# ---- sort_rle ----
### M1 wires, sort_rle

Scale bar: 20 um. Supply wires on this layer in gray.
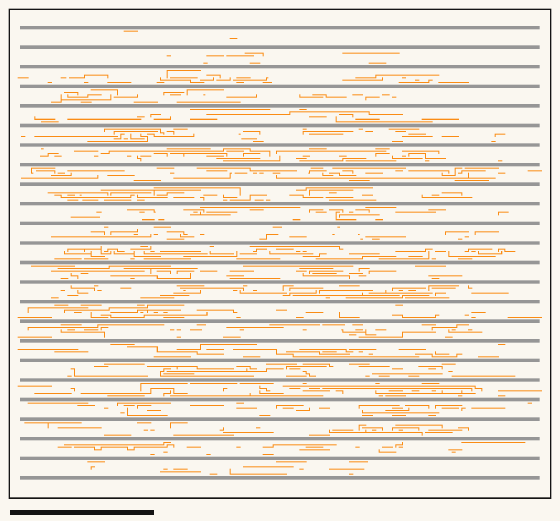
### Met2 routing, sort_rle

Scale bar: 20 um.
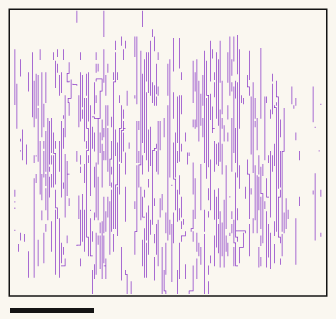
## src/rtl/sort_pkg.sv

```systemverilog
// Shared types for the sorted-stream run-length encoder.
package sort_pkg;
   localparam int DEF_DATA_W = 8;
   localparam int DEF_CNT_W  = 8;

   typedef struct packed {
      logic [DEF_DATA_W-1:0] value;
      logic [DEF_CNT_W-1:0]  count;
   } rle_pair_t;

   typedef enum logic {EMPTY, RUN} rle_state_t;
endpackage

```

## src/rtl/sort_rle_idle_timer.sv

```systemverilog
// Saturating idle counter; expired once IDLE_FLUSH-1 quiet cycles have been counted.
module sort_rle_idle_timer #(
   parameter int IDLE_FLUSH = 16
) (
   input  logic clk,
   input  logic rst_n,
   input  logic clear,
   input  logic tick,
   output logic expired
);
   localparam int TW = $clog2(IDLE_FLUSH);
   localparam logic [TW-1:0] LAST = TW'(IDLE_FLUSH - 1);

   logic [TW-1:0] cnt;

   always_ff @(posedge clk or negedge rst_n) begin
      if (!rst_n)                   cnt <= '0;
      else if (clear)               cnt <= '0;
      else if (tick && cnt != LAST) cnt <= cnt + 1'b1;
   end

   assign expired = (cnt == LAST);
endmodule

```

## src/rtl/sort_rle.sv

```systemverilog
// Run-length encoder for a sorted byte stream with idle flush.
// Optional descending-order detector enabled by SORT_RLE_ORDER_CHK_EN.
module sort_rle
   import sort_pkg::*;
#(
   parameter int DATA_W     = DEF_DATA_W,
   parameter int CNT_W      = DEF_CNT_W,
   parameter int IDLE_FLUSH = 16
) (
   input  logic              clk,
   input  logic              rst_n,
   input  logic              sort_val,
   output logic              sort_rdy,
   input  logic [DATA_W-1:0] sort_data,
   output logic              enc_val,
   input  logic              enc_rdy,
   output logic [DATA_W-1:0] enc_data,
   output logic [CNT_W-1:0]  enc_cnt,
   output logic              order_err
);
   localparam logic [CNT_W-1:0] MAX_RUN = '1;

   typedef struct packed {
      logic [DATA_W-1:0] value;
      logic [CNT_W-1:0]  count;
   } pair_t;

   rle_state_t        state, state_nxt;
   logic [DATA_W-1:0] cur_val, cur_val_nxt;
   logic [CNT_W-1:0]  cur_cnt, cur_cnt_nxt;
   pair_t             enc_q;
   logic              accept, emit, flush, expired;

   assign sort_rdy = ~enc_val | enc_rdy;
   assign accept   = sort_val & sort_rdy;
   // accept wins over flush, so a flush only happens on a quiet cycle
   assign flush    = (state == RUN) & ~accept & expired & sort_rdy;

   sort_rle_idle_timer #(.IDLE_FLUSH(IDLE_FLUSH)) u_idle (
      .clk     (clk),
      .rst_n   (rst_n),
      .clear   (accept | flush),
      .tick    (state == RUN),
      .expired (expired)
   );

   always_ff @(posedge clk or negedge rst_n) begin
      if (!rst_n) begin
         state   <= EMPTY;
         cur_val <= '0;
         cur_cnt <= '0;
      end else begin
         state   <= state_nxt;
         cur_val <= cur_val_nxt;
         cur_cnt <= cur_cnt_nxt;
      end
   end

   always_comb begin
      state_nxt   = state;
      cur_val_nxt = cur_val;
      cur_cnt_nxt = cur_cnt;
      emit        = 1'b0;
      case (state)
         EMPTY: begin
            if (accept) begin
               cur_val_nxt = sort_data;
               cur_cnt_nxt = CNT_W'(1);
               state_nxt   = RUN;
            end
         end
         RUN: begin
            if (accept) begin
               if (sort_data == cur_val && cur_cnt != MAX_RUN) begin
                  cur_cnt_nxt = cur_cnt + 1'b1;
               end else begin
                  emit        = 1'b1;
                  cur_val_nxt = sort_data;
                  cur_cnt_nxt = CNT_W'(1);
               end
            end else if (flush) begin
               emit        = 1'b1;
               cur_cnt_nxt = '0;
               state_nxt   = EMPTY;
            end
         end
         default: state_nxt = EMPTY;
      endcase
   end

   // emit is only possible when the slot is free, so a held pair is never overwritten
   always_ff @(posedge clk or negedge rst_n) begin
      if (!rst_n) begin
         enc_val <= 1'b0;
         enc_q   <= '0;
      end else if (emit) begin
         enc_val <= 1'b1;
         enc_q   <= '{value: cur_val, count: cur_cnt};
      end else if (enc_rdy) begin
         enc_val <= 1'b0;
      end
   end

   assign enc_data = enc_q.value;
   assign enc_cnt  = enc_q.count;

`ifdef SORT_RLE_ORDER_CHK_EN
   always_ff @(posedge clk or negedge rst_n) begin
      if (!rst_n)                                            order_err <= 1'b0;
      else if (accept && state == RUN && sort_data < cur_val) order_err <= 1'b1;
   end
`else
   assign order_err = 1'b0;
`endif
endmodule

```

## config.mk

```make
export PLATFORM = sky130hd
export DESIGN_NAME = sort_rle
export DESIGN_NICKNAME = d
export VERILOG_FILES = /design/src/rtl/sort_pkg.sv /design/src/rtl/sort_rle_idle_timer.sv /design/src/rtl/sort_rle.sv
export SDC_FILE = /design/constraint.sdc
export NUM_CORES = 1
export LEC_CHECK = 0
export ABC_AREA = 1
export CAP_MARGIN = 20
export CELL_PAD_IN_SITES_DETAIL_PLACEMENT = 1
export CELL_PAD_IN_SITES_GLOBAL_PLACEMENT = 1
export CORE_ASPECT_RATIO = 0.9
export CORE_UTILIZATION = 42
export CTS_CLUSTER_DIAMETER = 30
export CTS_CLUSTER_SIZE = 28
export DETAILED_ROUTE_END_ITERATION = 8
export PLACE_DENSITY = 0.95
export SLEW_MARGIN = 0
export SYNTH_ARGS = -nofsm -noshare
export SYNTH_HDL_FRONTEND = slang
export SYNTH_SLANG_ARGS = --single-unit
```

## constraint.sdc

```tcl
create_clock -name clk -period 3.7 [get_ports clk]
set_clock_uncertainty 0.2 [all_clocks]
set_input_delay 0.37 -clock clk [delete_from_list [all_inputs] [get_ports clk]]
set_output_delay 0.37 -clock clk [all_outputs]
set_load 0.05 [all_outputs]
```

==> results.json <==
{
  "cp_num_buf_inv": 3,
  "place_ws_ns": 1.31,
  "dieWidth_um": 75.0,
  "rows": 23,
  "finalNonFillerCells": 361,
  "synth.comb.largest_family": "simple AND/OR/NAND/NOR gates",
  "layout.cells.most_common_list": "sky130_fd_sc_hd__nand2_1, sky130_fd_sc_hd__dfrtp_1, sky130_fd_sc_hd__nand3_1, sky130_fd_sc_hd__clkdlybuf4s50_1, sky130_fd_sc_hd__inv_1",
  "worst_setup_path_endpoint": "sort_rdy",
  "combPwrFrac_pct": 28.0,
  "metal1_wirelength_um": 2230,
  "fmaxAchievable_mhz": 431,
  "gr-usage-all-layers_pct": 24.5,
  "post-dp-hpwl_um": 3930,
  "cts_resized": 0,
  "rr_worst_depth": 9,
  "cts-root-to-sink-buffers": 2,
  "setup.reg_to_reg.worst_slack_ns": 1.65,
  "whs_ns": -0.00859,
  "outcome": "finished, violations left",
  "aoi_share_pct": 1.24,
  "tritoncts": "done",
  "violations": "negative hold slack",
  "cpMostUsedCell": "sky130_fd_sc_hd__clkdlybuf4s50_1",
  "finalHoldViolations": 6,
  "core_area_mm2": 0.00452,
  "pwr-share-seq_pct": 46.4,
  "family_of_cells_with_the_greatest_summed_delay_on_the_critical_path": "buffers and inverters",
  "grt_pass1_wl_um": 8960,
  "worst_slew_pin_slew_ns": 0.864,
  "dr.first_iter.drc_count": 101
}
## Picture notes: 'M1 wires' of sort_rle
nets with wire on the layer: 278
longest straight run: 30.4 um
main direction: horizontal
share of all routed wire: 42%
wire length on this layer: 2230 um
total wire length: 5270 um
global routing met1 resource utilization: 27.9%
overall via count from detail_route: 1838

## Picture notes: 'Met2 routing' of sort_rle
wire length on this layer: 2830 um
longest straight run: 34.8 um
nets with wire on the layer: 267
met2 Track Usage GR: 44.9%

-- power groups by stage --
| stage | Sequential, uW | Combinational, uW | Clock [uW] |
|---|---|---|---|
| finish | 517 | 312 | 285 |
| global route | 522 | 343 | 310 |
| CTS | 517 | 316 | 289 |
| detailed placement | 524 | 314 | 0 |
| global placement | 518 | 300 | 0 |
| floorplan | 591 | 129 | 0 |
-- final cells by class --
type,count,area [um^2],area share (%)
clock buffers,6,82.6,3.41
well taps,62,77.6,3.20
inverters,30,113,4.64
repair buffers,29,285,11.8
multi-input cells,196,916,37.8
flip-flops and latches,38,951,39.2
-- stage by stage --
step | cell area (um^2) | total power (uW)
floorplan | 2020 | 720
global placement | 2340 | 818
detailed placement | 2340 | 837
CTS | 2420 | 1120
global route | 2420 | 1170
finish | 2420 | 1110
-- Yosys cell counts (all sizes together) --
library cell	instances	area, um^2
o21ai	3	15.0
inv	29	109
buf	4	28.8
ha	2	25.0
nand3	37	195
nor3	1	5.00
clkbuf	2	7.51
conb	1	3.75
nor2	20	82.6
xnor2	2	17.5
clkinv	1	3.75
a21oi	2	10.0
or2	1	6.26
dfrtp	38	951
nor3b	1	7.51
xor2	7	61.3
nand4	1	21.3
nand2	118	465

# ---- wb_stage ----
`config.mk`:
```
export PLATFORM = sky130hd
export DESIGN_NAME = wb_stage
export DESIGN_NICKNAME = d
export VERILOG_FILES = /design/src/rtl/rv_wb_pkg.sv /design/src/rtl/load_align.sv /design/src/rtl/wb_stage.sv
export SDC_FILE = /design/constraint.sdc
export NUM_CORES = 1
export LEC_CHECK = 0
export CAP_MARGIN = 10
export CORE_UTILIZATION = 41
export DETAILED_ROUTE_END_ITERATION = 8
export PLACE_DENSITY = 0.81
export SYNTH_ARGS = -nofsm -noshare
export SYNTH_HDL_FRONTEND = slang
export SYNTH_SLANG_ARGS = --single-unit
```
`constraint.sdc`:
```
create_clock -name clk_i -period 4.1 [get_ports clk_i]
set_clock_uncertainty 0.1 [all_clocks]
set_input_delay 0.82 -clock clk_i [delete_from_list [all_inputs] [get_ports clk_i]]
set_output_delay 0.82 -clock clk_i [all_outputs]
set_load 0.01 [all_outputs]
```
`src/rtl/rv_wb_pkg.sv`:
```
// Shared types and constants for the writeback stage: result-source select,
// stage state encoding and RISC-V load funct3 codes.
package rv_wb_pkg;

   typedef enum logic [1:0] {
      WB_ALU = 2'd0,
      WB_MEM = 2'd1,
      WB_PC4 = 2'd2
   } wb_sel_e;

   typedef enum logic [1:0] {
      IDLE     = 2'd0,
      WAIT_MEM = 2'd1,
      WRITE    = 2'd2
   } wb_state_e;

   localparam logic [2:0] F3_LB  = 3'b000;
   localparam logic [2:0] F3_LH  = 3'b001;
   localparam logic [2:0] F3_LW  = 3'b010;
   localparam logic [2:0] F3_LBU = 3'b100;
   localparam logic [2:0] F3_LHU = 3'b101;

endpackage

```
`src/rtl/load_align.sv`:
```
// Combinational load data alignment: picks the byte/half lane from the
// response word and sign- or zero-extends it according to funct3.
module load_align
   import rv_wb_pkg::*;
(
   input  logic [31:0] word,
   input  logic [2:0]  funct3,
   input  logic [1:0]  addr_lo,
   output logic [31:0] result
);

   logic [7:0]  byte_lane;
   logic [15:0] half_lane;

   always_comb begin
      byte_lane = word[7:0];
      case (addr_lo)
         2'd0: byte_lane = word[7:0];
         2'd1: byte_lane = word[15:8];
         2'd2: byte_lane = word[23:16];
         2'd3: byte_lane = word[31:24];
         default: byte_lane = word[7:0];
      endcase
      // Halves are lane-selected by bit 1 only; misalignment is not our concern.
      half_lane = addr_lo[1] ? word[31:16] : word[15:0];
   end

   always_comb begin
      result = word;
      case (funct3)
         F3_LB:   result = {{24{byte_lane[7]}}, byte_lane};
         F3_LH:   result = {{16{half_lane[15]}}, half_lane};
         F3_LBU:  result = {24'd0, byte_lane};
         F3_LHU:  result = {16'd0, half_lane};
         default: result = word;
      endcase
   end

endmodule

```
`src/rtl/wb_stage.sv`:
```
// Writeback stage: holds one retiring instruction, waits for the load response
// if needed, and drives the register file write port. Optional read-port
// bypass of the value being written is enabled by defining WB_BYPASS_EN.
//
// Handshake: an instruction transfers on a rising edge where valid_i && ready_o;
// valid_i may be held or dropped freely while ready_o is low.
module wb_stage
   import rv_wb_pkg::*;
(
   input  logic        clk_i,
   input  logic        rst_i,
   input  logic        valid_i,
   output logic        ready_o,
   input  logic [4:0]  rd_i,
   input  logic        reg_wen_i,
   input  logic [1:0]  wb_sel_i,
   input  logic [2:0]  funct3_i,
   input  logic [1:0]  addr_lo_i,
   input  logic [31:0] alu_i,
   input  logic [31:0] pc4_i,
   input  logic        dmem_rvalid_i,
   input  logic [31:0] dmem_rdata_i,
   output logic        reg_wen_o,
   output logic [4:0]  reg_waddr_o,
   output logic [31:0] reg_wdata_o,
   output logic        retire_o,
   input  logic [4:0]  rs1_i,
   input  logic [4:0]  rs2_i,
   input  logic [31:0] rf_data1_i,
   input  logic [31:0] rf_data2_i,
   output logic [31:0] data1_o,
   output logic [31:0] data2_o,
   output wb_state_e   state_o
);

   wb_state_e   state_q, state_d;
   logic [4:0]  rd_q;
   logic        reg_wen_q;
   logic [1:0]  wb_sel_q;
   logic [2:0]  funct3_q;
   logic [1:0]  addr_lo_q;
   logic [31:0] alu_q;
   logic [31:0] pc4_q;
   logic [31:0] rdata_q;
   logic [31:0] load_data;
   logic        accept;

   assign ready_o = (state_q != WAIT_MEM);
   assign accept  = valid_i && ready_o;
   assign state_o = state_q;

   always_ff @(posedge clk_i or posedge rst_i) begin
      if (rst_i) begin
         state_q   <= IDLE;
         rd_q      <= 5'd0;
         reg_wen_q <= 1'b0;
         wb_sel_q  <= 2'd0;
         funct3_q  <= 3'd0;
         addr_lo_q <= 2'd0;
         alu_q     <= 32'd0;
         pc4_q     <= 32'd0;
         rdata_q   <= 32'd0;
      end else begin
         state_q <= state_d;
         if (accept) begin
            rd_q      <= rd_i;
            reg_wen_q <= reg_wen_i;
            wb_sel_q  <= wb_sel_i;
            funct3_q  <= funct3_i;
            addr_lo_q <= addr_lo_i;
            alu_q     <= alu_i;
            pc4_q     <= pc4_i;
         end
         if (state_q == WAIT_MEM && dmem_rvalid_i) begin
            rdata_q <= dmem_rdata_i;
         end
      end
   end

   always_comb begin
      state_d = state_q;
      case (state_q)
         IDLE, WRITE: begin
            if (accept) state_d = (wb_sel_i == WB_MEM) ? WAIT_MEM : WRITE;
            else        state_d = IDLE;
         end
         WAIT_MEM: if (dmem_rvalid_i) state_d = WRITE;
         default:  state_d = IDLE;
      endcase
   end

   load_align u_load_align (
      .word    (rdata_q),
      .funct3  (funct3_q),
      .addr_lo (addr_lo_q),
      .result  (load_data)
   );

   always_comb begin
      reg_wen_o   = 1'b0;
      reg_waddr_o = 5'd0;
      reg_wdata_o = 32'd0;
      retire_o    = 1'b0;
      if (state_q == WRITE) begin
         retire_o    = 1'b1;
         reg_wen_o   = reg_wen_q && (rd_q != 5'd0);
         reg_waddr_o = rd_q;
         // Select code 3 is reserved and falls back to the ALU result.
         case (wb_sel_q)
            WB_MEM:  reg_wdata_o = load_data;
            WB_PC4:  reg_wdata_o = pc4_q;
            default: reg_wdata_o = alu_q;
         endcase
      end
   end

`ifdef WB_BYPASS_EN
   always_comb begin
      data1_o = rf_data1_i;
      data2_o = rf_data2_i;
      if (reg_wen_o && rs1_i == reg_waddr_o && rs1_i != 5'd0) data1_o = reg_wdata_o;
      if (reg_wen_o && rs2_i == reg_waddr_o && rs2_i != 5'd0) data2_o = reg_wdata_o;
   end
`else
   logic unused_rs;
   assign unused_rs = ^{rs1_i, rs2_i};
   assign data1_o   = rf_data1_i;
   assign data2_o   = rf_data2_i;
`endif

endmodule

```
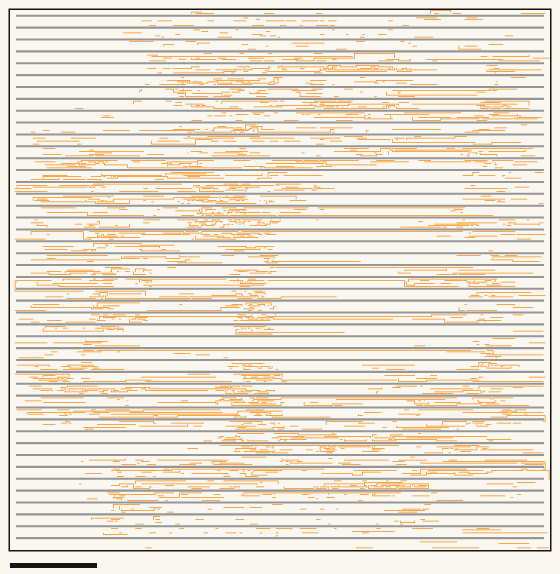
*M1 wires, wb_stage*
Scale bar: 20 um. Supply wires on this layer in gray.
nets with wire on the layer: 647
main direction: horizontal
total wire length: 17700 um
overall via count from detail_route: 4435

==> results.json <==
{
  "outcome": "finished, final reports clean",
  "postCtsSetupBuffers": 0,
  "layout.cells.most_common": "sky130_fd_sc_hd__clkdlybuf4s50_1",
  "die_y_um": 124,
  "slew_headroom_pct": 29.6,
  "leakagePower_uw": 0.00309,
  "final.setup.tns_ns": 0,
  "fillers": 1255,
  "worstReg2RegEnd": "pc4_q[24]",
  "drcViolationCount": 0,
  "regToRegStartpoint": "state_o[1]",
  "critical_path.slowest_cell": "sky130_fd_sc_hd__ha_2",
  "whs_endpoint": "rdata_q[3]",
  "yosysTopAreaCellShare_pct": 45.7,
  "timing.critical_path.fanout_max": 30,
  "timing.critical_path.from_type": "flip-flop",
  "gr-usage-met1_pct": 26.8,
  "rr_worst_depth": 3,
  "netlist_area_mm2": 0.00607,
  "synth.comb.largest_family": "multiplexers",
  "cp-end-kind": "primary output"
}
## worst register-to-register path, delay by kind of cell (launching register included)
family / cells / cell delay [ns]
flip-flops: 1 / 0.41
multiplexers: 1 / 0.48
AND/OR/NAND/NOR: 2 / 1.00
## layout make-up
type                            instances  area (um^2)  area share [%]
Sequential cell                       111         2780            36.5
Multi-Input combinational cell        280         2520            33.1
Timing Repair Buffer                  162         1610            21.2
Clock buffer                           11          253            3.32
Tap cell                              184          230            3.03
Inverter                               38          145            1.91
Clock inverter                          5         65.1           0.856
## per-stage QoR
step	util [%]	power (uW)	setup WS, ns	std cells	instance area, um^2
after floorplan	-	2150	0.249	528	6070
after global placement	50.3	2480	0.724	775	7280
after detailed placement	50.3	2530	0.732	775	7280
after CTS	52.5	3470	0.320	791	7600
after global routing	52.5	3620	0.178	791	7600
final	52.5	3440	0.329	791	7600
## where the power goes
part / leakage [uW] / switching, uW / total, uW / internal, uW
registers: 0.00131 / 211 / 1520 / 1310
logic: 0.00162 / 444 / 991 / 547
clock network: 0.000156 / 416 / 930 / 513
## routing by layer
metal  share of wire (%)  up-vias
li1                    -     1970
met1                  38     2199
met2                  49      238
met3                  10       26
met4                 2.2        2
met5                0.16        -

# ---- matmul_tile_sequencer_flat ----
--- src/rtl/matmul_tile_sequencer_if.sv ---
// rtl/matmul_tile_sequencer_if.sv - read/compute/write handshake bundle between the tile sequencer and the array side
interface matmul_tile_sequencer_if #(
  parameter int ADDR_WIDTH = 16,
  parameter int IDX_WIDTH  = 4
);
  logic                  rd_valid;
  logic                  rd_ready;
  logic [ADDR_WIDTH-1:0] rd_addr;
  logic                  rd_sel;
  logic                  rd_pad;
  logic [IDX_WIDTH-1:0]  rd_idx;
  logic                  cmp_start;
  logic                  cmp_done;
  logic                  wr_valid;
  logic                  wr_ready;
  logic [ADDR_WIDTH-1:0] wr_addr;
  logic [IDX_WIDTH-1:0]  wr_idx;
  logic                  wr_accum;

  modport master (
    output rd_valid, rd_addr, rd_sel, rd_pad, rd_idx, cmp_start, wr_valid, wr_addr, wr_idx, wr_accum,
    input  rd_ready, cmp_done, wr_ready
  );

  modport slave (
    input  rd_valid, rd_addr, rd_sel, rd_pad, rd_idx, cmp_start, wr_valid, wr_addr, wr_idx, wr_accum,
    output rd_ready, cmp_done, wr_ready
  );
endinterface

--- src/rtl/matmul_tile_sequencer.sv ---
// rtl/matmul_tile_sequencer.sv - MxM tile walker for C = A*W (WS/OS); TILE_SEQ_PERF_EN adds perf counters
module matmul_tile_sequencer #(
  parameter int M          = 3,
  parameter int ADDR_WIDTH = 16,
  parameter int DIM_WIDTH  = 8,
  parameter int WORD_BYTES = 8
) (
  input  logic                  clk,
  input  logic                  reset_n,
  input  logic                  start,
  input  logic [DIM_WIDTH-1:0]  K1,
  input  logic [DIM_WIDTH-1:0]  K2,
  input  logic [DIM_WIDTH-1:0]  K3,
  input  logic [ADDR_WIDTH-1:0] A_base_addr,
  input  logic [ADDR_WIDTH-1:0] W_base_addr,
  input  logic [ADDR_WIDTH-1:0] C_base_addr,
  input  logic                  output_stationary,
  output logic                  busy,
  output logic                  done,
`ifdef TILE_SEQ_PERF_EN
  output logic [31:0]           perf_cycles,
  output logic [31:0]           perf_stalls,
`endif
  matmul_tile_sequencer_if.master bus
);
  localparam int IDX_W = $clog2(M*M);
  localparam logic [IDX_W-1:0] RC_LAST = IDX_W'(M-1);

  typedef enum logic [2:0] {S_IDLE, S_LOAD_A, S_LOAD_W, S_COMPUTE, S_STORE, S_NEXT, S_FIN} state_t;
  state_t state, state_nxt;

  logic [DIM_WIDTH-1:0]  k1, k2, k3, ti, tj, tk;
  logic [ADDR_WIDTH-1:0] a_base, w_base, c_base, rbase, rd_off, wr_off;
  logic                  os, zero_k, cmp_sent;
  logic [IDX_W-1:0]      r, c, idx;
  logic [31:0]           nt2, nt3, nt1, row, col, rdim, cdim, stride, wrow, wcol;
  logic                  pad, last_rc, last_wr_row, last_wr_col, last_tk, last_tj, last_ti;
  logic                  rd_valid_i, cmp_start_i, wr_valid_i, wr_accum_i;

  // Tile geometry: A tile reads (ti,tk), W tile reads (tk,tj), C tile writes (ti,tj)
  always_comb begin
    nt1 = (32'(k1) + 32'(M-1)) / 32'(M);
    nt2 = (32'(k2) + 32'(M-1)) / 32'(M);
    nt3 = (32'(k3) + 32'(M-1)) / 32'(M);
    if (state == S_LOAD_W) begin
      row    = 32'(tk) * 32'(M) + 32'(r);
      col    = 32'(tj) * 32'(M) + 32'(c);
      rdim   = 32'(k2);
      cdim   = 32'(k3);
      stride = 32'(k3);
      rbase  = w_base;
    end else begin
      row    = 32'(ti) * 32'(M) + 32'(r);
      col    = 32'(tk) * 32'(M) + 32'(c);
      rdim   = 32'(k1);
      cdim   = 32'(k2);
      stride = 32'(k2);
      rbase  = a_base;
    end
    pad         = (row >= rdim) || (col >= cdim);
    rd_off      = ADDR_WIDTH'((row * stride + col) * 32'(WORD_BYTES));
    wrow        = 32'(ti) * 32'(M) + 32'(r);
    wcol        = 32'(tj) * 32'(M) + 32'(c);
    wr_off      = ADDR_WIDTH'((wrow * 32'(k3) + wcol) * 32'(WORD_BYTES));
    idx         = IDX_W'(32'(r) * 32'(M) + 32'(c));
    last_rc     = (r == RC_LAST) && (c == RC_LAST);
    // Store walk covers only the in-range rectangle, so skipped elements cost no cycles
    last_wr_row = (r == RC_LAST) || (wrow + 32'd1 >= 32'(k1));
    last_wr_col = (c == RC_LAST) || (wcol + 32'd1 >= 32'(k3));
    last_tk     = (32'(tk) + 32'd1 >= nt2);
    last_tj     = (32'(tj) + 32'd1 >= nt3);
    last_ti     = (32'(ti) + 32'd1 >= nt1);
  end

  always_ff @(posedge clk or negedge reset_n) begin
    if (!reset_n) state <= S_IDLE;
    else          state <= state_nxt;
  end

  always_comb begin
    state_nxt   = state;
    rd_valid_i  = 1'b0;
    cmp_start_i = 1'b0;
    wr_valid_i  = 1'b0;
    wr_accum_i  = 1'b0;
    busy        = (state != S_IDLE) && (state != S_FIN);
    done        = (state == S_FIN);
    case (state)
      S_IDLE: begin
        if (start) begin
          if (K1 == '0 || K2 == '0 || K3 == '0) state_nxt = S_NEXT;
          else                                  state_nxt = S_LOAD_A;
        end
      end
      S_LOAD_A: begin
        rd_valid_i = 1'b1;
        if (bus.rd_ready && last_rc) state_nxt = S_LOAD_W;
      end
      S_LOAD_W: begin
        rd_valid_i = 1'b1;
        if (bus.rd_ready && last_rc) state_nxt = S_COMPUTE;
      end
      S_COMPUTE: begin
        cmp_start_i = !cmp_sent;
        if (cmp_sent && bus.cmp_done) state_nxt = (!os || last_tk) ? S_STORE : S_NEXT;
      end
      S_STORE: begin
        wr_valid_i = 1'b1;
        wr_accum_i = !os && (tk != '0);
        if (bus.wr_ready && last_wr_row && last_wr_col) state_nxt = S_NEXT;
      end
      S_NEXT: begin
        if (zero_k || (last_ti && last_tj && last_tk)) state_nxt = S_FIN;
        else                                           state_nxt = S_LOAD_A;
      end
      S_FIN:   state_nxt = S_IDLE;
      default: state_nxt = S_IDLE;
    endcase
  end

  assign bus.rd_valid  = rd_valid_i;
  assign bus.rd_sel    = (state == S_LOAD_W);
  assign bus.rd_pad    = rd_valid_i && pad;
  assign bus.rd_addr   = (rd_valid_i && !pad) ? rbase + rd_off : '0;
  assign bus.rd_idx    = rd_valid_i ? idx : '0;
  assign bus.cmp_start = cmp_start_i;
  assign bus.wr_valid  = wr_valid_i;
  assign bus.wr_accum  = wr_accum_i;
  assign bus.wr_addr   = wr_valid_i ? c_base + wr_off : '0;
  assign bus.wr_idx    = wr_valid_i ? idx : '0;

  always_ff @(posedge clk or negedge reset_n) begin
    if (!reset_n) begin
      k1 <= '0; k2 <= '0; k3 <= '0;
      ti <= '0; tj <= '0; tk <= '0;
      r <= '0; c <= '0;
      a_base <= '0; w_base <= '0; c_base <= '0;
      os <= 1'b0; zero_k <= 1'b0; cmp_sent <= 1'b0;
    end else begin
      cmp_sent <= (state == S_COMPUTE) && (state_nxt == S_COMPUTE);
      case (state)
        S_IDLE: begin
          if (start) begin
            k1     <= K1;
            k2     <= K2;
            k3     <= K3;
            a_base <= A_base_addr;
            w_base <= W_base_addr;
            c_base <= C_base_addr;
            os     <= output_stationary;
            zero_k <= (K1 == '0) || (K2 == '0) || (K3 == '0);
            ti <= '0; tj <= '0; tk <= '0;
            r  <= '0; c  <= '0;
          end
        end
        S_LOAD_A, S_LOAD_W: begin
          if (bus.rd_ready) begin
            if (c == RC_LAST) begin
              c <= '0;
              r <= (r == RC_LAST) ? '0 : r + IDX_W'(1);
            end else begin
              c <= c + IDX_W'(1);
            end
          end
        end
        S_STORE: begin
          if (bus.wr_ready) begin
            if (last_wr_col) begin
              c <= '0;
              r <= last_wr_row ? '0 : r + IDX_W'(1);
            end else begin
              c <= c + IDX_W'(1);
            end
          end
        end
        S_NEXT: begin
          if (last_tk) begin
            tk <= '0;
            if (last_tj) begin
              tj <= '0;
              ti <= ti + DIM_WIDTH'(1);
            end else begin
              tj <= tj + DIM_WIDTH'(1);
            end
          end else begin
            tk <= tk + DIM_WIDTH'(1);
          end
        end
        default: ;
      endcase
    end
  end

`ifdef TILE_SEQ_PERF_EN
  logic stall;
  assign stall = (rd_valid_i && !bus.rd_ready) || (wr_valid_i && !bus.wr_ready);

  always_ff @(posedge clk or negedge reset_n) begin
    if (!reset_n) begin
      perf_cycles <= '0;
      perf_stalls <= '0;
    end else if (state == S_IDLE && start) begin
      perf_cycles <= '0;
      perf_stalls <= '0;
    end else begin
      if (busy && perf_cycles != '1)  perf_cycles <= perf_cycles + 32'd1;
      if (stall && perf_stalls != '1) perf_stalls <= perf_stalls + 32'd1;
    end
  end
`endif
endmodule

--- src/flat_wrapper.sv ---
// flat-port wrapper written by rule: the top's interface ports become plain ports
module matmul_tile_sequencer_flat 
#(
  parameter int M          = 3,
  parameter int ADDR_WIDTH = 16,
  parameter int DIM_WIDTH  = 8,
  parameter int WORD_BYTES = 8
)
  (clk, reset_n, start, K1, K2, K3, A_base_addr, W_base_addr, C_base_addr, output_stationary, busy, done, bus_rd_valid, bus_rd_addr, bus_rd_sel, bus_rd_pad, bus_rd_idx, bus_cmp_start, bus_wr_valid, bus_wr_addr, bus_wr_idx, bus_wr_accum, bus_rd_ready, bus_cmp_done, bus_wr_ready);
  matmul_tile_sequencer_if #(.ADDR_WIDTH(ADDR_WIDTH), .IDX_WIDTH(4)) bus_i ();
  input  logic clk;
  input  logic reset_n;
  input  logic start;
  input  logic [DIM_WIDTH-1:0] K1;
  input  logic [DIM_WIDTH-1:0] K2;
  input  logic [DIM_WIDTH-1:0] K3;
  input  logic [ADDR_WIDTH-1:0] A_base_addr;
  input  logic [ADDR_WIDTH-1:0] W_base_addr;
  input  logic [ADDR_WIDTH-1:0] C_base_addr;
  input  logic output_stationary;
  output logic busy;
  output logic done;
  output wire logic [$bits(bus_i.rd_valid)-1:0] bus_rd_valid;
  output wire logic [$bits(bus_i.rd_addr)-1:0] bus_rd_addr;
  output wire logic [$bits(bus_i.rd_sel)-1:0] bus_rd_sel;
  output wire logic [$bits(bus_i.rd_pad)-1:0] bus_rd_pad;
  output wire logic [$bits(bus_i.rd_idx)-1:0] bus_rd_idx;
  output wire logic [$bits(bus_i.cmp_start)-1:0] bus_cmp_start;
  output wire logic [$bits(bus_i.wr_valid)-1:0] bus_wr_valid;
  output wire logic [$bits(bus_i.wr_addr)-1:0] bus_wr_addr;
  output wire logic [$bits(bus_i.wr_idx)-1:0] bus_wr_idx;
  output wire logic [$bits(bus_i.wr_accum)-1:0] bus_wr_accum;
  input wire logic [$bits(bus_i.rd_ready)-1:0] bus_rd_ready;
  input wire logic [$bits(bus_i.cmp_done)-1:0] bus_cmp_done;
  input wire logic [$bits(bus_i.wr_ready)-1:0] bus_wr_ready;
  assign bus_rd_valid = bus_i.rd_valid;
  assign bus_rd_addr = bus_i.rd_addr;
  assign bus_rd_sel = bus_i.rd_sel;
  assign bus_rd_pad = bus_i.rd_pad;
  assign bus_rd_idx = bus_i.rd_idx;
  assign bus_cmp_start = bus_i.cmp_start;
  assign bus_wr_valid = bus_i.wr_valid;
  assign bus_wr_addr = bus_i.wr_addr;
  assign bus_wr_idx = bus_i.wr_idx;
  assign bus_wr_accum = bus_i.wr_accum;
  assign bus_i.rd_ready = bus_rd_ready;
  assign bus_i.cmp_done = bus_cmp_done;
  assign bus_i.wr_ready = bus_wr_ready;
  matmul_tile_sequencer #(.M(M), .ADDR_WIDTH(ADDR_WIDTH), .DIM_WIDTH(DIM_WIDTH), .WORD_BYTES(WORD_BYTES)) u_core (.clk(clk), .reset_n(reset_n), .start(start), .K1(K1), .K2(K2), .K3(K3), .A_base_addr(A_base_addr), .W_base_addr(W_base_addr), .C_base_addr(C_base_addr), .output_stationary(output_stationary), .busy(busy), .done(done), .bus(bus_i));
endmodule
--- config.mk ---
export PLATFORM = sky130hd
export DESIGN_NAME = matmul_tile_sequencer_flat
export DESIGN_NICKNAME = d
export VERILOG_FILES = /design/src/rtl/matmul_tile_sequencer_if.sv /design/src/rtl/matmul_tile_sequencer.sv /design/src/flat_wrapper.sv
export SDC_FILE = /design/constraint.sdc
export NUM_CORES = 1
export LEC_CHECK = 0
export CORE_UTILIZATION = 25
export CTS_CLUSTER_DIAMETER = 100
export DETAILED_ROUTE_END_ITERATION = 16
export GPL_TIMING_DRIVEN = 0
export PLACE_DENSITY = 0.52
export SETUP_SLACK_MARGIN = 0.2
export SYNTH_ARGS = -nofsm -noshare
export SYNTH_HDL_FRONTEND = slang
export SYNTH_SLANG_ARGS = --single-unit
--- constraint.sdc ---
create_clock -name clk -period 27.4 [get_ports clk]
set_clock_uncertainty 0.15 [all_clocks]
set_input_delay 6.85 -clock clk [delete_from_list [all_inputs] [get_ports clk]]
set_output_delay 6.85 -clock clk [all_outputs]
set_load 0.01 [all_outputs]
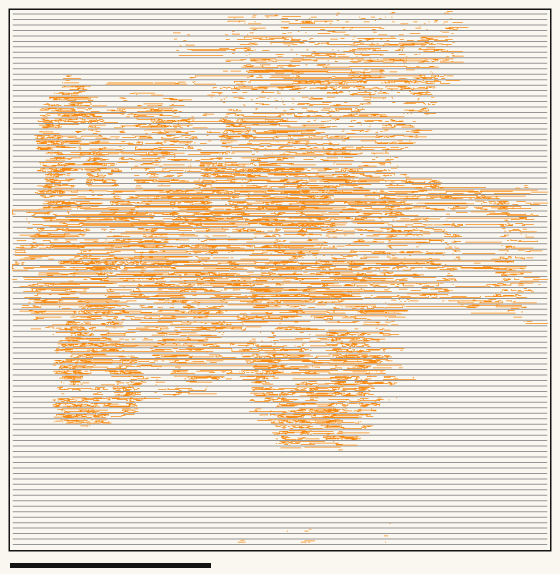
*M1 wires, matmul_tile_sequencer_flat*
Scale bar: 100 um. Supply wires on this layer in gray.
wire length on this layer: 27.0 mm
nets with wire on the layer: 2536
share of all routed wire: 49%
total wire length: 55600 um
overall via count from detail_route: 15759
global routing met1 resource utilization: 22.3%

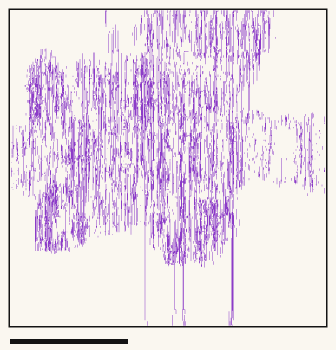
*Met2 routing, matmul_tile_sequencer_flat*
Scale bar: 100 um.
longest straight run: 106 um
nets with wire on the layer: 2178
share of all routed wire: 44%
main direction: vertical
wire length on this layer: 24.7 mm
met2 Track Usage GR: 24.3%

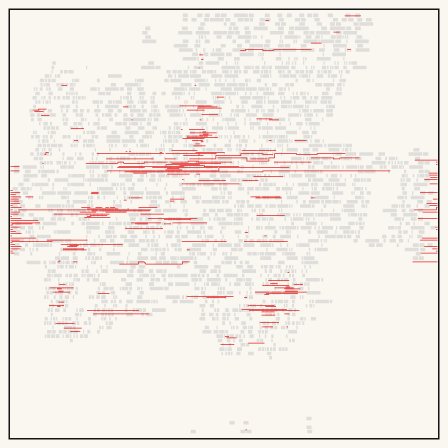
*The metal 3 layer, matmul_tile_sequencer_flat*
Cells faint in the background.
main direction: horizontal
nets with wire on the layer: 192
share of all routed wire: 5.2%
met3 global-route usage: 2.36%

==> results.json <==
{
  "outcome": "finished, final reports clean",
  "pwr-share-seq_pct": 9.9,
  "count_of_nets_after_finishing": 2749,
  "post_synth_tally_of_flip_flops_with_integrated_enable": 0,
  "net-switching-power_uw": 1550,
  "sequential_cell_total": 110,
  "post-route-worst-setup-slack_ns": 11.22,
  "internal_power_uw": 1330,
  "timing.critical_path.fanout_max": 10,
  "worst_setup_path_startpoint": "u_core.ti[0]",
  "fin_util_pct": 29.3,
  "setup.reg_to_reg.worst_slack_ns": 17.33,
  "fmaxAchievable_mhz": 61.8,
  "max_cap_violations": 0,
  "synth.yosys.seq_area_share_pct": 15.5,
  "pwr_density_cell_mw_per_mm2": 140,
  "wl_met2_um": 24700,
  "yosysTopAreaCellShare_pct": 15.5,
  "gp_routability_congestion": 0.897,
  "inverters_excl_clock": 248,
  "slew_headroom_pct": 18.9,
  "clkbuf_count": 9,
  "timing.critical_path.from_type": "flip-flop",
  "drive_above_1_share_pct": 5.32,
  "n_antenna_cell": 1,
  "ff_latch_area_mm2": 0.00275,
  "critical_path.slowest_cell": "sky130_fd_sc_hd__a21oi_1",
  "post-route-cell-area_mm2": 0.0206,
  "synth.yosys.warnings": 0,
  "leakagePower_uw": 0.00905,
  "post-dp-hpwl_um": 44900,
  "final.setup.tns_ns": 0,
  "final.period_utilization_pct": 59.1,
  "fp_util_pct": 25.3,
  "aoi_share_pct": 17.0
}
## sequential cells by signal, summed over array words and instances (netlist names)
signal           cells
u_core.c             4
u_core.state         3
u_core.zero_k        1
u_core.a_base       16
u_core.cmp_sent      1
u_core.os            1
u_core.r             4
u_core.k3            8
u_core.k1            8
u_core.k2            8
u_core.tj            8
u_core.c_base       16
u_core.tk            8
u_core.w_base       16
u_core.ti            8
## power groups by stage
stage                     registers (uW)  logic [uW]  clock network (uW)
after global placement               289        2430                   0
after floorplan                      268        1760                   0
after global routing                 297        2750                 163
after CTS                            287        2450                 159
final                                287        2440                 153
after detailed placement             290        2430                   0
## cell usage in the layout, fill, tap and decap left out, drive strengths merged, types with 11 or more instances in the layout
cell type,instances
a21o,32
a21oi,134
a31oi,17
a32o,14
and2,61
and3,15
buf,26
clkbuf,69
clkdlybuf4s50,125
dfrtp,110
fa,118
ha,209
inv,247
mux2,54
mux2i,13
nand2,245
nand2b,35
nand3,46
nand4,19
nor2,181
nor2b,35
nor3,37
nor4,18
o21ai,114
o21bai,35
o31ai,12
or2,11
or3,18
xnor2,120
xor2,31

# ---- serial_add_sub_flat ----
### M1 wires, serial_add_sub_flat

Scale bar: 20 um. Supply wires on this layer in gray.
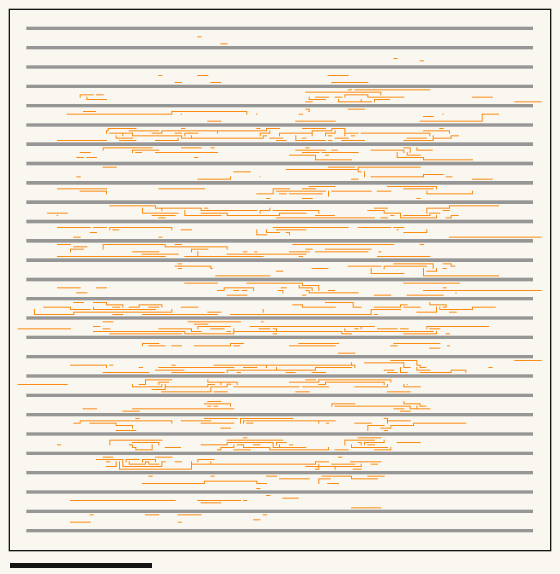
### Met2 routing, serial_add_sub_flat

Scale bar: 20 um.
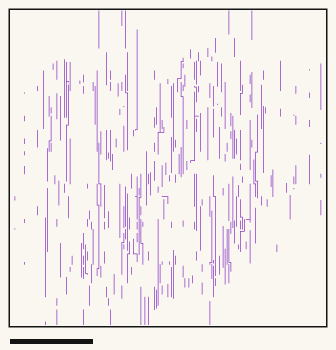
$ cat src/rtl/serial_add_sub_if.sv
// Handshake and operand/result bundle for the bit-serial adder/subtractor.
// The requester drives start/mode/a/b; the arithmetic unit returns status and result.
interface serial_add_sub_if #(
    parameter int WIDTH = 8
);
    logic             start;
    logic             mode;
    logic [WIDTH-1:0] a;
    logic [WIDTH-1:0] b;
    logic             busy;
    logic             done;
    logic [WIDTH-1:0] result;
    logic             carry;
    logic             overflow;
    logic             zero;

    modport master (
        output start, mode, a, b,
        input  busy, done, result, carry, overflow, zero
    );

    modport slave (
        input  start, mode, a, b,
        output busy, done, result, carry, overflow, zero
    );
endinterface

$ cat src/rtl/serial_add_sub.sv
// Bit-serial two's-complement adder/subtractor: one full-adder stage reused
// over WIDTH cycles, committing result and carry/overflow/zero flags on done.
module serial_add_sub #(
    parameter int WIDTH = 8
) (
    input  logic            clk,
    input  logic            rst,
    serial_add_sub_if.slave bus
);
    localparam int CW = $clog2(WIDTH + 1);

    localparam logic [0:0] ST_IDLE = 1'b0;
    localparam logic [0:0] ST_RUN  = 1'b1;

    localparam logic [CW-1:0] CNT_LAST = CW'(WIDTH - 1);
    localparam logic [CW-1:0] CNT_MSB_IN = CW'(WIDTH - 2);

    logic [0:0]       state_q, state_d;
    logic [WIDTH-1:0] op_a_q, op_a_d;
    logic [WIDTH-1:0] op_b_q, op_b_d;
    logic [WIDTH-1:0] sum_q, sum_d;
    logic [CW-1:0]    cnt_q, cnt_d;
    logic             c_q, c_d;
    logic             c_msb_q, c_msb_d;
    logic [WIDTH-1:0] result_q, result_d;
    logic             carry_q, carry_d;
    logic             ovf_q, ovf_d;
    logic             zero_q, zero_d;
    logic             done_q, done_d;

    logic [WIDTH-1:0] op_a_shr;
    logic [WIDTH-1:0] op_b_shr;
    logic [WIDTH-1:0] sum_shift;
    logic             bit_s;
    logic             bit_c;

    // The single full-adder stage operating on the current LSBs.
    assign bit_s = op_a_q[0] ^ op_b_q[0] ^ c_q;
    assign bit_c = (op_a_q[0] & op_b_q[0]) | (op_a_q[0] & c_q) | (op_b_q[0] & c_q);

    // Operands drain LSB first; the sum fills from the MSB end.
    genvar gi;
    generate
        for (gi = 0; gi < WIDTH - 1; gi++) begin : g_shift
            assign op_a_shr[gi]  = op_a_q[gi+1];
            assign op_b_shr[gi]  = op_b_q[gi+1];
            assign sum_shift[gi] = sum_q[gi+1];
        end
    endgenerate
    assign op_a_shr[WIDTH-1]  = 1'b0;
    assign op_b_shr[WIDTH-1]  = 1'b0;
    assign sum_shift[WIDTH-1] = bit_s;

    always_comb begin
        state_d  = state_q;
        op_a_d   = op_a_q;
        op_b_d   = op_b_q;
        sum_d    = sum_q;
        cnt_d    = cnt_q;
        c_d      = c_q;
        c_msb_d  = c_msb_q;
        result_d = result_q;
        carry_d  = carry_q;
        ovf_d    = ovf_q;
        zero_d   = zero_q;
        done_d   = 1'b0;

        case (state_q)
            ST_IDLE: begin
                if (bus.start) begin
                    // Subtract is a + ~b + 1: invert B and inject mode as carry-in.
                    op_a_d  = bus.a;
                    op_b_d  = bus.b ^ {WIDTH{bus.mode}};
                    c_d     = bus.mode;
                    cnt_d   = '0;
                    sum_d   = '0;
                    c_msb_d = 1'b0;
                    state_d = ST_RUN;
                end
            end

            ST_RUN: begin
                sum_d  = sum_shift;
                op_a_d = op_a_shr;
                op_b_d = op_b_shr;
                c_d    = bit_c;
                cnt_d  = cnt_q + CW'(1);
                if (cnt_q == CNT_MSB_IN) begin
                    c_msb_d = bit_c;
                end
                if (cnt_q == CNT_LAST) begin
                    result_d = sum_shift;
                    carry_d  = bit_c;
                    ovf_d    = c_msb_q ^ bit_c;
                    zero_d   = ~|sum_shift;
                    done_d   = 1'b1;
                    cnt_d    = '0;
                    state_d  = ST_IDLE;
                end
            end

            default: begin
                state_d = ST_IDLE;
            end
        endcase
    end

    always_ff @(posedge clk) begin
        if (rst) begin
            state_q  <= ST_IDLE;
            op_a_q   <= '0;
            op_b_q   <= '0;
            sum_q    <= '0;
            cnt_q    <= '0;
            c_q      <= 1'b0;
            c_msb_q  <= 1'b0;
            result_q <= '0;
            carry_q  <= 1'b0;
            ovf_q    <= 1'b0;
            zero_q   <= 1'b0;
            done_q   <= 1'b0;
        end else begin
            state_q  <= state_d;
            op_a_q   <= op_a_d;
            op_b_q   <= op_b_d;
            sum_q    <= sum_d;
            cnt_q    <= cnt_d;
            c_q      <= c_d;
            c_msb_q  <= c_msb_d;
            result_q <= result_d;
            carry_q  <= carry_d;
            ovf_q    <= ovf_d;
            zero_q   <= zero_d;
            done_q   <= done_d;
        end
    end

    assign bus.busy     = (state_q == ST_RUN);
    assign bus.done     = done_q;
    assign bus.result   = result_q;
    assign bus.carry    = carry_q;
    assign bus.overflow = ovf_q;
    assign bus.zero     = zero_q;
endmodule
$ cat src/flat_wrapper.sv
// flat-port wrapper written by rule: the top's interface ports become plain ports
module serial_add_sub_flat 
#(
    parameter int WIDTH = 8
)
  (clk, rst, bus_start, bus_mode, bus_a, bus_b, bus_busy, bus_done, bus_result, bus_carry, bus_overflow, bus_zero);
  serial_add_sub_if #(.WIDTH(WIDTH)) bus_i ();
  input  logic clk;
  input  logic rst;
  input wire logic [$bits(bus_i.start)-1:0] bus_start;
  input wire logic [$bits(bus_i.mode)-1:0] bus_mode;
  input wire logic [$bits(bus_i.a)-1:0] bus_a;
  input wire logic [$bits(bus_i.b)-1:0] bus_b;
  output wire logic [$bits(bus_i.busy)-1:0] bus_busy;
  output wire logic [$bits(bus_i.done)-1:0] bus_done;
  output wire logic [$bits(bus_i.result)-1:0] bus_result;
  output wire logic [$bits(bus_i.carry)-1:0] bus_carry;
  output wire logic [$bits(bus_i.overflow)-1:0] bus_overflow;
  output wire logic [$bits(bus_i.zero)-1:0] bus_zero;
  assign bus_i.start = bus_start;
  assign bus_i.mode = bus_mode;
  assign bus_i.a = bus_a;
  assign bus_i.b = bus_b;
  assign bus_busy = bus_i.busy;
  assign bus_done = bus_i.done;
  assign bus_result = bus_i.result;
  assign bus_carry = bus_i.carry;
  assign bus_overflow = bus_i.overflow;
  assign bus_zero = bus_i.zero;
  serial_add_sub #(.WIDTH(WIDTH)) u_core (.clk(clk), .rst(rst), .bus(bus_i));
endmodule
$ cat config.mk
export PLATFORM = sky130hd
export DESIGN_NAME = serial_add_sub_flat
export DESIGN_NICKNAME = d
export VERILOG_FILES = /design/src/rtl/serial_add_sub_if.sv /design/src/rtl/serial_add_sub.sv /design/src/flat_wrapper.sv
export SDC_FILE = /design/constraint.sdc
export NUM_CORES = 1
export LEC_CHECK = 0
export CORE_MARGIN = 2
export CORE_UTILIZATION = 36
export DETAILED_ROUTE_END_ITERATION = 7
export PLACE_DENSITY = 0.58
export RECOVER_POWER = 50
export SLEW_MARGIN = 20
export SYNTH_ARGS = -nofsm -noshare
export SYNTH_HDL_FRONTEND = slang
export SYNTH_SLANG_ARGS = --single-unit
$ cat constraint.sdc
create_clock -name clk -period 1.7 [get_ports clk]
set_input_delay 0.255 -clock clk [delete_from_list [all_inputs] [get_ports clk]]
set_output_delay 0.255 -clock clk [all_outputs]
set_load 0.02 [all_outputs]
==> results.json <==
{
  "fillers": 508,
  "synth.lib_cells_used.distinct": 31,
  "max_cap_violations": 0,
  "worst_hold_path_type": "flip-flop to flip-flop",
  "post-dp-hpwl_um": 2320,
  "combPwrFrac_pct": 13.0,
  "outcome": "finished, final reports clean",
  "whs_endpoint": "u_core.op_b_q[2]",
  "numClockSinks": 42,
  "post-route-cell-area_mm2": 0.00231,
  "antenna_found_initial": 0,
  "synth-main-ff-cell": "sky130_fd_sc_hd__dfxtp_1",
  "final.period_utilization_pct": 93.1,
  "sequential_cell_total": 42,
  "timing.critical_path.fanout_max": 6,
  "avgRoutedWirePerCell_um": 11.8,
  "yosys_cells": 190,
  "yosys-top-cells-count": "sky130_fd_sc_hd__dfxtp_1, sky130_fd_sc_hd__nor2_1, sky130_fd_sc_hd__a21oi_1",
  "cts_resized": 0,
  "p_clk_share_pct": 33.9,
  "comb_area_share_pct": 37.9,
  "cts-hold-fix-buffers": 0,
  "cts_inserted_buffers": 5,
  "cp_slowest_stage_delay_ns": 0.63
}
Notes on 'M1 wires' of serial_add_sub_flat above:
wire length on this layer: 1770 um
nets with wire on the layer: 214
main direction: horizontal
longest straight run: 19.8 um
overall via count from detail_route: 1369
total wire length: 3450 um
global routing met1 resource utilization: 17.6%

Notes on 'Met2 routing' of serial_add_sub_flat above:
nets with wire on the layer: 186
share of all routed wire: 43%
wire length on this layer: 1480 um
met2 Track Usage GR: 19.6%

tightest hold or removal path, delay by kind of cell (launching register included):
family | cells | cell delay [ns]
AOI/OAI and AO/OA | 1 | 0.05
DFF | 1 | 0.32
and+or+nand+nor | 1 | 0.05
kinds of logic (layout without fill, tap and decap cells):
| kind of cell | Yosys count | after routing | synth area share (%) |
|---|---|---|---|
| AND-OR/OR-AND | 42 | 42 | 15.8 |
| multiplexers | 16 | 16 | 9.12 |
| adder cells (fa/ha/maj) | 3 | 3 | 2.41 |
| flip-flops | 42 | 42 | 45.0 |
| buffers and inverters | 22 | 54 | 7.71 |
| XOR/XNOR | 9 | 9 | 4.22 |
| AND/OR/NAND/NOR | 56 | 56 | 15.7 |
layer usage:
layer	vias to the layer above	wire length [um]	track usage (%)
li1	722	-	-
met1	613	1770	17.6
met2	29	1480	19.6
met3	5	138	4.98
met4	0	59	4.91
met5	-	0	0
sequential cells by signal, summed over array words and instances (netlist names):
signal,cells
u_core.bus.result,8
u_core.op_a_q,8
u_core.op_b_q,8
u_core.sum_q,7
u_core.cnt_q,4
u_core.bus.busy,1
u_core.bus.carry,1
u_core.bus.done,1
u_core.bus.overflow,1
u_core.bus.zero,1
u_core.c_msb_q,1
u_core.c_q,1

# ---- hmmm_mem_responder ----
### M1 wires, hmmm_mem_responder

Scale bar: 100 um. Supply wires on this layer in gray.
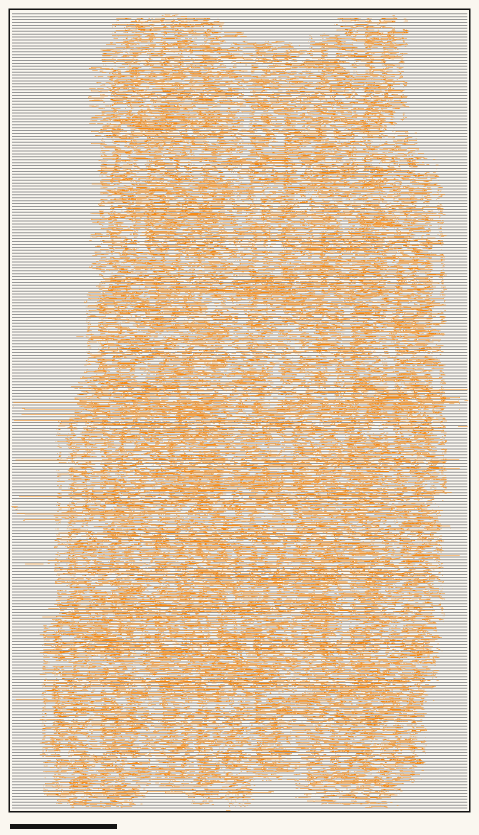
[src/rtl/hmmm_mem_responder.sv]
// Unified 256x15 instruction/data memory for the HMMM core, with a byte-stream
// program loader that holds the core in reset until the final frame commits.
module hmmm_mem_responder #(
  parameter int unsigned ADDR_WIDTH = 8,
  parameter int unsigned WORD_WIDTH = 15
) (
  input  logic                  ph1,
  input  logic                  reset,
  input  logic [ADDR_WIDTH-1:0] Adr,
  input  logic                  MemWrite,
  output logic [WORD_WIDTH-9:0] MemData1,
  output logic [7:0]            MemData2_out,
  output logic                  MemData2_oe,
  input  logic [7:0]            MemData2_in,
  input  logic                  ld_valid,
  input  logic [7:0]            ld_data,
  output logic                  ld_ready,
  output logic                  cpu_reset
);

  localparam int unsigned Depth = 2 ** ADDR_WIDTH;
  localparam int unsigned HiW   = WORD_WIDTH - 8;

  typedef enum logic [2:0] {
    StLoadAddr,
    StLoadHi,
    StLoadLo,
    StCommit,
    StRun
  } state_e;

  state_e                state_q;
  logic                  ld_ready_q;
  logic                  cpu_reset_q;
  logic [ADDR_WIDTH-1:0] addr_q;
  logic [HiW-1:0]        hi_q;
  logic [7:0]            lo_q;
  logic                  last_q;
  logic                  hs;

  logic [WORD_WIDTH-1:0] mem [Depth];
  logic [WORD_WIDTH-1:0] rd_word;
  logic                  run;

  assign hs        = ld_valid & ld_ready_q;
  assign ld_ready  = ld_ready_q;
  assign cpu_reset = cpu_reset_q;

  always_ff @(posedge ph1 or negedge reset) begin
    if (!reset) begin
      state_q     <= StLoadAddr;
      ld_ready_q  <= 1'b1;
      cpu_reset_q <= 1'b1;
      addr_q      <= '0;
      hi_q        <= '0;
      lo_q        <= '0;
      last_q      <= 1'b0;
    end else begin
      case (state_q)
        StLoadAddr: begin
          if (hs) begin
            addr_q  <= ADDR_WIDTH'(ld_data);
            state_q <= StLoadHi;
          end
        end
        StLoadHi: begin
          if (hs) begin
            last_q  <= ld_data[7];
            hi_q    <= ld_data[HiW-1:0];
            state_q <= StLoadLo;
          end
        end
        StLoadLo: begin
          if (hs) begin
            lo_q       <= ld_data;
            ld_ready_q <= 1'b0;
            state_q    <= StCommit;
          end
        end
        StCommit: begin
          // Memory write for the frame happens on this edge (see array block).
          if (last_q) begin
            cpu_reset_q <= 1'b0;
            state_q     <= StRun;
          end else begin
            ld_ready_q <= 1'b1;
            state_q    <= StLoadAddr;
          end
        end
        StRun: begin
          state_q <= StRun;
        end
        default: begin
          ld_ready_q <= 1'b1;
          state_q    <= StLoadAddr;
        end
      endcase
    end
  end

  // Array is deliberately not reset so a reload can patch a subset of words.
  always_ff @(posedge ph1) begin
    if (state_q == StCommit) begin
      mem[addr_q] <= {hi_q, lo_q};
    end else if ((state_q == StRun) && MemWrite) begin
      mem[Adr][7:0] <= MemData2_in;
    end
  end

  assign run     = (state_q == StRun);
  assign rd_word = mem[Adr];

  always_comb begin
    MemData1     = '0;
    MemData2_out = '0;
    MemData2_oe  = 1'b0;
    if (run) begin
      MemData1     = rd_word[WORD_WIDTH-1:8];
      MemData2_out = rd_word[7:0];
      MemData2_oe  = ~MemWrite;
    end
  end

endmodule
[config.mk]
export PLATFORM = sky130hd
export DESIGN_NAME = hmmm_mem_responder
export DESIGN_NICKNAME = d
export VERILOG_FILES = /design/src/rtl/hmmm_mem_responder.sv
export SDC_FILE = /design/constraint.sdc
export NUM_CORES = 2
export LEC_CHECK = 0
export ABC_AREA = 1
export ABC_CLOCK_PERIOD_IN_PS = 4950
export CAP_MARGIN = 20
export CORE_ASPECT_RATIO = 1.75
export CORE_MARGIN = 1.5
export CORE_UTILIZATION = 50
export CTS_CLUSTER_SIZE = 20
export DETAILED_ROUTE_END_ITERATION = 10
export PLACE_DENSITY = 0.68
export SLEW_MARGIN = 20
export SYNTH_ARGS = -nofsm -noshare
export SYNTH_HDL_FRONTEND = slang
export SYNTH_SLANG_ARGS = --single-unit
[constraint.sdc]
create_clock -name ph1 -period 4.95 [get_ports ph1]
set_input_delay 0.7425 -clock ph1 [delete_from_list [all_inputs] [get_ports ph1]]
set_output_delay 0.7425 -clock ph1 [all_outputs]
set_load 0.1 [all_outputs]
==> results.json <==
{
  "final.period_utilization_pct": 99.2,
  "drcViolationCount": 0,
  "rows": 272,
  "rsz0062_at_grt": "false",
  "gr-total-overflow": 0,
  "comb_area_share_pct": 21.2,
  "outcome": "finished, final reports clean",
  "fillers": 25123,
  "seq_share_pct": 65.1,
  "grt_pass1_wl_um": 676000,
  "area.growth.synth_to_final_pct": 13.0,
  "yosys-top-cells-count": "sky130_fd_sc_hd__nand2_1, sky130_fd_sc_hd__edfxtp_1, sky130_fd_sc_hd__nand3_1",
  "setup_viol": 0,
  "post-route-worst-setup-slack_ns": 0.0377,
  "core_area_mm2": 0.314,
  "postCtsSetupBuffers": 0,
  "routed_via_density": 5.92,
  "yosysChipArea_mm2": 0.158,
  "gp_routability_congestion": 0.925,
  "timing.critical_path.fanout_max": 31,
  "synth.lib_cells_used.distinct": 24,
  "inverters_excl_clock": 44,
  "post_synth_inst_count": 13497,
  "dr.first_iter.drc_count": 10995
}
About 'M1 wires' of hmmm_mem_responder:
wire length on this layer: 152 mm
main direction: horizontal
nets with wire on the layer: 12678
longest straight run: 131 um
share of all routed wire: 33%
total wire length: 466000 um
overall via count from detail_route: 107198
global routing met1 resource utilization: 31.4%

## power by group
group	total (uW)	internal, uW	switching, uW
clock	25700	14100	11600
sequential	35400	35400	0
combinational	3740	1080	2660
## critical path: cells and delay by family
kind / cells / cell delay, ns
and+or+nand+nor: 10 / 1.76
buffers and inverters: 7 / 1.50
## registers in the layout (all words and copies together), names as in the netlist
signal / cells
ld_ready: 1
lo_q: 8
cpu_reset: 1
state_q: 3
hi_q: 7
mem: 3840
last_q: 1
addr_q: 8
## cell families after synthesis
kind of cell,share of synthesized area (%)
flops,73.6
simple gates,23.2
compound gates,0.544
mux,0.0571
buf+inv,2.62
## timing repair
action | in CTS | in global routing
hold buffers | 0 | 0
gates resized | 4 | 2
hold endpoints to repair | 0 | 0
setup endpoints to repair | 4 | 2
## metal layers
metal  wire length, um  share of wire, %  global-route usage [%]  vias up
met2            237000                51                    50.2     5109
met4             43100               9.3                    22.7       14
met5               254             0.055                   0.413        -
met3             33100               7.1                    3.99     1444
met1            152000                33                    31.4    52471
li1                  -                 -                       -    48160

# ---- cpu_sequencer ----
### The metal 3 layer, cpu_sequencer

Cells faint in the background.
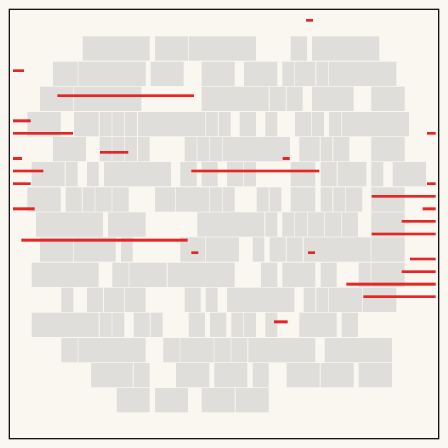
### M1 wires, cpu_sequencer

Scale bar: 10 um. Supply wires on this layer in gray.
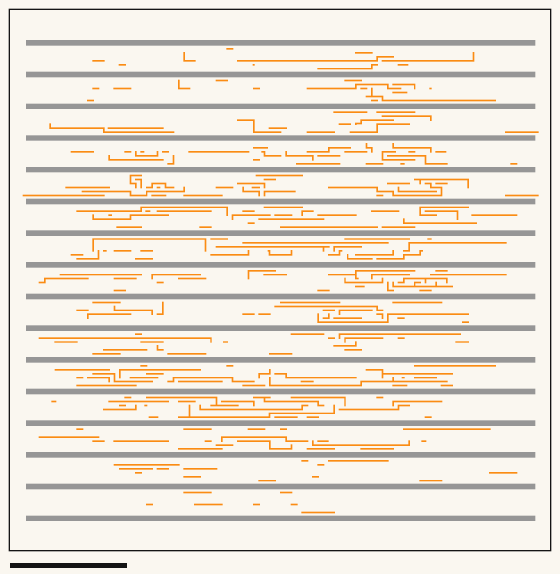
### Met2 routing, cpu_sequencer

Scale bar: 10 um.
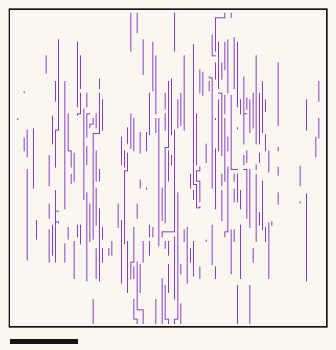
## src/rtl/cpu_sequencer.sv

```systemverilog
// Purpose : fetch/execute controller for the 4-bit CPU; owns PC and carry flag.
// Latency : 2 cycles/instruction with a same-cycle ROM ack, +1 per ROM wait cycle.
// Backpr.  : ROM stalls hold FETCH (rom_req high) until rom_ack or timeout -> sticky FAULT.
//
// Ports:
//   clk_cpu, reset          clock, synchronous active-high reset
//   run, step               free-run enable / single-instruction pulse (honoured in IDLE only)
//   rom_req, rom_addr       fetch request (registered) and address (= pc register)
//   rom_ack, rom_data       ROM response; rom_data = {op, imm}
//   op_out, im_out          decoded fields, held until the next successful fetch
//   exec_en                 one-cycle execute strobe
//   carry_in, carry_flag    ALU carry-out sampled on exec_en / registered carry flag
//   fault, state_out        sticky ROM-timeout flag / debug state (0 IDLE,1 FETCH,2 EXEC,3 FAULT)

`ifndef OP_NOP
`define OP_NOP 4'h0
`endif
`ifndef OP_JMP
`define OP_JMP 4'hE
`endif
`ifndef OP_JNC
`define OP_JNC 4'hF
`endif

module cpu_sequencer #(
  parameter int PC_W        = 4,
  parameter int ROM_TIMEOUT = 8
) (
  input  logic            clk_cpu,
  input  logic            reset,
  input  logic            run,
  input  logic            step,
  output logic            rom_req,
  output logic [PC_W-1:0] rom_addr,
  input  logic            rom_ack,
  input  logic [7:0]      rom_data,
  output logic [3:0]      op_out,
  output logic [3:0]      im_out,
  output logic            exec_en,
  input  logic            carry_in,
  output logic            carry_flag,
  output logic            fault,
  output logic [1:0]      state_out
);

  localparam int CNT_W = $clog2(ROM_TIMEOUT);
  localparam logic [CNT_W-1:0] CNT_LAST = CNT_W'(ROM_TIMEOUT - 1);

  typedef enum logic [1:0] {
    ST_IDLE  = 2'd0,
    ST_FETCH = 2'd1,
    ST_EXEC  = 2'd2,
    ST_FAULT = 2'd3
  } state_t;

  state_t            state_q, state_d;
  logic [PC_W-1:0]   pc_q, pc_d;
  logic [3:0]        op_q, op_d;
  logic [3:0]        im_q, im_d;
  logic              carry_q, carry_d;
  logic [CNT_W-1:0]  wait_cnt_q, wait_cnt_d;
  logic              rom_req_q, rom_req_d;
  logic              exec_en_q, exec_en_d;
  logic              fault_q, fault_d;
  logic              is_branch;
  logic              take_jump;

  always_comb begin
    state_d    = state_q;
    pc_d       = pc_q;
    op_d       = op_q;
    im_d       = im_q;
    carry_d    = carry_q;
    wait_cnt_d = wait_cnt_q;
    is_branch  = (op_q == `OP_JMP) || (op_q == `OP_JNC);
    // JNC looks at the flag as it stood before this instruction's update.
    take_jump  = (op_q == `OP_JMP) || ((op_q == `OP_JNC) && !carry_q);

    case (state_q)
      ST_IDLE: begin
        if (run || step) begin
          state_d = ST_FETCH;
        end
      end
      ST_FETCH: begin
        // An ack in the last allowed wait cycle still completes the fetch.
        if (rom_ack) begin
          op_d       = rom_data[7:4];
          im_d       = rom_data[3:0];
          wait_cnt_d = '0;
          state_d    = ST_EXEC;
        end else if (wait_cnt_q == CNT_LAST) begin
          wait_cnt_d = '0;
          state_d    = ST_FAULT;
        end else begin
          wait_cnt_d = wait_cnt_q + 1'b1;
        end
      end
      ST_EXEC: begin
        pc_d    = take_jump ? PC_W'(im_q) : pc_q + 1'b1;
        carry_d = is_branch ? 1'b0 : carry_in;
        state_d = run ? ST_FETCH : ST_IDLE;
      end
      ST_FAULT: begin
        state_d = ST_FAULT;
      end
      default: begin
        state_d = ST_IDLE;
      end
    endcase

    // Registered outputs are decoded from the state being entered so they
    // line up with state_q on the following cycle.
    rom_req_d = (state_d == ST_FETCH);
    exec_en_d = (state_d == ST_EXEC);
    fault_d   = (state_d == ST_FAULT);
  end

  always_ff @(posedge clk_cpu) begin
    if (reset) begin
      state_q    <= ST_IDLE;
      pc_q       <= '0;
      op_q       <= `OP_NOP;
      im_q       <= '0;
      carry_q    <= 1'b0;
      wait_cnt_q <= '0;
      rom_req_q  <= 1'b0;
      exec_en_q  <= 1'b0;
      fault_q    <= 1'b0;
    end else begin
      state_q    <= state_d;
      pc_q       <= pc_d;
      op_q       <= op_d;
      im_q       <= im_d;
      carry_q    <= carry_d;
      wait_cnt_q <= wait_cnt_d;
      rom_req_q  <= rom_req_d;
      exec_en_q  <= exec_en_d;
      fault_q    <= fault_d;
    end
  end

  assign rom_req    = rom_req_q;
  assign rom_addr   = pc_q;
  assign op_out     = op_q;
  assign im_out     = im_q;
  assign exec_en    = exec_en_q;
  assign carry_flag = carry_q;
  assign fault      = fault_q;
  assign state_out  = state_q;

endmodule

```

## config.mk

```make
export PLATFORM = sky130hd
export DESIGN_NAME = cpu_sequencer
export DESIGN_NICKNAME = d
export VERILOG_FILES = /design/src/rtl/cpu_sequencer.sv
export SDC_FILE = /design/constraint.sdc
export NUM_CORES = 1
export LEC_CHECK = 0
export ABC_AREA = 1
export ABC_CLOCK_PERIOD_IN_PS = 2350
export CORE_MARGIN = 1
export CORE_UTILIZATION = 46
export CTS_CLUSTER_DIAMETER = 80
export CTS_CLUSTER_SIZE = 30
export DETAILED_ROUTE_END_ITERATION = 6
export PLACE_DENSITY_LB_ADDON = 0.25
export SYNTH_ARGS = -nofsm -noshare
export SYNTH_HDL_FRONTEND = slang
export SYNTH_SLANG_ARGS = --single-unit
```

## constraint.sdc

```tcl
create_clock -name clk_cpu -period 2.35 [get_ports clk_cpu]
set_input_delay 0.47 -clock clk_cpu [delete_from_list [all_inputs] [get_ports clk_cpu]]
set_output_delay 0.47 -clock clk_cpu [all_outputs]
set_load 0.01 [all_outputs]
```

==> results.json <==
{
  "outcome": "finished, final reports clean",
  "antenna_left": 0,
  "rows": 15,
  "count_of_nets_after_finishing": 167,
  "io_pins": 32,
  "slew_viol_final": 0,
  "dieWidth_um": 46.3,
  "family_of_cells_with_the_greatest_summed_delay_on_the_critical_path": "buffers and inverters",
  "synth.comb.largest_family": "simple AND/OR/NAND/NOR gates",
  "whs_ns": 0.480,
  "worstReg2RegEnd": "wait_cnt_q[1]",
  "synth-adder-area-share_pct": 4.15,
  "crit_required_ns": 1.88,
  "antenna_found_initial": 0,
  "n_antenna_cell": 0,
  "placed_cells_incl_taps": 170,
  "area.growth.synth_to_final_pct": 39.3,
  "grt_max_degree": 15,
  "final.setup.tns_ns": 0,
  "worst_slew_pin_slew_ns": 0.324,
  "rr_worst_depth": 5,
  "layout.cells.most_common_list": "sky130_fd_sc_hd__clkdlybuf4s50_1, sky130_fd_sc_hd__dfxtp_1, sky130_fd_sc_hd__nand2_1, sky130_fd_sc_hd__inv_1, sky130_fd_sc_hd__a21oi_1",
  "worst_hold_startpoint": "im_out[2]",
  "cp_slowest_stage_delay_ns": 0.60,
  "postCtsSetupBuffers": 0,
  "dr.first_iter.drc_count": 20,
  "ys_async_sr_fraction_pct": 0,
  "slew_headroom_pct": 78.3,
  "timing.critical_path.fanout_max": 5,
  "fillers": 153,
  "post_synthesis_cell_type_with_the_largest_instance_count": "sky130_fd_sc_hd__dfxtp_1",
  "yosysTopAreaCellShare_pct": 46.5,
  "cts_resized": 0
}
Notes on 'The metal 3 layer' of cpu_sequencer above:
longest straight run: 17.7 um
share of all routed wire: 5.5%
wire length on this layer: 109 um
overall via count from detail_route: 865
total wire length: 1980 um
met3 global-route usage: 7.06%

Notes on 'M1 wires' of cpu_sequencer above:
main direction: horizontal
nets with wire on the layer: 142
longest straight run: 14.7 um
global routing met1 resource utilization: 24.0%

Notes on 'Met2 routing' of cpu_sequencer above:
main direction: vertical
nets with wire on the layer: 141
share of all routed wire: 49%
met2 Track Usage GR: 33.1%

## state kept, by name, indices dropped and copies added, names as in the netlist
| name | cells |
|---|---|
| carry_flag | 1 |
| exec_en | 1 |
| fault | 1 |
| im_out | 4 |
| op_out | 4 |
| rom_addr | 4 |
| rom_req | 1 |
| state_out | 2 |
| wait_cnt_q | 3 |
## power breakdown
part	leakage, uW	switching (uW)	internal [uW]
Sequential	0.000171	14.5	374
Clock	0.0000150	109	66.4
Combinational	0.000335	56.9	65.0
## kinds of logic after synthesis
group	count (synthesis)
AND/OR/NAND/NOR	46
AND-OR/OR-AND	25
adder cells (fa/ha/maj)	3
buffers and inverters	20
flip-flops	21
XOR/XNOR	1
## area by class of cell
| class | count | area [um^2] | share of cell area (%) |
|---|---|---|---|
| clock buffer | 4 | 26.3 | 2.09 |
| inverter | 17 | 66.3 | 5.26 |
| multi-input combinational | 75 | 398 | 31.6 |
| sequential | 21 | 420 | 33.4 |
| tap | 25 | 31.3 | 2.48 |
| timing repair buffer | 32 | 318 | 25.2 |
## tightest hold or removal path, cell delays in order, from the launching register on
cell and delay [ns]:
sky130_fd_sc_hd__dfxtp_1 0.33, sky130_fd_sc_hd__inv_1 0.06, sky130_fd_sc_hd__a21oi_1 0.06

# ---- oled_frame_sequencer_flat ----
### M1 wires, oled_frame_sequencer_flat

Scale bar: 20 um. Supply wires on this layer in gray.
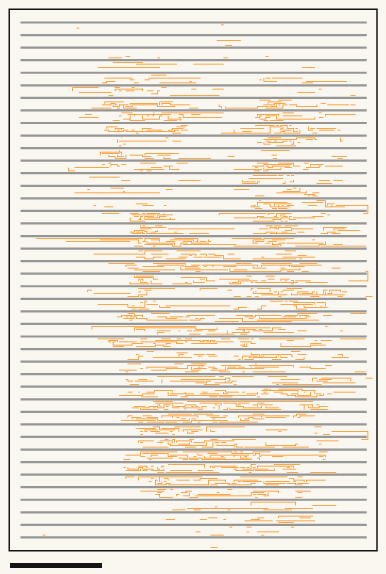
### Met2 routing, oled_frame_sequencer_flat

Scale bar: 20 um.
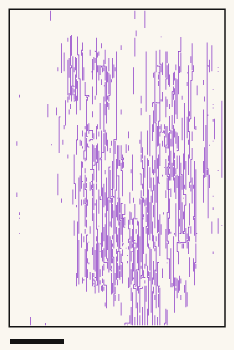
**src/rtl/oled_frame_sequencer_if.sv**
```systemverilog
// Byte-engine link between oled_frame_sequencer and i2c_controller.
// The sequencer is the master; the engine answers with i2c_ready.
interface oled_frame_sequencer_if;
  logic [6:0] i2c_addr;
  logic [7:0] i2c_data;
  logic       i2c_dc;
  logic       i2c_rw;
  logic       i2c_enable;
  logic       i2c_ready;

  modport master (
    output i2c_addr, i2c_data, i2c_dc, i2c_rw, i2c_enable,
    input  i2c_ready
  );

  modport slave (
    input  i2c_addr, i2c_data, i2c_dc, i2c_rw, i2c_enable,
    output i2c_ready
  );
endinterface

```
**src/rtl/oled_frame_sequencer.sv**
```systemverilog
// SSD1306 128x32 sequencer: power-up wait, init list, then framed
// refreshes (6-byte window header + framebuffer bytes) via the I2C engine.
module oled_frame_sequencer #(
  parameter logic [6:0] I2C_ADDR  = 7'h3C,
  parameter int         PWR_DELAY = 16,
  parameter int         FB_BYTES  = 512
) (
  input  logic       clk,
  input  logic       rst,
  input  logic       start_frame,
  output logic [8:0] fb_addr,
  input  logic [7:0] fb_data,
  output logic       init_done,
  output logic       busy,
  output logic       frame_done,
  oled_frame_sequencer_if.master i2c
);

  localparam logic [15:0] PWR_LAST  = 16'(PWR_DELAY - 1);
  localparam logic [8:0]  DATA_LAST = 9'(FB_BYTES - 1);
  localparam logic [4:0]  INIT_LAST = 5'd24;
  localparam logic [4:0]  HDR_LAST  = 5'd5;

  typedef enum logic [2:0] {
    S_PWR, S_INIT, S_IDLE, S_HDR, S_DATA
  } state_t;

  typedef enum logic [1:0] {
    P_ISSUE, P_ACCEPT, P_DONE
  } phase_t;

  state_t      state, state_d;
  phase_t      phase, phase_d;
  logic [15:0] cnt, cnt_d;
  logic [4:0]  idx, idx_d;
  logic [8:0]  didx, didx_d;
  logic [8:0]  fb_addr_d;
  logic [7:0]  byte_q, byte_d;
  logic        dc_q, dc_d;
  logic        en_q, en_d;
  logic        init_done_d;
  logic        frame_done_d;
  logic        pend, pend_d;
  logic [7:0]  src;

  function automatic logic [7:0] init_rom(input logic [4:0] i);
    case (i)
      5'd0:    return 8'hAE;
      5'd1:    return 8'hD5;
      5'd2:    return 8'h80;
      5'd3:    return 8'hA8;
      5'd4:    return 8'h1F;
      5'd5:    return 8'hD3;
      5'd6:    return 8'h00;
      5'd7:    return 8'h40;
      5'd8:    return 8'h8D;
      5'd9:    return 8'h14;
      5'd10:   return 8'h20;
      5'd11:   return 8'h00;
      5'd12:   return 8'hA1;
      5'd13:   return 8'hC8;
      5'd14:   return 8'hDA;
      5'd15:   return 8'h02;
      5'd16:   return 8'h81;
      5'd17:   return 8'h8F;
      5'd18:   return 8'hD9;
      5'd19:   return 8'hF1;
      5'd20:   return 8'hDB;
      5'd21:   return 8'h40;
      5'd22:   return 8'hA4;
      5'd23:   return 8'hA6;
      5'd24:   return 8'hAF;
      default: return 8'h00;
    endcase
  endfunction

  // Column 0..127, page 0..3 address window.
  function automatic logic [7:0] hdr_rom(input logic [4:0] i);
    case (i)
      5'd0:    return 8'h21;
      5'd1:    return 8'h00;
      5'd2:    return 8'h7F;
      5'd3:    return 8'h22;
      5'd4:    return 8'h00;
      5'd5:    return 8'h03;
      default: return 8'h00;
    endcase
  endfunction

  assign busy           = (state != S_IDLE);
  assign i2c.i2c_addr   = I2C_ADDR;
  assign i2c.i2c_rw     = 1'b0;
  assign i2c.i2c_data   = byte_q;
  assign i2c.i2c_dc     = dc_q;
  assign i2c.i2c_enable = en_q;

  // Byte source for the list currently being sent.
  always_comb begin
    src = fb_data;
    if (state == S_INIT) src = init_rom(idx);
    else if (state == S_HDR) src = hdr_rom(idx);
  end

  // State register and all registered outputs.
  always_ff @(posedge clk or posedge rst) begin
    if (rst) begin
      state      <= S_PWR;
      phase      <= P_ISSUE;
      cnt        <= '0;
      idx        <= '0;
      didx       <= '0;
      fb_addr    <= '0;
      byte_q     <= '0;
      dc_q       <= 1'b0;
      en_q       <= 1'b0;
      init_done  <= 1'b0;
      frame_done <= 1'b0;
      pend       <= 1'b0;
    end else begin
      state      <= state_d;
      phase      <= phase_d;
      cnt        <= cnt_d;
      idx        <= idx_d;
      didx       <= didx_d;
      fb_addr    <= fb_addr_d;
      byte_q     <= byte_d;
      dc_q       <= dc_d;
      en_q       <= en_d;
      init_done  <= init_done_d;
      frame_done <= frame_done_d;
      pend       <= pend_d;
    end
  end

  // Next state: power-up count, list walking, per-byte handshake.
  // fb_addr runs one byte ahead so registered RAM data is ready by ISSUE.
  always_comb begin
    state_d      = state;
    phase_d      = phase;
    cnt_d        = cnt;
    idx_d        = idx;
    didx_d       = didx;
    fb_addr_d    = fb_addr;
    byte_d       = byte_q;
    dc_d         = dc_q;
    en_d         = 1'b0;
    init_done_d  = init_done;
    frame_done_d = 1'b0;
    pend_d       = pend | start_frame;

    unique case (state)
      S_PWR: begin
        if (cnt == PWR_LAST) begin
          state_d = S_INIT;
          phase_d = P_ISSUE;
          idx_d   = '0;
        end else begin
          cnt_d = cnt + 16'd1;
        end
      end
      S_IDLE: begin
        if (start_frame || pend) begin
          state_d = S_HDR;
          phase_d = P_ISSUE;
          idx_d   = '0;
          pend_d  = 1'b0;
        end
      end
      default: begin
        unique case (phase)
          P_ISSUE: begin
            byte_d = src;
            dc_d   = (state == S_DATA);
            if (i2c.i2c_ready) begin
              en_d    = 1'b1;
              phase_d = P_ACCEPT;
              if (state == S_DATA && didx != DATA_LAST)
                fb_addr_d = didx + 9'd1;
            end
          end
          P_ACCEPT: begin
            if (!i2c.i2c_ready) phase_d = P_DONE;
          end
          default: begin
            if (i2c.i2c_ready) begin
              phase_d = P_ISSUE;
              if (state == S_INIT) begin
                if (idx == INIT_LAST) begin
                  init_done_d = 1'b1;
                  state_d     = S_IDLE;
                  idx_d       = '0;
                end else begin
                  idx_d = idx + 5'd1;
                end
              end else if (state == S_HDR) begin
                if (idx == HDR_LAST) begin
                  state_d = S_DATA;
                  didx_d  = '0;
                  idx_d   = '0;
                end else begin
                  idx_d = idx + 5'd1;
                end
              end else begin
                if (didx == DATA_LAST) begin
                  frame_done_d = 1'b1;
                  fb_addr_d    = '0;
                  didx_d       = '0;
                  state_d      = S_IDLE;
                end else begin
                  didx_d = didx + 9'd1;
                end
              end
            end
          end
        endcase
      end
    endcase
  end

endmodule
```
**src/flat_wrapper.sv**
```systemverilog
// flat-port wrapper written by rule: the top's interface ports become plain ports
module oled_frame_sequencer_flat 
#(
  parameter logic [6:0] I2C_ADDR  = 7'h3C,
  parameter int         PWR_DELAY = 16,
  parameter int         FB_BYTES  = 512
)
  (clk, rst, start_frame, fb_addr, fb_data, init_done, busy, frame_done, i2c_i2c_addr, i2c_i2c_data, i2c_i2c_dc, i2c_i2c_rw, i2c_i2c_enable, i2c_i2c_ready);
  oled_frame_sequencer_if i2c_i ();
  input  logic clk;
  input  logic rst;
  input  logic start_frame;
  output logic [8:0] fb_addr;
  input  logic [7:0] fb_data;
  output logic init_done;
  output logic busy;
  output logic frame_done;
  output wire logic [$bits(i2c_i.i2c_addr)-1:0] i2c_i2c_addr;
  output wire logic [$bits(i2c_i.i2c_data)-1:0] i2c_i2c_data;
  output wire logic [$bits(i2c_i.i2c_dc)-1:0] i2c_i2c_dc;
  output wire logic [$bits(i2c_i.i2c_rw)-1:0] i2c_i2c_rw;
  output wire logic [$bits(i2c_i.i2c_enable)-1:0] i2c_i2c_enable;
  input wire logic [$bits(i2c_i.i2c_ready)-1:0] i2c_i2c_ready;
  assign i2c_i2c_addr = i2c_i.i2c_addr;
  assign i2c_i2c_data = i2c_i.i2c_data;
  assign i2c_i2c_dc = i2c_i.i2c_dc;
  assign i2c_i2c_rw = i2c_i.i2c_rw;
  assign i2c_i2c_enable = i2c_i.i2c_enable;
  assign i2c_i.i2c_ready = i2c_i2c_ready;
  oled_frame_sequencer #(.I2C_ADDR(I2C_ADDR), .PWR_DELAY(PWR_DELAY), .FB_BYTES(FB_BYTES)) u_core (.clk(clk), .rst(rst), .start_frame(start_frame), .fb_addr(fb_addr), .fb_data(fb_data), .init_done(init_done), .busy(busy), .frame_done(frame_done), .i2c(i2c_i));
endmodule
```
**config.mk**
```make
export PLATFORM = sky130hd
export DESIGN_NAME = oled_frame_sequencer_flat
export DESIGN_NICKNAME = d
export VERILOG_FILES = /design/src/rtl/oled_frame_sequencer_if.sv /design/src/rtl/oled_frame_sequencer.sv /design/src/flat_wrapper.sv
export SDC_FILE = /design/constraint.sdc
export NUM_CORES = 1
export LEC_CHECK = 0
export CAP_MARGIN = 20
export CORE_ASPECT_RATIO = 1.5
export CORE_MARGIN = 2
export CORE_UTILIZATION = 40
export CTS_CLUSTER_DIAMETER = 80
export DETAILED_ROUTE_END_ITERATION = 6
export GPL_TIMING_DRIVEN = 1
export HOLD_SLACK_MARGIN = 0.06
export PLACE_DENSITY = 0.72
export SLEW_MARGIN = 20
export SYNTH_ARGS = -nofsm -noshare
export SYNTH_HDL_FRONTEND = slang
export SYNTH_SLANG_ARGS = --single-unit
```
**constraint.sdc**
```tcl
create_clock -name clk -period 2.85 [get_ports clk]
set_input_delay 0.57 -clock clk [delete_from_list [all_inputs] [get_ports clk]]
set_output_delay 0.57 -clock clk [all_outputs]
set_load 0.05 [all_outputs]
```
==> results.json <==
{
  "yosys_cells": 372,
  "fillers": 780,
  "outcome": "finished, final reports clean",
  "yosysChipArea_mm2": 0.00340,
  "die_y_um": 117,
  "numClockSinks": 57,
  "regToRegStartpoint": "u_core.didx[0]",
  "worstReg2RegEnd": "u_core.fb_addr[6]",
  "gp_routability_congestion": 0.903,
  "sequential_cell_total": 57,
  "timing.critical_path.fanout_max": 14,
  "port_buffers": 33,
  "crit_required_ns": 3.08,
  "gr-total-overflow": 0,
  "synth-adder-area-share_pct": 4.41,
  "synth.yosys.seq_area_share_pct": 41.9,
  "clkbuf_count": 11,
  "layout.cells.most_common": "sky130_fd_sc_hd__dfrtp_1",
  "post-dp-hpwl_um": 5330,
  "comb_area_mm2": 0.00177,
  "cts-hold-fix-buffers": 0,
  "critical_path.slowest_cell": "sky130_fd_sc_hd__dfrtp_1",
  "whs_endpoint": "u_core.fb_addr[0]",
  "count_of_nets_after_finishing": 425,
  "slew_viol_final": 0,
  "final.setup.tns_ns": 0,
  "antenna_left": 0,
  "ff_latch_area_mm2": 0.00143,
  "cts-root-to-sink-buffers": 2
}
Notes on 'M1 wires' of oled_frame_sequencer_flat above:
wire length on this layer: 3180 um
nets with wire on the layer: 375
global routing met1 resource utilization: 20.9%
total wire length: 7440 um
overall via count from detail_route: 2790

Notes on 'Met2 routing' of oled_frame_sequencer_flat above:
main direction: vertical
wire length on this layer: 3780 um
longest straight run: 46.7 um
met2 Track Usage GR: 29.2%

## layer usage
| layer | up-vias | track usage, % | wire, um |
|---|---|---|---|
| met5 | - | 0 | 0 |
| met4 | 0 | 8.16 | 150 |
| met3 | 14 | 4.98 | 335 |
| met2 | 76 | 29.2 | 3780 |
| met1 | 1342 | 20.9 | 3180 |
| li1 | 1358 | - | - |
## flip-flops by register name (all words and copies together) (netlist names)
register / flops
u_core.cnt: 16
u_core.didx: 9
u_core.fb_addr: 9
u_core.frame_done: 1
u_core.i2c.i2c_data: 8
u_core.i2c.i2c_dc: 1
u_core.i2c.i2c_enable: 1
u_core.idx: 5
u_core.init_done: 1
u_core.pend: 1
u_core.phase: 2
u_core.state: 3
## report_power, final
group / switching (uW) / leakage, uW / internal, uW
Clock: 359 / 0.000159 / 786
Combinational: 1080 / 0.000868 / 622
Sequential: 215 / 0.000751 / 971
Total: 1660 / 0.00178 / 2380
## per-stage QoR
stage,util (%),cell area [um^2]
final,49.0,4100
after global routing,49.0,4100
after CTS,49.0,4100
after detailed placement,45.2,3780
after global placement,45.2,3780
after floorplan,-,3420

# ---- rr_arbiter ----
===== src/rtl/rr_arbiter.sv =====
// N-requester arbiter, run-time selectable round-robin / fixed priority, with hold-limit preemption.
// Registered one-hot grant one cycle after the deciding edge; an owner keeps its grant while it keeps requesting.
module rr_arbiter #(
    parameter int N        = 3,
    parameter int HOLD_MAX = 4
) (
    input  logic                           clk,
    input  logic                           res,
    input  logic                           rr_en,
    input  logic [N-1:0]                   req,
    output logic [N-1:0]                   grant,
    output logic                           grant_valid,
    output logic [(N > 1 ? $clog2(N) : 1)-1:0] grant_idx
);

    localparam int IW = (N > 1) ? $clog2(N) : 1;
    localparam int HW = (HOLD_MAX > 0) ? $clog2(HOLD_MAX + 1) : 1;
    localparam logic [HW-1:0] HOLD_LIM = HW'(HOLD_MAX);

    typedef enum logic {IDLE, GRANT} state_t;

    state_t         state, state_nxt;
    logic [IW-1:0]  last_owner, last_owner_nxt;
    logic [HW-1:0]  hold_cnt, hold_cnt_nxt;
    logic [N-1:0]   grant_nxt;
    logic           grant_valid_nxt;
    logic [IW-1:0]  grant_idx_nxt;
    logic [N-1:0]   others;

    // Round-robin scans cyclically starting just after the last owner.
    function automatic logic [IW-1:0] pick(input logic [N-1:0] mask,
                                           input logic rr,
                                           input logic [IW-1:0] last);
        logic [IW-1:0] idx;
        logic          found;
        int            p;
        idx   = '0;
        found = 1'b0;
        if (rr) begin
            for (int k = 1; k <= N; k++) begin
                p = (int'(last) + k) % N;
                if (!found && mask[p]) begin
                    idx   = IW'(p);
                    found = 1'b1;
                end
            end
        end else begin
            for (int i = 0; i < N; i++) begin
                if (!found && mask[i]) begin
                    idx   = IW'(i);
                    found = 1'b1;
                end
            end
        end
        return idx;
    endfunction

    assign others = req & ~grant;

    always_comb begin
        state_nxt       = state;
        last_owner_nxt  = last_owner;
        hold_cnt_nxt    = hold_cnt;
        grant_idx_nxt   = grant_idx;
        grant_valid_nxt = grant_valid;

        case (state)
            IDLE: begin
                if (req != '0) begin
                    state_nxt       = GRANT;
                    grant_idx_nxt   = pick(req, rr_en, last_owner);
                    grant_valid_nxt = 1'b1;
                    hold_cnt_nxt    = HW'(1);
                    last_owner_nxt  = grant_idx_nxt;
                end
            end
            GRANT: begin
                if (req == '0) begin
                    state_nxt       = IDLE;
                    grant_idx_nxt   = '0;
                    grant_valid_nxt = 1'b0;
                    hold_cnt_nxt    = '0;
                end else if (req[grant_idx]) begin
                    if (others != '0 && HOLD_MAX != 0 && hold_cnt >= HOLD_LIM) begin
                        grant_idx_nxt  = pick(others, rr_en, last_owner);
                        hold_cnt_nxt   = HW'(1);
                        last_owner_nxt = grant_idx_nxt;
                    end else if (hold_cnt < HOLD_LIM) begin
                        hold_cnt_nxt = hold_cnt + HW'(1);
                    end
                end else begin
                    // Owner released while others wait: hand over on the same edge.
                    grant_idx_nxt  = pick(req, rr_en, last_owner);
                    hold_cnt_nxt   = HW'(1);
                    last_owner_nxt = grant_idx_nxt;
                end
            end
            default: state_nxt = IDLE;
        endcase

        grant_nxt = '0;
        for (int i = 0; i < N; i++) begin
            grant_nxt[i] = grant_valid_nxt && (grant_idx_nxt == IW'(i));
        end
    end

    always_ff @(posedge clk) begin
        if (res) begin
            state       <= IDLE;
            last_owner  <= IW'(N - 1);
            hold_cnt    <= '0;
            grant       <= '0;
            grant_valid <= 1'b0;
            grant_idx   <= '0;
        end else begin
            state       <= state_nxt;
            last_owner  <= last_owner_nxt;
            hold_cnt    <= hold_cnt_nxt;
            grant       <= grant_nxt;
            grant_valid <= grant_valid_nxt;
            grant_idx   <= grant_idx_nxt;
        end
    end

endmodule


===== config.mk =====
export PLATFORM = sky130hd
export DESIGN_NAME = rr_arbiter
export DESIGN_NICKNAME = d
export VERILOG_FILES = /design/src/rtl/rr_arbiter.sv
export SDC_FILE = /design/constraint.sdc
export NUM_CORES = 1
export LEC_CHECK = 0
export CAP_MARGIN = 25
export CORE_AREA = 5 5 73 75
export CTS_BUF_LIST = sky130_fd_sc_hd__clkbuf_8
export CTS_CLUSTER_SIZE = 8
export DETAILED_ROUTE_END_ITERATION = 6
export DIE_AREA = 0 0 78 80
export GPL_TIMING_DRIVEN = 1
export PLACE_DENSITY = 0.46
export SYNTH_ARGS = -nofsm -noshare
export SYNTH_HDL_FRONTEND = slang
export SYNTH_SLANG_ARGS = --single-unit

===== constraint.sdc =====
create_clock -name clk -period 4.1 [get_ports clk]
set_clock_uncertainty 0.1 [all_clocks]
set_input_delay 1.025 -clock clk [delete_from_list [all_inputs] [get_ports clk]]
set_output_delay 1.025 -clock clk [all_outputs]
set_load 0.005 [all_outputs]

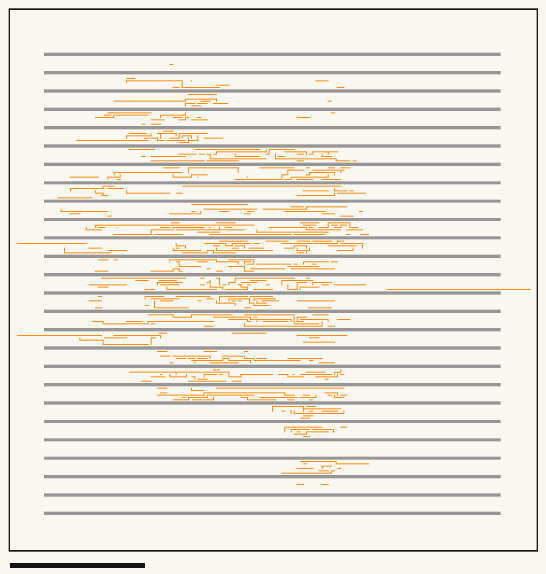
*M1 wires, rr_arbiter*
Scale bar: 20 um. Supply wires on this layer in gray.
share of all routed wire: 43%
wire length on this layer: 1290 um
global routing met1 resource utilization: 12.3%
total wire length: 2990 um
overall via count from detail_route: 1090

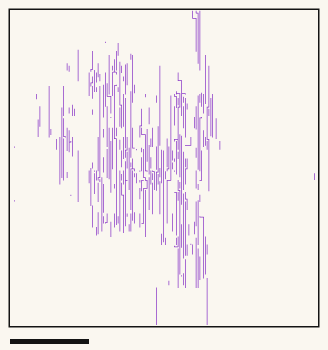
*Met2 routing, rr_arbiter*
Scale bar: 20 um.
wire length on this layer: 1440 um
main direction: vertical
longest straight run: 23.1 um
share of all routed wire: 48%
met2 Track Usage GR: 15.9%

==> results.json <==
{
  "post_synth_inst_count": 138,
  "timing.critical_path.fanout_max": 14,
  "tritoncts": "done",
  "dieWidth_um": 78,
  "fin_crit_ns": 3.17,
  "clock_tree.root_cell": "sky130_fd_sc_hd__clkbuf_8",
  "yosysTopAreaCellShare_pct": 21.6,
  "seq_share_pct": 18.8,
  "wl_met3_um": 168,
  "fmaxAchievable_mhz": 316,
  "outcome": "finished, final reports clean",
  "fillers": 485,
  "worstSkewPairLatency_ns": 0.24,
  "layout.comb_gates.multi_input": 107,
  "clkbuf_count": 3,
  "critical_path.slowest_cell": "sky130_fd_sc_hd__clkdlybuf4s50_1",
  "gr-total-overflow": 0
}
## per-stage QoR
step | hold WS [ns] | cells
floorplan | 0.358 | 138
global placement | 0.387 | 194
detailed placement | 0.387 | 194
CTS | 0.399 | 197
global route | 0.430 | 197
finish | 0.398 | 197
## registers in the layout, indices dropped and copies added, names as in the netlist
| signal | cells |
|---|---|
| grant_valid | 1 |
| hold_cnt | 3 |
| state | 1 |
| grant | 3 |
| grant_idx | 2 |
| last_owner | 2 |
## kinds of logic (layout without fill, tap and decap cells)
kind of cell	after synthesis	in the layout	synth area share [%]
DFF	12	12	21.6
AOI/OAI and AO/OA	47	47	35.6
and+or+nand+nor	54	54	28.5
adders and majority gates	4	4	4.50
buffers and inverters	19	24	8.00
muxes	2	2	1.80
## how the worst max path moves through the flow
stage               startpoint  endpoint  slack [ns]  depth (start not counted)
finish                  req[1]  grant[0]        0.93                          7
global route            req[1]  grant[1]        0.73                          7
CTS                     req[1]  grant[0]        0.96                          7
detailed placement      req[1]  grant[0]        0.72                          7
global placement        req[1]  grant[0]        0.75                          7
floorplan               req[2]  grant[0]        1.67                          7
## power by group
group | switching, uW | internal [uW]
Clock | 40.7 | 64.5
Sequential | 17.0 | 130
Combinational | 123 | 87.6

# ---- regfile_wb_arbiter ----
### M1 wires, regfile_wb_arbiter

Scale bar: 20 um. Supply wires on this layer in gray.
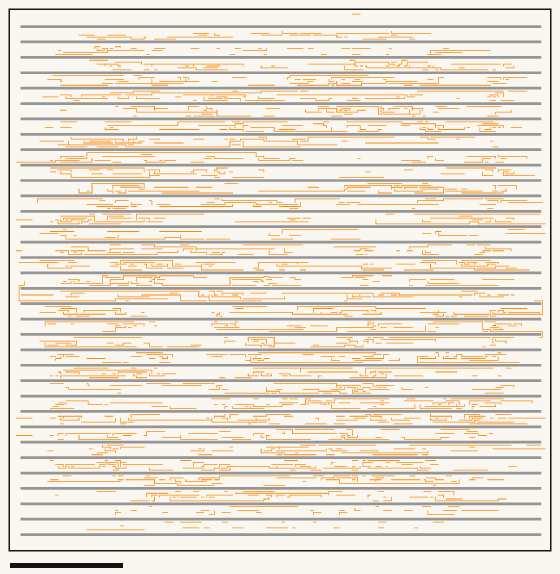
[src/rtl/regfile_pkg.sv]
// Shared widths, occupancy encoding and writeback payload for the regfile writeback arbiter.
package regfile_pkg;

  localparam int unsigned DATA_W = 32;
  localparam int unsigned ADDR_W = 5;

  localparam logic [ADDR_W-1:0] REG_ZERO = '0;

  typedef enum logic [1:0] {
    OCC_EMPTY = 2'd0,
    OCC_ONE   = 2'd1,
    OCC_BOTH  = 2'd2
  } occ_e;

  typedef struct packed {
    logic [ADDR_W-1:0] addr;
    logic [DATA_W-1:0] data;
  } wb_req_t;

endpackage

[src/rtl/regfile_wb_hold_slot.sv]
// One-entry writeback hold buffer: accepts on valid&ready, frees when granted or when it holds an r0 write.
module wb_hold_slot
  import regfile_pkg::*;
(
  input  logic    clk,
  input  logic    rst,
  input  logic    i_valid,
  input  wb_req_t i_req,
  input  logic    i_grant,
  output logic    o_ready,
  output logic    o_accept,
  output logic    o_drain,
  output logic    o_held,
  output wb_req_t o_entry
);

  logic    r_held;
  wb_req_t r_entry;
  logic    w_drain;
  logic    w_ready;
  logic    w_accept;

  // r0 writes are absorbed: the entry leaves without ever being granted
  assign w_drain  = i_grant | (r_held & (r_entry.addr == REG_ZERO));
  assign w_ready  = ~r_held | w_drain;
  assign w_accept = i_valid & w_ready;

  always_ff @(posedge clk or negedge rst) begin
    if (!rst) begin
      r_held  <= 1'b0;
      r_entry <= '0;
    end else if (w_accept) begin
      r_held  <= 1'b1;
      r_entry <= i_req;
    end else if (w_drain) begin
      r_held  <= 1'b0;
    end
  end

  assign o_ready  = w_ready;
  assign o_accept = w_accept;
  assign o_drain  = w_drain;
  assign o_held   = r_held;
  assign o_entry  = r_entry;

endmodule

[src/rtl/regfile_wb_arbiter.sv]
// Arbitrates the regfile write port between ALU (port 0) and MEM (port 1) writebacks, oldest first.
// Optional REGFILE_WB_BYPASS_EN adds read ports that forward the youngest held write.
module regfile_wb_arbiter
  import regfile_pkg::*;
(
  input  logic              clk,
  input  logic              rst,
  input  logic              req0_valid,
  input  logic [ADDR_W-1:0] req0_addr,
  input  logic [DATA_W-1:0] req0_data,
  output logic              req0_ready,
  input  logic              req1_valid,
  input  logic [ADDR_W-1:0] req1_addr,
  input  logic [DATA_W-1:0] req1_data,
  output logic              req1_ready,
  output logic              rf_we,
  output logic [ADDR_W-1:0] rf_waddr,
  output logic [DATA_W-1:0] rf_wdata,
`ifdef REGFILE_WB_BYPASS_EN
  input  logic [ADDR_W-1:0] raddr1,
  input  logic [ADDR_W-1:0] raddr2,
  input  logic [DATA_W-1:0] rf_rdata1,
  input  logic [DATA_W-1:0] rf_rdata2,
  output logic [DATA_W-1:0] rdata1,
  output logic [DATA_W-1:0] rdata2,
`endif
  output logic              busy
);

  occ_e    r_state;
  occ_e    w_state_nxt;
  logic    r_old1;
  logic    r_rr;
  logic [1:0] w_valid;
  logic [1:0] w_ready;
  logic [1:0] w_accept;
  logic [1:0] w_drain;
  logic [1:0] w_held;
  logic [1:0] w_zero;
  logic [1:0] w_want;
  logic [1:0] w_grant;
  logic [1:0] w_held_nxt;
  wb_req_t w_entry0;
  wb_req_t w_entry1;

  assign w_valid = {req1_valid, req0_valid};

  wb_hold_slot u_slot0 (
    .clk      (clk),
    .rst      (rst),
    .i_valid  (req0_valid),
    .i_req    ('{addr: req0_addr, data: req0_data}),
    .i_grant  (w_grant[0]),
    .o_ready  (w_ready[0]),
    .o_accept (w_accept[0]),
    .o_drain  (w_drain[0]),
    .o_held   (w_held[0]),
    .o_entry  (w_entry0)
  );

  wb_hold_slot u_slot1 (
    .clk      (clk),
    .rst      (rst),
    .i_valid  (req1_valid),
    .i_req    ('{addr: req1_addr, data: req1_data}),
    .i_grant  (w_grant[1]),
    .o_ready  (w_ready[1]),
    .o_accept (w_accept[1]),
    .o_drain  (w_drain[1]),
    .o_held   (w_held[1]),
    .o_entry  (w_entry1)
  );

  assign w_zero[0] = w_held[0] & (w_entry0.addr == REG_ZERO);
  assign w_zero[1] = w_held[1] & (w_entry1.addr == REG_ZERO);
  assign w_want    = w_held & ~w_zero;

  always_ff @(posedge clk or negedge rst) begin
    if (!rst) r_state <= OCC_EMPTY;
    else      r_state <= w_state_nxt;
  end

  // Next occupancy is rebuilt from slot registers here so the grant never loops back through the slots
  always_comb begin
    w_grant     = 2'b00;
    w_held_nxt  = 2'b00;
    w_state_nxt = r_state;
    case (r_state)
      OCC_ONE:  w_grant = w_want;
      OCC_BOTH: w_grant = (&w_want) ? (r_old1 ? 2'b10 : 2'b01) : w_want;
      default:  w_grant = 2'b00;
    endcase
    for (int i = 0; i < 2; i++)
      w_held_nxt[i] = w_valid[i] | (w_held[i] & ~(w_grant[i] | w_zero[i]));
    case (w_held_nxt)
      2'b00:   w_state_nxt = OCC_EMPTY;
      2'b11:   w_state_nxt = OCC_BOTH;
      default: w_state_nxt = OCC_ONE;
    endcase
  end

  // r_old1: slot 1 holds the older entry; ties use rr unless both target the same register
  always_ff @(posedge clk or negedge rst) begin
    if (!rst) begin
      r_old1 <= 1'b0;
      r_rr   <= 1'b0;
    end else if (&w_accept) begin
      if (req0_addr == req1_addr) begin
        r_old1 <= 1'b0;
      end else begin
        r_old1 <= r_rr;
        r_rr   <= ~r_rr;
      end
    end else if (w_accept[0]) begin
      r_old1 <= 1'b1;
    end else if (w_accept[1]) begin
      r_old1 <= 1'b0;
    end
  end

  assign rf_we      = |w_grant;
  assign rf_waddr   = w_grant[1] ? w_entry1.addr : (w_grant[0] ? w_entry0.addr : ADDR_W'(0));
  assign rf_wdata   = w_grant[1] ? w_entry1.data : (w_grant[0] ? w_entry0.data : DATA_W'(0));
  assign req0_ready = w_ready[0];
  assign req1_ready = w_ready[1];
  assign busy       = w_held[0] & w_held[1] & ~w_drain[0] & ~w_drain[1];

`ifdef REGFILE_WB_BYPASS_EN
  function automatic logic [DATA_W-1:0] fwd(
    input logic [ADDR_W-1:0] raddr,
    input logic [DATA_W-1:0] rf_rdata,
    input logic [1:0]        held,
    input wb_req_t           e0,
    input wb_req_t           e1,
    input logic              old1
  );
    logic hit0;
    logic hit1;
    hit0 = held[0] & (e0.addr == raddr) & (raddr != REG_ZERO);
    hit1 = held[1] & (e1.addr == raddr) & (raddr != REG_ZERO);
    if (hit0 & hit1) return old1 ? e0.data : e1.data;
    else if (hit0)   return e0.data;
    else if (hit1)   return e1.data;
    else             return rf_rdata;
  endfunction

  assign rdata1 = fwd(raddr1, rf_rdata1, w_held, w_entry0, w_entry1, r_old1);
  assign rdata2 = fwd(raddr2, rf_rdata2, w_held, w_entry0, w_entry1, r_old1);
`endif

endmodule

[config.mk]
export PLATFORM = sky130hd
export DESIGN_NAME = regfile_wb_arbiter
export DESIGN_NICKNAME = d
export VERILOG_FILES = /design/src/rtl/regfile_pkg.sv /design/src/rtl/regfile_wb_hold_slot.sv /design/src/rtl/regfile_wb_arbiter.sv
export SDC_FILE = /design/constraint.sdc
export NUM_CORES = 1
export LEC_CHECK = 0
export ABC_AREA = 1
export CORE_MARGIN = 1.5
export CORE_UTILIZATION = 45
export CTS_CLUSTER_DIAMETER = 80
export CTS_CLUSTER_SIZE = 14
export DETAILED_ROUTE_END_ITERATION = 10
export PLACE_DENSITY_LB_ADDON = 0.15
export SYNTH_ARGS = -nofsm -noshare
export SYNTH_HDL_FRONTEND = slang
export SYNTH_SLANG_ARGS = --single-unit
export TNS_END_PERCENT = 20
[constraint.sdc]
create_clock -name clk -period 2.05 [get_ports clk]
set_clock_uncertainty 0.15 [all_clocks]
set_input_delay 0.3075 -clock clk [delete_from_list [all_inputs] [get_ports clk]]
set_output_delay 0.3075 -clock clk [all_outputs]
set_load 0.03 [all_outputs]
==> results.json <==
{
  "routed_via_density": 5.01,
  "synth_flops": 80,
  "violations": "negative setup slack",
  "worst_setup_path_endpoint": "rf_waddr[3]",
  "cp_num_buf_inv": 4,
  "swShare_pct": 46.4,
  "post-route-worst-setup-slack_ns": -0.284,
  "cts-root-to-sink-buffers": 2,
  "whs_ns": 0.326,
  "power_top_consumer": "combinational logic",
  "cts_inserted_buffers": 9,
  "layout.comb_gates.multi_input": 378,
  "cts-hold-fix-buffers": 1,
  "timing.critical_path.arrival_ns": 1.88,
  "setup_viol": 41,
  "antenna_found_initial": 0,
  "outcome": "finished, violations left",
  "leakagePower_uw": 0.00290
}
About 'M1 wires' of regfile_wb_arbiter:
share of all routed wire: 44%
nets with wire on the layer: 617
wire length on this layer: 4600 um
main direction: horizontal
longest straight run: 29.9 um
total wire length: 10500 um
overall via count from detail_route: 3715

-- cell families (layout without fill, tap and decap cells) --
family | Yosys count | count (layout) | synth area share [%]
simple gates | 327 | 327 | 34.2
compound gates | 45 | 45 | 5.93
buf+inv | 45 | 178 | 6.15
xor+xnor | 3 | 3 | 0.684
flops | 80 | 80 | 52.1
fa+ha+maj | 3 | 3 | 0.977
-- per-layer routing --
layer	vias up	global-route usage (%)	share of wire, %
met5	-	0	0
met4	0	9.19	1.6
met3	14	3.83	5.5
met2	117	39.6	49
met1	1762	31.9	44
li1	1822	-	-
-- synthesized netlist by cell type, drive strengths merged --
| library cell | n | area, um^2 |
|---|---|---|
| a21oi | 38 | 190 |
| xor2 | 2 | 17.5 |
| xnor2 | 1 | 8.76 |
| nand2 | 241 | 930 |
| dfrtp | 80 | 2000 |
| o21ai | 6 | 30.0 |
| nor2 | 44 | 165 |
| nand3 | 41 | 210 |
| clkbuf | 5 | 18.8 |
| ha | 3 | 37.5 |
| inv | 15 | 58.8 |
| nand3b | 1 | 7.51 |
| o21bai | 1 | 7.51 |
| buf | 25 | 159 |

# ---- weight_tile_loader ----
### M1 wires, weight_tile_loader

Scale bar: 20 um. Supply wires on this layer in gray.
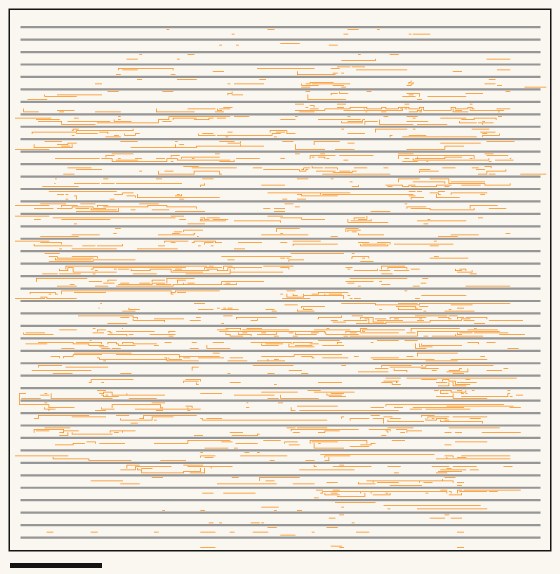
### Met2 routing, weight_tile_loader

Scale bar: 20 um.
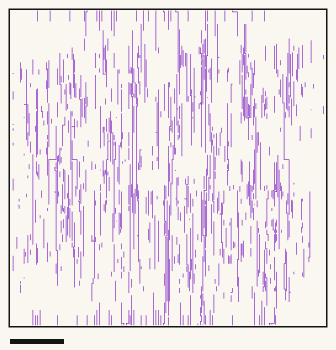
### The metal 3 layer, weight_tile_loader

Cells faint in the background.
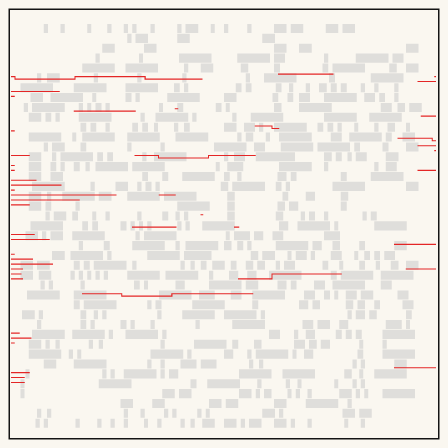
## config.mk

```make
export PLATFORM = sky130hd
export DESIGN_NAME = weight_tile_loader
export DESIGN_NICKNAME = d
export VERILOG_FILES = /design/src/rtl/weight_tile_loader.sv
export SDC_FILE = /design/constraint.sdc
export NUM_CORES = 1
export LEC_CHECK = 0
export CAP_MARGIN = 20
export CELL_PAD_IN_SITES_DETAIL_PLACEMENT = 1
export CELL_PAD_IN_SITES_GLOBAL_PLACEMENT = 2
export CORE_MARGIN = 2
export CORE_UTILIZATION = 31
export CTS_BUF_LIST = sky130_fd_sc_hd__clkbuf_16
export DETAILED_ROUTE_END_ITERATION = 12
export GPL_ROUTABILITY_DRIVEN = 0
export PLACE_DENSITY_LB_ADDON = 0.2
export SLEW_MARGIN = 30
export SYNTH_ARGS = -nofsm -noshare
export SYNTH_HDL_FRONTEND = slang
export SYNTH_SLANG_ARGS = --single-unit
```

## constraint.sdc

```tcl
create_clock -name clk -period 4.6 [get_ports clk]
set_input_delay 0.69 -clock clk [delete_from_list [all_inputs] [get_ports clk]]
set_output_delay 0.69 -clock clk [all_outputs]
set_load 0.02 [all_outputs]
```

## src/rtl/weight_tile_loader.sv

```systemverilog
// Weight-FIFO writer: packs an input byte stream into weight rows.
// Loads num_tiles tiles of ROWS_PER_TILE rows, then pulses done.
module weight_tile_loader #(
  parameter int ROW_BYTES     = 3,
  parameter int ROWS_PER_TILE = 3,
  parameter int DATA_W        = 64,
  parameter int TILE_W        = 8
) (
  input  logic              clk,
  input  logic              rst,
  input  logic              start,
  input  logic [TILE_W-1:0] num_tiles,
  input  logic              abort,
  input  logic              in_valid,
  input  logic [7:0]        in_data,
  output logic              in_ready,
  output logic              wt_fifo_wr,
  output logic [DATA_W-1:0] wt_fifo_data,
  output logic              busy,
  output logic              done,
  output logic [15:0]       rows_pushed
);

  localparam int RW  = 8 * ROW_BYTES;
  localparam int BW  = $clog2(ROW_BYTES + 1);
  localparam int RCW = $clog2(ROWS_PER_TILE + 1);

  typedef enum logic [1:0] {
    IDLE,
    COLLECT,
    PUSH,
    FIN
  } state_t;

  state_t            state_q;
  state_t            state_d;
  logic [TILE_W-1:0] tiles_q;
  logic [TILE_W-1:0] tile_cnt;
  logic [RCW-1:0]    row_cnt;
  logic [BW-1:0]     byte_cnt;
  logic [RW-1:0]     row_q;
  logic [RW-1:0]     row_d;
  logic              hs;
  logic              go;
  logic              last_byte;
  logic              last_row;
  logic              last_tile;

  assign hs        = in_valid && in_ready;
  assign go        = start && !abort;
  assign last_byte = byte_cnt == BW'(ROW_BYTES - 1);
  assign last_row  = row_cnt == RCW'(ROWS_PER_TILE - 1);
  assign last_tile = tile_cnt == tiles_q - 1'b1;

  always_comb begin
    row_d = row_q;
    for (int k = 0; k < ROW_BYTES; k++) begin
      if (hs && byte_cnt == BW'(k)) begin
        row_d[8*k +: 8] = in_data;
      end
    end
  end

  // abort outranks every other event, including a completing byte
  always_comb begin
    state_d = state_q;
    unique case (state_q)
      IDLE: begin
        if (go) begin
          state_d = (num_tiles != '0) ? COLLECT : FIN;
        end
      end
      COLLECT: begin
        if (abort) begin
          state_d = IDLE;
        end else if (hs && last_byte) begin
          state_d = PUSH;
        end
      end
      PUSH: begin
        if (abort) begin
          state_d = IDLE;
        end else if (last_row && last_tile) begin
          state_d = FIN;
        end else begin
          state_d = COLLECT;
        end
      end
      FIN: begin
        state_d = IDLE;
      end
      default: begin
        state_d = IDLE;
      end
    endcase
  end

  always_ff @(posedge clk or posedge rst) begin
    if (rst) begin
      state_q      <= IDLE;
      in_ready     <= 1'b0;
      wt_fifo_wr   <= 1'b0;
      busy         <= 1'b0;
      done         <= 1'b0;
      wt_fifo_data <= '0;
      rows_pushed  <= '0;
      tiles_q      <= '0;
      tile_cnt     <= '0;
      row_cnt      <= '0;
      byte_cnt     <= '0;
      row_q        <= '0;
    end else begin
      state_q    <= state_d;
      in_ready   <= state_d == COLLECT;
      wt_fifo_wr <= state_d == PUSH;
      busy       <= (state_d == COLLECT) || (state_d == PUSH);
      done       <= state_d == FIN;
      unique case (state_q)
        IDLE: begin
          if (go) begin
            tiles_q     <= num_tiles;
            tile_cnt    <= '0;
            row_cnt     <= '0;
            byte_cnt    <= '0;
            row_q       <= '0;
            rows_pushed <= '0;
          end
        end
        COLLECT: begin
          if (abort) begin
            byte_cnt <= '0;
          end else if (hs) begin
            row_q <= row_d;
            if (last_byte) begin
              byte_cnt     <= '0;
              wt_fifo_data <= {{(DATA_W - RW){1'b0}}, row_d};
              rows_pushed  <= rows_pushed + 16'd1;
            end else begin
              byte_cnt <= byte_cnt + 1'b1;
            end
          end
        end
        PUSH: begin
          byte_cnt <= '0;
          if (last_row) begin
            row_cnt  <= '0;
            tile_cnt <= tile_cnt + 1'b1;
          end else begin
            row_cnt <= row_cnt + 1'b1;
          end
        end
        FIN: begin
          byte_cnt <= '0;
        end
        default: begin
          byte_cnt <= '0;
        end
      endcase
    end
  end

endmodule

```

==> results.json <==
{
  "outcome": "finished, final reports clean",
  "mean_syn_cell_area_um2": 9.03,
  "crit_path_cell_trace": "clkdlybuf4s50_1 -> nor3b_2 -> and2_1 -> a31oi_1 -> o21a_1 -> ha_1 -> inv_1",
  "grt_max_degree": 58,
  "synth.cellmix.simpleShare_pct": 23.4,
  "fillers": 1501,
  "post-dp-hpwl_um": 6890,
  "timing.hold.worst_path_depth": 2,
  "slew_headroom_pct": 47.6,
  "crit_required_ns": 4.84,
  "layout.cells.most_common_list": "sky130_fd_sc_hd__nand2_1, sky130_fd_sc_hd__dfrtp_1, sky130_fd_sc_hd__clkdlybuf4s50_1, sky130_fd_sc_hd__conb_1, sky130_fd_sc_hd__o21ai_0",
  "antenna_found_initial": 0,
  "cts_resized": 0,
  "p_total_uw": 1620,
  "rows": 41,
  "critical_path.slowest_cell": "sky130_fd_sc_hd__and2_1",
  "finalClockSkew_ns": 0.00357,
  "clock_tree.root_cell": "sky130_fd_sc_hd__clkbuf_16",
  "post_synth_tally_of_flip_flops_with_integrated_enable": 0,
  "rr_worst_depth": 7,
  "timing.critical_path.from_type": "input port",
  "fp_util_pct": 31.8,
  "yosys_cells": 446,
  "openroad.warnings": 28,
  "whs_ns": 0.470,
  "finalHoldViolations": 0,
  "drcViolationCount": 0,
  "fmaxAchievable_mhz": 376,
  "fin_crit_ns": 2.66,
  "first_global_vias": 3285,
  "slew_viol_final": 0,
  "peak_supply_drop_mv": 0.206,
  "setup.reg_to_reg.worst_slack_ns": 2.26
}
About 'M1 wires' of weight_tile_loader:
nets with wire on the layer: 443
longest straight run: 30.8 um
main direction: horizontal
wire length on this layer: 4400 um
share of all routed wire: 45%
overall via count from detail_route: 3091
total wire length: 9800 um
global routing met1 resource utilization: 18.2%

About 'Met2 routing' of weight_tile_loader:
share of all routed wire: 49%
wire length on this layer: 4830 um
met2 Track Usage GR: 25.3%

About 'The metal 3 layer' of weight_tile_loader:
main direction: horizontal
nets with wire on the layer: 40
wire length on this layer: 441 um
longest straight run: 28.8 um
met3 global-route usage: 5.04%

[final cells by class]
| type | count | area, um^2 | area share, % |
|---|---|---|---|
| flip-flops and latches | 82 | 2050 | 41.2 |
| multi-input cells | 327 | 1690 | 34.0 |
| repair buffers | 66 | 656 | 13.2 |
| clock buffers | 9 | 225 | 4.53 |
| well taps | 172 | 215 | 4.33 |
| inverters | 20 | 76.3 | 1.53 |
| clock inverters | 7 | 60.1 | 1.21 |
[worst max-delay path, delay by kind of cell]
family	cells	cell delay, ns
adder cells (fa/ha/maj)	1	0.27
buffers and inverters	2	0.59
AND/OR/NAND/NOR	2	1.03
AND-OR/OR-AND	2	0.30
[metal layers]
layer  routed length (um)  vias to the layer above  share of wire, %  global-route usage (%)
met3                  441                       14               4.5                    5.04
met5                    0                        -                 0                       0
met2                 4830                       50                49                    25.3
met1                 4400                     1531                45                    18.2
li1                     -                     1496                 -                       -
met4                  134                        0               1.4                    4.59
[report_power, final]
part           internal, uW  switching (uW)
Clock                   413             286
Combinational          58.1             105
Sequential              740            21.2
Total                  1210             412

# ---- mcc_add_sequencer ----
$ cat config.mk
export PLATFORM = sky130hd
export DESIGN_NAME = mcc_add_sequencer
export DESIGN_NICKNAME = d
export VERILOG_FILES = /design/src/rtl/mcc_add_sequencer.sv
export SDC_FILE = /design/constraint.sdc
export NUM_CORES = 1
export LEC_CHECK = 0
export CAP_MARGIN = 20
export CORE_MARGIN = 2
export CORE_UTILIZATION = 40
export DETAILED_ROUTE_END_ITERATION = 8
export DONT_BUFFER_PORTS = 1
export GPL_TIMING_DRIVEN = 0
export SYNTH_ARGS = -nofsm -noshare
export SYNTH_HDL_FRONTEND = slang
export SYNTH_SLANG_ARGS = --single-unit
$ cat constraint.sdc
create_clock -name clk -period 6.4 [get_ports clk]
set_input_delay 0.64 -clock clk [delete_from_list [all_inputs] [get_ports clk]]
set_output_delay 0.64 -clock clk [all_outputs]
set_load 0.01 [all_outputs]
$ cat src/rtl/mcc_add_sequencer.sv
// Round-robin two-port front end that walks WIDTH-bit adds through a shared
// SLICE-bit dynamic Manchester-carry-chain block, one precharge/evaluate pair per chunk.
module mcc_add_sequencer #(
    parameter int WIDTH = 64,
    parameter int SLICE = 16
) (
    input  logic             clk,
    input  logic             rst_n,
    input  logic             req0_valid,
    output logic             req0_ready,
    input  logic [WIDTH-1:0] req0_a,
    input  logic [WIDTH-1:0] req0_b,
    input  logic             req0_cin,
    input  logic             req1_valid,
    output logic             req1_ready,
    input  logic [WIDTH-1:0] req1_a,
    input  logic [WIDTH-1:0] req1_b,
    input  logic             req1_cin,
    output logic             rsp_valid,
    input  logic             rsp_ready,
    output logic [WIDTH-1:0] rsp_sum,
    output logic             rsp_cout,
    output logic             rsp_id,
    output logic [SLICE-1:0] add_a,
    output logic [SLICE-1:0] add_b,
    output logic             add_cin,
    output logic             add_eval,
    input  logic [SLICE-1:0] add_sum,
    input  logic             add_cout,
    output logic             busy
);

    localparam int NCH = WIDTH / SLICE;
    localparam int CW  = (NCH > 1) ? $clog2(NCH) : 1;

    typedef enum logic [1:0] {
        S_IDLE,
        S_PRE,
        S_EVAL,
        S_DONE
    } state_t;

    state_t           state, state_nxt;
    logic [CW-1:0]    chunk, chunk_nxt;
    logic             rr_ptr, carry, id_q;
    logic [WIDTH-1:0] op_a, op_b, result;
    logic             grant0, grant1, accept, last_chunk;
    logic [WIDTH-1:0] sel_a, sel_b;
    logic             sel_cin;

    function automatic logic [SLICE-1:0] chunk_of(input logic [WIDTH-1:0] v,
                                                  input logic [CW-1:0]    c);
        return v[int'(c)*SLICE +: SLICE];
    endfunction

    // Tie goes to the requester that was not served last.
    assign grant0     = req0_valid & (~req1_valid | rr_ptr);
    assign grant1     = req1_valid & (~req0_valid | ~rr_ptr);
    assign accept     = (state == S_IDLE) & (grant0 | grant1);
    assign last_chunk = (int'(chunk) == NCH - 1);
    assign chunk_nxt  = chunk + 1'b1;

    always_comb begin
        sel_a   = grant0 ? req0_a   : req1_a;
        sel_b   = grant0 ? req0_b   : req1_b;
        sel_cin = grant0 ? req0_cin : req1_cin;
    end

    always_ff @(posedge clk or negedge rst_n) begin
        if (!rst_n) state <= S_IDLE;
        else        state <= state_nxt;
    end

    always_comb begin
        state_nxt  = state;
        req0_ready = 1'b0;
        req1_ready = 1'b0;
        add_eval   = 1'b0;
        rsp_valid  = 1'b0;
        busy       = 1'b1;
        case (state)
            S_IDLE: begin
                busy       = 1'b0;
                req0_ready = grant0;
                req1_ready = grant1;
                if (accept) state_nxt = S_PRE;
            end
            S_PRE: state_nxt = S_EVAL;
            S_EVAL: begin
                add_eval  = 1'b1;
                state_nxt = last_chunk ? S_DONE : S_PRE;
            end
            S_DONE: begin
                rsp_valid = 1'b1;
                if (rsp_ready) state_nxt = S_IDLE;
            end
            default: state_nxt = S_IDLE;
        endcase
    end

    // Slice operands are registered so they only move on entry to PRE.
    always_ff @(posedge clk or negedge rst_n) begin
        if (!rst_n) begin
            rr_ptr  <= 1'b1;
            chunk   <= '0;
            carry   <= 1'b0;
            id_q    <= 1'b0;
            op_a    <= '0;
            op_b    <= '0;
            result  <= '0;
            add_a   <= '0;
            add_b   <= '0;
            add_cin <= 1'b0;
        end else begin
            case (state)
                S_IDLE: begin
                    if (accept) begin
                        op_a    <= sel_a;
                        op_b    <= sel_b;
                        carry   <= sel_cin;
                        id_q    <= grant1;
                        rr_ptr  <= grant1;
                        chunk   <= '0;
                        add_a   <= sel_a[SLICE-1:0];
                        add_b   <= sel_b[SLICE-1:0];
                        add_cin <= sel_cin;
                    end
                end
                S_EVAL: begin
                    result[int'(chunk)*SLICE +: SLICE] <= add_sum;
                    carry <= add_cout;
                    if (!last_chunk) begin
                        chunk   <= chunk_nxt;
                        add_a   <= chunk_of(op_a, chunk_nxt);
                        add_b   <= chunk_of(op_b, chunk_nxt);
                        add_cin <= add_cout;
                    end
                end
                default: ;
            endcase
        end
    end

    assign rsp_sum  = result;
    assign rsp_cout = carry;
    assign rsp_id   = id_q;

endmodule

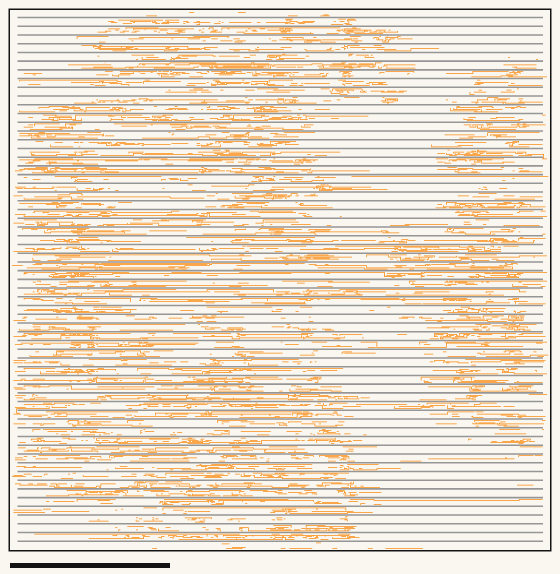
*M1 wires, mcc_add_sequencer*
Scale bar: 50 um. Supply wires on this layer in gray.
share of all routed wire: 40%
wire length on this layer: 13600 um
longest straight run: 63.9 um
overall via count from detail_route: 7809
global routing met1 resource utilization: 30.2%
total wire length: 33900 um

==> results.json <==
{
  "drtPass1Iterations": 5,
  "avgRoutedWirePerCell_um": 24.9,
  "p_total_uw": 6170,
  "htree_levels": 1,
  "sequential_cell_total": 232,
  "critical_path_start_end_classification": "flip-flop to flip-flop",
  "seq_share_pct": 47.7,
  "yosysTopAreaCellShare_pct": 53.6,
  "final.signal_buffer_count": 76,
  "comb_area_share_pct": 38.0,
  "dr.first_iter.drc_count": 458,
  "fp_util_pct": 40.4,
  "fmaxAchievable_mhz": 344,
  "busiest_layer": "met2",
  "fillers": 2575,
  "outcome": "finished, final reports clean",
  "post-dp-hpwl_um": 24600,
  "yosys_cells": 970,
  "clock_buffers_and_inverters_area_share_pct": 7.45,
  "cts_resized": 0,
  "routed_via_density": 5.73,
  "cp-end-kind": "flip-flop",
  "dieWidth_um": 168,
  "n_antenna_cell": 1,
  "max_cap_violations": 0,
  "highest_layer": "met5",
  "synth.yosys.seq_area_share_pct": 53.8
}
worst reg2reg max path, cell delays in order, from the launching register on:
cell and delay, ns:
sky130_fd_sc_hd__dfrtp_1 0.39, sky130_fd_sc_hd__buf_2 0.33, sky130_fd_sc_hd__inv_1 0.21, sky130_fd_sc_hd__ha_1 0.31
sky130_fd_sc_hd__buf_2 0.29, sky130_fd_sc_hd__clkbuf_1 0.62, sky130_fd_sc_hd__mux4_2 0.43, sky130_fd_sc_hd__nand2_1 0.10
sky130_fd_sc_hd__o211ai_1 0.09
power by group:
part	switching [uW]	total, uW	internal (uW)
registers	555	2660	2100
clock network	622	1580	956
logic	1080	1940	861
metrics by stage:
step | util, % | instance area [um^2] | std cells | setup WS, ns | hold slack (ns)
after floorplan | - | 10800 | 970 | 4.16 | 0.344
after global placement | 42.0 | 11200 | 1311 | 3.50 | 0.356
after detailed placement | 42.0 | 11200 | 1311 | 3.51 | 0.356
after CTS | 45.5 | 12200 | 1361 | 3.49 | 0.192
after global routing | 45.5 | 12200 | 1362 | 3.40 | 0.214
final | 45.5 | 12200 | 1362 | 3.49 | 0.178

# ---- fifo_ctl ----
### M1 wires, fifo_ctl

Scale bar: 20 um. Supply wires on this layer in gray.
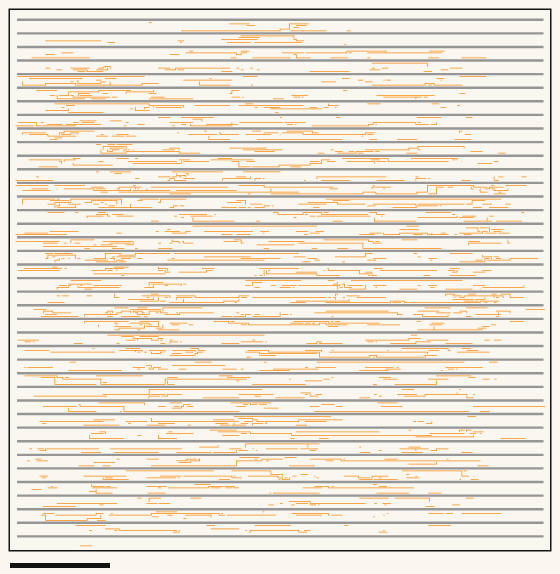
### Met2 routing, fifo_ctl

Scale bar: 20 um.
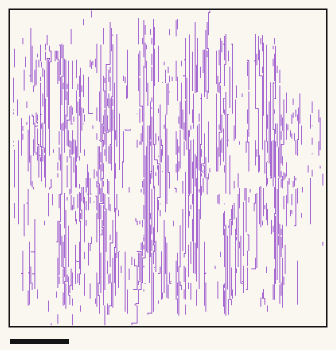
### The metal 3 layer, fifo_ctl

Cells faint in the background.
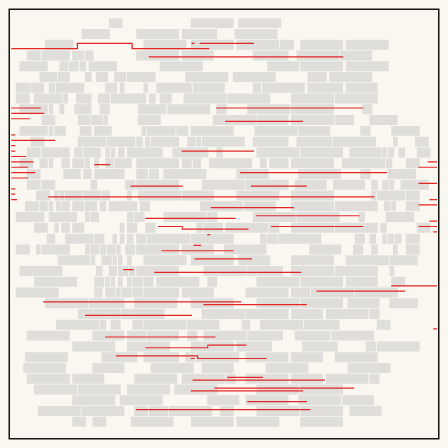
$ cat src/rtl/fifo_ctl.sv
// fifo_ctl: parametrised single-clock FIFO controller with occupancy count,
// programmable almost-full/almost-empty flags, sticky overflow/underflow
// flags and flush. Define FIFO_CTL_FWFT_EN for first-word-fall-through
// output; otherwise o_data is a registered read with one cycle of latency.
module fifo_ctl #(
  parameter int DATA_SZ    = 8,
  parameter int ADDR_SZ    = 4,
  parameter int AFULL_LVL  = (2 ** ADDR_SZ) - 2,
  parameter int AEMPTY_LVL = 1
) (
  input  logic               i_clk,
  input  logic               i_rst,
  input  logic               i_flush,
  input  logic               i_wr,
  input  logic [DATA_SZ-1:0] i_data,
  output logic               o_full,
  input  logic               i_rd,
  output logic [DATA_SZ-1:0] o_data,
  output logic               o_empty,
  output logic [ADDR_SZ:0]   o_count,
  output logic               o_afull,
  output logic               o_aempty,
  output logic               o_ovf,
  output logic               o_udf
);

  localparam int DEPTH = 2 ** ADDR_SZ;
  localparam logic [ADDR_SZ:0] DEPTH_CNT  = (ADDR_SZ+1)'(DEPTH);
  localparam logic [ADDR_SZ:0] AFULL_CNT  = (ADDR_SZ+1)'(AFULL_LVL);
  localparam logic [ADDR_SZ:0] AEMPTY_CNT = (ADDR_SZ+1)'(AEMPTY_LVL);

  // Threshold sanity checks at elaboration time
  if (AFULL_LVL < 1 || AFULL_LVL > DEPTH) begin : g_afull_chk
    $error("fifo_ctl: AFULL_LVL must be within 1..DEPTH");
  end
  if (AEMPTY_LVL < 0 || AEMPTY_LVL >= DEPTH) begin : g_aempty_chk
    $error("fifo_ctl: AEMPTY_LVL must be within 0..DEPTH-1");
  end

  logic [DATA_SZ-1:0] mem [DEPTH];

  logic [ADDR_SZ:0] wr_ptr_reg, rd_ptr_reg;
  logic [ADDR_SZ:0] wr_ptr_next, rd_ptr_next, count_next;
  logic [ADDR_SZ:0] count_reg;
  logic             full_reg, empty_reg, afull_reg, aempty_reg;
  logic             ovf_reg, udf_reg;
  logic             wr_acc, rd_acc;

  // Accept decisions use the registered flags, so a full FIFO with both
  // requests pops but drops the write, and an empty one pushes but drops
  // the read. Occupancy is the pointer difference (extra MSB disambiguates).
  always_comb begin
    wr_acc      = i_wr && !full_reg;
    rd_acc      = i_rd && !empty_reg;
    wr_ptr_next = wr_ptr_reg + (ADDR_SZ+1)'(wr_acc);
    rd_ptr_next = rd_ptr_reg + (ADDR_SZ+1)'(rd_acc);
    count_next  = wr_ptr_next - rd_ptr_next;
  end

  // Pointers, registered status flags and sticky error flags
  always_ff @(posedge i_clk) begin
    if (i_rst) begin
      wr_ptr_reg <= '0;
      rd_ptr_reg <= '0;
      count_reg  <= '0;
      full_reg   <= 1'b0;
      empty_reg  <= 1'b1;
      afull_reg  <= 1'b0;
      aempty_reg <= 1'b1;
      ovf_reg    <= 1'b0;
      udf_reg    <= 1'b0;
    end else if (i_flush) begin
      // Empty state; error flags survive a flush
      wr_ptr_reg <= '0;
      rd_ptr_reg <= '0;
      count_reg  <= '0;
      full_reg   <= 1'b0;
      empty_reg  <= 1'b1;
      afull_reg  <= 1'b0;
      aempty_reg <= 1'b1;
    end else begin
      wr_ptr_reg <= wr_ptr_next;
      rd_ptr_reg <= rd_ptr_next;
      count_reg  <= count_next;
      full_reg   <= (count_next == DEPTH_CNT);
      empty_reg  <= (count_next == '0);
      afull_reg  <= (count_next >= AFULL_CNT);
      aempty_reg <= (count_next <= AEMPTY_CNT);
      if (i_wr && full_reg)
        ovf_reg <= 1'b1;
      if (i_rd && empty_reg)
        udf_reg <= 1'b1;
    end
  end

  // Storage write port; contents are never cleared
  always_ff @(posedge i_clk) begin
    if (!i_rst && !i_flush && wr_acc)
      mem[wr_ptr_reg[ADDR_SZ-1:0]] <= i_data;
  end

`ifdef FIFO_CTL_FWFT_EN
  // Head entry presented directly from storage; meaningless while empty
  assign o_data = mem[rd_ptr_reg[ADDR_SZ-1:0]];
`else
  logic [DATA_SZ-1:0] data_reg;

  // Registered read: loads the head on each accepted pop, holds otherwise
  always_ff @(posedge i_clk) begin
    if (i_rst)
      data_reg <= '0;
    else if (!i_flush && rd_acc)
      data_reg <= mem[rd_ptr_reg[ADDR_SZ-1:0]];
  end

  assign o_data = data_reg;
`endif

  assign o_full   = full_reg;
  assign o_empty  = empty_reg;
  assign o_count  = count_reg;
  assign o_afull  = afull_reg;
  assign o_aempty = aempty_reg;
  assign o_ovf    = ovf_reg;
  assign o_udf    = udf_reg;

endmodule

$ cat config.mk
export PLATFORM = sky130hd
export DESIGN_NAME = fifo_ctl
export DESIGN_NICKNAME = d
export VERILOG_FILES = /design/src/rtl/fifo_ctl.sv
export SDC_FILE = /design/constraint.sdc
export NUM_CORES = 1
export LEC_CHECK = 0
export ABC_AREA = 0
export CAP_MARGIN = 20
export CORE_UTILIZATION = 54
export DETAILED_ROUTE_END_ITERATION = 7
export HOLD_SLACK_MARGIN = 0.12
export PLACE_DENSITY = 0.7
export SYNTH_ARGS = -nofsm -noshare
export SYNTH_HDL_FRONTEND = slang
export SYNTH_SLANG_ARGS = --single-unit
$ cat constraint.sdc
create_clock -name i_clk -period 4.3 [get_ports i_clk]
set_input_delay 0.86 -clock i_clk [delete_from_list [all_inputs] [get_ports i_clk]]
set_output_delay 0.86 -clock i_clk [all_outputs]
set_load 0.05 [all_outputs]
==> results.json <==
{
  "outcome": "finished, final reports clean",
  "postCtsSetupBuffers": 0,
  "dieWidth_um": 108,
  "worst_hold_path_type": "flip-flop to flip-flop",
  "post_synth_xor_area_fraction_pct": 1.85,
  "taps": 140,
  "drive_above_1_share_pct": 21.8,
  "seq_share_pct": 61.2,
  "timing.critical_path.from_type": "input port",
  "die_y_um": 108,
  "aoi_share_pct": 4.58,
  "synth.cellmix.simpleShare_pct": 5.67,
  "cts-root-to-sink-buffers": 2,
  "final.setup.tns_ns": 0,
  "count_of_nets_after_finishing": 415,
  "p_total_uw": 3240,
  "netlist_area_mm2": 0.00607,
  "cp_slowest_stage_delay_ns": 0.48,
  "drcViolationCount": 0,
  "whs_endpoint": "o_udf",
  "post_synth_tally_of_flip_flops_with_integrated_enable": 128,
  "setup_viol": 0,
  "clock_buffers_and_inverters_area_share_pct": 8.42,
  "inverters_excl_clock": 5,
  "area.growth.synth_to_final_pct": 19.2,
  "final-nonclk-buf-share_pct": 6.16,
  "internal_power_uw": 2610
}
## Picture notes: 'M1 wires' of fifo_ctl
longest straight run: 35.9 um
main direction: horizontal
total wire length: 11400 um
overall via count from detail_route: 3133

## Picture notes: 'Met2 routing' of fifo_ctl
nets with wire on the layer: 362
wire length on this layer: 5880 um
met2 Track Usage GR: 36.9%

## Picture notes: 'The metal 3 layer' of fifo_ctl
share of all routed wire: 8.7%
wire length on this layer: 999 um
nets with wire on the layer: 49
main direction: horizontal
longest straight run: 81.9 um
met3 global-route usage: 5.79%

## worst max-delay path: cells and delay by family
family / cells / cell delay (ns)
buffers and inverters: 3 / 0.61
adder cells (fa/ha/maj): 4 / 1.16
AND/OR/NAND/NOR: 1 / 0.20
AND-OR/OR-AND: 2 / 0.41
XOR/XNOR: 1 / 0.14
## metrics by stage
step / instance area, um^2 / setup WS [ns]
2_1_floorplan: 6070 / 1.41
3_3_place_gp: 6630 / 0.863
3_5_place_dp: 6630 / 0.789
4_1_cts: 7240 / 1.34
5_1_grt: 7240 / 1.11
6_report: 7240 / 1.32
## power groups by stage
stage | combinational, uW | clock (uW) | sequential (uW)
global route | 132 | 1560 | 1660
global placement | 120 | 0 | 1690
detailed placement | 122 | 0 | 1690
floorplan | 50.2 | 0 | 1710
CTS | 123 | 1480 | 1660
finish | 122 | 1460 | 1660
## metal layers
| layer | vias to the layer above | GRT usage, % | part of all wire (%) |
|---|---|---|---|
| li1 | 1450 | - | - |
| met3 | 6 | 5.79 | 8.7 |
| met1 | 1573 | 28.6 | 39 |
| met4 | 0 | 9.00 | 0.68 |
| met5 | - | 0 | 0 |
| met2 | 104 | 36.9 | 51 |

# ---- sdram_arbiter_flat ----
### M1 wires, sdram_arbiter_flat

Scale bar: 20 um. Supply wires on this layer in gray.
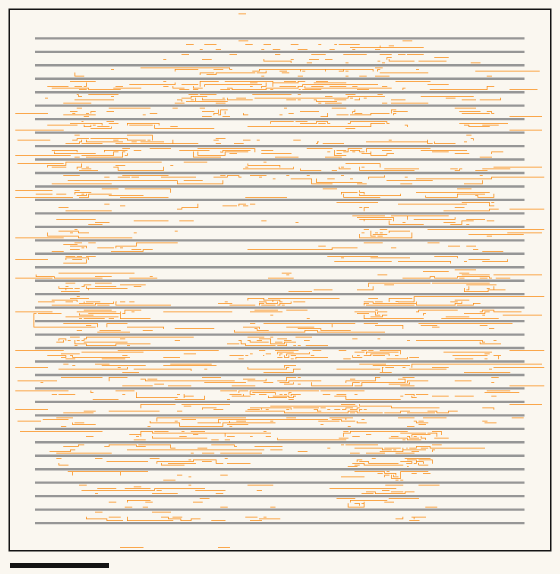
### Met2 routing, sdram_arbiter_flat

Scale bar: 20 um.
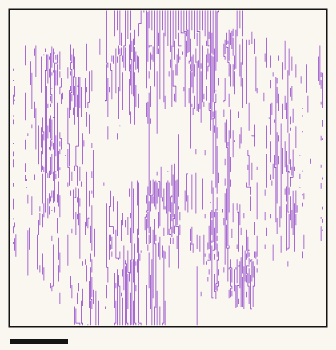
### The metal 3 layer, sdram_arbiter_flat

Cells faint in the background.
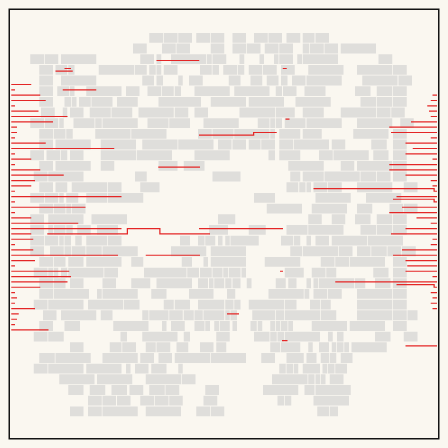
<file path="config.mk">
export PLATFORM = sky130hd
export DESIGN_NAME = sdram_arbiter_flat
export DESIGN_NICKNAME = d
export VERILOG_FILES = /design/src/rtl/sdram_arb_pkg.sv /design/src/rtl/sdram_arbiter_if.sv /design/src/rtl/sdram_arbiter.sv /design/src/flat_wrapper.sv
export SDC_FILE = /design/constraint.sdc
export NUM_CORES = 1
export LEC_CHECK = 0
export CAP_MARGIN = 25
export CORE_MARGIN = 5
export CORE_UTILIZATION = 42
export CTS_CLUSTER_SIZE = 24
export DETAILED_ROUTE_END_ITERATION = 16
export GPL_ROUTABILITY_DRIVEN = 0
export PLACE_DENSITY = 0.82
export SLEW_MARGIN = 40
export SYNTH_ARGS = -nofsm -noshare
export SYNTH_HDL_FRONTEND = slang
export SYNTH_SLANG_ARGS = --single-unit
</file>
<file path="constraint.sdc">
create_clock -name clk -period 2.4 [get_ports clk]
set_input_delay 0.24 -clock clk [delete_from_list [all_inputs] [get_ports clk]]
set_output_delay 0.24 -clock clk [all_outputs]
set_load 0.02 [all_outputs]
</file>
<file path="src/rtl/sdram_arb_pkg.sv">
// Shared types for the SDRAM port arbiter: FSM states, owner and op encodings.
// Latency: n/a (types and helpers only).
// Backpressure: n/a.
package sdram_arb_pkg;

  localparam int ADDR_W_DEF      = 25;
  localparam int DATA_W_DEF      = 8;
  localparam int HOST_STARVE_DEF = 8;
  localparam int RD_TIMEOUT_DEF  = 63;

  typedef enum logic [1:0] {
    IDLE    = 2'd0,
    GUARD   = 2'd1,
    RD_WAIT = 2'd2,
    WR_WAIT = 2'd3
  } state_e;

  typedef enum logic [1:0] {
    NONE = 2'd0,
    SPI  = 2'd1,
    HOST = 2'd2
  } owner_e;

  typedef enum logic {
    RD = 1'b0,
    WR = 1'b1
  } op_e;

  // Width of a counter that must hold 0..max_val inclusive.
  function automatic int cnt_w(input int max_val);
    return (max_val < 2) ? 1 : $clog2(max_val + 1);
  endfunction

endpackage

</file>
<file path="src/rtl/sdram_arbiter_if.sv">
// Bundles the two requester ports and the controller port of the SDRAM arbiter.
// Latency: n/a (wiring only).
// Backpressure: req/ack handshakes, controller busy; see sdram_arbiter.
interface sdram_arbiter_if #(
  parameter int ADDR_W = 25,
  parameter int DATA_W = 8
);

  // SPI flash-emulation read port
  logic              spi_req;
  logic [ADDR_W-1:0] spi_addr;
  logic              spi_ack;
  logic [DATA_W-1:0] spi_rdata;
  logic              spi_rvalid;

  // Host / UART command port
  logic              host_req;
  logic              host_we;
  logic [ADDR_W-1:0] host_addr;
  logic [DATA_W-1:0] host_wdata;
  logic              host_ack;
  logic [DATA_W-1:0] host_rdata;
  logic              host_rvalid;

  logic              rd_timeout;

  // SDRAM controller logical port
  logic [ADDR_W-1:0] sd_rd_addr;
  logic              sd_rd_enable;
  logic [ADDR_W-1:0] sd_wr_addr;
  logic [DATA_W-1:0] sd_wr_data;
  logic              sd_wr_enable;
  logic [DATA_W-1:0] sd_rd_data;
  logic              sd_rd_ready;
  logic              sd_busy;

  // Arbiter side
  modport slave (
    input  spi_req, spi_addr,
    input  host_req, host_we, host_addr, host_wdata,
    input  sd_rd_data, sd_rd_ready, sd_busy,
    output spi_ack, spi_rdata, spi_rvalid,
    output host_ack, host_rdata, host_rvalid,
    output rd_timeout,
    output sd_rd_addr, sd_rd_enable, sd_wr_addr, sd_wr_data, sd_wr_enable
  );

  // Requesters plus controller side
  modport master (
    output spi_req, spi_addr,
    output host_req, host_we, host_addr, host_wdata,
    output sd_rd_data, sd_rd_ready, sd_busy,
    input  spi_ack, spi_rdata, spi_rvalid,
    input  host_ack, host_rdata, host_rvalid,
    input  rd_timeout,
    input  sd_rd_addr, sd_rd_enable, sd_wr_addr, sd_wr_data, sd_wr_enable
  );

endinterface

</file>
<file path="src/rtl/sdram_arbiter.sv">
// Shares one SDRAM controller port between a high-priority SPI read path and a host path.
// Latency: grant registered 1 cycle after req seen in IDLE; read data 1 cycle after sd_rd_ready.
// Backpressure: one access in flight; requesters hold req until ack; waits on sd_busy.
module sdram_arbiter
  import sdram_arb_pkg::*;
#(
  parameter int ADDR_W      = ADDR_W_DEF,
  parameter int DATA_W      = DATA_W_DEF,
  parameter int HOST_STARVE = HOST_STARVE_DEF,
  parameter int RD_TIMEOUT  = RD_TIMEOUT_DEF
) (
  input logic             clk,
  input logic             rst_n,
  sdram_arbiter_if.slave  bus
);

  localparam int SW = cnt_w(HOST_STARVE);
  localparam int TW = cnt_w(RD_TIMEOUT);

  localparam logic [SW-1:0] STARVE_MAX = SW'(HOST_STARVE);
  localparam logic [SW-1:0] STARVE_ONE = SW'(1);
  localparam logic [TW-1:0] TMO_LAST   = TW'(RD_TIMEOUT - 1);
  localparam logic [TW-1:0] TMO_ONE    = TW'(1);

  // Control state
  state_e        state_q, state_d;
  owner_e        owner_q, owner_d;
  op_e           op_q, op_d;
  logic [SW-1:0] starve_cnt_q, starve_cnt_d;
  logic [TW-1:0] tmo_cnt_q, tmo_cnt_d;

  // Registered outputs
  logic [ADDR_W-1:0] sd_rd_addr_q, sd_rd_addr_d;
  logic              sd_rd_enable_q, sd_rd_enable_d;
  logic [ADDR_W-1:0] sd_wr_addr_q, sd_wr_addr_d;
  logic [DATA_W-1:0] sd_wr_data_q, sd_wr_data_d;
  logic              sd_wr_enable_q, sd_wr_enable_d;
  logic              spi_ack_q, spi_ack_d;
  logic [DATA_W-1:0] spi_rdata_q, spi_rdata_d;
  logic              spi_rvalid_q, spi_rvalid_d;
  logic              host_ack_q, host_ack_d;
  logic [DATA_W-1:0] host_rdata_q, host_rdata_d;
  logic              host_rvalid_q, host_rvalid_d;
  logic              rd_timeout_q, rd_timeout_d;

  logic spi_grant;
  logic host_grant;

  // Pick this cycle's winner; SPI by default, host once the SPI streak has hit the limit.
  always_comb begin
    spi_grant  = 1'b0;
    host_grant = 1'b0;
    if (state_q == IDLE && !bus.sd_busy) begin
      if (bus.host_req && (!bus.spi_req || starve_cnt_q == STARVE_MAX)) begin
        host_grant = 1'b1;
      end else if (bus.spi_req) begin
        spi_grant = 1'b1;
      end
    end
  end

  // Count SPI grants that bypassed a waiting host; forget the streak once host is idle or served.
  always_comb begin
    starve_cnt_d = starve_cnt_q;
    if (!bus.host_req || host_grant) begin
      starve_cnt_d = '0;
    end else if (spi_grant && starve_cnt_q != STARVE_MAX) begin
      starve_cnt_d = starve_cnt_q + STARVE_ONE;
    end
  end

  // FSM next-state plus next values of every registered output; pulses default low.
  always_comb begin
    state_d        = state_q;
    owner_d        = owner_q;
    op_d           = op_q;
    tmo_cnt_d      = tmo_cnt_q;
    sd_rd_addr_d   = sd_rd_addr_q;
    sd_wr_addr_d   = sd_wr_addr_q;
    sd_wr_data_d   = sd_wr_data_q;
    spi_rdata_d    = spi_rdata_q;
    host_rdata_d   = host_rdata_q;
    sd_rd_enable_d = 1'b0;
    sd_wr_enable_d = 1'b0;
    spi_ack_d      = 1'b0;
    spi_rvalid_d   = 1'b0;
    host_ack_d     = 1'b0;
    host_rvalid_d  = 1'b0;
    rd_timeout_d   = 1'b0;

    unique case (state_q)
      IDLE: begin
        if (host_grant) begin
          owner_d    = HOST;
          host_ack_d = 1'b1;
          state_d    = GUARD;
          if (bus.host_we) begin
            op_d           = WR;
            sd_wr_addr_d   = bus.host_addr;
            sd_wr_data_d   = bus.host_wdata;
            sd_wr_enable_d = 1'b1;
          end else begin
            op_d           = RD;
            sd_rd_addr_d   = bus.host_addr;
            sd_rd_enable_d = 1'b1;
          end
        end else if (spi_grant) begin
          owner_d        = SPI;
          op_d           = RD;
          spi_ack_d      = 1'b1;
          sd_rd_addr_d   = bus.spi_addr;
          sd_rd_enable_d = 1'b1;
          state_d        = GUARD;
        end
      end

      // The controller's busy is registered, so it cannot reflect our enable yet.
      GUARD: begin
        tmo_cnt_d = '0;
        state_d   = (op_q == RD) ? RD_WAIT : WR_WAIT;
      end

      RD_WAIT: begin
        if (bus.sd_rd_ready) begin
          if (owner_q == SPI) begin
            spi_rdata_d  = bus.sd_rd_data;
            spi_rvalid_d = 1'b1;
          end else if (owner_q == HOST) begin
            host_rdata_d  = bus.sd_rd_data;
            host_rvalid_d = 1'b1;
          end
          owner_d = NONE;
          state_d = IDLE;
        end else if (tmo_cnt_q == TMO_LAST) begin
          // Give up on the read so neither requester can wedge the port.
          rd_timeout_d = 1'b1;
          owner_d      = NONE;
          state_d      = IDLE;
        end else begin
          tmo_cnt_d = tmo_cnt_q + TMO_ONE;
        end
      end

      WR_WAIT: begin
        if (!bus.sd_busy) begin
          owner_d = NONE;
          state_d = IDLE;
        end
      end

      default: begin
        owner_d = NONE;
        state_d = IDLE;
      end
    endcase
  end

  // State and output registers; reset drops any access in flight.
  always_ff @(posedge clk or negedge rst_n) begin
    if (!rst_n) begin
      state_q        <= IDLE;
      owner_q        <= NONE;
      op_q           <= RD;
      starve_cnt_q   <= '0;
      tmo_cnt_q      <= '0;
      sd_rd_addr_q   <= '0;
      sd_rd_enable_q <= 1'b0;
      sd_wr_addr_q   <= '0;
      sd_wr_data_q   <= '0;
      sd_wr_enable_q <= 1'b0;
      spi_ack_q      <= 1'b0;
      spi_rdata_q    <= '0;
      spi_rvalid_q   <= 1'b0;
      host_ack_q     <= 1'b0;
      host_rdata_q   <= '0;
      host_rvalid_q  <= 1'b0;
      rd_timeout_q   <= 1'b0;
    end else begin
      state_q        <= state_d;
      owner_q        <= owner_d;
      op_q           <= op_d;
      starve_cnt_q   <= starve_cnt_d;
      tmo_cnt_q      <= tmo_cnt_d;
      sd_rd_addr_q   <= sd_rd_addr_d;
      sd_rd_enable_q <= sd_rd_enable_d;
      sd_wr_addr_q   <= sd_wr_addr_d;
      sd_wr_data_q   <= sd_wr_data_d;
      sd_wr_enable_q <= sd_wr_enable_d;
      spi_ack_q      <= spi_ack_d;
      spi_rdata_q    <= spi_rdata_d;
      spi_rvalid_q   <= spi_rvalid_d;
      host_ack_q     <= host_ack_d;
      host_rdata_q   <= host_rdata_d;
      host_rvalid_q  <= host_rvalid_d;
      rd_timeout_q   <= rd_timeout_d;
    end
  end

  assign bus.sd_rd_addr   = sd_rd_addr_q;
  assign bus.sd_rd_enable = sd_rd_enable_q;
  assign bus.sd_wr_addr   = sd_wr_addr_q;
  assign bus.sd_wr_data   = sd_wr_data_q;
  assign bus.sd_wr_enable = sd_wr_enable_q;
  assign bus.spi_ack      = spi_ack_q;
  assign bus.spi_rdata    = spi_rdata_q;
  assign bus.spi_rvalid   = spi_rvalid_q;
  assign bus.host_ack     = host_ack_q;
  assign bus.host_rdata   = host_rdata_q;
  assign bus.host_rvalid  = host_rvalid_q;
  assign bus.rd_timeout   = rd_timeout_q;

endmodule

</file>
<file path="src/flat_wrapper.sv">
// flat-port wrapper written by rule: the top's interface ports become plain ports
module sdram_arbiter_flat import sdram_arb_pkg::*;
#(
  parameter int ADDR_W      = ADDR_W_DEF,
  parameter int DATA_W      = DATA_W_DEF,
  parameter int HOST_STARVE = HOST_STARVE_DEF,
  parameter int RD_TIMEOUT  = RD_TIMEOUT_DEF
)
  (clk, rst_n, bus_spi_req, bus_spi_addr, bus_host_req, bus_host_we, bus_host_addr, bus_host_wdata, bus_sd_rd_data, bus_sd_rd_ready, bus_sd_busy, bus_spi_ack, bus_spi_rdata, bus_spi_rvalid, bus_host_ack, bus_host_rdata, bus_host_rvalid, bus_rd_timeout, bus_sd_rd_addr, bus_sd_rd_enable, bus_sd_wr_addr, bus_sd_wr_data, bus_sd_wr_enable);
  sdram_arbiter_if #(.ADDR_W(ADDR_W), .DATA_W(DATA_W)) bus_i ();
  input logic clk;
  input logic rst_n;
  input wire logic [$bits(bus_i.spi_req)-1:0] bus_spi_req;
  input wire logic [$bits(bus_i.spi_addr)-1:0] bus_spi_addr;
  input wire logic [$bits(bus_i.host_req)-1:0] bus_host_req;
  input wire logic [$bits(bus_i.host_we)-1:0] bus_host_we;
  input wire logic [$bits(bus_i.host_addr)-1:0] bus_host_addr;
  input wire logic [$bits(bus_i.host_wdata)-1:0] bus_host_wdata;
  input wire logic [$bits(bus_i.sd_rd_data)-1:0] bus_sd_rd_data;
  input wire logic [$bits(bus_i.sd_rd_ready)-1:0] bus_sd_rd_ready;
  input wire logic [$bits(bus_i.sd_busy)-1:0] bus_sd_busy;
  output wire logic [$bits(bus_i.spi_ack)-1:0] bus_spi_ack;
  output wire logic [$bits(bus_i.spi_rdata)-1:0] bus_spi_rdata;
  output wire logic [$bits(bus_i.spi_rvalid)-1:0] bus_spi_rvalid;
  output wire logic [$bits(bus_i.host_ack)-1:0] bus_host_ack;
  output wire logic [$bits(bus_i.host_rdata)-1:0] bus_host_rdata;
  output wire logic [$bits(bus_i.host_rvalid)-1:0] bus_host_rvalid;
  output wire logic [$bits(bus_i.rd_timeout)-1:0] bus_rd_timeout;
  output wire logic [$bits(bus_i.sd_rd_addr)-1:0] bus_sd_rd_addr;
  output wire logic [$bits(bus_i.sd_rd_enable)-1:0] bus_sd_rd_enable;
  output wire logic [$bits(bus_i.sd_wr_addr)-1:0] bus_sd_wr_addr;
  output wire logic [$bits(bus_i.sd_wr_data)-1:0] bus_sd_wr_data;
  output wire logic [$bits(bus_i.sd_wr_enable)-1:0] bus_sd_wr_enable;
  assign bus_i.spi_req = bus_spi_req;
  assign bus_i.spi_addr = bus_spi_addr;
  assign bus_i.host_req = bus_host_req;
  assign bus_i.host_we = bus_host_we;
  assign bus_i.host_addr = bus_host_addr;
  assign bus_i.host_wdata = bus_host_wdata;
  assign bus_i.sd_rd_data = bus_sd_rd_data;
  assign bus_i.sd_rd_ready = bus_sd_rd_ready;
  assign bus_i.sd_busy = bus_sd_busy;
  assign bus_spi_ack = bus_i.spi_ack;
  assign bus_spi_rdata = bus_i.spi_rdata;
  assign bus_spi_rvalid = bus_i.spi_rvalid;
  assign bus_host_ack = bus_i.host_ack;
  assign bus_host_rdata = bus_i.host_rdata;
  assign bus_host_rvalid = bus_i.host_rvalid;
  assign bus_rd_timeout = bus_i.rd_timeout;
  assign bus_sd_rd_addr = bus_i.sd_rd_addr;
  assign bus_sd_rd_enable = bus_i.sd_rd_enable;
  assign bus_sd_wr_addr = bus_i.sd_wr_addr;
  assign bus_sd_wr_data = bus_i.sd_wr_data;
  assign bus_sd_wr_enable = bus_i.sd_wr_enable;
  sdram_arbiter #(.ADDR_W(ADDR_W), .DATA_W(DATA_W), .HOST_STARVE(HOST_STARVE), .RD_TIMEOUT(RD_TIMEOUT)) u_core (.clk(clk), .rst_n(rst_n), .bus(bus_i));
endmodule
</file>
==> results.json <==
{
  "max_cap_violations": 0,
  "place_ws_ns": 0.432,
  "outcome": "finished, final reports clean",
  "finalHoldViolations": 0,
  "drtPass1Iterations": 4,
  "synth.lib_cells_used.distinct": 45,
  "chipArea_mm2": 0.0119,
  "first_global_vias": 3310,
  "timing.critical_path.arrival_ns": 2.10,
  "grt_pass1_wl_um": 16800,
  "fp_util_pct": 42.6,
  "routed_via_density": 5.02,
  "numClockSinks": 96,
  "synth.yosys.warnings": 0,
  "cts_inserted_buffers": 9,
  "fillers": 768,
  "swShare_pct": 35.3,
  "synth.comb.largest_family": "multiplexers",
  "power_combinational_uw": 3490,
  "htree_levels": 3,
  "synth-main-ff-cell": "sky130_fd_sc_hd__dfrtp_1",
  "synth_flops": 96,
  "count_of_nets_after_finishing": 556,
  "layout.cells.most_common": "sky130_fd_sc_hd__clkdlybuf4s50_1",
  "area.growth.synth_to_final_pct": 46.8,
  "post_synth_inst_count": 319,
  "pwr_density_cell_mw_per_mm2": 1220,
  "rsz0062_at_grt": "false",
  "pwr.group.clock_uw": 1180,
  "yosysTopAreaCell": "sky130_fd_sc_hd__dfrtp_1",
  "yosysChipArea_mm2": 0.00412,
  "io_pins": 154,
  "internal_power_uw": 4800,
  "timing.hold.worst_path_depth": 3
}
## Picture notes: 'M1 wires' of sdram_arbiter_flat
wire length on this layer: 4340 um
main direction: horizontal
share of all routed wire: 42%
longest straight run: 27.6 um
total wire length: 10400 um
overall via count from detail_route: 3098
global routing met1 resource utilization: 22.6%

## Picture notes: 'Met2 routing' of sdram_arbiter_flat
longest straight run: 49.0 um
share of all routed wire: 50%
wire length on this layer: 5210 um
met2 Track Usage GR: 30.4%

## Picture notes: 'The metal 3 layer' of sdram_arbiter_flat
share of all routed wire: 7.4%
longest straight run: 30.6 um
wire length on this layer: 772 um
nets with wire on the layer: 96
main direction: horizontal
met3 global-route usage: 5.86%

==> worst register-to-register path, cell delays in order (launching register included) <==
cell and delay [ns]:
sky130_fd_sc_hd__dfrtp_1 0.43, sky130_fd_sc_hd__inv_1 0.10, sky130_fd_sc_hd__ha_1 0.22, sky130_fd_sc_hd__nand3b_4 0.14
sky130_fd_sc_hd__a21boi_4 0.21, sky130_fd_sc_hd__nand3_4 0.10, sky130_fd_sc_hd__buf_4 0.22, sky130_fd_sc_hd__mux2_4 0.32
==> per-stage QoR <==
stage          power [uW]  hold slack, ns  utilization, %  std cells
6_report             7410           0.413            62.5        617
3_3_place_gp         6200           0.302            60.1        600
2_1_floorplan        4530         -0.0556               -        319
3_5_place_dp         6290           0.305            60.1        600
4_1_cts              7490           0.406            62.5        617
5_1_grt              7810           0.399            62.5        617
==> layout make-up <==
type | instances | area, um^2 | share of cell area (%)
Clock buffer | 9 | 124 | 2.05
Timing Repair Buffer | 163 | 1620 | 26.7
Inverter | 10 | 37.5 | 0.620
Tap cell | 133 | 166 | 2.75
Sequential cell | 96 | 2400 | 39.7
Multi-Input combinational cell | 199 | 1600 | 26.5
Clock inverter | 7 | 103 | 1.69

# ---- detector_padrao ----
### Routing congestion, detector_padrao

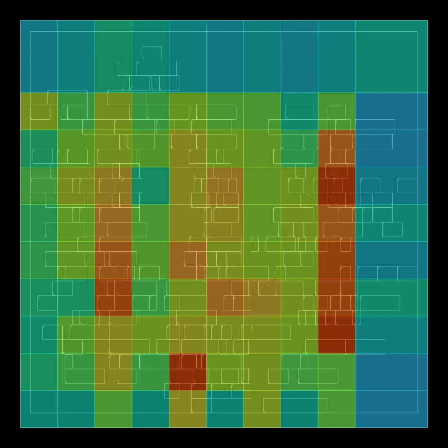
### Routed clock nets over the placement, detector_padrao

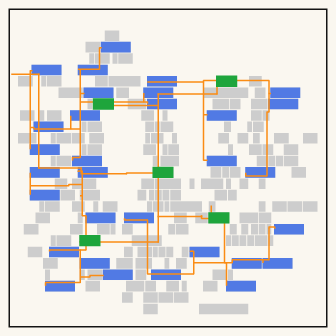
--- src/rtl/detector_padrao.sv ---
// -----------------------------------------------------------------------------
// detector_padrao
// Serial pattern detector. Shifts a gated serial bit stream into a WIDTH-bit
// window and compares it against a programmable pattern, either once
// (one-shot, found held) or continuously (found pulses, matches counted).
//
// Parameters
//   WIDTH    pattern length in bits (2..32)
//   CNT_W    match counter width (1..16), counter saturates
//   OVERLAP  1: overlapping matches count in continuous mode
//            0: WIDTH fresh bits are needed after each match
//
// Build option
//   DETECTOR_MASK_EN  when defined, i_mask is latched on load and bits with a
//                     0 mask are ignored in the compare; otherwise the compare
//                     is exact and i_mask is unused.
//
// Ports
//   clk             clock, rising edge
//   rst_n           synchronous active-low reset
//   i_load          latch pattern/mask, abort any search
//   i_pattern       pattern, bit WIDTH-1 is the oldest bit
//   i_mask          compare mask (1 = compare bit)
//   i_start         begin a new search (clears count)
//   i_stop          abort a running search, keep count
//   i_mode_cont     0 one-shot, 1 continuous; sampled on start
//   i_bit_valid     i_bit_in is meaningful this cycle
//   i_bit_in        serial data, newest bit
//   o_found         one-shot: level; continuous: 1-cycle pulse per match
//   o_busy          search active
//   o_match_count   matches since last start, saturating
// -----------------------------------------------------------------------------
module detector_padrao #(
    parameter int WIDTH   = 8,
    parameter int CNT_W   = 8,
    parameter int OVERLAP = 1
) (
    input  logic             clk,
    input  logic             rst_n,
    input  logic             i_load,
    input  logic [WIDTH-1:0] i_pattern,
    input  logic [WIDTH-1:0] i_mask,
    input  logic             i_start,
    input  logic             i_stop,
    input  logic             i_mode_cont,
    input  logic             i_bit_valid,
    input  logic             i_bit_in,
    output logic             o_found,
    output logic             o_busy,
    output logic [CNT_W-1:0] o_match_count
);

    // fill counter spans 0..WIDTH
    localparam int FW = $clog2(WIDTH + 1);

    typedef enum logic [1:0] {
        IDLE   = 2'd0,
        SEARCH = 2'd1,
        DONE   = 2'd2
    } state_t;

    state_t           r_state,   w_state_nx;
    logic [WIDTH-1:0] r_pattern, w_pattern_nx;
    logic [WIDTH-1:0] r_shift,   w_shift_nx;
    logic [FW-1:0]    r_fill,    w_fill_nx;
    logic             r_mode,    w_mode_nx;
    logic             r_found,   w_found_nx;
    logic [CNT_W-1:0] r_count,   w_count_nx;

    logic [WIDTH-1:0] w_mask;
    logic [WIDTH-1:0] w_window;
    logic             w_match;

`ifdef DETECTOR_MASK_EN
    logic [WIDTH-1:0] r_mask;

    always_ff @(posedge clk) begin
        if (!rst_n)
            r_mask <= '1;
        else if (i_load)
            r_mask <= i_mask;
    end

    assign w_mask = r_mask;
`else
    // exact compare: mask is constant all ones and the input is not used
    logic [WIDTH-1:0] w_unused_mask;
    assign w_unused_mask = i_mask;
    assign w_mask        = '1;
`endif

    // the window includes the bit being presented this cycle
    assign w_window = {r_shift[WIDTH-2:0], i_bit_in};

    // r_fill counts bits already held; the incoming bit completes WIDTH
    assign w_match  = (((w_window ^ r_pattern) & w_mask) == '0) &&
                      (r_fill >= FW'(WIDTH - 1));

    always_comb begin
        w_state_nx   = r_state;
        w_pattern_nx = r_pattern;
        w_shift_nx   = r_shift;
        w_fill_nx    = r_fill;
        w_mode_nx    = r_mode;
        w_found_nx   = r_found;
        w_count_nx   = r_count;

        if (i_load) begin
            w_pattern_nx = i_pattern;
            w_state_nx   = IDLE;
            w_found_nx   = 1'b0;
        end else if (i_stop && (r_state == SEARCH)) begin
            w_state_nx = IDLE;
            w_found_nx = 1'b0;
        end else if (i_start) begin
            // any bit presented alongside start is dropped
            w_shift_nx = '0;
            w_fill_nx  = '0;
            w_count_nx = '0;
            w_found_nx = 1'b0;
            w_mode_nx  = i_mode_cont;
            w_state_nx = SEARCH;
        end else if (r_state == SEARCH) begin
            // continuous-mode found is a single-cycle pulse
            if (r_mode)
                w_found_nx = 1'b0;

            if (i_bit_valid) begin
                w_shift_nx = w_window;
                if (r_fill != FW'(WIDTH))
                    w_fill_nx = r_fill + 1'b1;

                if (w_match) begin
                    w_found_nx = 1'b1;
                    if (!r_mode) begin
                        w_count_nx = CNT_W'(1);
                        w_state_nx = DONE;
                    end else begin
                        if (r_count != '1)
                            w_count_nx = r_count + 1'b1;
                        // without overlap the next match needs a full new window
                        if (OVERLAP == 0)
                            w_fill_nx = '0;
                    end
                end
            end
        end
    end

    always_ff @(posedge clk) begin
        if (!rst_n) begin
            r_state   <= IDLE;
            r_pattern <= '0;
            r_shift   <= '0;
            r_fill    <= '0;
            r_mode    <= 1'b0;
            r_found   <= 1'b0;
            r_count   <= '0;
        end else begin
            r_state   <= w_state_nx;
            r_pattern <= w_pattern_nx;
            r_shift   <= w_shift_nx;
            r_fill    <= w_fill_nx;
            r_mode    <= w_mode_nx;
            r_found   <= w_found_nx;
            r_count   <= w_count_nx;
        end
    end

    assign o_found       = r_found;
    assign o_busy        = (r_state == SEARCH);
    assign o_match_count = r_count;

endmodule

--- config.mk ---
export PLATFORM = sky130hd
export DESIGN_NAME = detector_padrao
export DESIGN_NICKNAME = d
export VERILOG_FILES = /design/src/rtl/detector_padrao.sv
export SDC_FILE = /design/constraint.sdc
export NUM_CORES = 1
export LEC_CHECK = 0
export CAP_MARGIN = 20
export CORE_MARGIN = 1.5
export CORE_UTILIZATION = 30
export CTS_CLUSTER_DIAMETER = 80
export DETAILED_ROUTE_END_ITERATION = 8
export GPL_ROUTABILITY_DRIVEN = 0
export GPL_TIMING_DRIVEN = 0
export PLACE_DENSITY = 0.51
export RECOVER_POWER = 25
export SETUP_SLACK_MARGIN = 0.3
export SLEW_MARGIN = 20
export SYNTH_ARGS = -nofsm -noshare
export SYNTH_HDL_FRONTEND = slang
export SYNTH_SLANG_ARGS = --single-unit
--- constraint.sdc ---
create_clock -name clk -period 2.45 [get_ports clk]
set_input_delay 0.49 -clock clk [delete_from_list [all_inputs] [get_ports clk]]
set_output_delay 0.49 -clock clk [all_outputs]
set_load 0.01 [all_outputs]
==> results.json <==
{
  "postPlaceCellArea_mm2": 0.00191,
  "fin_crit_ns": 2.19,
  "wl_met2_um": 1820,
  "yosys_cells": 162,
  "whs_endpoint": "o_match_count[7]",
  "post-route-cell-area_mm2": 0.00206,
  "worst_hold_startpoint": "o_match_count[7]",
  "clkbuf_count": 6,
  "outcome": "finished, final reports clean",
  "timing.critical_path.from_type": "input port",
  "sequential_cell_total": 31,
  "inverters_excl_clock": 6,
  "final.period_utilization_pct": 89.2,
  "drcViolationCount": 0,
  "comb_area_um2": 890,
  "comb_area_share_pct": 43.1,
  "final-nonclk-buf-share_pct": 15.8,
  "aoi_share_pct": 13.1,
  "wl_met3_um": 158,
  "antenna_found_initial": 0,
  "syn-num-nets": 189,
  "peak_supply_drop_mv": 0.251,
  "gr-usage-met1_pct": 15.7,
  "worst_slew_pin_slew_ns": 0.554,
  "final.setup.tns_ns": 0,
  "post_synth_tally_of_flip_flops_with_integrated_enable": 0,
  "fp_util_pct": 31.1,
  "synth-adder-area-share_pct": 2.38,
  "worst_setup_path_startpoint": "i_stop",
  "core_area_mm2": 0.00507,
  "io_pins": 34,
  "layout.comb_gates.multi_input": 119,
  "p_total_uw": 1170,
  "pwr-share-seq_pct": 44.6,
  "timing.critical_path.fanout_max": 10,
  "leakagePower_uw": 0.000813,
  "clock_tree.root_cell": "sky130_fd_sc_hd__clkbuf_8",
  "taps": 70,
  "whs_ns": 0.512,
  "count_of_nets_after_finishing": 221,
  "timing.hold.worst_path_depth": 2,
  "worst_hold_path_type": "flip-flop to flip-flop",
  "postCtsSetupBuffers": 0,
  "grt_pass1_wl_um": 5880
}
About 'Routing congestion' of detector_padrao:
Post-Route Utilization: 40.7%
overall track demand over capacity in global routing: 14.1%
Most Crowded Layer GR: met2
met3 global-route usage: 5.16%

About 'Routed clock nets over the placement' of detector_padrao:
legend:
  flip-flops:
    color: blue
    count: 31
  clock wires:
    color: orange
    length: 489 um
  cells driving clock nets:
    color: green
    count: 5
flops lie: spread over the die
post-route clock skew: 0.00461 ns
clk pwr: 529 uW
Clk Latency, worst-skew pair: 0.29 ns
share of total power in the clock network: 45.1%

## power by group through the flow
| stage | Combinational, uW | Clock [uW] | Sequential (uW) |
|---|---|---|---|
| global route | 130 | 576 | 525 |
| detailed placement | 116 | 0 | 535 |
| floorplan | 72.4 | 0 | 533 |
| finish | 120 | 529 | 524 |
| global placement | 115 | 0 | 535 |
| CTS | 118 | 548 | 524 |
## layout by cell type (no fill, tap or decap), drive strengths merged, types with 2 or more instances in the layout
| cell type | Yosys | layout |
|---|---|---|
| ha | 3 | 3 |
| a21oi | 12 | 12 |
| o31ai | 6 | 6 |
| inv | 6 | 6 |
| mux2i | 16 | 16 |
| o21ai | 3 | 3 |
| clkbuf | 1 | 8 |
| or4 | 5 | 5 |
| nand3b | 5 | 5 |
| xor2 | 10 | 10 |
| nor3 | 3 | 3 |
| a2bb2oi | 2 | 2 |
| clkdlybuf4s50 | 0 | 20 |
| dfxtp | 31 | 31 |
| dlymetal6s2s | 0 | 2 |
| nand3 | 8 | 8 |
| dlygate4sd3 | 0 | 2 |
| nand2 | 7 | 7 |
| nand4 | 3 | 3 |
| buf | 4 | 4 |
| and4 | 2 | 2 |
| nor2 | 23 | 23 |

# ---- time_set_ctrl_flat ----
### M1 wires, time_set_ctrl_flat

Scale bar: 20 um. Supply wires on this layer in gray.
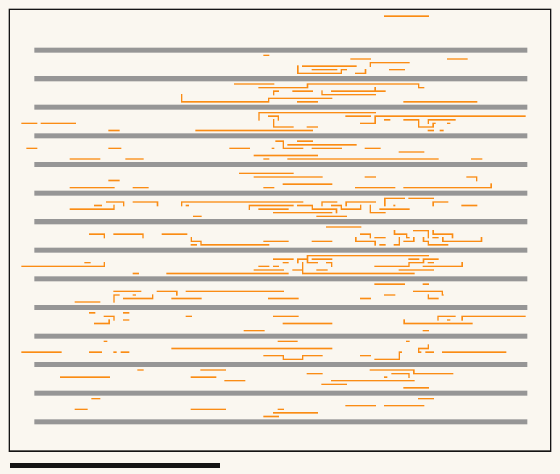
### Met2 routing, time_set_ctrl_flat

Scale bar: 20 um.
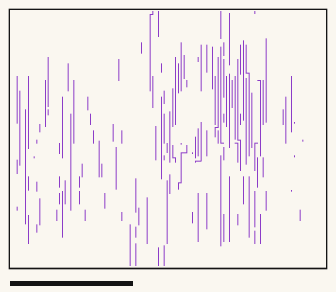
[config.mk]
export PLATFORM = sky130hd
export DESIGN_NAME = time_set_ctrl_flat
export DESIGN_NICKNAME = d
export VERILOG_FILES = /design/src/rtl/time_set_ctrl_if.sv /design/src/rtl/time_set_ctrl.sv /design/src/flat_wrapper.sv
export SDC_FILE = /design/constraint.sdc
export NUM_CORES = 1
export LEC_CHECK = 0
export ABC_AREA = 1
export CAP_MARGIN = 15
export CORE_ASPECT_RATIO = 0.8
export CORE_MARGIN = 2
export CORE_UTILIZATION = 41
export CTS_CLUSTER_DIAMETER = 40
export CTS_CLUSTER_SIZE = 24
export DETAILED_ROUTE_END_ITERATION = 10
export PLACE_DENSITY = 0.83
export SYNTH_ARGS = -nofsm -noshare
export SYNTH_HDL_FRONTEND = slang
export SYNTH_SLANG_ARGS = --single-unit
[constraint.sdc]
create_clock -name CP -period 1.4 [get_ports CP]
set_clock_uncertainty 0.05 [all_clocks]
set_input_delay 0.42 -clock CP [delete_from_list [all_inputs] [get_ports CP]]
set_output_delay 0.42 -clock CP [all_outputs]
set_load 0.01 [all_outputs]
[src/rtl/time_set_ctrl_if.sv]
// rtl/time_set_ctrl_if.sv - button/tick inputs and counter-enable outputs of time_set_ctrl
interface time_set_ctrl_if;
  logic       tick_1hz;
  logic       btn_mode;
  logic       btn_up;
  logic       btn_down;
  logic [7:0] sec;
  logic [7:0] min;
  logic       sec_en;
  logic       min_en;
  logic       hour_en;
  logic       dir;
  logic [1:0] mode;
  logic       blink;

  modport master (
    output tick_1hz, btn_mode, btn_up, btn_down, sec, min,
    input  sec_en, min_en, hour_en, dir, mode, blink
  );

  modport slave (
    input  tick_1hz, btn_mode, btn_up, btn_down, sec, min,
    output sec_en, min_en, hour_en, dir, mode, blink
  );
endinterface

[src/rtl/time_set_ctrl.sv]
// rtl/time_set_ctrl.sv - run/set mode and count-enable controller for the clock counter chain
// Optional: TIME_SET_AUTO_REPEAT_EN adds held-button auto-repeat of up/down steps in SET modes.
module time_set_ctrl #(
  parameter int unsigned REPEAT_DELAY = 8,
  parameter int unsigned REPEAT_RATE  = 4
) (
  input  logic           CP,
  input  logic           nCLR,
  time_set_ctrl_if.slave bus
);
  typedef enum logic [1:0] {
    RUN      = 2'b00,
    SET_HOUR = 2'b01,
    SET_MIN  = 2'b10,
    SET_SEC  = 2'b11
  } mode_e;

  mode_e mode_q, mode_d;
  logic  sec_en_q, sec_en_d;
  logic  min_en_q, min_en_d;
  logic  hour_en_q, hour_en_d;
  logic  dir_q, dir_d;
  logic  blink_q, blink_d;

  // Per button: [0] first sync flop, [1] second sync flop, [2] previous synced level
  logic [2:0] mode_sync_q, up_sync_q, down_sync_q;
  logic       mode_press, up_press, down_press;
  logic       edge_up, edge_down;
  logic       step_up, step_down;

  if (REPEAT_DELAY == 0 || REPEAT_RATE == 0) begin : g_repeat_cfg_unusable
  end

  always_ff @(posedge CP or negedge nCLR) begin
    if (!nCLR) begin
      mode_sync_q <= 3'b000;
      up_sync_q   <= 3'b000;
      down_sync_q <= 3'b000;
    end else begin
      mode_sync_q <= {mode_sync_q[1:0], bus.btn_mode};
      up_sync_q   <= {up_sync_q[1:0], bus.btn_up};
      down_sync_q <= {down_sync_q[1:0], bus.btn_down};
    end
  end

  assign mode_press = mode_sync_q[1] & ~mode_sync_q[2];
  assign up_press   = up_sync_q[1] & ~up_sync_q[2];
  assign down_press = down_sync_q[1] & ~down_sync_q[2];

  // A mode press or a simultaneous up+down press drops the step
  assign edge_up   = up_press & ~down_press & ~mode_press & (mode_q != RUN);
  assign edge_down = down_press & ~up_press & ~mode_press & (mode_q != RUN);

`ifdef TIME_SET_AUTO_REPEAT_EN
  localparam int unsigned CW = 16;

  logic          rep_act_q, rep_act_d;
  logic          rep_up_q, rep_up_d;
  logic          rep_phase_q, rep_phase_d;
  logic [CW-1:0] rep_cnt_q, rep_cnt_d;
  logic [CW-1:0] rep_limit;
  logic          rep_held, rep_fire, edge_any;

  assign edge_any  = edge_up | edge_down;
  assign rep_held  = rep_up_q ? up_sync_q[1] : down_sync_q[1];
  assign rep_limit = rep_phase_q ? CW'(REPEAT_RATE) : CW'(REPEAT_DELAY);
  assign rep_fire  = rep_act_q & rep_held & ~mode_press & (mode_q != RUN) & (rep_cnt_q == rep_limit);

  // rep_cnt_q counts cycles since the last issued step, starting at 1 after it
  always_comb begin
    rep_act_d   = rep_act_q;
    rep_up_d    = rep_up_q;
    rep_phase_d = rep_phase_q;
    rep_cnt_d   = rep_cnt_q;
    if (edge_any) begin
      rep_act_d   = 1'b1;
      rep_up_d    = edge_up;
      rep_phase_d = 1'b0;
      rep_cnt_d   = CW'(1);
    end else if (rep_act_q) begin
      if (!rep_held || mode_press || mode_q == RUN) begin
        rep_act_d   = 1'b0;
        rep_phase_d = 1'b0;
        rep_cnt_d   = '0;
      end else if (rep_fire) begin
        rep_phase_d = 1'b1;
        rep_cnt_d   = CW'(1);
      end else begin
        rep_cnt_d = rep_cnt_q + CW'(1);
      end
    end
  end

  always_ff @(posedge CP or negedge nCLR) begin
    if (!nCLR) begin
      rep_act_q   <= 1'b0;
      rep_up_q    <= 1'b0;
      rep_phase_q <= 1'b0;
      rep_cnt_q   <= '0;
    end else begin
      rep_act_q   <= rep_act_d;
      rep_up_q    <= rep_up_d;
      rep_phase_q <= rep_phase_d;
      rep_cnt_q   <= rep_cnt_d;
    end
  end

  assign step_up   = edge_up | (rep_fire & rep_up_q & ~edge_any);
  assign step_down = edge_down | (rep_fire & ~rep_up_q & ~edge_any);
`else
  assign step_up   = edge_up;
  assign step_down = edge_down;
`endif

  always_ff @(posedge CP or negedge nCLR) begin
    if (!nCLR) begin
      mode_q    <= RUN;
      sec_en_q  <= 1'b0;
      min_en_q  <= 1'b0;
      hour_en_q <= 1'b0;
      dir_q     <= 1'b1;
      blink_q   <= 1'b0;
    end else begin
      mode_q    <= mode_d;
      sec_en_q  <= sec_en_d;
      min_en_q  <= min_en_d;
      hour_en_q <= hour_en_d;
      dir_q     <= dir_d;
      blink_q   <= blink_d;
    end
  end

  always_comb begin
    mode_d = mode_q;
    if (mode_press) begin
      mode_d = mode_e'(mode_q + 2'd1);
    end
  end

  always_comb begin
    sec_en_d  = 1'b0;
    min_en_d  = 1'b0;
    hour_en_d = 1'b0;
    dir_d     = dir_q;
    blink_d   = blink_q;
    if (mode_q == RUN) begin
      dir_d   = 1'b1;
      blink_d = 1'b0;
      if (bus.tick_1hz) begin
        sec_en_d  = 1'b1;
        min_en_d  = (bus.sec == 8'h59);
        hour_en_d = (bus.sec == 8'h59) && (bus.min == 8'h59);
      end
    end else begin
      if (bus.tick_1hz) begin
        blink_d = ~blink_q;
      end
      if (step_up || step_down) begin
        dir_d = step_up;
        case (mode_q)
          SET_HOUR: hour_en_d = 1'b1;
          SET_MIN:  min_en_d  = 1'b1;
          SET_SEC:  sec_en_d  = 1'b1;
          default:  ;
        endcase
      end
    end
    // Mode entry overrides any tick-driven blink toggle in the same cycle
    if (mode_press) begin
      if (mode_d == RUN) begin
        dir_d   = 1'b1;
        blink_d = 1'b0;
      end else begin
        blink_d = 1'b1;
      end
    end
  end

  assign bus.sec_en  = sec_en_q;
  assign bus.min_en  = min_en_q;
  assign bus.hour_en = hour_en_q;
  assign bus.dir     = dir_q;
  assign bus.mode    = mode_q;
  assign bus.blink   = blink_q;
endmodule

[src/flat_wrapper.sv]
// flat-port wrapper written by rule: the top's interface ports become plain ports
module time_set_ctrl_flat 
#(
  parameter int unsigned REPEAT_DELAY = 8,
  parameter int unsigned REPEAT_RATE  = 4
)
  (CP, nCLR, bus_tick_1hz, bus_btn_mode, bus_btn_up, bus_btn_down, bus_sec, bus_min, bus_sec_en, bus_min_en, bus_hour_en, bus_dir, bus_mode, bus_blink);
  time_set_ctrl_if bus_i ();
  input  logic CP;
  input  logic nCLR;
  input wire logic [$bits(bus_i.tick_1hz)-1:0] bus_tick_1hz;
  input wire logic [$bits(bus_i.btn_mode)-1:0] bus_btn_mode;
  input wire logic [$bits(bus_i.btn_up)-1:0] bus_btn_up;
  input wire logic [$bits(bus_i.btn_down)-1:0] bus_btn_down;
  input wire logic [$bits(bus_i.sec)-1:0] bus_sec;
  input wire logic [$bits(bus_i.min)-1:0] bus_min;
  output wire logic [$bits(bus_i.sec_en)-1:0] bus_sec_en;
  output wire logic [$bits(bus_i.min_en)-1:0] bus_min_en;
  output wire logic [$bits(bus_i.hour_en)-1:0] bus_hour_en;
  output wire logic [$bits(bus_i.dir)-1:0] bus_dir;
  output wire logic [$bits(bus_i.mode)-1:0] bus_mode;
  output wire logic [$bits(bus_i.blink)-1:0] bus_blink;
  assign bus_i.tick_1hz = bus_tick_1hz;
  assign bus_i.btn_mode = bus_btn_mode;
  assign bus_i.btn_up = bus_btn_up;
  assign bus_i.btn_down = bus_btn_down;
  assign bus_i.sec = bus_sec;
  assign bus_i.min = bus_min;
  assign bus_sec_en = bus_i.sec_en;
  assign bus_min_en = bus_i.min_en;
  assign bus_hour_en = bus_i.hour_en;
  assign bus_dir = bus_i.dir;
  assign bus_mode = bus_i.mode;
  assign bus_blink = bus_i.blink;
  time_set_ctrl #(.REPEAT_DELAY(REPEAT_DELAY), .REPEAT_RATE(REPEAT_RATE)) u_core (.CP(CP), .nCLR(nCLR), .bus(bus_i));
endmodule
==> results.json <==
{
  "outcome": "finished, final reports clean",
  "cp_slowest_stage_delay_ns": 0.55,
  "post_synth_inst_count": 82,
  "crit_required_ns": 0.93,
  "post_synth_tally_of_flip_flops_with_integrated_enable": 0,
  "numClockSinks": 16,
  "worstSkewPairLatency_ns": 0.27,
  "layout.cells.most_common": "sky130_fd_sc_hd__clkdlybuf4s50_1",
  "top_cells_by_area": "sky130_fd_sc_hd__dfrtp_1, sky130_fd_sc_hd__nand2_1, sky130_fd_sc_hd__inv_1",
  "ys_async_sr_fraction_pct": 100,
  "crit_path_cell_trace": "buf_6",
  "antenna_found_initial": 0,
  "synth.lib_cells_used.distinct": 15,
  "yosysChipArea_um2": 736,
  "fillers": 133,
  "die_y_um": 41.9,
  "gr-usage-all-layers_pct": 14.2,
  "post-dp-hpwl_um": 1120,
  "yosysTopAreaCell": "sky130_fd_sc_hd__dfrtp_1",
  "drcViolationCount": 0,
  "first_global_vias": 623,
  "antenna_left": 0,
  "ff_latch_area_um2": 402,
  "drive_above_1_share_pct": 21.0,
  "comb_area_um2": 283,
  "layout.cells.most_common_list": "sky130_fd_sc_hd__clkdlybuf4s50_1, sky130_fd_sc_hd__nand2_1, sky130_fd_sc_hd__dfrtp_1, sky130_fd_sc_hd__inv_1, sky130_fd_sc_hd__nor2_1",
  "worst_slew_pin_slew_ns": 0.236,
  "placed_cells_incl_taps": 135,
  "core_area_mm2": 0.00166,
  "final-nonclk-buf-share_pct": 27.9,
  "cts-hold-fix-buffers": 0,
  "metal1_wirelength_um": 572,
  "gp_routability_congestion": 0.778,
  "dieWidth_um": 51.4,
  "final.setup.tns_ns": 0,
  "clock_buffers_and_inverters_area_share_pct": 3.22,
  "htree_levels": 1,
  "post-route-worst-setup-slack_ns": 0.0143,
  "whs_endpoint": "u_core.up_sync_q[1]"
}
Notes on 'M1 wires' of time_set_ctrl_flat above:
longest straight run: 15.2 um
nets with wire on the layer: 121
overall via count from detail_route: 604
global routing met1 resource utilization: 15.0%
total wire length: 1370 um

Notes on 'Met2 routing' of time_set_ctrl_flat above:
nets with wire on the layer: 107
share of all routed wire: 51%
longest straight run: 18.5 um
wire length on this layer: 701 um
main direction: vertical
met2 Track Usage GR: 26.4%

-- registers in the layout, summed over array words and instances (netlist names) --
register and cells:
u_core.bus.mode 2, u_core.down_sync_q 3, u_core.bus.dir 1, u_core.bus.min_en 1, u_core.bus.sec_en 1, u_core.up_sync_q 3, u_core.bus.hour_en 1, u_core.mode_sync_q 3
u_core.bus.blink 1
-- report_power, final --
part	switching, uW	internal (uW)
logic	329	342
clock network	127	158
registers	42.0	559
-- worst max-delay path by stage --
stage / start / end / slack [ns] / depth (start not counted)
2_1_floorplan: u_core.bus.mode[0] / u_core.bus.hour_en / 0.14 / 8
3_3_place_gp: u_core.bus.dir / bus_dir / -0.1 / 1
3_5_place_dp: u_core.bus.dir / bus_dir / -0.10 / 1
4_1_cts: u_core.bus.min_en / bus_min_en / 0.001 / 1
5_1_grt: u_core.bus.dir / bus_dir / -0.03 / 1
6_report: u_core.bus.dir / bus_dir / 0.01 / 1
-- cell families after synthesis --
| logic type | after synthesis | synth area share (%) |
|---|---|---|
| buf+inv | 17 | 8.67 |
| compound gates | 2 | 1.36 |
| simple gates | 42 | 27.4 |
| fa+ha+maj | 4 | 6.80 |
| xor+xnor | 1 | 1.19 |
| flops | 16 | 54.6 |

# ---- mac_stream_acc_flat ----
### M1 wires, mac_stream_acc_flat

Scale bar: 50 um. Supply wires on this layer in gray.
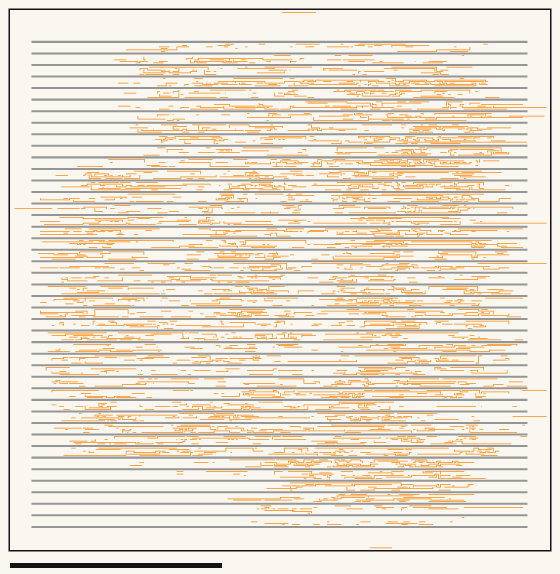
### Met2 routing, mac_stream_acc_flat

Scale bar: 50 um.
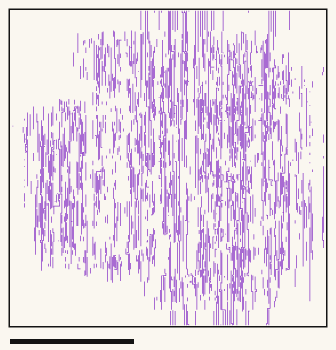
### The metal 3 layer, mac_stream_acc_flat

Cells faint in the background.
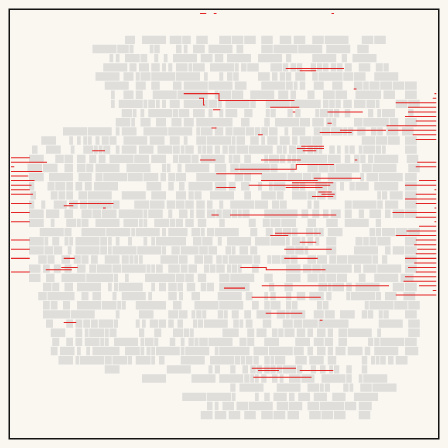
==> src/rtl/mac_stream_acc_pkg.sv <==
// ============================================================================
//  Module      : mac_stream_acc_pkg
//  Description : Shared constants and the saturation-limit helper for the
//                streaming multiply-accumulate engine.
//  Revision    : 1.0 - initial release
// ============================================================================
`default_nettype none

package mac_stream_acc_pkg;

    // Overflow handling modes.
    localparam bit OVF_WRAP     = 1'b0;
    localparam bit OVF_SATURATE = 1'b1;

    // Operand / accumulator interpretation.
    localparam bit OPS_UNSIGNED = 1'b0;
    localparam bit OPS_SIGNED   = 1'b1;

    // Widest accumulator the limit helper can describe.
    localparam int unsigned LIM_W = 64;

    // Largest (negative=0) or smallest (negative=1) value representable in
    // 'width' bits, returned right-aligned in a LIM_W vector. The unsigned
    // minimum is never needed because an unsigned sum cannot underflow.
    function automatic logic [LIM_W-1:0] sat_limit(input int unsigned width,
                                                  input bit          is_signed,
                                                  input bit          negative);
        logic [LIM_W-1:0] ones;
        logic [LIM_W-1:0] half;
        ones = (64'd1 << width) - 64'd1;
        half = 64'd1 << (width - 1);
        if (!is_signed) begin
            return negative ? '0 : ones;
        end
        return negative ? half : (half - 64'd1);
    endfunction

endpackage

`default_nettype wire

==> src/rtl/mac_stream_acc_if.sv <==
// ============================================================================
//  Module      : mac_stream_acc_if
//  Description : Operand-beat and result handshakes of the MAC engine.
//                master = producer/consumer side, slave = engine side.
//  Revision    : 1.0 - initial release
// ============================================================================
`default_nettype none

interface mac_stream_acc_if #(
    parameter int A_W   = 8,
    parameter int B_W   = 8,
    parameter int ACC_W = 24,
    parameter int CNT_W = 8
);
    logic             in_valid;
    logic             in_ready;
    logic [A_W-1:0]   in_a;
    logic [B_W-1:0]   in_b;
    logic             in_last;
    logic             out_valid;
    logic             out_ready;
    logic [ACC_W-1:0] out_acc;
    logic             out_ovf;
    logic [CNT_W-1:0] out_count;

    modport master (
        output in_valid, in_a, in_b, in_last, out_ready,
        input  in_ready, out_valid, out_acc, out_ovf, out_count
    );

    modport slave (
        input  in_valid, in_a, in_b, in_last, out_ready,
        output in_ready, out_valid, out_acc, out_ovf, out_count
    );
endinterface

`default_nettype wire

==> src/rtl/mac_stream_acc_mul_stage.sv <==
// ============================================================================
//  Module      : mac_stream_acc_mul_stage
//  Description : Stage-1 product register. Captures a*b (signed or unsigned)
//                and the last flag of an accepted beat; holds while stalled.
//  Revision    : 1.0 - initial release
// ============================================================================
`default_nettype none

module mac_stream_acc_mul_stage
    import mac_stream_acc_pkg::*;
#(
    parameter int A_W    = 8,
    parameter int B_W    = 8,
    parameter bit SIGNED = OPS_UNSIGNED
) (
    input  wire logic               clk,
    input  wire logic               rst,
    input  wire logic               flush_i,
    input  wire logic               en_i,
    input  wire logic               fire_i,
    input  wire logic [A_W-1:0]     a_i,
    input  wire logic [B_W-1:0]     b_i,
    input  wire logic               last_i,
    output logic                    valid_o,
    output logic                    last_o,
    output logic [A_W+B_W-1:0]      prod_o
);

    localparam int P_W = A_W + B_W;

    logic [P_W-1:0] w_a_ext;
    logic [P_W-1:0] w_b_ext;
    logic [P_W-1:0] w_prod;
    logic           valid_q;
    logic           last_q;
    logic [P_W-1:0] prod_q;

    // Extending both operands to the full product width makes the low P_W
    // bits of an unsigned multiply equal to the exact signed product.
    generate
        if (SIGNED) begin : g_signed
            assign w_a_ext = {{B_W{a_i[A_W-1]}}, a_i};
            assign w_b_ext = {{A_W{b_i[B_W-1]}}, b_i};
        end else begin : g_unsigned
            assign w_a_ext = {{B_W{1'b0}}, a_i};
            assign w_b_ext = {{A_W{1'b0}}, b_i};
        end
    endgenerate

    assign w_prod = w_a_ext * w_b_ext;

    // Stage register: a flush empties it, but a beat accepted in the same
    // cycle still lands; while stalled (en_i=0) the contents are held.
    always_ff @(posedge clk) begin
        if (rst) begin
            valid_q <= 1'b0;
            last_q  <= 1'b0;
            prod_q  <= '0;
        end else if (flush_i || en_i) begin
            valid_q <= fire_i;
            if (fire_i) begin
                prod_q <= w_prod;
                last_q <= last_i;
            end
        end
    end

    assign valid_o = valid_q;
    assign last_o  = last_q;
    assign prod_o  = prod_q;

endmodule

`default_nettype wire

==> src/rtl/mac_stream_acc.sv <==
// ============================================================================
//  Module      : mac_stream_acc
//  Description : Streaming multiply-accumulate engine. Accumulates stage-1
//                products, detects/saturates overflow, counts terms and
//                hands each closed dot product to a held output register.
//  Revision    : 1.0 - initial release
// ============================================================================
`default_nettype none

module mac_stream_acc
    import mac_stream_acc_pkg::*;
#(
    parameter int A_W      = 8,
    parameter int B_W      = 8,
    parameter int ACC_W    = 24,
    parameter int CNT_W    = 8,
    parameter bit SIGNED   = OPS_UNSIGNED,
    parameter bit SATURATE = OVF_SATURATE
) (
    input  wire logic               clk,
    input  wire logic               rst,
    mac_stream_acc_if.slave         bus,
    input  wire logic               clear_i,
    input  wire logic               acc_load_i,
    input  wire logic [ACC_W-1:0]   load_val_i,
    output logic [ACC_W-1:0]        acc_now_o
);

    localparam int P_W = A_W + B_W;
    localparam logic [ACC_W-1:0] C_POS_LIM = ACC_W'(sat_limit(ACC_W, SIGNED, 1'b0));
    localparam logic [ACC_W-1:0] C_NEG_LIM = ACC_W'(sat_limit(ACC_W, SIGNED, 1'b1));

    logic             w_stall;
    logic             w_fire;
    logic             w_adv;
    logic             w_new_res;
    logic             w_s1_valid;
    logic             w_s1_last;
    logic [P_W-1:0]   w_s1_prod;
    logic [ACC_W-1:0] w_prod_ext;
    logic [ACC_W-1:0] w_base;
    logic [ACC_W-1:0] w_addend;
    logic [ACC_W:0]   w_sum;
    logic             w_ovf;
    logic [ACC_W-1:0] w_lim;
    logic [ACC_W-1:0] acc_d;
    logic [ACC_W-1:0] acc_q;
    logic [CNT_W-1:0] count_q;
    logic             sticky_q;
    logic             out_valid_q;
    logic [ACC_W-1:0] out_acc_q;
    logic             out_ovf_q;
    logic [CNT_W-1:0] out_count_q;

    // A finished dot product waiting in stage 1 cannot move while the
    // previous result is still unclaimed; everything upstream freezes.
    assign w_stall    = w_s1_valid & w_s1_last & out_valid_q & ~bus.out_ready;
    assign w_fire     = bus.in_valid & ~w_stall;
    assign w_adv      = w_s1_valid & ~w_stall;
    assign w_new_res  = w_adv & w_s1_last & ~clear_i;

    mac_stream_acc_mul_stage #(
        .A_W    (A_W),
        .B_W    (B_W),
        .SIGNED (SIGNED)
    ) u_mul (
        .clk     (clk),
        .rst     (rst),
        .flush_i (clear_i),
        .en_i    (~w_stall),
        .fire_i  (w_fire),
        .a_i     (bus.in_a),
        .b_i     (bus.in_b),
        .last_i  (bus.in_last),
        .valid_o (w_s1_valid),
        .last_o  (w_s1_last),
        .prod_o  (w_s1_prod)
    );

    generate
        if (SIGNED) begin : g_ext_signed
            assign w_prod_ext = ACC_W'($signed(w_s1_prod));
        end else begin : g_ext_unsigned
            assign w_prod_ext = ACC_W'(w_s1_prod);
        end
    endgenerate

    // Next accumulator value: base (live or loaded) plus the advancing
    // product, with overflow detection and optional clamping.
    always_comb begin
        w_base   = acc_load_i ? load_val_i : acc_q;
        w_addend = w_adv ? w_prod_ext : '0;
        w_sum    = {1'b0, w_base} + {1'b0, w_addend};
        w_ovf    = 1'b0;
        w_lim    = C_POS_LIM;
        if (SIGNED) begin
            w_ovf = (w_base[ACC_W-1] == w_addend[ACC_W-1]) &&
                    (w_sum[ACC_W-1] != w_base[ACC_W-1]);
            w_lim = w_base[ACC_W-1] ? C_NEG_LIM : C_POS_LIM;
        end else begin
            w_ovf = w_sum[ACC_W];
        end
        acc_d = (w_ovf && SATURATE) ? w_lim : w_sum[ACC_W-1:0];
    end

    // Accumulator, term counter and sticky overflow; a closing beat
    // restarts all three for the next dot product.
    always_ff @(posedge clk) begin
        if (rst) begin
            acc_q    <= '0;
            count_q  <= '0;
            sticky_q <= 1'b0;
        end else if (clear_i) begin
            acc_q    <= '0;
            count_q  <= '0;
            sticky_q <= 1'b0;
        end else if (w_adv && w_s1_last) begin
            acc_q    <= '0;
            count_q  <= '0;
            sticky_q <= 1'b0;
        end else if (acc_load_i) begin
            acc_q    <= acc_d;
        end else if (w_adv) begin
            acc_q    <= acc_d;
            count_q  <= count_q + CNT_W'(1);
            sticky_q <= sticky_q | w_ovf;
        end
    end

    // Result register: a new result overwrites (even when the old one is
    // consumed in the same cycle); otherwise valid drops once taken.
    always_ff @(posedge clk) begin
        if (rst) begin
            out_valid_q <= 1'b0;
            out_acc_q   <= '0;
            out_ovf_q   <= 1'b0;
            out_count_q <= '0;
        end else if (w_new_res) begin
            out_valid_q <= 1'b1;
            out_acc_q   <= acc_d;
            out_ovf_q   <= sticky_q | w_ovf;
            out_count_q <= count_q + CNT_W'(1);
        end else if (out_valid_q && bus.out_ready) begin
            out_valid_q <= 1'b0;
        end
    end

    assign bus.in_ready  = ~w_stall;
    assign bus.out_valid = out_valid_q;
    assign bus.out_acc   = out_acc_q;
    assign bus.out_ovf   = out_ovf_q;
    assign bus.out_count = out_count_q;
    assign acc_now_o     = acc_q;

endmodule

`default_nettype wire
==> src/flat_wrapper.sv <==
// flat-port wrapper written by rule: the top's interface ports become plain ports
module mac_stream_acc_flat import mac_stream_acc_pkg::*;
#(
    parameter int A_W      = 8,
    parameter int B_W      = 8,
    parameter int ACC_W    = 24,
    parameter int CNT_W    = 8,
    parameter bit SIGNED   = OPS_UNSIGNED,
    parameter bit SATURATE = OVF_SATURATE
)
  (clk, rst, clear_i, acc_load_i, load_val_i, acc_now_o, bus_in_valid, bus_in_a, bus_in_b, bus_in_last, bus_out_ready, bus_in_ready, bus_out_valid, bus_out_acc, bus_out_ovf, bus_out_count);
  mac_stream_acc_if #(.A_W(A_W), .B_W(B_W), .ACC_W(ACC_W), .CNT_W(CNT_W)) bus_i ();
  input  wire logic clk;
  input  wire logic rst;
  input  wire logic clear_i;
  input  wire logic acc_load_i;
  input  wire logic [ACC_W-1:0] load_val_i;
  output logic [ACC_W-1:0] acc_now_o;
  input wire logic [$bits(bus_i.in_valid)-1:0] bus_in_valid;
  input wire logic [$bits(bus_i.in_a)-1:0] bus_in_a;
  input wire logic [$bits(bus_i.in_b)-1:0] bus_in_b;
  input wire logic [$bits(bus_i.in_last)-1:0] bus_in_last;
  input wire logic [$bits(bus_i.out_ready)-1:0] bus_out_ready;
  output wire logic [$bits(bus_i.in_ready)-1:0] bus_in_ready;
  output wire logic [$bits(bus_i.out_valid)-1:0] bus_out_valid;
  output wire logic [$bits(bus_i.out_acc)-1:0] bus_out_acc;
  output wire logic [$bits(bus_i.out_ovf)-1:0] bus_out_ovf;
  output wire logic [$bits(bus_i.out_count)-1:0] bus_out_count;
  assign bus_i.in_valid = bus_in_valid;
  assign bus_i.in_a = bus_in_a;
  assign bus_i.in_b = bus_in_b;
  assign bus_i.in_last = bus_in_last;
  assign bus_i.out_ready = bus_out_ready;
  assign bus_in_ready = bus_i.in_ready;
  assign bus_out_valid = bus_i.out_valid;
  assign bus_out_acc = bus_i.out_acc;
  assign bus_out_ovf = bus_i.out_ovf;
  assign bus_out_count = bus_i.out_count;
  mac_stream_acc #(.A_W(A_W), .B_W(B_W), .ACC_W(ACC_W), .CNT_W(CNT_W), .SIGNED(SIGNED), .SATURATE(SATURATE)) u_core (.clk(clk), .rst(rst), .bus(bus_i), .clear_i(clear_i), .acc_load_i(acc_load_i), .load_val_i(load_val_i), .acc_now_o(acc_now_o));
endmodule
==> config.mk <==
export PLATFORM = sky130hd
export DESIGN_NAME = mac_stream_acc_flat
export DESIGN_NICKNAME = d
export VERILOG_FILES = /design/src/rtl/mac_stream_acc_pkg.sv /design/src/rtl/mac_stream_acc_if.sv /design/src/rtl/mac_stream_acc_mul_stage.sv /design/src/rtl/mac_stream_acc.sv /design/src/flat_wrapper.sv
export SDC_FILE = /design/constraint.sdc
export NUM_CORES = 1
export LEC_CHECK = 0
export CAP_MARGIN = 30
export CORE_MARGIN = 5
export CORE_UTILIZATION = 50
export DETAILED_ROUTE_END_ITERATION = 8
export HOLD_SLACK_MARGIN = 0.05
export PLACE_DENSITY = 0.78
export SKIP_CTS_REPAIR_TIMING = 1
export SLEW_MARGIN = 5
export SYNTH_ARGS = -nofsm -noshare
export SYNTH_HDL_FRONTEND = slang
export SYNTH_SLANG_ARGS = --single-unit
==> constraint.sdc <==
create_clock -name clk -period 4.8 [get_ports clk]
set_input_delay 0.96 -clock clk [delete_from_list [all_inputs] [get_ports clk]]
set_output_delay 0.96 -clock clk [all_outputs]
set_load 0.02 [all_outputs]
==> results.json <==
{
  "post_synth_xor_area_fraction_pct": 4.08,
  "synth.yosys.warnings": 0,
  "outcome": "finished, final reports clean",
  "fmaxAchievable_mhz": 216,
  "p_total_uw": 2640,
  "finalClockSkew_ns": 0.00842,
  "clkbuf_count": 10,
  "count_of_nets_after_finishing": 1083,
  "pwr_density_cell_mw_per_mm2": 300,
  "layout.comb_gates.multi_input": 639,
  "cp_num_cells": 17,
  "final-nonclk-buf-share_pct": 16.8,
  "grt_max_degree": 31,
  "taps": 176,
  "chipArea_mm2": 0.0162,
  "drtPass1Iterations": 5,
  "yosys-top-cells-count": "sky130_fd_sc_hd__dfxtp_1, sky130_fd_sc_hd__and2_1, sky130_fd_sc_hd__nor2_1",
  "gr-usage-all-layers_pct": 21.6,
  "timing.critical_path.from_type": "input port",
  "worst_setup_path_endpoint": "u_core.u_mul.prod_o[14]",
  "comb_area_mm2": 0.00488,
  "cts-root-to-sink-buffers": 2,
  "cp_num_buf_inv": 5,
  "peak_supply_drop_mv": 0.207,
  "finalNonFillerCells": 1127,
  "drive_above_1_share_pct": 13.5,
  "synth.comb.largest_family": "simple AND/OR/NAND/NOR gates",
  "yosysTopAreaCellShare_pct": 24.8,
  "mux_share_pct": 4.28,
  "worst_slew_pin_slew_ns": 0.910
}
Notes on 'M1 wires' of mac_stream_acc_flat above:
longest straight run: 31.3 um
share of all routed wire: 45%
main direction: horizontal
wire length on this layer: 7920 um
total wire length: 17600 um
overall via count from detail_route: 6201
global routing met1 resource utilization: 28.8%

Notes on 'Met2 routing' of mac_stream_acc_flat above:
main direction: vertical
share of all routed wire: 48%
longest straight run: 43.2 um
wire length on this layer: 8480 um
met2 Track Usage GR: 36.9%

Notes on 'The metal 3 layer' of mac_stream_acc_flat above:
main direction: horizontal
nets with wire on the layer: 99
share of all routed wire: 5.1%
longest straight run: 37.5 um
met3 global-route usage: 2.71%

[through the flow]
step | util (%) | setup TNS, ns | setup WS [ns] | cell area [um^2]
6_report | 65.8 | 0 | 0.162 | 8780
5_1_grt | 65.8 | -0.0539 | -0.0539 | 8780
4_1_cts | 65.1 | -2.07 | -0.382 | 8690
3_5_place_dp | 62.8 | -5.10 | -0.708 | 8380
3_3_place_gp | 62.8 | -4.40 | -0.624 | 8380
2_1_floorplan | - | 0 | 0.00127 | 6890
[flip-flops by register name (all words and copies together), names as in the netlist]
name,count
u_core.sticky_q,1
u_core.bus.out_valid,1
u_core.bus.out_ovf,1
u_core.u_mul.valid_o,1
u_core.acc_now_o,24
u_core.u_mul.last_o,1
u_core.bus.out_acc,24
u_core.count_q,8
u_core.bus.out_count,8
u_core.u_mul.prod_o,16
[where the power goes]
group / leakage, uW / switching (uW) / internal, uW
Clock: 0.000153 / 289 / 422
Combinational: 0.00307 / 573 / 567
Sequential: 0.000692 / 28.5 / 758
Total: 0.00392 / 890 / 1750
[layer usage]
layer  GRT usage (%)  vias up
met4            5.93        0
met5               0        -
met3            2.71       22
met2            36.9      163
met1            28.8     2902
li1                -     3114

# ---- uart_rx_flat ----
### M1 wires, uart_rx_flat

Scale bar: 20 um. Supply wires on this layer in gray.
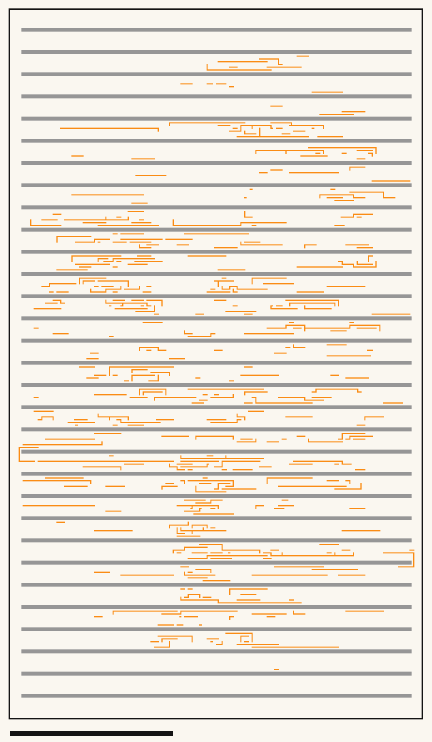
### Met2 routing, uart_rx_flat

Scale bar: 20 um.
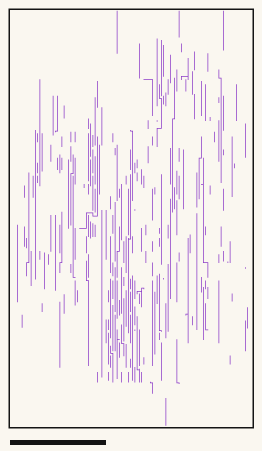
--- src/rtl/uart_pkg.sv ---
// Shared types and constants for the UART receiver.
// Latency: n/a (declarations only). Backpressure: n/a.
package uart_pkg;

   localparam int DATA_BITS        = 8;
   localparam int CLKS_PER_BIT_DEF = 434;   // 50 MHz / 115200 baud

   typedef enum logic [2:0] {
      IDLE,
      START,
      DATA,
      STOP,
      WAIT_HIGH
   } rx_state_t;

`ifdef UART_RX_MAJORITY_EN
   function automatic logic maj3(input logic a, input logic b, input logic c);
      return (a & b) | (a & c) | (b & c);
   endfunction
`endif

endpackage

--- src/rtl/uart_rx_if.sv ---
// Receive-side bundle: serial line in, byte/status pulses out.
// Latency: n/a (wiring only). Backpressure: none, consumer must take rx_ready pulses as they come.
interface uart_rx_if;
   import uart_pkg::*;

   logic                 rx;
   logic [DATA_BITS-1:0] rx_data;
   logic                 rx_ready;
   logic                 rx_frame_err;
   logic                 rx_busy;

   modport master (output rx, input rx_data, rx_ready, rx_frame_err, rx_busy);
   modport slave  (input rx, output rx_data, rx_ready, rx_frame_err, rx_busy);

endinterface

--- src/rtl/uart_rx_sync_ff.sv ---
// Two-flop synchronizer for asynchronous inputs, reset to a caller-chosen value.
// Latency: 2 clk. Backpressure: none.
module sync_ff #(
   parameter int WIDTH = 1
) (
   input  logic             clk,
   input  logic             reset,
   input  logic [WIDTH-1:0] rst_val_i,
   input  logic [WIDTH-1:0] d_i,
   output logic [WIDTH-1:0] q_o
);

   logic [WIDTH-1:0] meta_q;
   logic [WIDTH-1:0] sync_q;

   always_ff @(posedge clk or posedge reset) begin
      if (reset) begin
         meta_q <= rst_val_i;
         sync_q <= rst_val_i;
      end else begin
         meta_q <= d_i;
         sync_q <= meta_q;
      end
   end

   assign q_o = sync_q;

endmodule

--- src/rtl/uart_rx.sv ---
// 8N1 UART receiver; UART_RX_MAJORITY_EN selects 2-of-3 voting around each sample point.
// Latency: rx_ready ~2 + 9.5*CLKS_PER_BIT clk after the start edge. Backpressure: none, pulses are one clk.
module uart_rx
   import uart_pkg::*;
#(
   parameter int CLKS_PER_BIT = CLKS_PER_BIT_DEF
) (
   input  logic      clk,
   input  logic      reset,
   uart_rx_if.slave  bus
);

   localparam int TW  = $clog2(CLKS_PER_BIT);
   localparam int BCW = $clog2(DATA_BITS);
   localparam logic [TW-1:0]  HALF_TICK = TW'(CLKS_PER_BIT / 2);
   localparam logic [TW-1:0]  LAST_TICK = TW'(CLKS_PER_BIT - 1);
   localparam logic [BCW-1:0] LAST_BIT  = BCW'(DATA_BITS - 1);

   logic rx_s;

   sync_ff #(.WIDTH(1)) u_rx_sync (
      .clk       (clk),
      .reset     (reset),
      .rst_val_i (1'b1),
      .d_i       (bus.rx),
      .q_o       (rx_s)
   );

   rx_state_t            state_q;
   logic [TW-1:0]        tick_q;
   logic [TW-1:0]        tick_d;
   logic [BCW-1:0]       bit_cnt_q;
   logic [DATA_BITS-1:0] shift_q;
   logic [DATA_BITS-1:0] shift_d;
   logic [DATA_BITS-1:0] data_q;
   logic                 ready_q;
   logic                 ferr_q;
   logic                 busy_q;

   logic in_frame;
   logic at_target;
   logic samp_stb;
   logic samp_bit;

   assign in_frame  = (state_q == START) || (state_q == DATA) || (state_q == STOP);
   assign at_target = (state_q == START) ? (tick_q == HALF_TICK) : (tick_q == LAST_TICK);
   // Counter restarts at the nominal sample point so it never wraps inside a bit.
   assign tick_d    = at_target ? '0 : tick_q + 1'b1;

`ifdef UART_RX_MAJORITY_EN
   logic [1:0] hist_q;
   logic       pend_q;

   // Vote over t-1, t (history) and t+1 (live), so the decision lands one clk late.
   always_ff @(posedge clk or posedge reset) begin
      if (reset) begin
         hist_q <= 2'b11;
         pend_q <= 1'b0;
      end else begin
         hist_q <= {hist_q[0], rx_s};
         pend_q <= in_frame && at_target;
      end
   end

   assign samp_stb = pend_q;
   assign samp_bit = maj3(hist_q[1], hist_q[0], rx_s);
`else
   assign samp_stb = in_frame && at_target;
   assign samp_bit = rx_s;
`endif

   assign shift_d = {samp_bit, shift_q[DATA_BITS-1:1]};

   always_ff @(posedge clk or posedge reset) begin
      if (reset) begin
         state_q   <= IDLE;
         tick_q    <= '0;
         bit_cnt_q <= '0;
         shift_q   <= '0;
         data_q    <= '0;
         ready_q   <= 1'b0;
         ferr_q    <= 1'b0;
         busy_q    <= 1'b0;
      end else begin
         ready_q <= 1'b0;
         ferr_q  <= 1'b0;
         tick_q  <= tick_d;

         case (state_q)
            IDLE: begin
               tick_q    <= '0;
               bit_cnt_q <= '0;
               if (!rx_s) begin
                  state_q <= START;
                  busy_q  <= 1'b1;
               end
            end

            START: begin
               if (samp_stb) begin
                  if (samp_bit) begin
                     state_q <= IDLE;
                     busy_q  <= 1'b0;
                  end else begin
                     state_q <= DATA;
                  end
               end
            end

            DATA: begin
               if (samp_stb) begin
                  shift_q   <= shift_d;
                  bit_cnt_q <= bit_cnt_q + 1'b1;
                  if (bit_cnt_q == LAST_BIT) begin
                     state_q <= STOP;
                  end
               end
            end

            STOP: begin
               if (samp_stb) begin
                  if (samp_bit) begin
                     data_q  <= shift_q;
                     ready_q <= 1'b1;
                     state_q <= IDLE;
                     busy_q  <= 1'b0;
                  end else begin
                     ferr_q  <= 1'b1;
                     state_q <= WAIT_HIGH;
                  end
               end
            end

            WAIT_HIGH: begin
               // A held break must not be mistaken for a fresh start bit.
               tick_q <= '0;
               if (rx_s) begin
                  state_q <= IDLE;
                  busy_q  <= 1'b0;
               end
            end

            default: begin
               state_q <= IDLE;
               busy_q  <= 1'b0;
            end
         endcase
      end
   end

   assign bus.rx_data      = data_q;
   assign bus.rx_ready     = ready_q;
   assign bus.rx_frame_err = ferr_q;
   assign bus.rx_busy      = busy_q;

endmodule

--- src/flat_wrapper.sv ---
// flat-port wrapper written by rule: the top's interface ports become plain ports
module uart_rx_flat import uart_pkg::*;
#(
   parameter int CLKS_PER_BIT = CLKS_PER_BIT_DEF
)
  (clk, reset, bus_rx, bus_rx_data, bus_rx_ready, bus_rx_frame_err, bus_rx_busy);
  uart_rx_if bus_i ();
  input  logic clk;
  input  logic reset;
  input wire logic [$bits(bus_i.rx)-1:0] bus_rx;
  output wire logic [$bits(bus_i.rx_data)-1:0] bus_rx_data;
  output wire logic [$bits(bus_i.rx_ready)-1:0] bus_rx_ready;
  output wire logic [$bits(bus_i.rx_frame_err)-1:0] bus_rx_frame_err;
  output wire logic [$bits(bus_i.rx_busy)-1:0] bus_rx_busy;
  assign bus_i.rx = bus_rx;
  assign bus_rx_data = bus_i.rx_data;
  assign bus_rx_ready = bus_i.rx_ready;
  assign bus_rx_frame_err = bus_i.rx_frame_err;
  assign bus_rx_busy = bus_i.rx_busy;
  uart_rx #(.CLKS_PER_BIT(CLKS_PER_BIT)) u_core (.clk(clk), .reset(reset), .bus(bus_i));
endmodule
--- config.mk ---
export PLATFORM = sky130hd
export DESIGN_NAME = uart_rx_flat
export DESIGN_NICKNAME = d
export VERILOG_FILES = /design/src/rtl/uart_pkg.sv /design/src/rtl/uart_rx_if.sv /design/src/rtl/uart_rx_sync_ff.sv /design/src/rtl/uart_rx.sv /design/src/flat_wrapper.sv
export SDC_FILE = /design/constraint.sdc
export NUM_CORES = 1
export LEC_CHECK = 0
export ABC_AREA = 1
export CAP_MARGIN = 0
export CORE_ASPECT_RATIO = 1.75
export CORE_UTILIZATION = 40
export DETAILED_ROUTE_END_ITERATION = 7
export SYNTH_ARGS = -nofsm -noshare
export SYNTH_HDL_FRONTEND = slang
export SYNTH_SLANG_ARGS = --single-unit
--- constraint.sdc ---
create_clock -name clk -period 1.9 [get_ports clk]
set_input_delay 0.475 -clock clk [delete_from_list [all_inputs] [get_ports clk]]
set_output_delay 0.475 -clock clk [all_outputs]
set_load 0.02 [all_outputs]
==> results.json <==
{
  "outcome": "finished, final reports clean",
  "place_ws_ns": 0.337,
  "gp_routability_congestion": 0.853,
  "gr-usage-all-layers_pct": 15.4,
  "synth.yosys.seq_area_share_pct": 55.0,
  "fin_util_pct": 49.2,
  "clk_pin_slew_worst_paths_ns": 0.07,
  "post-route-cell-area_mm2": 0.00192,
  "leakagePower_uw": 0.000923,
  "antenna_left": 0,
  "syn-num-nets": 184,
  "tritoncts": "done",
  "yosys-top-cells-count": "sky130_fd_sc_hd__nand2_1, sky130_fd_sc_hd__dfrtp_1, sky130_fd_sc_hd__inv_1",
  "cts_resized": 0,
  "antenna_found_initial": 0,
  "worstSkewPairLatency_ns": 0.29,
  "slew_viol_final": 0,
  "aoi_share_pct": 10.1,
  "wl_met2_um": 1520,
  "cp_slowest_stage_delay_ns": 0.61,
  "first_global_vias": 1215,
  "core_area_mm2": 0.00390,
  "n_antenna_cell": 0,
  "port_buffers": 13,
  "post_synth_xor_area_fraction_pct": 1.60,
  "dr.first_iter.drc_count": 21,
  "synth-adder-area-share_pct": 3.05,
  "post_synth_tally_of_flip_flops_with_integrated_enable": 0,
  "final.period_utilization_pct": 91.5,
  "synth.yosys.warnings": 0,
  "crit_required_ns": 1.42,
  "placed_cells_incl_taps": 237,
  "openroad.warnings": 27,
  "cp_num_buf_inv": 1,
  "die_y_um": 86.7,
  "timing.critical_path.fanout_max": 2,
  "rows": 30,
  "yosysChipArea_mm2": 0.00164,
  "gr-total-overflow": 0,
  "busiest_layer": "met2"
}
Notes on 'M1 wires' of uart_rx_flat above:
longest straight run: 16.6 um
wire length on this layer: 1100 um
total wire length: 2780 um
overall via count from detail_route: 1175

Notes on 'Met2 routing' of uart_rx_flat above:
nets with wire on the layer: 164
main direction: vertical
share of all routed wire: 55%
longest straight run: 34.7 um
wire length on this layer: 1520 um
met2 Track Usage GR: 28.4%

-- path summary, 6_finish.rpt --
kind	start	end	slack, ns	depth (start not counted)
max	u_core.bus.rx_data[5]	bus_rx_data[5]	0.16	1
min	u_core.u_rx_sync.meta_q	u_core.u_rx_sync.q_o	0.36	0
max reg2reg	u_core.state_q[0]	u_core.state_q[1]	0.35	8
min reg2reg	u_core.u_rx_sync.meta_q	u_core.u_rx_sync.q_o	0.36	0
max in group asynchronous	reset	u_core.u_rx_sync.meta_q	0.97	3
min in group asynchronous	reset	u_core.bus.rx_data[5]	0.57	3
-- power by group --
part | leakage, uW | internal, uW | switching [uW]
Combinational | 0.000397 | 6.03 | 17.2
Clock | 0.0000503 | 322 | 250
Sequential | 0.000476 | 770 | 0.985
-- layout make-up --
| type | instances | area (um^2) |
|---|---|---|
| multi-input combinational | 111 | 613 |
| sequential | 36 | 903 |
| tap | 48 | 60.1 |
| inverter | 27 | 104 |
| clock buffer | 7 | 96.3 |
| fill | 388 | 1980 |
| timing repair buffer | 15 | 145 |
-- flip-flops by register name, indices dropped and copies added (netlist names), 3 cells and up --
signal              count
u_core.state_q          3
u_core.tick_q           9
u_core.bus.rx_data      8
u_core.bit_cnt_q        3
u_core.shift_q          8

# ---- fetch_queue ----
### Routing congestion, fetch_queue

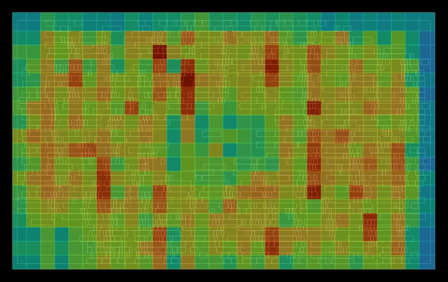
### M1 wires, fetch_queue

Scale bar: 50 um. Supply wires on this layer in gray.
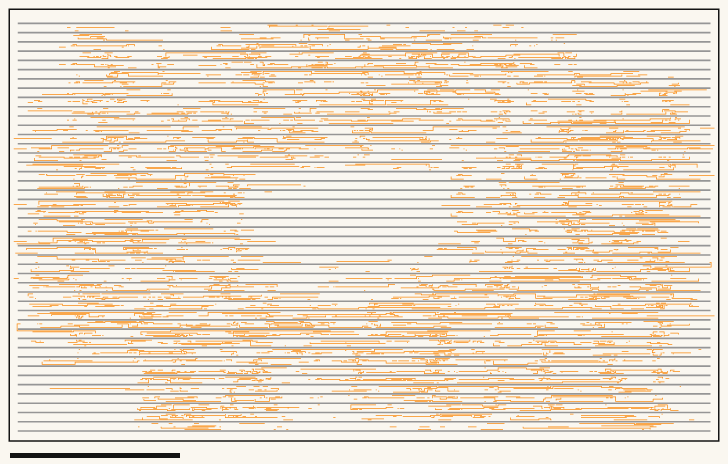
### config.mk
export PLATFORM = sky130hd
export DESIGN_NAME = fetch_queue
export DESIGN_NICKNAME = d
export VERILOG_FILES = /design/src/rtl/pipeline_pkg.sv /design/src/rtl/fetch_queue_ram.sv /design/src/rtl/fetch_queue.sv
export SDC_FILE = /design/constraint.sdc
export NUM_CORES = 1
export LEC_CHECK = 0
export ABC_AREA = 1
export ABC_CLOCK_PERIOD_IN_PS = 9350
export CORE_ASPECT_RATIO = 0.6
export CORE_MARGIN = 2
export CORE_UTILIZATION = 45
export CTS_CLUSTER_DIAMETER = 120
export DETAILED_ROUTE_END_ITERATION = 7
export GPL_TIMING_DRIVEN = 0
export PLACE_DENSITY = 0.68
export SLEW_MARGIN = 5
export SYNTH_ARGS = -nofsm -noshare
export SYNTH_HDL_FRONTEND = slang
export SYNTH_HIERARCHICAL = 1
export SYNTH_SLANG_ARGS = --single-unit
### constraint.sdc
create_clock -name clk -period 9.35 [get_ports clk]
set_input_delay 2.3375 -clock clk [delete_from_list [all_inputs] [get_ports clk]]
set_output_delay 2.3375 -clock clk [all_outputs]
set_load 0.03 [all_outputs]
### src/rtl/pipeline_pkg.sv
// Shared types and default widths for the fetch, queue and decode stages.
package pipeline_pkg;

    localparam int unsigned PIPE_DATA_WIDTH    = 32;
    localparam int unsigned PIPE_ADDRESS_WIDTH = 32;

    // One fetched instruction together with the PC it was read from.
    typedef struct packed {
        logic [PIPE_ADDRESS_WIDTH-1:0] pc;
        logic [PIPE_DATA_WIDTH-1:0]    instr;
    } fetch_entry_t;

endpackage

### src/rtl/fetch_queue_ram.sv
// DEPTH x WIDTH register array: one synchronous write port, one asynchronous read port.
module fetch_queue_ram #(
    parameter int unsigned DEPTH = 4,
    parameter int unsigned WIDTH = 64,
    localparam int unsigned PTR_W = $clog2(DEPTH)
) (
    input  logic             clk,
    input  logic             we,
    input  logic [PTR_W-1:0] waddr,
    input  logic [WIDTH-1:0] wdata,
    input  logic [PTR_W-1:0] raddr,
    output logic [WIDTH-1:0] rdata
);

    logic [WIDTH-1:0] mem [DEPTH];

    // Entry write; contents need no reset since count gates visibility.
    always_ff @(posedge clk) begin
        if (we) begin
            mem[waddr] <= wdata;
        end
    end

    assign rdata = mem[raddr];

endmodule

### src/rtl/fetch_queue.sv
// Instruction buffer between fetch and decode: in-order valid/ready output,
// fetch throttling via fetch_halt, full discard on taken-branch flush.
module fetch_queue
    import pipeline_pkg::*;
#(
    parameter int unsigned DATA_WIDTH    = PIPE_DATA_WIDTH,
    parameter int unsigned ADDRESS_WIDTH = PIPE_ADDRESS_WIDTH,
    parameter int unsigned DEPTH         = 4,
    parameter int unsigned HALT_MARGIN   = 2,
    localparam int unsigned COUNT_W      = $clog2(DEPTH + 1)
) (
    input  logic                     clk,
    input  logic                     rst,
    input  logic [DATA_WIDTH-1:0]    in_data,
    input  logic [ADDRESS_WIDTH-1:0] in_pc,
    input  logic                     in_valid,
    output logic                     fetch_halt,
    input  logic                     flush,
    output logic [DATA_WIDTH-1:0]    out_data,
    output logic [ADDRESS_WIDTH-1:0] out_pc,
    output logic                     out_valid,
    input  logic                     out_ready,
    output logic [COUNT_W-1:0]       occupancy,
    output logic                     overflow
);

    localparam int unsigned PTR_W   = $clog2(DEPTH);
    localparam int unsigned ENTRY_W = ADDRESS_WIDTH + DATA_WIDTH;

    typedef struct packed {
        logic [ADDRESS_WIDTH-1:0] pc;
        logic [DATA_WIDTH-1:0]    instr;
    } entry_t;

    logic [PTR_W-1:0]   wr_ptr;
    logic [PTR_W-1:0]   rd_ptr;
    logic [COUNT_W-1:0] count;
    logic               full_c;
    logic               deq_c;
    logic               enq_c;
    logic               drop_c;
    entry_t             wr_entry;
    entry_t             rd_entry;

    // Handshake decode from registered count; nothing here depends on fetch_halt.
    always_comb begin
        full_c = (count == COUNT_W'(DEPTH));
        deq_c  = (count != '0) && out_ready;
        enq_c  = in_valid && !flush && (!full_c || deq_c);
        drop_c = in_valid && !flush && full_c && !deq_c;
    end

    // Pointer, count and sticky overflow state; flush outranks any traffic.
    always_ff @(posedge clk) begin
        if (!rst) begin
            wr_ptr   <= '0;
            rd_ptr   <= '0;
            count    <= '0;
            overflow <= 1'b0;
        end else if (flush) begin
            wr_ptr <= '0;
            rd_ptr <= '0;
            count  <= '0;
        end else begin
            if (enq_c) begin
                wr_ptr <= wr_ptr + PTR_W'(1);
            end
            if (deq_c) begin
                rd_ptr <= rd_ptr + PTR_W'(1);
            end
            if (enq_c && !deq_c) begin
                count <= count + COUNT_W'(1);
            end else if (deq_c && !enq_c) begin
                count <= count - COUNT_W'(1);
            end
            if (drop_c) begin
                overflow <= 1'b1;
            end
        end
    end

    assign wr_entry = '{pc: in_pc, instr: in_data};

    fetch_queue_ram #(
        .DEPTH (DEPTH),
        .WIDTH (ENTRY_W)
    ) u_ram (
        .clk   (clk),
        .we    (enq_c && rst),
        .waddr (wr_ptr),
        .wdata (wr_entry),
        .raddr (rd_ptr),
        .rdata (rd_entry)
    );

    // Head presentation and throttle, all derived from registered state.
    always_comb begin
        out_valid  = (count != '0);
        out_data   = rd_entry.instr;
        out_pc     = rd_entry.pc;
        occupancy  = count;
        fetch_halt = (count >= COUNT_W'(DEPTH - HALT_MARGIN));
    end

endmodule

==> results.json <==
{
  "yosysTopAreaCell": "sky130_fd_sc_hd__edfxtp_1",
  "p_clk_share_pct": 42.7,
  "netlist_area_mm2": 0.0112,
  "crit_path_cell_trace": "inv_2 -> clkbuf_1 -> nand3_1 -> nand2_1 -> clkdlybuf4s50_1",
  "pwr-share-seq_pct": 49.9,
  "worst_setup_path_endpoint": "out_data[27]",
  "mean_syn_cell_area_um2": 10.4,
  "highest_layer": "met5",
  "drtPass1Iterations": 5,
  "ys_async_sr_fraction_pct": 0,
  "slew_headroom_pct": 41.1,
  "outcome": "finished, final reports clean",
  "routed_via_density": 4.60,
  "io_pins": 139,
  "core_area_mm2": 0.0243,
  "grt_pass1_wl_um": 39200,
  "wl_met3_um": 1600,
  "finalHoldViolations": 0,
  "power_combinational_uw": 195,
  "antenna_found_initial": 1,
  "metal1_wirelength_um": 11400,
  "layout.cells.most_common_list": "sky130_fd_sc_hd__nand2_1, sky130_fd_sc_hd__inv_1, sky130_fd_sc_hd__edfxtp_1, sky130_fd_sc_hd__clkdlybuf4s50_1, sky130_fd_sc_hd__nand3_1",
  "max_ffs_per_register": 256,
  "leakagePower_uw": 0.00626
}
About 'Routing congestion' of fetch_queue:
global routing met1 resource utilization: 27.8%
Most Crowded Layer GR: met2
routed wire length per instance: 15.2 um
overall track demand over capacity in global routing: 19.0%

About 'M1 wires' of fetch_queue:
main direction: horizontal
wire length on this layer: 11400 um
overall via count from detail_route: 7431
total wire length: 24500 um

-- cell usage after synthesis, types with 2 or more instances --
| master | count |
|---|---|
| sky130_fd_sc_hd__a21oi_1 | 4 |
| sky130_fd_sc_hd__nor2_1 | 6 |
| sky130_fd_sc_hd__buf_1 | 2 |
| sky130_fd_sc_hd__clkbuf_1 | 4 |
| sky130_fd_sc_hd__nand3_1 | 134 |
| sky130_fd_sc_hd__inv_2 | 4 |
| sky130_fd_sc_hd__nand2_1 | 336 |
| sky130_fd_sc_hd__edfxtp_1 | 256 |
| sky130_fd_sc_hd__nor3_1 | 4 |
| sky130_fd_sc_hd__buf_2 | 21 |
| sky130_fd_sc_hd__inv_1 | 270 |
| sky130_fd_sc_hd__nor2_2 | 3 |
| sky130_fd_sc_hd__buf_4 | 14 |
| sky130_fd_sc_hd__nand2_2 | 3 |
| sky130_fd_sc_hd__dfxtp_1 | 8 |
-- layout make-up --
class                      instances  share of cell area [%]
buffer                            41                    1.63
tap                              322                    2.82
inverter                         274                    7.20
clock buffer                      31                    4.83
sequential                       264                    54.9
clock inverter                    17                    1.73
timing repair buffer             169                    12.0
multi-input combinational        497                    14.9

# ---- gpio_rx_monitor ----
### M1 wires, gpio_rx_monitor

Scale bar: 20 um. Supply wires on this layer in gray.
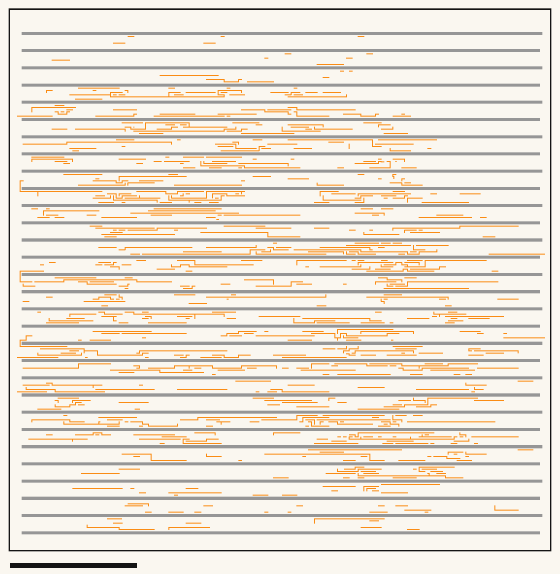
[src/rtl/gpio_rx_monitor.sv]
// gpio_rx_monitor: synchronises, debounces, edge-flags and times an asynchronous GPIO input.
// Optional stuck-level detection is built only when the macro GPIO_RX_TIMEOUT_EN is defined.
module gpio_rx_monitor #(
    parameter int SYNC_STAGES    = 2,
    parameter int DEB_CYCLES     = 16,
    parameter int WIDTH_W        = 16,
    parameter int TIMEOUT_CYCLES = 4000
) (
    input  logic               i_clk,
    input  logic               i_rst_n,
    input  logic               i_gpio,
    input  logic               i_clear,
    output logic               o_level,
    output logic               o_rise,
    output logic               o_fall,
    output logic [WIDTH_W-1:0] o_width,
    output logic               o_width_valid,
    output logic               o_width_is_high,
    output logic [15:0]        o_edge_cnt,
    output logic               o_timeout
);

    typedef enum logic [0:0] {
        ST_STABLE = 1'b0,
        ST_CAND   = 1'b1
    } deb_state_t;

    localparam int DEB_W = (DEB_CYCLES < 2) ? 1 : $clog2(DEB_CYCLES + 1);
    localparam logic [DEB_W-1:0]   DEB_ZERO  = {DEB_W{1'b0}};
    localparam logic [DEB_W-1:0]   DEB_ONE   = DEB_W'(1);
    localparam logic [DEB_W-1:0]   DEB_LAST  = DEB_W'(DEB_CYCLES - 1);
    localparam logic [WIDTH_W-1:0] WIDTH_ZERO = {WIDTH_W{1'b0}};
    localparam logic [WIDTH_W-1:0] WIDTH_ONE  = WIDTH_W'(1);
    // hold_extra_r stores hold_cnt-1, so its ceiling is one below the hold_cnt ceiling
    localparam logic [WIDTH_W-1:0] HOLD_EXTRA_MAX = ~WIDTH_ONE;

    logic [SYNC_STAGES-1:0] sync_r;
    logic                   sync_out_s;
    deb_state_t             state_r;
    deb_state_t             state_nxt_s;
    logic [DEB_W-1:0]       deb_cnt_r;
    logic [DEB_W-1:0]       deb_cnt_nxt_s;
    logic                   toggle_s;
    logic                   level_r;
    logic                   rise_r;
    logic                   fall_r;
    logic                   width_valid_r;
    logic                   width_is_high_r;
    logic                   timeout_r;
    logic [WIDTH_W-1:0]     width_r;
    logic [WIDTH_W-1:0]     hold_extra_r;
    logic [WIDTH_W-1:0]     hold_s;
    logic [15:0]            edge_cnt_r;

    assign sync_out_s = sync_r[SYNC_STAGES-1];
    assign hold_s     = hold_extra_r + WIDTH_ONE;

    // Synchroniser chain bringing the pin into the clock domain
    always_ff @(posedge i_clk or negedge i_rst_n) begin
        if (!i_rst_n) begin
            sync_r <= {SYNC_STAGES{1'b0}};
        end else begin
            sync_r <= {sync_r[SYNC_STAGES-2:0], i_gpio};
        end
    end

    // Debounce state, candidate counter and the accepted level
    always_ff @(posedge i_clk or negedge i_rst_n) begin
        if (!i_rst_n) begin
            state_r   <= ST_STABLE;
            deb_cnt_r <= DEB_ZERO;
            level_r   <= 1'b0;
        end else begin
            state_r   <= state_nxt_s;
            deb_cnt_r <= deb_cnt_nxt_s;
            level_r   <= level_r ^ toggle_s;
        end
    end

    // Debounce next-state: a candidate must differ for DEB_CYCLES consecutive samples
    always_comb begin
        state_nxt_s   = state_r;
        deb_cnt_nxt_s = deb_cnt_r;
        toggle_s      = 1'b0;
        case (state_r)
            ST_STABLE: begin
                if (sync_out_s != level_r) begin
                    if (DEB_CYCLES == 1) begin
                        toggle_s      = 1'b1;
                        deb_cnt_nxt_s = DEB_ZERO;
                    end else begin
                        state_nxt_s   = ST_CAND;
                        deb_cnt_nxt_s = DEB_ONE;
                    end
                end else begin
                    deb_cnt_nxt_s = DEB_ZERO;
                end
            end
            ST_CAND: begin
                if (sync_out_s == level_r) begin
                    state_nxt_s   = ST_STABLE;
                    deb_cnt_nxt_s = DEB_ZERO;
                end else if (deb_cnt_r == DEB_LAST) begin
                    toggle_s      = 1'b1;
                    state_nxt_s   = ST_STABLE;
                    deb_cnt_nxt_s = DEB_ZERO;
                end else begin
                    deb_cnt_nxt_s = deb_cnt_r + DEB_ONE;
                end
            end
            default: begin
                state_nxt_s   = ST_STABLE;
                deb_cnt_nxt_s = DEB_ZERO;
            end
        endcase
    end

    // Edge pulses, width capture, edge counter and saturating hold counter
    always_ff @(posedge i_clk or negedge i_rst_n) begin
        if (!i_rst_n) begin
            rise_r          <= 1'b0;
            fall_r          <= 1'b0;
            width_valid_r   <= 1'b0;
            width_r         <= WIDTH_ZERO;
            width_is_high_r <= 1'b0;
            edge_cnt_r      <= 16'd0;
            hold_extra_r    <= WIDTH_ZERO;
        end else begin
            rise_r        <= toggle_s & ~level_r;
            fall_r        <= toggle_s & level_r;
            width_valid_r <= toggle_s;
            if (toggle_s) begin
                width_r         <= hold_s;
                width_is_high_r <= level_r;
            end else begin
                width_r         <= width_r;
                width_is_high_r <= width_is_high_r;
            end
            // a clear coinciding with an edge still counts that edge
            if (toggle_s) begin
                edge_cnt_r <= i_clear ? 16'd1 : (edge_cnt_r + 16'd1);
            end else if (i_clear) begin
                edge_cnt_r <= 16'd0;
            end else begin
                edge_cnt_r <= edge_cnt_r;
            end
            if (toggle_s || i_clear) begin
                hold_extra_r <= WIDTH_ZERO;
            end else if (hold_extra_r != HOLD_EXTRA_MAX) begin
                hold_extra_r <= hold_extra_r + WIDTH_ONE;
            end else begin
                hold_extra_r <= hold_extra_r;
            end
        end
    end

`ifdef GPIO_RX_TIMEOUT_EN
    localparam logic [WIDTH_W-1:0] TIMEOUT_VAL = WIDTH_W'(TIMEOUT_CYCLES);

    // Sticky stuck-level flag; an edge or clear in the same cycle wins over setting it
    always_ff @(posedge i_clk or negedge i_rst_n) begin
        if (!i_rst_n) begin
            timeout_r <= 1'b0;
        end else if (toggle_s || i_clear) begin
            timeout_r <= 1'b0;
        end else if (hold_s == TIMEOUT_VAL) begin
            timeout_r <= 1'b1;
        end else begin
            timeout_r <= timeout_r;
        end
    end
`else
    assign timeout_r = 1'b0;
`endif

    assign o_level         = level_r;
    assign o_rise          = rise_r;
    assign o_fall          = fall_r;
    assign o_width         = width_r;
    assign o_width_valid   = width_valid_r;
    assign o_width_is_high = width_is_high_r;
    assign o_edge_cnt      = edge_cnt_r;
    assign o_timeout       = timeout_r;

endmodule

[config.mk]
export PLATFORM = sky130hd
export DESIGN_NAME = gpio_rx_monitor
export DESIGN_NICKNAME = d
export VERILOG_FILES = /design/src/rtl/gpio_rx_monitor.sv
export SDC_FILE = /design/constraint.sdc
export NUM_CORES = 1
export LEC_CHECK = 0
export CORE_MARGIN = 1.5
export CORE_UTILIZATION = 40
export DETAILED_ROUTE_END_ITERATION = 12
export SLEW_MARGIN = 10
export SYNTH_ARGS = -nofsm -noshare
export SYNTH_HDL_FRONTEND = slang
export SYNTH_SLANG_ARGS = --single-unit
[constraint.sdc]
create_clock -name i_clk -period 2.6 [get_ports i_clk]
set_input_delay 0.26 -clock i_clk [delete_from_list [all_inputs] [get_ports i_clk]]
set_output_delay 0.26 -clock i_clk [all_outputs]
set_load 0.02 [all_outputs]
==> results.json <==
{
  "die_y_um": 85.3,
  "fin_crit_ns": 2.14,
  "family_of_cells_with_the_greatest_summed_delay_on_the_critical_path": "buffers and inverters",
  "avgRoutedWirePerCell_um": 14.0,
  "drcViolationCount": 2,
  "core_area_mm2": 0.00646,
  "violations": "design-rule violations",
  "grt_pass1_wl_um": 9410,
  "p_clk_share_pct": 48.3,
  "htree_levels": 3,
  "aoi_share_pct": 11.9,
  "wl_met3_um": 193,
  "max_cap_violations": 0,
  "synth.lib_cells_used.distinct": 32,
  "netlist_area_mm2": 0.00271,
  "drive_above_1_share_pct": 7.40,
  "synth.yosys.warnings": 0,
  "outcome": "finished, violations left",
  "yosys-top-cells-count": "sky130_fd_sc_hd__dfrtp_1, sky130_fd_sc_hd__a21oi_1, sky130_fd_sc_hd__nand2_1",
  "critical_path.slowest_cell": "sky130_fd_sc_hd__dfrtp_1",
  "internal_power_uw": 1540,
  "antenna_left": 0,
  "post-dp-hpwl_um": 3650,
  "n_antenna_cell": 0,
  "postPlaceCellArea_mm2": 0.00316,
  "slew_viol_final": 0,
  "top_cells_by_area": "sky130_fd_sc_hd__dfrtp_1, sky130_fd_sc_hd__a21oi_1, sky130_fd_sc_hd__xnor2_1",
  "yosysTopAreaCell": "sky130_fd_sc_hd__dfrtp_1",
  "sequential_cell_total": 61,
  "whs_ns": 0.0597,
  "ff_latch_area_mm2": 0.00153,
  "timing.critical_path.from_type": "flip-flop"
}
Notes on 'M1 wires' of gpio_rx_monitor above:
nets with wire on the layer: 284
wire length on this layer: 2610 um
longest straight run: 18.9 um
main direction: horizontal
share of all routed wire: 48%
global routing met1 resource utilization: 22.0%
overall via count from detail_route: 2038
total wire length: 5450 um

-- worst paths after layout --
| path | startpoint | endpoint | slack (ns) | depth (start not counted) |
|---|---|---|---|---|
| max | deb_cnt_r[0] | o_level | 0.46 | 7 |
| min in group i_clk | sync_r[0] | sync_r[1] | 0.36 | 0 |
| min | i_rst_n | o_edge_cnt[10] | 0.06 | 2 |
| min reg2reg | sync_r[0] | sync_r[1] | 0.36 | 0 |
| max reg2reg | deb_cnt_r[0] | o_level | 0.46 | 7 |
| max in group asynchronous | i_rst_n | hold_extra_r[11] | 2.01 | 2 |
-- placed cells by master (no fill, tap or decap), drive strengths merged --
cell type,count
a211oi,1
a21boi,1
a21oi,29
and2,2
and3,4
and4,2
and4b,1
buf,5
bufinv,2
clkbuf,10
clkdlybuf4s50,39
clkinv,3
clkinvlp,1
conb,1
dfrtp,61
ha,6
inv,7
nand2,28
nand3,13
nand4,10
nor2,10
nor2b,1
nor3,3
nor4,6
o21ai,25
o31ai,5
or2b,1
or3,8
or4,6
xnor2,16
xor2,4

# ---- p405s_utlb_bank_clock_ctl ----
### M1 wires, p405s_utlb_bank_clock_ctl

Scale bar: 20 um. Supply wires on this layer in gray.
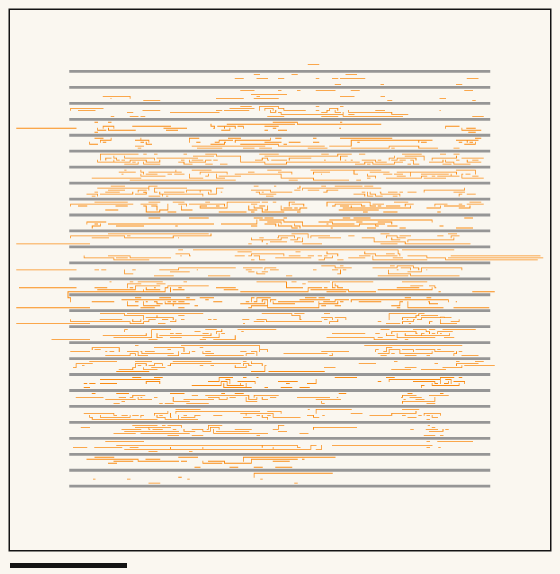
### Met2 routing, p405s_utlb_bank_clock_ctl

Scale bar: 20 um.
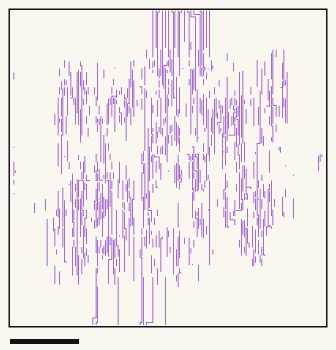
### The metal 3 layer, p405s_utlb_bank_clock_ctl

Cells faint in the background.
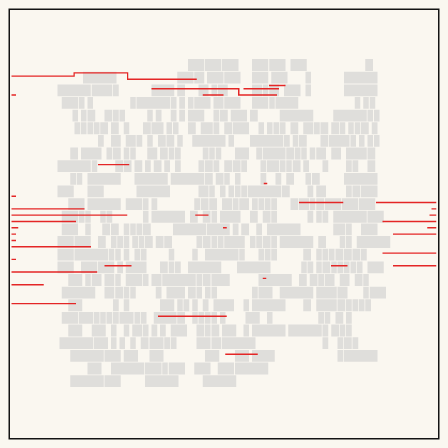
`src/rtl/p405s_utlb_clk_pkg.sv`:
```
// ---------------------------------------------------------------------------
// p405s_utlb_clk_pkg
//
// Shared definitions for the banked UTLB clock-enable controller:
//   - bank_state_t : per-bank clock state (SLEEP, WAKE, ACTIVE, HOLD)
//   - default parameter values used by the top level and the bank FSM
//   - small decode helpers on the bank state
// ---------------------------------------------------------------------------
package p405s_utlb_clk_pkg;

    // Encoding is fixed so that SLEEP is all-zeros: "bank awake" is then a
    // plain OR of the two state bits.
    typedef enum logic [1:0] {
        BANK_SLEEP  = 2'b00,
        BANK_WAKE   = 2'b01,
        BANK_ACTIVE = 2'b10,
        BANK_HOLD   = 2'b11
    } bank_state_t;

    localparam int DEFAULT_NUM_BANKS   = 4;
    localparam int DEFAULT_HOLD_CYCLES = 2;
    localparam int DEFAULT_HOLD_W      = 4;
    localparam int DEFAULT_CNT_W       = 16;

    // Bank may fire its array clock on a request this cycle.
    function automatic logic state_is_armed(input bank_state_t s);
        return (s == BANK_ACTIVE) || (s == BANK_HOLD);
    endfunction

    // Bank cannot serve a request yet; the requester has to stall.
    function automatic logic state_is_cold(input bank_state_t s);
        return (s == BANK_SLEEP) || (s == BANK_WAKE);
    endfunction

endpackage

```
`src/rtl/p405s_utlb_bank_clock_fsm.sv`:
```
// ---------------------------------------------------------------------------
// p405s_utlb_bank_clock_fsm
//
// Clock state machine for one UTLB array bank plus its hold-window counter.
// A request wakes a sleeping bank (one WAKE cycle, then ACTIVE). Once the
// requests stop, the bank lingers in HOLD for HOLD_CYCLES cycles before it
// returns to SLEEP, unless the hold is disabled.
//
// Ports:
//   clk        in   clock
//   reset_n    in   synchronous active-low reset
//   req        in   this bank is targeted by a request this cycle
//   hold_dis   in   skip the hold window (ACTIVE goes straight to SLEEP)
//   state      out  current bank state (registered)
//   wake_start out  bank leaves SLEEP for WAKE at the coming edge
// ---------------------------------------------------------------------------
module p405s_utlb_bank_clock_fsm
    import p405s_utlb_clk_pkg::*;
#(
    parameter int HOLD_CYCLES = DEFAULT_HOLD_CYCLES,
    parameter int HOLD_W      = DEFAULT_HOLD_W
) (
    input  logic        clk,
    input  logic        reset_n,
    input  logic        req,
    input  logic        hold_dis,
    output bank_state_t state,
    output logic        wake_start
);

    localparam logic [HOLD_W-1:0] HOLD_LOAD = HOLD_W'(HOLD_CYCLES);
    localparam logic [HOLD_W-1:0] HOLD_LAST = HOLD_W'(1);

    bank_state_t       state_q;
    bank_state_t       state_d;
    logic [HOLD_W-1:0] hold_cnt_q;
    logic [HOLD_W-1:0] hold_cnt_d;

    // State and hold counter registers.
    always_ff @(posedge clk) begin
        if (!reset_n) begin
            state_q    <= BANK_SLEEP;
            hold_cnt_q <= '0;
        end else begin
            state_q    <= state_d;
            hold_cnt_q <= hold_cnt_d;
        end
    end

    // Next-state logic. WAKE always advances to ACTIVE, even if the request
    // went away during the wake cycle. A request seen in HOLD wins over an
    // expiring count, so a late re-request never loses the bank.
    always_comb begin
        state_d    = state_q;
        hold_cnt_d = hold_cnt_q;
        wake_start = 1'b0;

        unique case (state_q)
            BANK_SLEEP: begin
                if (req) begin
                    state_d    = BANK_WAKE;
                    wake_start = 1'b1;
                end
            end

            BANK_WAKE: begin
                state_d = BANK_ACTIVE;
            end

            BANK_ACTIVE: begin
                if (!req) begin
                    if ((HOLD_CYCLES == 0) || hold_dis) begin
                        state_d = BANK_SLEEP;
                    end else begin
                        state_d    = BANK_HOLD;
                        hold_cnt_d = HOLD_LOAD;
                    end
                end
            end

            BANK_HOLD: begin
                if (req) begin
                    state_d    = BANK_ACTIVE;
                    hold_cnt_d = '0;
                end else if (hold_cnt_q == HOLD_LAST) begin
                    state_d    = BANK_SLEEP;
                    hold_cnt_d = '0;
                end else begin
                    hold_cnt_d = hold_cnt_q - HOLD_LAST;
                end
            end

            default: begin
                state_d    = BANK_SLEEP;
                hold_cnt_d = '0;
            end
        endcase
    end

    assign state = state_q;

endmodule

```
`src/rtl/p405s_utlb_bank_clock_ctl.sv`:
```
// ---------------------------------------------------------------------------
// p405s_utlb_bank_clock_ctl
//
// Banked clock-enable controller for the UTLB array. Each of NUM_BANKS banks
// has its own clock FSM; this level decodes requests to banks, qualifies the
// C1 and array-L1 clock enables, raises a stall while a targeted bank is
// waking, and counts wake events.
//
// Ports:
//   CB                    in   clock
//   Reset_N               in   synchronous active-low reset
//   C_Clock               in   C-phase qualifier for EN_C1
//   LSSD_ArrayCClk_buf    in   array C-clock qualifier for EN_ARRAYL1*
//   TestM3                in   scan mode, masks EN_ARRAYL1
//   TestComp              in   test compare, forces C1 enable on all banks
//   lookupEn              in   CAM lookup, targets every bank
//   rdEn, wrEn            in   read / write, target the banks in bankSel
//   bankSel               in   per-bank target mask for rd/wr
//   holdDis               in   disable the hold window
//   EN_C1                 out  per-bank C1 clock enable
//   EN_ARRAYL1            out  per-bank array enable after the TestM3 mask
//   EN_ARRAYL1_preTestM3  out  per-bank array enable before the TestM3 mask
//   bankActive            out  bank is not sleeping (from the state flops)
//   wakeStall             out  a targeted bank is still waking; hold request
//   wakeCnt               out  saturating count of SLEEP->WAKE transitions
// ---------------------------------------------------------------------------
module p405s_utlb_bank_clock_ctl
    import p405s_utlb_clk_pkg::*;
#(
    parameter int NUM_BANKS   = DEFAULT_NUM_BANKS,
    parameter int HOLD_CYCLES = DEFAULT_HOLD_CYCLES,
    parameter int HOLD_W      = DEFAULT_HOLD_W,
    parameter int CNT_W       = DEFAULT_CNT_W
) (
    input  logic                 CB,
    input  logic                 Reset_N,
    input  logic                 C_Clock,
    input  logic                 LSSD_ArrayCClk_buf,
    input  logic                 TestM3,
    input  logic                 TestComp,
    input  logic                 lookupEn,
    input  logic                 rdEn,
    input  logic                 wrEn,
    input  logic [NUM_BANKS-1:0] bankSel,
    input  logic                 holdDis,
    output logic [NUM_BANKS-1:0] EN_C1,
    output logic [NUM_BANKS-1:0] EN_ARRAYL1,
    output logic [NUM_BANKS-1:0] EN_ARRAYL1_preTestM3,
    output logic [NUM_BANKS-1:0] bankActive,
    output logic                 wakeStall,
    output logic [CNT_W-1:0]     wakeCnt
);

    // Width of the per-cycle wake count (0..NUM_BANKS) and of the unsaturated
    // sum, wide enough that the addition itself can never wrap.
    localparam int NUM_W = $clog2(NUM_BANKS + 1);
    localparam int SUM_W = CNT_W + NUM_W;

    localparam logic [SUM_W-1:0] CNT_MAX = SUM_W'({CNT_W{1'b1}});

    logic [NUM_BANKS-1:0] bank_req;
    logic [NUM_BANKS-1:0] armed;
    logic [NUM_BANKS-1:0] awake;
    logic [NUM_BANKS-1:0] cold;
    logic [NUM_BANKS-1:0] wake_start;
    bank_state_t          bank_state [NUM_BANKS];

    logic [NUM_W-1:0]     wake_num;
    logic [SUM_W-1:0]     wake_sum;
    logic [CNT_W-1:0]     wake_cnt_q;
    logic [CNT_W-1:0]     wake_cnt_d;

    // A lookup probes the whole CAM; reads and writes only touch the
    // selected banks. Read and write may target overlapping banks.
    assign bank_req = {NUM_BANKS{lookupEn}}
                    | ({NUM_BANKS{rdEn | wrEn}} & bankSel);

    // One independent clock FSM per bank.
    for (genvar b = 0; b < NUM_BANKS; b++) begin : g_bank
        p405s_utlb_bank_clock_fsm #(
            .HOLD_CYCLES (HOLD_CYCLES),
            .HOLD_W      (HOLD_W)
        ) u_fsm (
            .clk        (CB),
            .reset_n    (Reset_N),
            .req        (bank_req[b]),
            .hold_dis   (holdDis),
            .state      (bank_state[b]),
            .wake_start (wake_start[b])
        );

        assign armed[b] = state_is_armed(bank_state[b]);
        assign cold[b]  = state_is_cold(bank_state[b]);
        assign awake[b] = (bank_state[b] != BANK_SLEEP);
    end

    // Clock enable qualification. The test overrides sit purely on the
    // output path so that scan/compare modes never disturb the FSMs.
    assign EN_ARRAYL1_preTestM3 = bank_req & armed & {NUM_BANKS{LSSD_ArrayCClk_buf}};
    assign EN_ARRAYL1           = EN_ARRAYL1_preTestM3 & ~{NUM_BANKS{TestM3}};
    assign EN_C1                = {NUM_BANKS{C_Clock}} & (awake | {NUM_BANKS{TestComp}});

    // bankActive is a decode of the state flops only, so it is glitch-free.
    assign bankActive = awake;

    // Stall while any targeted bank is sleeping or in its wake cycle.
    assign wakeStall = |(bank_req & cold);

    // Several banks can wake on the same edge (e.g. a lookup from all-sleep),
    // so the counter adds the number of banks entering WAKE and clamps at
    // all-ones instead of wrapping.
    always_comb begin
        wake_num = '0;
        for (int b = 0; b < NUM_BANKS; b++) begin
            wake_num = wake_num + NUM_W'(wake_start[b]);
        end
        wake_sum = SUM_W'(wake_cnt_q) + SUM_W'(wake_num);
        if (wake_sum > CNT_MAX) begin
            wake_cnt_d = {CNT_W{1'b1}};
        end else begin
            wake_cnt_d = wake_sum[CNT_W-1:0];
        end
    end

    // Wake event counter register.
    always_ff @(posedge CB) begin
        if (!Reset_N) begin
            wake_cnt_q <= '0;
        end else begin
            wake_cnt_q <= wake_cnt_d;
        end
    end

    assign wakeCnt = wake_cnt_q;

endmodule

```
`config.mk`:
```
export PLATFORM = sky130hd
export DESIGN_NAME = p405s_utlb_bank_clock_ctl
export DESIGN_NICKNAME = d
export VERILOG_FILES = /design/src/rtl/p405s_utlb_clk_pkg.sv /design/src/rtl/p405s_utlb_bank_clock_fsm.sv /design/src/rtl/p405s_utlb_bank_clock_ctl.sv
export SDC_FILE = /design/constraint.sdc
export NUM_CORES = 1
export LEC_CHECK = 0
export ABC_AREA = 1
export CAP_MARGIN = 30
export CORE_MARGIN = 10
export CORE_UTILIZATION = 50
export DETAILED_ROUTE_END_ITERATION = 6
export GPL_TIMING_DRIVEN = 0
export PLACE_DENSITY = 0.77
export SYNTH_ARGS = -nofsm -noshare
export SYNTH_HDL_FRONTEND = slang
export SYNTH_HIERARCHICAL = 1
export SYNTH_SLANG_ARGS = --single-unit
```
`constraint.sdc`:
```
create_clock -name CB -period 5.6 [get_ports CB]
set_input_delay 0.56 -clock CB [delete_from_list [all_inputs] [get_ports CB]]
set_output_delay 0.56 -clock CB [all_outputs]
set_load 0.02 [all_outputs]
```
==> results.json <==
{
  "comb_area_share_pct": 45.4,
  "crit_path_cell_trace": "clkdlybuf4s50_1 -> inv_1 -> nand2_1 -> a21oi_1 -> inv_1 -> nand2_1 -> nor2_1 -> fa_1 -> inv_1 -> fa_1 -> inv_1 -> fa_1 -> nand2_2 -> nor2_4 -> nand4_2 -> buf_6 -> a21oi_2",
  "timing.critical_path.from_type": "input port",
  "peak_supply_drop_mv": 0.180,
  "outcome": "finished, final reports clean",
  "count_of_nets_after_finishing": 481,
  "taps": 70,
  "finalClockSkew_ns": 0.00521,
  "synth-adder-area-share_pct": 6.65,
  "wl_met2_um": 2990,
  "avgRoutedWirePerCell_um": 12.0,
  "routed_via_density": 4.98,
  "timing.critical_path.fanout_max": 10,
  "synth.lib_cells_used.distinct": 28,
  "drtPass1Iterations": 5,
  "fp_util_pct": 51.2,
  "antenna_left": 0,
  "whs_endpoint": "g_bank[0].u_fsm/hold_cnt_q[0]",
  "post_synthesis_cell_type_with_the_largest_instance_count": "sky130_fd_sc_hd__nand2_1",
  "cts-hold-fix-buffers": 0,
  "cp_num_buf_inv": 6,
  "clock_tree.root_cell": "sky130_fd_sc_hd__clkbuf_8",
  "highest_layer": "met4",
  "synth.yosys.warnings": 6,
  "worst_hold_startpoint": "g_bank[0].u_fsm/hold_cnt_q[0]",
  "layout.cells.most_common_list": "sky130_fd_sc_hd__nand2_1, sky130_fd_sc_hd__inv_1, sky130_fd_sc_hd__clkdlybuf4s50_1, sky130_fd_sc_hd__dfxtp_1, sky130_fd_sc_hd__nand3_1",
  "postCtsSetupBuffers": 0,
  "fin_crit_ns": 3.56,
  "first_global_vias": 2568,
  "synth-main-ff-cell": "sky130_fd_sc_hd__dfxtp_1",
  "tritoncts": "done",
  "crit_required_ns": 5.83,
  "netlist_area_mm2": 0.00260,
  "cp-end-kind": "flip-flop"
}
Notes on 'M1 wires' of p405s_utlb_bank_clock_ctl above:
wire length on this layer: 2890 um
main direction: horizontal
nets with wire on the layer: 444
share of all routed wire: 46%
longest straight run: 34.9 um
total wire length: 6290 um
global routing met1 resource utilization: 18.2%
overall via count from detail_route: 2617

Notes on 'Met2 routing' of p405s_utlb_bank_clock_ctl above:
nets with wire on the layer: 379
main direction: vertical
wire length on this layer: 2990 um
met2 Track Usage GR: 26.7%

Notes on 'The metal 3 layer' of p405s_utlb_bank_clock_ctl above:
main direction: horizontal
nets with wire on the layer: 31
longest straight run: 24.6 um
wire length on this layer: 303 um
met3 global-route usage: 4.73%

-- logic make-up after synthesis --
family          count (synthesis)
compound gates                 53
xor+xnor                        8
fa+ha+maj                      12
buf+inv                        85
flops                          40
simple gates                  204
-- state kept, by name (all words and copies together), names as in the netlist --
| register | cells |
|---|---|
| g_bank.u_fsm/hold_cnt_q | 16 |
| wakeCnt | 16 |
| g_bank.u_fsm/state | 8 |
-- power by group --
group	switching, uW	internal (uW)	leakage [uW]
Combinational	200	147	0.00106
Sequential	42.6	320	0.000326
Clock	102	101	0.0000455
-- stage by stage --
stage / total power, uW / hold WS, ns / setup slack [ns] / cells / area, um^2
after floorplan: 603 / 0.450 / 2.51 / 402 / 2600
after global placement: 708 / 0.467 / 1.75 / 518 / 3150
after detailed placement: 718 / 0.477 / 1.73 / 518 / 3150
after CTS: 925 / 0.493 / 2.04 / 526 / 3240
after global routing: 991 / 0.519 / 1.77 / 526 / 3240
final: 913 / 0.491 / 2.04 / 526 / 3240
-- worst register-to-register path: cells and delay by family (launching register included) --
family / cells / cell delay [ns]
buffers and inverters: 4 / 0.46
adders and majority gates: 3 / 1.09
AOI/OAI and AO/OA: 1 / 0.14
and+or+nand+nor: 5 / 0.61
DFF: 1 / 0.45

# ---- div_s_seq ----
--- config.mk ---
export PLATFORM = sky130hd
export DESIGN_NAME = div_s_seq
export DESIGN_NICKNAME = d
export VERILOG_FILES = /design/src/rtl/fixed_point_pkg.sv /design/src/rtl/div_s_step.sv /design/src/rtl/div_s_seq.sv
export SDC_FILE = /design/constraint.sdc
export NUM_CORES = 1
export LEC_CHECK = 0
export ABC_AREA = 1
export ABC_CLOCK_PERIOD_IN_PS = 1800
export CAP_MARGIN = 20
export CORE_ASPECT_RATIO = 1.75
export CORE_MARGIN = 4
export CORE_UTILIZATION = 40
export DETAILED_ROUTE_END_ITERATION = 16
export SLEW_MARGIN = 20
export SYNTH_ARGS = -nofsm -noshare
export SYNTH_HDL_FRONTEND = slang
export SYNTH_SLANG_ARGS = --single-unit
--- constraint.sdc ---
create_clock -name clk -period 1.8 [get_ports clk]
set_input_delay 0.36 -clock clk [delete_from_list [all_inputs] [get_ports clk]]
set_output_delay 0.36 -clock clk [all_outputs]
set_load 0.05 [all_outputs]
--- src/rtl/fixed_point_pkg.sv ---
`default_nettype none
// ============================================================================
//  Module   : fixed_point_pkg
//  Brief    : Shared constants and types for the fixed-point basic-op library
//             (saturation limits, divider state encoding, iteration count).
//  Revision : 1.0  initial release
// ============================================================================
package fixed_point_pkg;

  localparam logic [15:0] MAX_16 = 16'h7FFF;
  localparam logic [15:0] MIN_16 = 16'h8000;
  localparam logic [31:0] MAX_32 = 32'h7FFF_FFFF;

  localparam int DIV_WIDTH = 16;
  localparam int DIV_ITERS = DIV_WIDTH - 1;

  typedef enum logic [1:0] {
    IDLE = 2'd0,
    CALC = 2'd1,
    DONE = 2'd2
  } div_state_t;

endpackage
`default_nettype wire

--- src/rtl/div_s_step.sv ---
`default_nettype none
// ============================================================================
//  Module   : div_s_step
//  Brief    : One restoring shift/subtract division step (combinational).
//             Shifts the partial remainder left, subtracts the divisor when it
//             fits, and shifts the resulting quotient bit into q.
//  Revision : 1.0  initial release
// ============================================================================
module div_s_step #(
  parameter int WIDTH = 16
) (
  input  logic [WIDTH:0]   i_num,
  input  logic [WIDTH-1:0] i_q,
  input  logic [WIDTH:0]   i_den,
  output logic [WIDTH:0]   o_num,
  output logic [WIDTH-1:0] o_q
);

  logic [WIDTH:0] w_shift;
  logic           w_ge;

  // Remainder stays below den (< 2^(WIDTH-1)), so the shift never overflows WIDTH+1 bits
  always_comb begin
    w_shift = i_num << 1;
    w_ge    = (w_shift >= i_den);
    o_num   = w_ge ? (w_shift - i_den) : w_shift;
    o_q     = (i_q << 1) | {{(WIDTH-1){1'b0}}, w_ge};
  end

endmodule
`default_nettype wire

--- src/rtl/div_s_seq.sv ---
`default_nettype none
// ============================================================================
//  Module   : div_s_seq
//  Brief    : Sequential Q15 fractional divide, quot = var1/var2 for
//             0 <= var1 <= var2, var2 > 0. One quotient bit per clock,
//             valid/ready handshake on input and output.
//  Config   : DIV_S_ERR_EN - when defined, illegal operands return err=1 and
//             quot=0; otherwise err is tied low and illegal operands saturate.
//  Revision : 1.0  initial release
// ============================================================================
module div_s_seq
  import fixed_point_pkg::*;
#(
  parameter int WIDTH = DIV_WIDTH
) (
  input  logic             clk,
  input  logic             rst,
  input  logic             in_valid,
  output logic             in_ready,
  input  logic [WIDTH-1:0] var1,
  input  logic [WIDTH-1:0] var2,
  output logic             out_valid,
  input  logic             out_ready,
  output logic [WIDTH-1:0] quot,
  output logic             err
);

  localparam int               ITERS = WIDTH - 1;
  localparam int               CNT_W = $clog2(WIDTH);
  localparam logic [WIDTH-1:0] Q_MAX = {1'b0, {(WIDTH-1){1'b1}}};

  div_state_t       state_q, state_d;
  logic [WIDTH:0]   num_q, num_d;
  logic [WIDTH:0]   den_q, den_d;
  logic [WIDTH-1:0] q_q, q_d;
  logic [CNT_W-1:0] cnt_q, cnt_d;
  logic [WIDTH-1:0] quot_q, quot_d;

  logic             w_accept;
  logic             w_var1_neg;
  logic             w_var2_nonpos;
  logic             w_illegal;
  logic [WIDTH:0]   w_step_num;
  logic [WIDTH-1:0] w_step_q;

  assign in_ready  = (state_q == IDLE);
  assign out_valid = (state_q == DONE);
  assign quot      = quot_q;
  assign w_accept  = in_valid & in_ready;

  // Operand legality is judged on the live inputs at the accepting edge
  always_comb begin
    w_var1_neg    = var1[WIDTH-1];
    w_var2_nonpos = var2[WIDTH-1] | (var2 == '0);
    w_illegal     = w_var2_nonpos | w_var1_neg | ($signed(var1) > $signed(var2));
  end

  div_s_step #(.WIDTH(WIDTH)) u_step (
    .i_num (num_q),
    .i_q   (q_q),
    .i_den (den_q),
    .o_num (w_step_num),
    .o_q   (w_step_q)
  );

  // Next-state and datapath: fast paths go straight to DONE, others iterate in CALC
  always_comb begin
    state_d = state_q;
    num_d   = num_q;
    den_d   = den_q;
    q_d     = q_q;
    cnt_d   = cnt_q;
    quot_d  = quot_q;
    case (state_q)
      IDLE: begin
        if (in_valid) begin
          num_d = {1'b0, var1};
          den_d = {1'b0, var2};
          q_d   = '0;
          cnt_d = '0;
          if (w_illegal) begin
            state_d = DONE;
`ifdef DIV_S_ERR_EN
            quot_d  = '0;
`else
            // Only var1 > var2 with both positive saturates high
            quot_d  = (w_var2_nonpos | w_var1_neg) ? '0 : Q_MAX;
`endif
          end else if (var1 == '0) begin
            state_d = DONE;
            quot_d  = '0;
          end else if (var1 == var2) begin
            state_d = DONE;
            quot_d  = Q_MAX;
          end else begin
            state_d = CALC;
          end
        end
      end
      CALC: begin
        num_d = w_step_num;
        q_d   = w_step_q;
        cnt_d = cnt_q + CNT_W'(1);
        if (cnt_q == CNT_W'(ITERS - 1)) begin
          state_d = DONE;
          quot_d  = w_step_q;
        end
      end
      DONE: begin
        if (out_ready) state_d = IDLE;
      end
      default: state_d = IDLE;
    endcase
  end

  // State and datapath registers
  always_ff @(posedge clk) begin
    if (rst) begin
      state_q <= IDLE;
      num_q   <= '0;
      den_q   <= '0;
      q_q     <= '0;
      cnt_q   <= '0;
      quot_q  <= '0;
    end else begin
      state_q <= state_d;
      num_q   <= num_d;
      den_q   <= den_d;
      q_q     <= q_d;
      cnt_q   <= cnt_d;
      quot_q  <= quot_d;
    end
  end

`ifdef DIV_S_ERR_EN
  logic err_q, err_d;

  // Error flag is refreshed on every accept and held until the next one
  always_comb begin
    err_d = err_q;
    if (w_accept) err_d = w_illegal;
  end

  // Error flag register
  always_ff @(posedge clk) begin
    if (rst) err_q <= 1'b0;
    else     err_q <= err_d;
  end

  assign err = err_q;
`else
  logic w_accept_unused;
  assign w_accept_unused = w_accept;
  assign err = 1'b0;
`endif

endmodule
`default_nettype wire

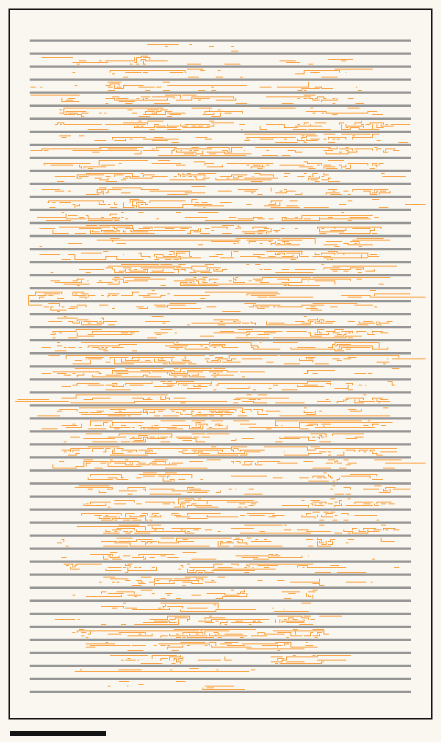
*M1 wires, div_s_seq*
Scale bar: 20 um. Supply wires on this layer in gray.
longest straight run: 36.3 um
nets with wire on the layer: 857
wire length on this layer: 5520 um
total wire length: 15500 um
overall via count from detail_route: 5100
global routing met1 resource utilization: 24.2%

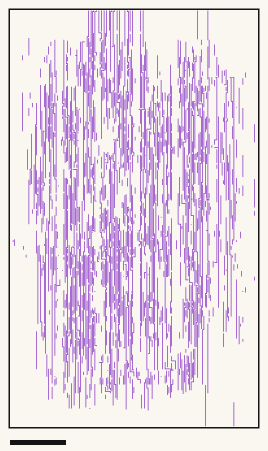
*Met2 routing, div_s_seq*
Scale bar: 20 um.
longest straight run: 67.7 um
nets with wire on the layer: 771
main direction: vertical
share of all routed wire: 56%
wire length on this layer: 8670 um
met2 Track Usage GR: 43.8%

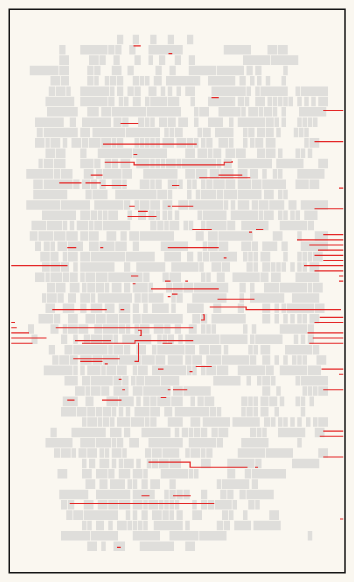
*The metal 3 layer, div_s_seq*
Cells faint in the background.
main direction: horizontal
wire length on this layer: 605 um
longest straight run: 37.7 um
share of all routed wire: 3.9%
nets with wire on the layer: 66
met3 global-route usage: 4.13%

==> results.json <==
{
  "drive_above_1_share_pct": 43.6,
  "yosys_cells": 678,
  "finalClockSkew_ns": 0.00478,
  "synth-adder-area-share_pct": 9.97,
  "setup_viol": 18,
  "synth.cellmix.simpleShare_pct": 28.9,
  "power_combinational_uw": 3810,
  "highest_layer": "met4",
  "cpMostUsedCell": "sky130_fd_sc_hd__ha_4",
  "violations": "negative setup slack",
  "clock_buffers_and_inverters_area_share_pct": 4.70,
  "ys_async_sr_fraction_pct": 0,
  "post-route-worst-setup-slack_ns": -0.140,
  "pwr_density_cell_mw_per_mm2": 1070,
  "p_total_uw": 7620,
  "outcome": "finished, violations left",
  "yosys-top-cells-count": "sky130_fd_sc_hd__nand2_1, sky130_fd_sc_hd__inv_1, sky130_fd_sc_hd__a21oi_1",
  "yosysTopAreaCellShare_pct": 30.9,
  "yosysChipArea_mm2": 0.00447,
  "synth_flops": 69,
  "clk_pin_slew_worst_paths_ns": 0.06,
  "net-switching-power_uw": 2870,
  "timing.critical_path.fanout_max": 8,
  "worst_hold_path_type": "input port to flip-flop",
  "rsz0062_at_grt": "true",
  "swShare_pct": 37.6
}
stage by stage:
stage                     worst slack [ns]  cells  hold slack, ns
final                               -0.140    990           0.337
after global placement              -0.668    953           0.450
after CTS                           -0.100    984           0.438
after global routing                -0.208    990           0.375
after floorplan                   0.000986    678           0.433
after detailed placement            -0.729    953           0.457
path summary, 6_finish.rpt:
| check | startpoint | end | cells past startpoint |
|---|---|---|---|
| worst max-delay path | den_q[1] | num_q[8] | 10 |
| worst min-delay path | var2[8] | den_q[8] | 3 |
| worst max register to register | den_q[1] | num_q[8] | 10 |
| worst min register to register | q_q[7] | q_q[7] | 2 |
sequential cells by signal, indices dropped and copies added, names as in the netlist:
signal	cells
cnt_q	4
den_q	16
num_q	16
q_q	15
quot	16
state_q	2
critical path: cells and delay by family, from the launching register on:
family / cells / cell delay [ns]
fa+ha+maj: 2 / 0.39
flops: 1 / 0.33
simple gates: 6 / 0.98
compound gates: 1 / 0.06
buf+inv: 1 / 0.05
repair_timing:
item	in CTS	in global routing
pin swaps	48	49
buffers inserted	12	6
hold buffers	0	0
endpoints found under the setup margin	35	35
gates cloned	4	0
gates resized	169	125


==> layout pictures side by side <==
Routed clock nets over the placement.
image #1
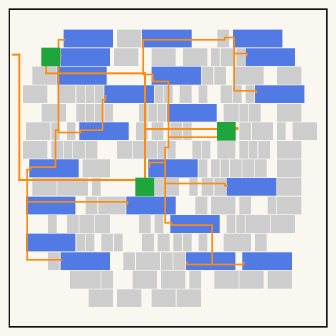
image #2
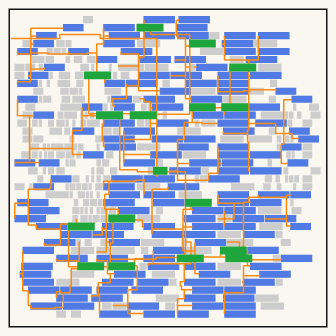
image #3
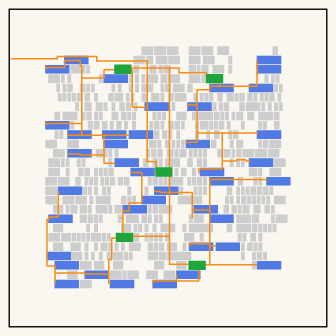
image #4
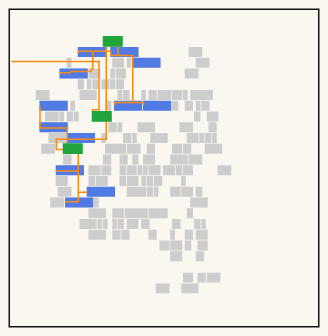
image #5
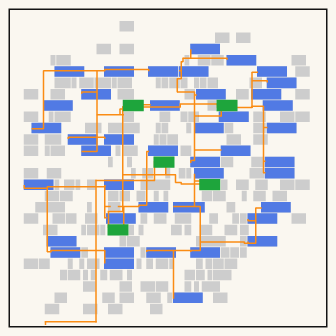
image #6
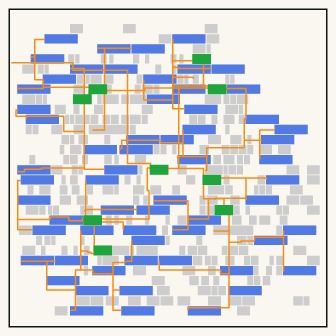
The one with the most sequential cells is image #2.
The one with the fewest sequential cells is image #4.
Image #4 comes from rr_arbiter.
Image #1 comes from cpu_sequencer.
Image #3 comes from p405s_utlb_bank_clock_ctl.
Image #2 comes from fifo_ctl.
Image #5 comes from serial_add_sub_flat.
Image #6 comes from gpio_rx_monitor.


==> gallery <==
The metal 4 layer.
Plate I
Scale bar: 50 um. Supply wires on this layer in gray.
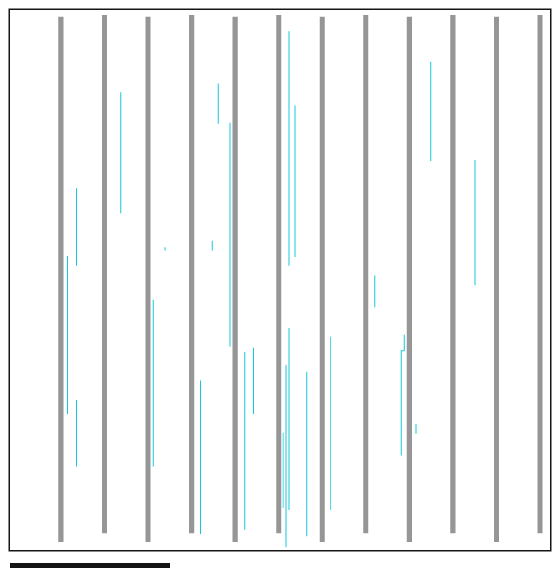
Plate II
Scale bar: 100 um. Supply wires on this layer in gray.
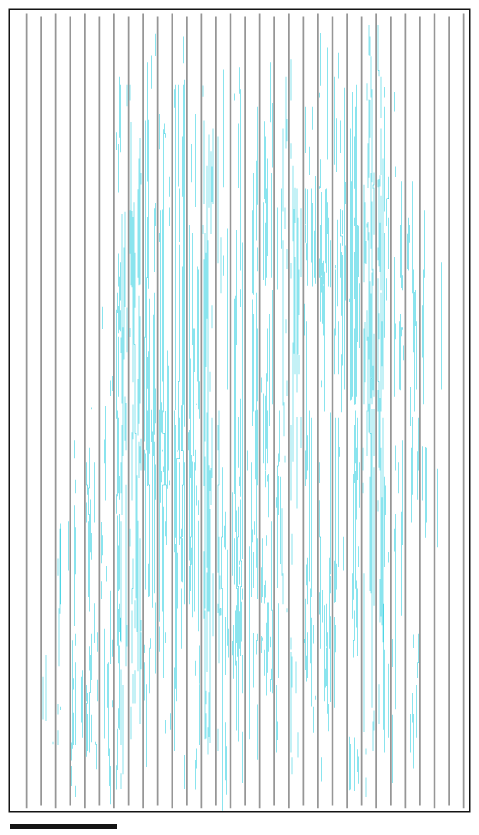
Plate III
Scale bar: 50 um. Supply wires on this layer in gray.
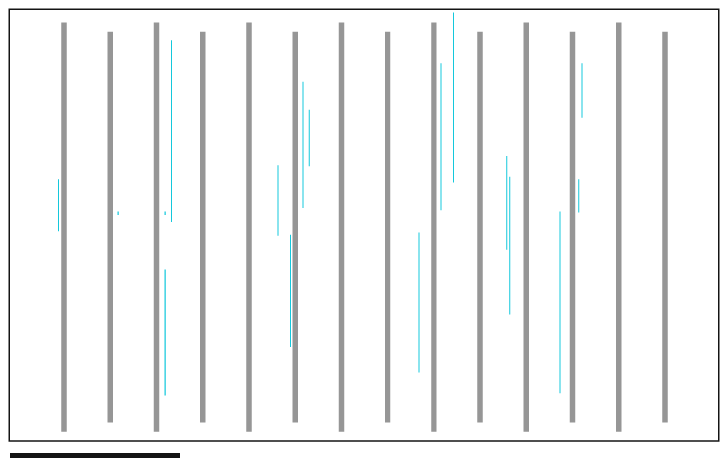
Plate IV
Scale bar: 50 um. Supply wires on this layer in gray.
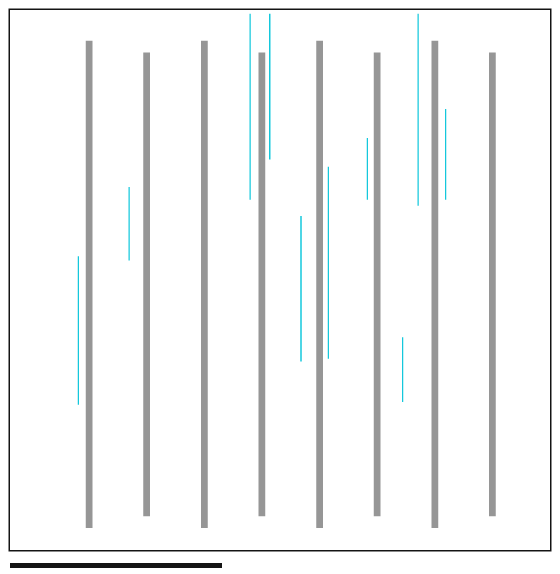
Plate V
Scale bar: 100 um. Supply wires on this layer in gray.
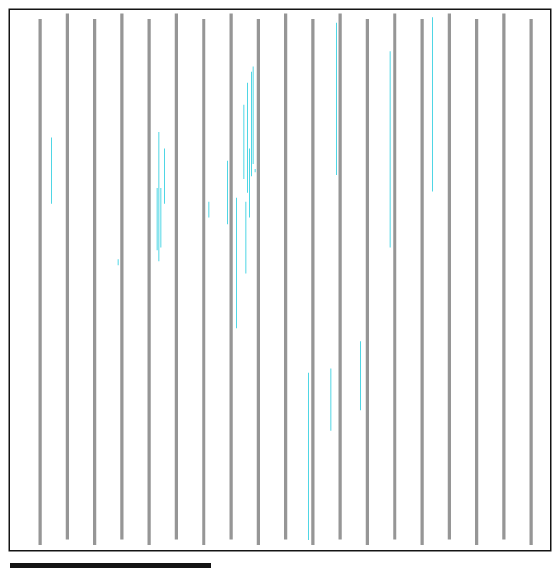
Plate VI
Scale bar: 20 um. Supply wires on this layer in gray.
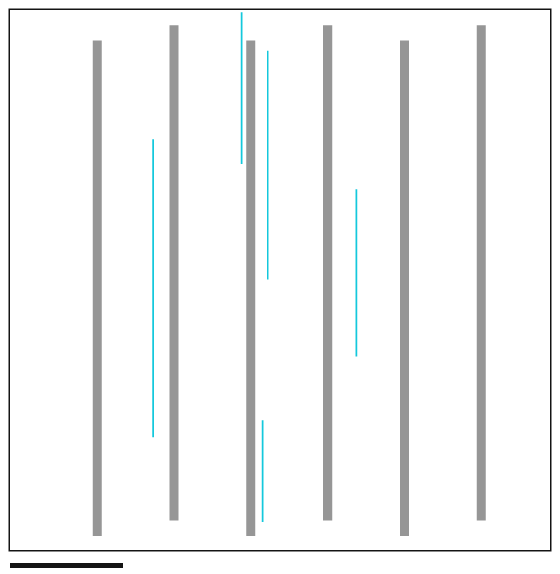
fetch_queue: Plate III
mcc_add_sequencer: Plate I
mac_stream_acc_flat: Plate IV
regfile_wb_arbiter: Plate VI
matmul_tile_sequencer_flat: Plate V
hmmm_mem_responder: Plate II
- largest die: Plate II
- smallest die: Plate VI

Key to Plate III:
nets with wire on the layer: 7
longest straight run: 53.0 um
main direction: vertical

Power is estimated from default activity; no workload was simulated.
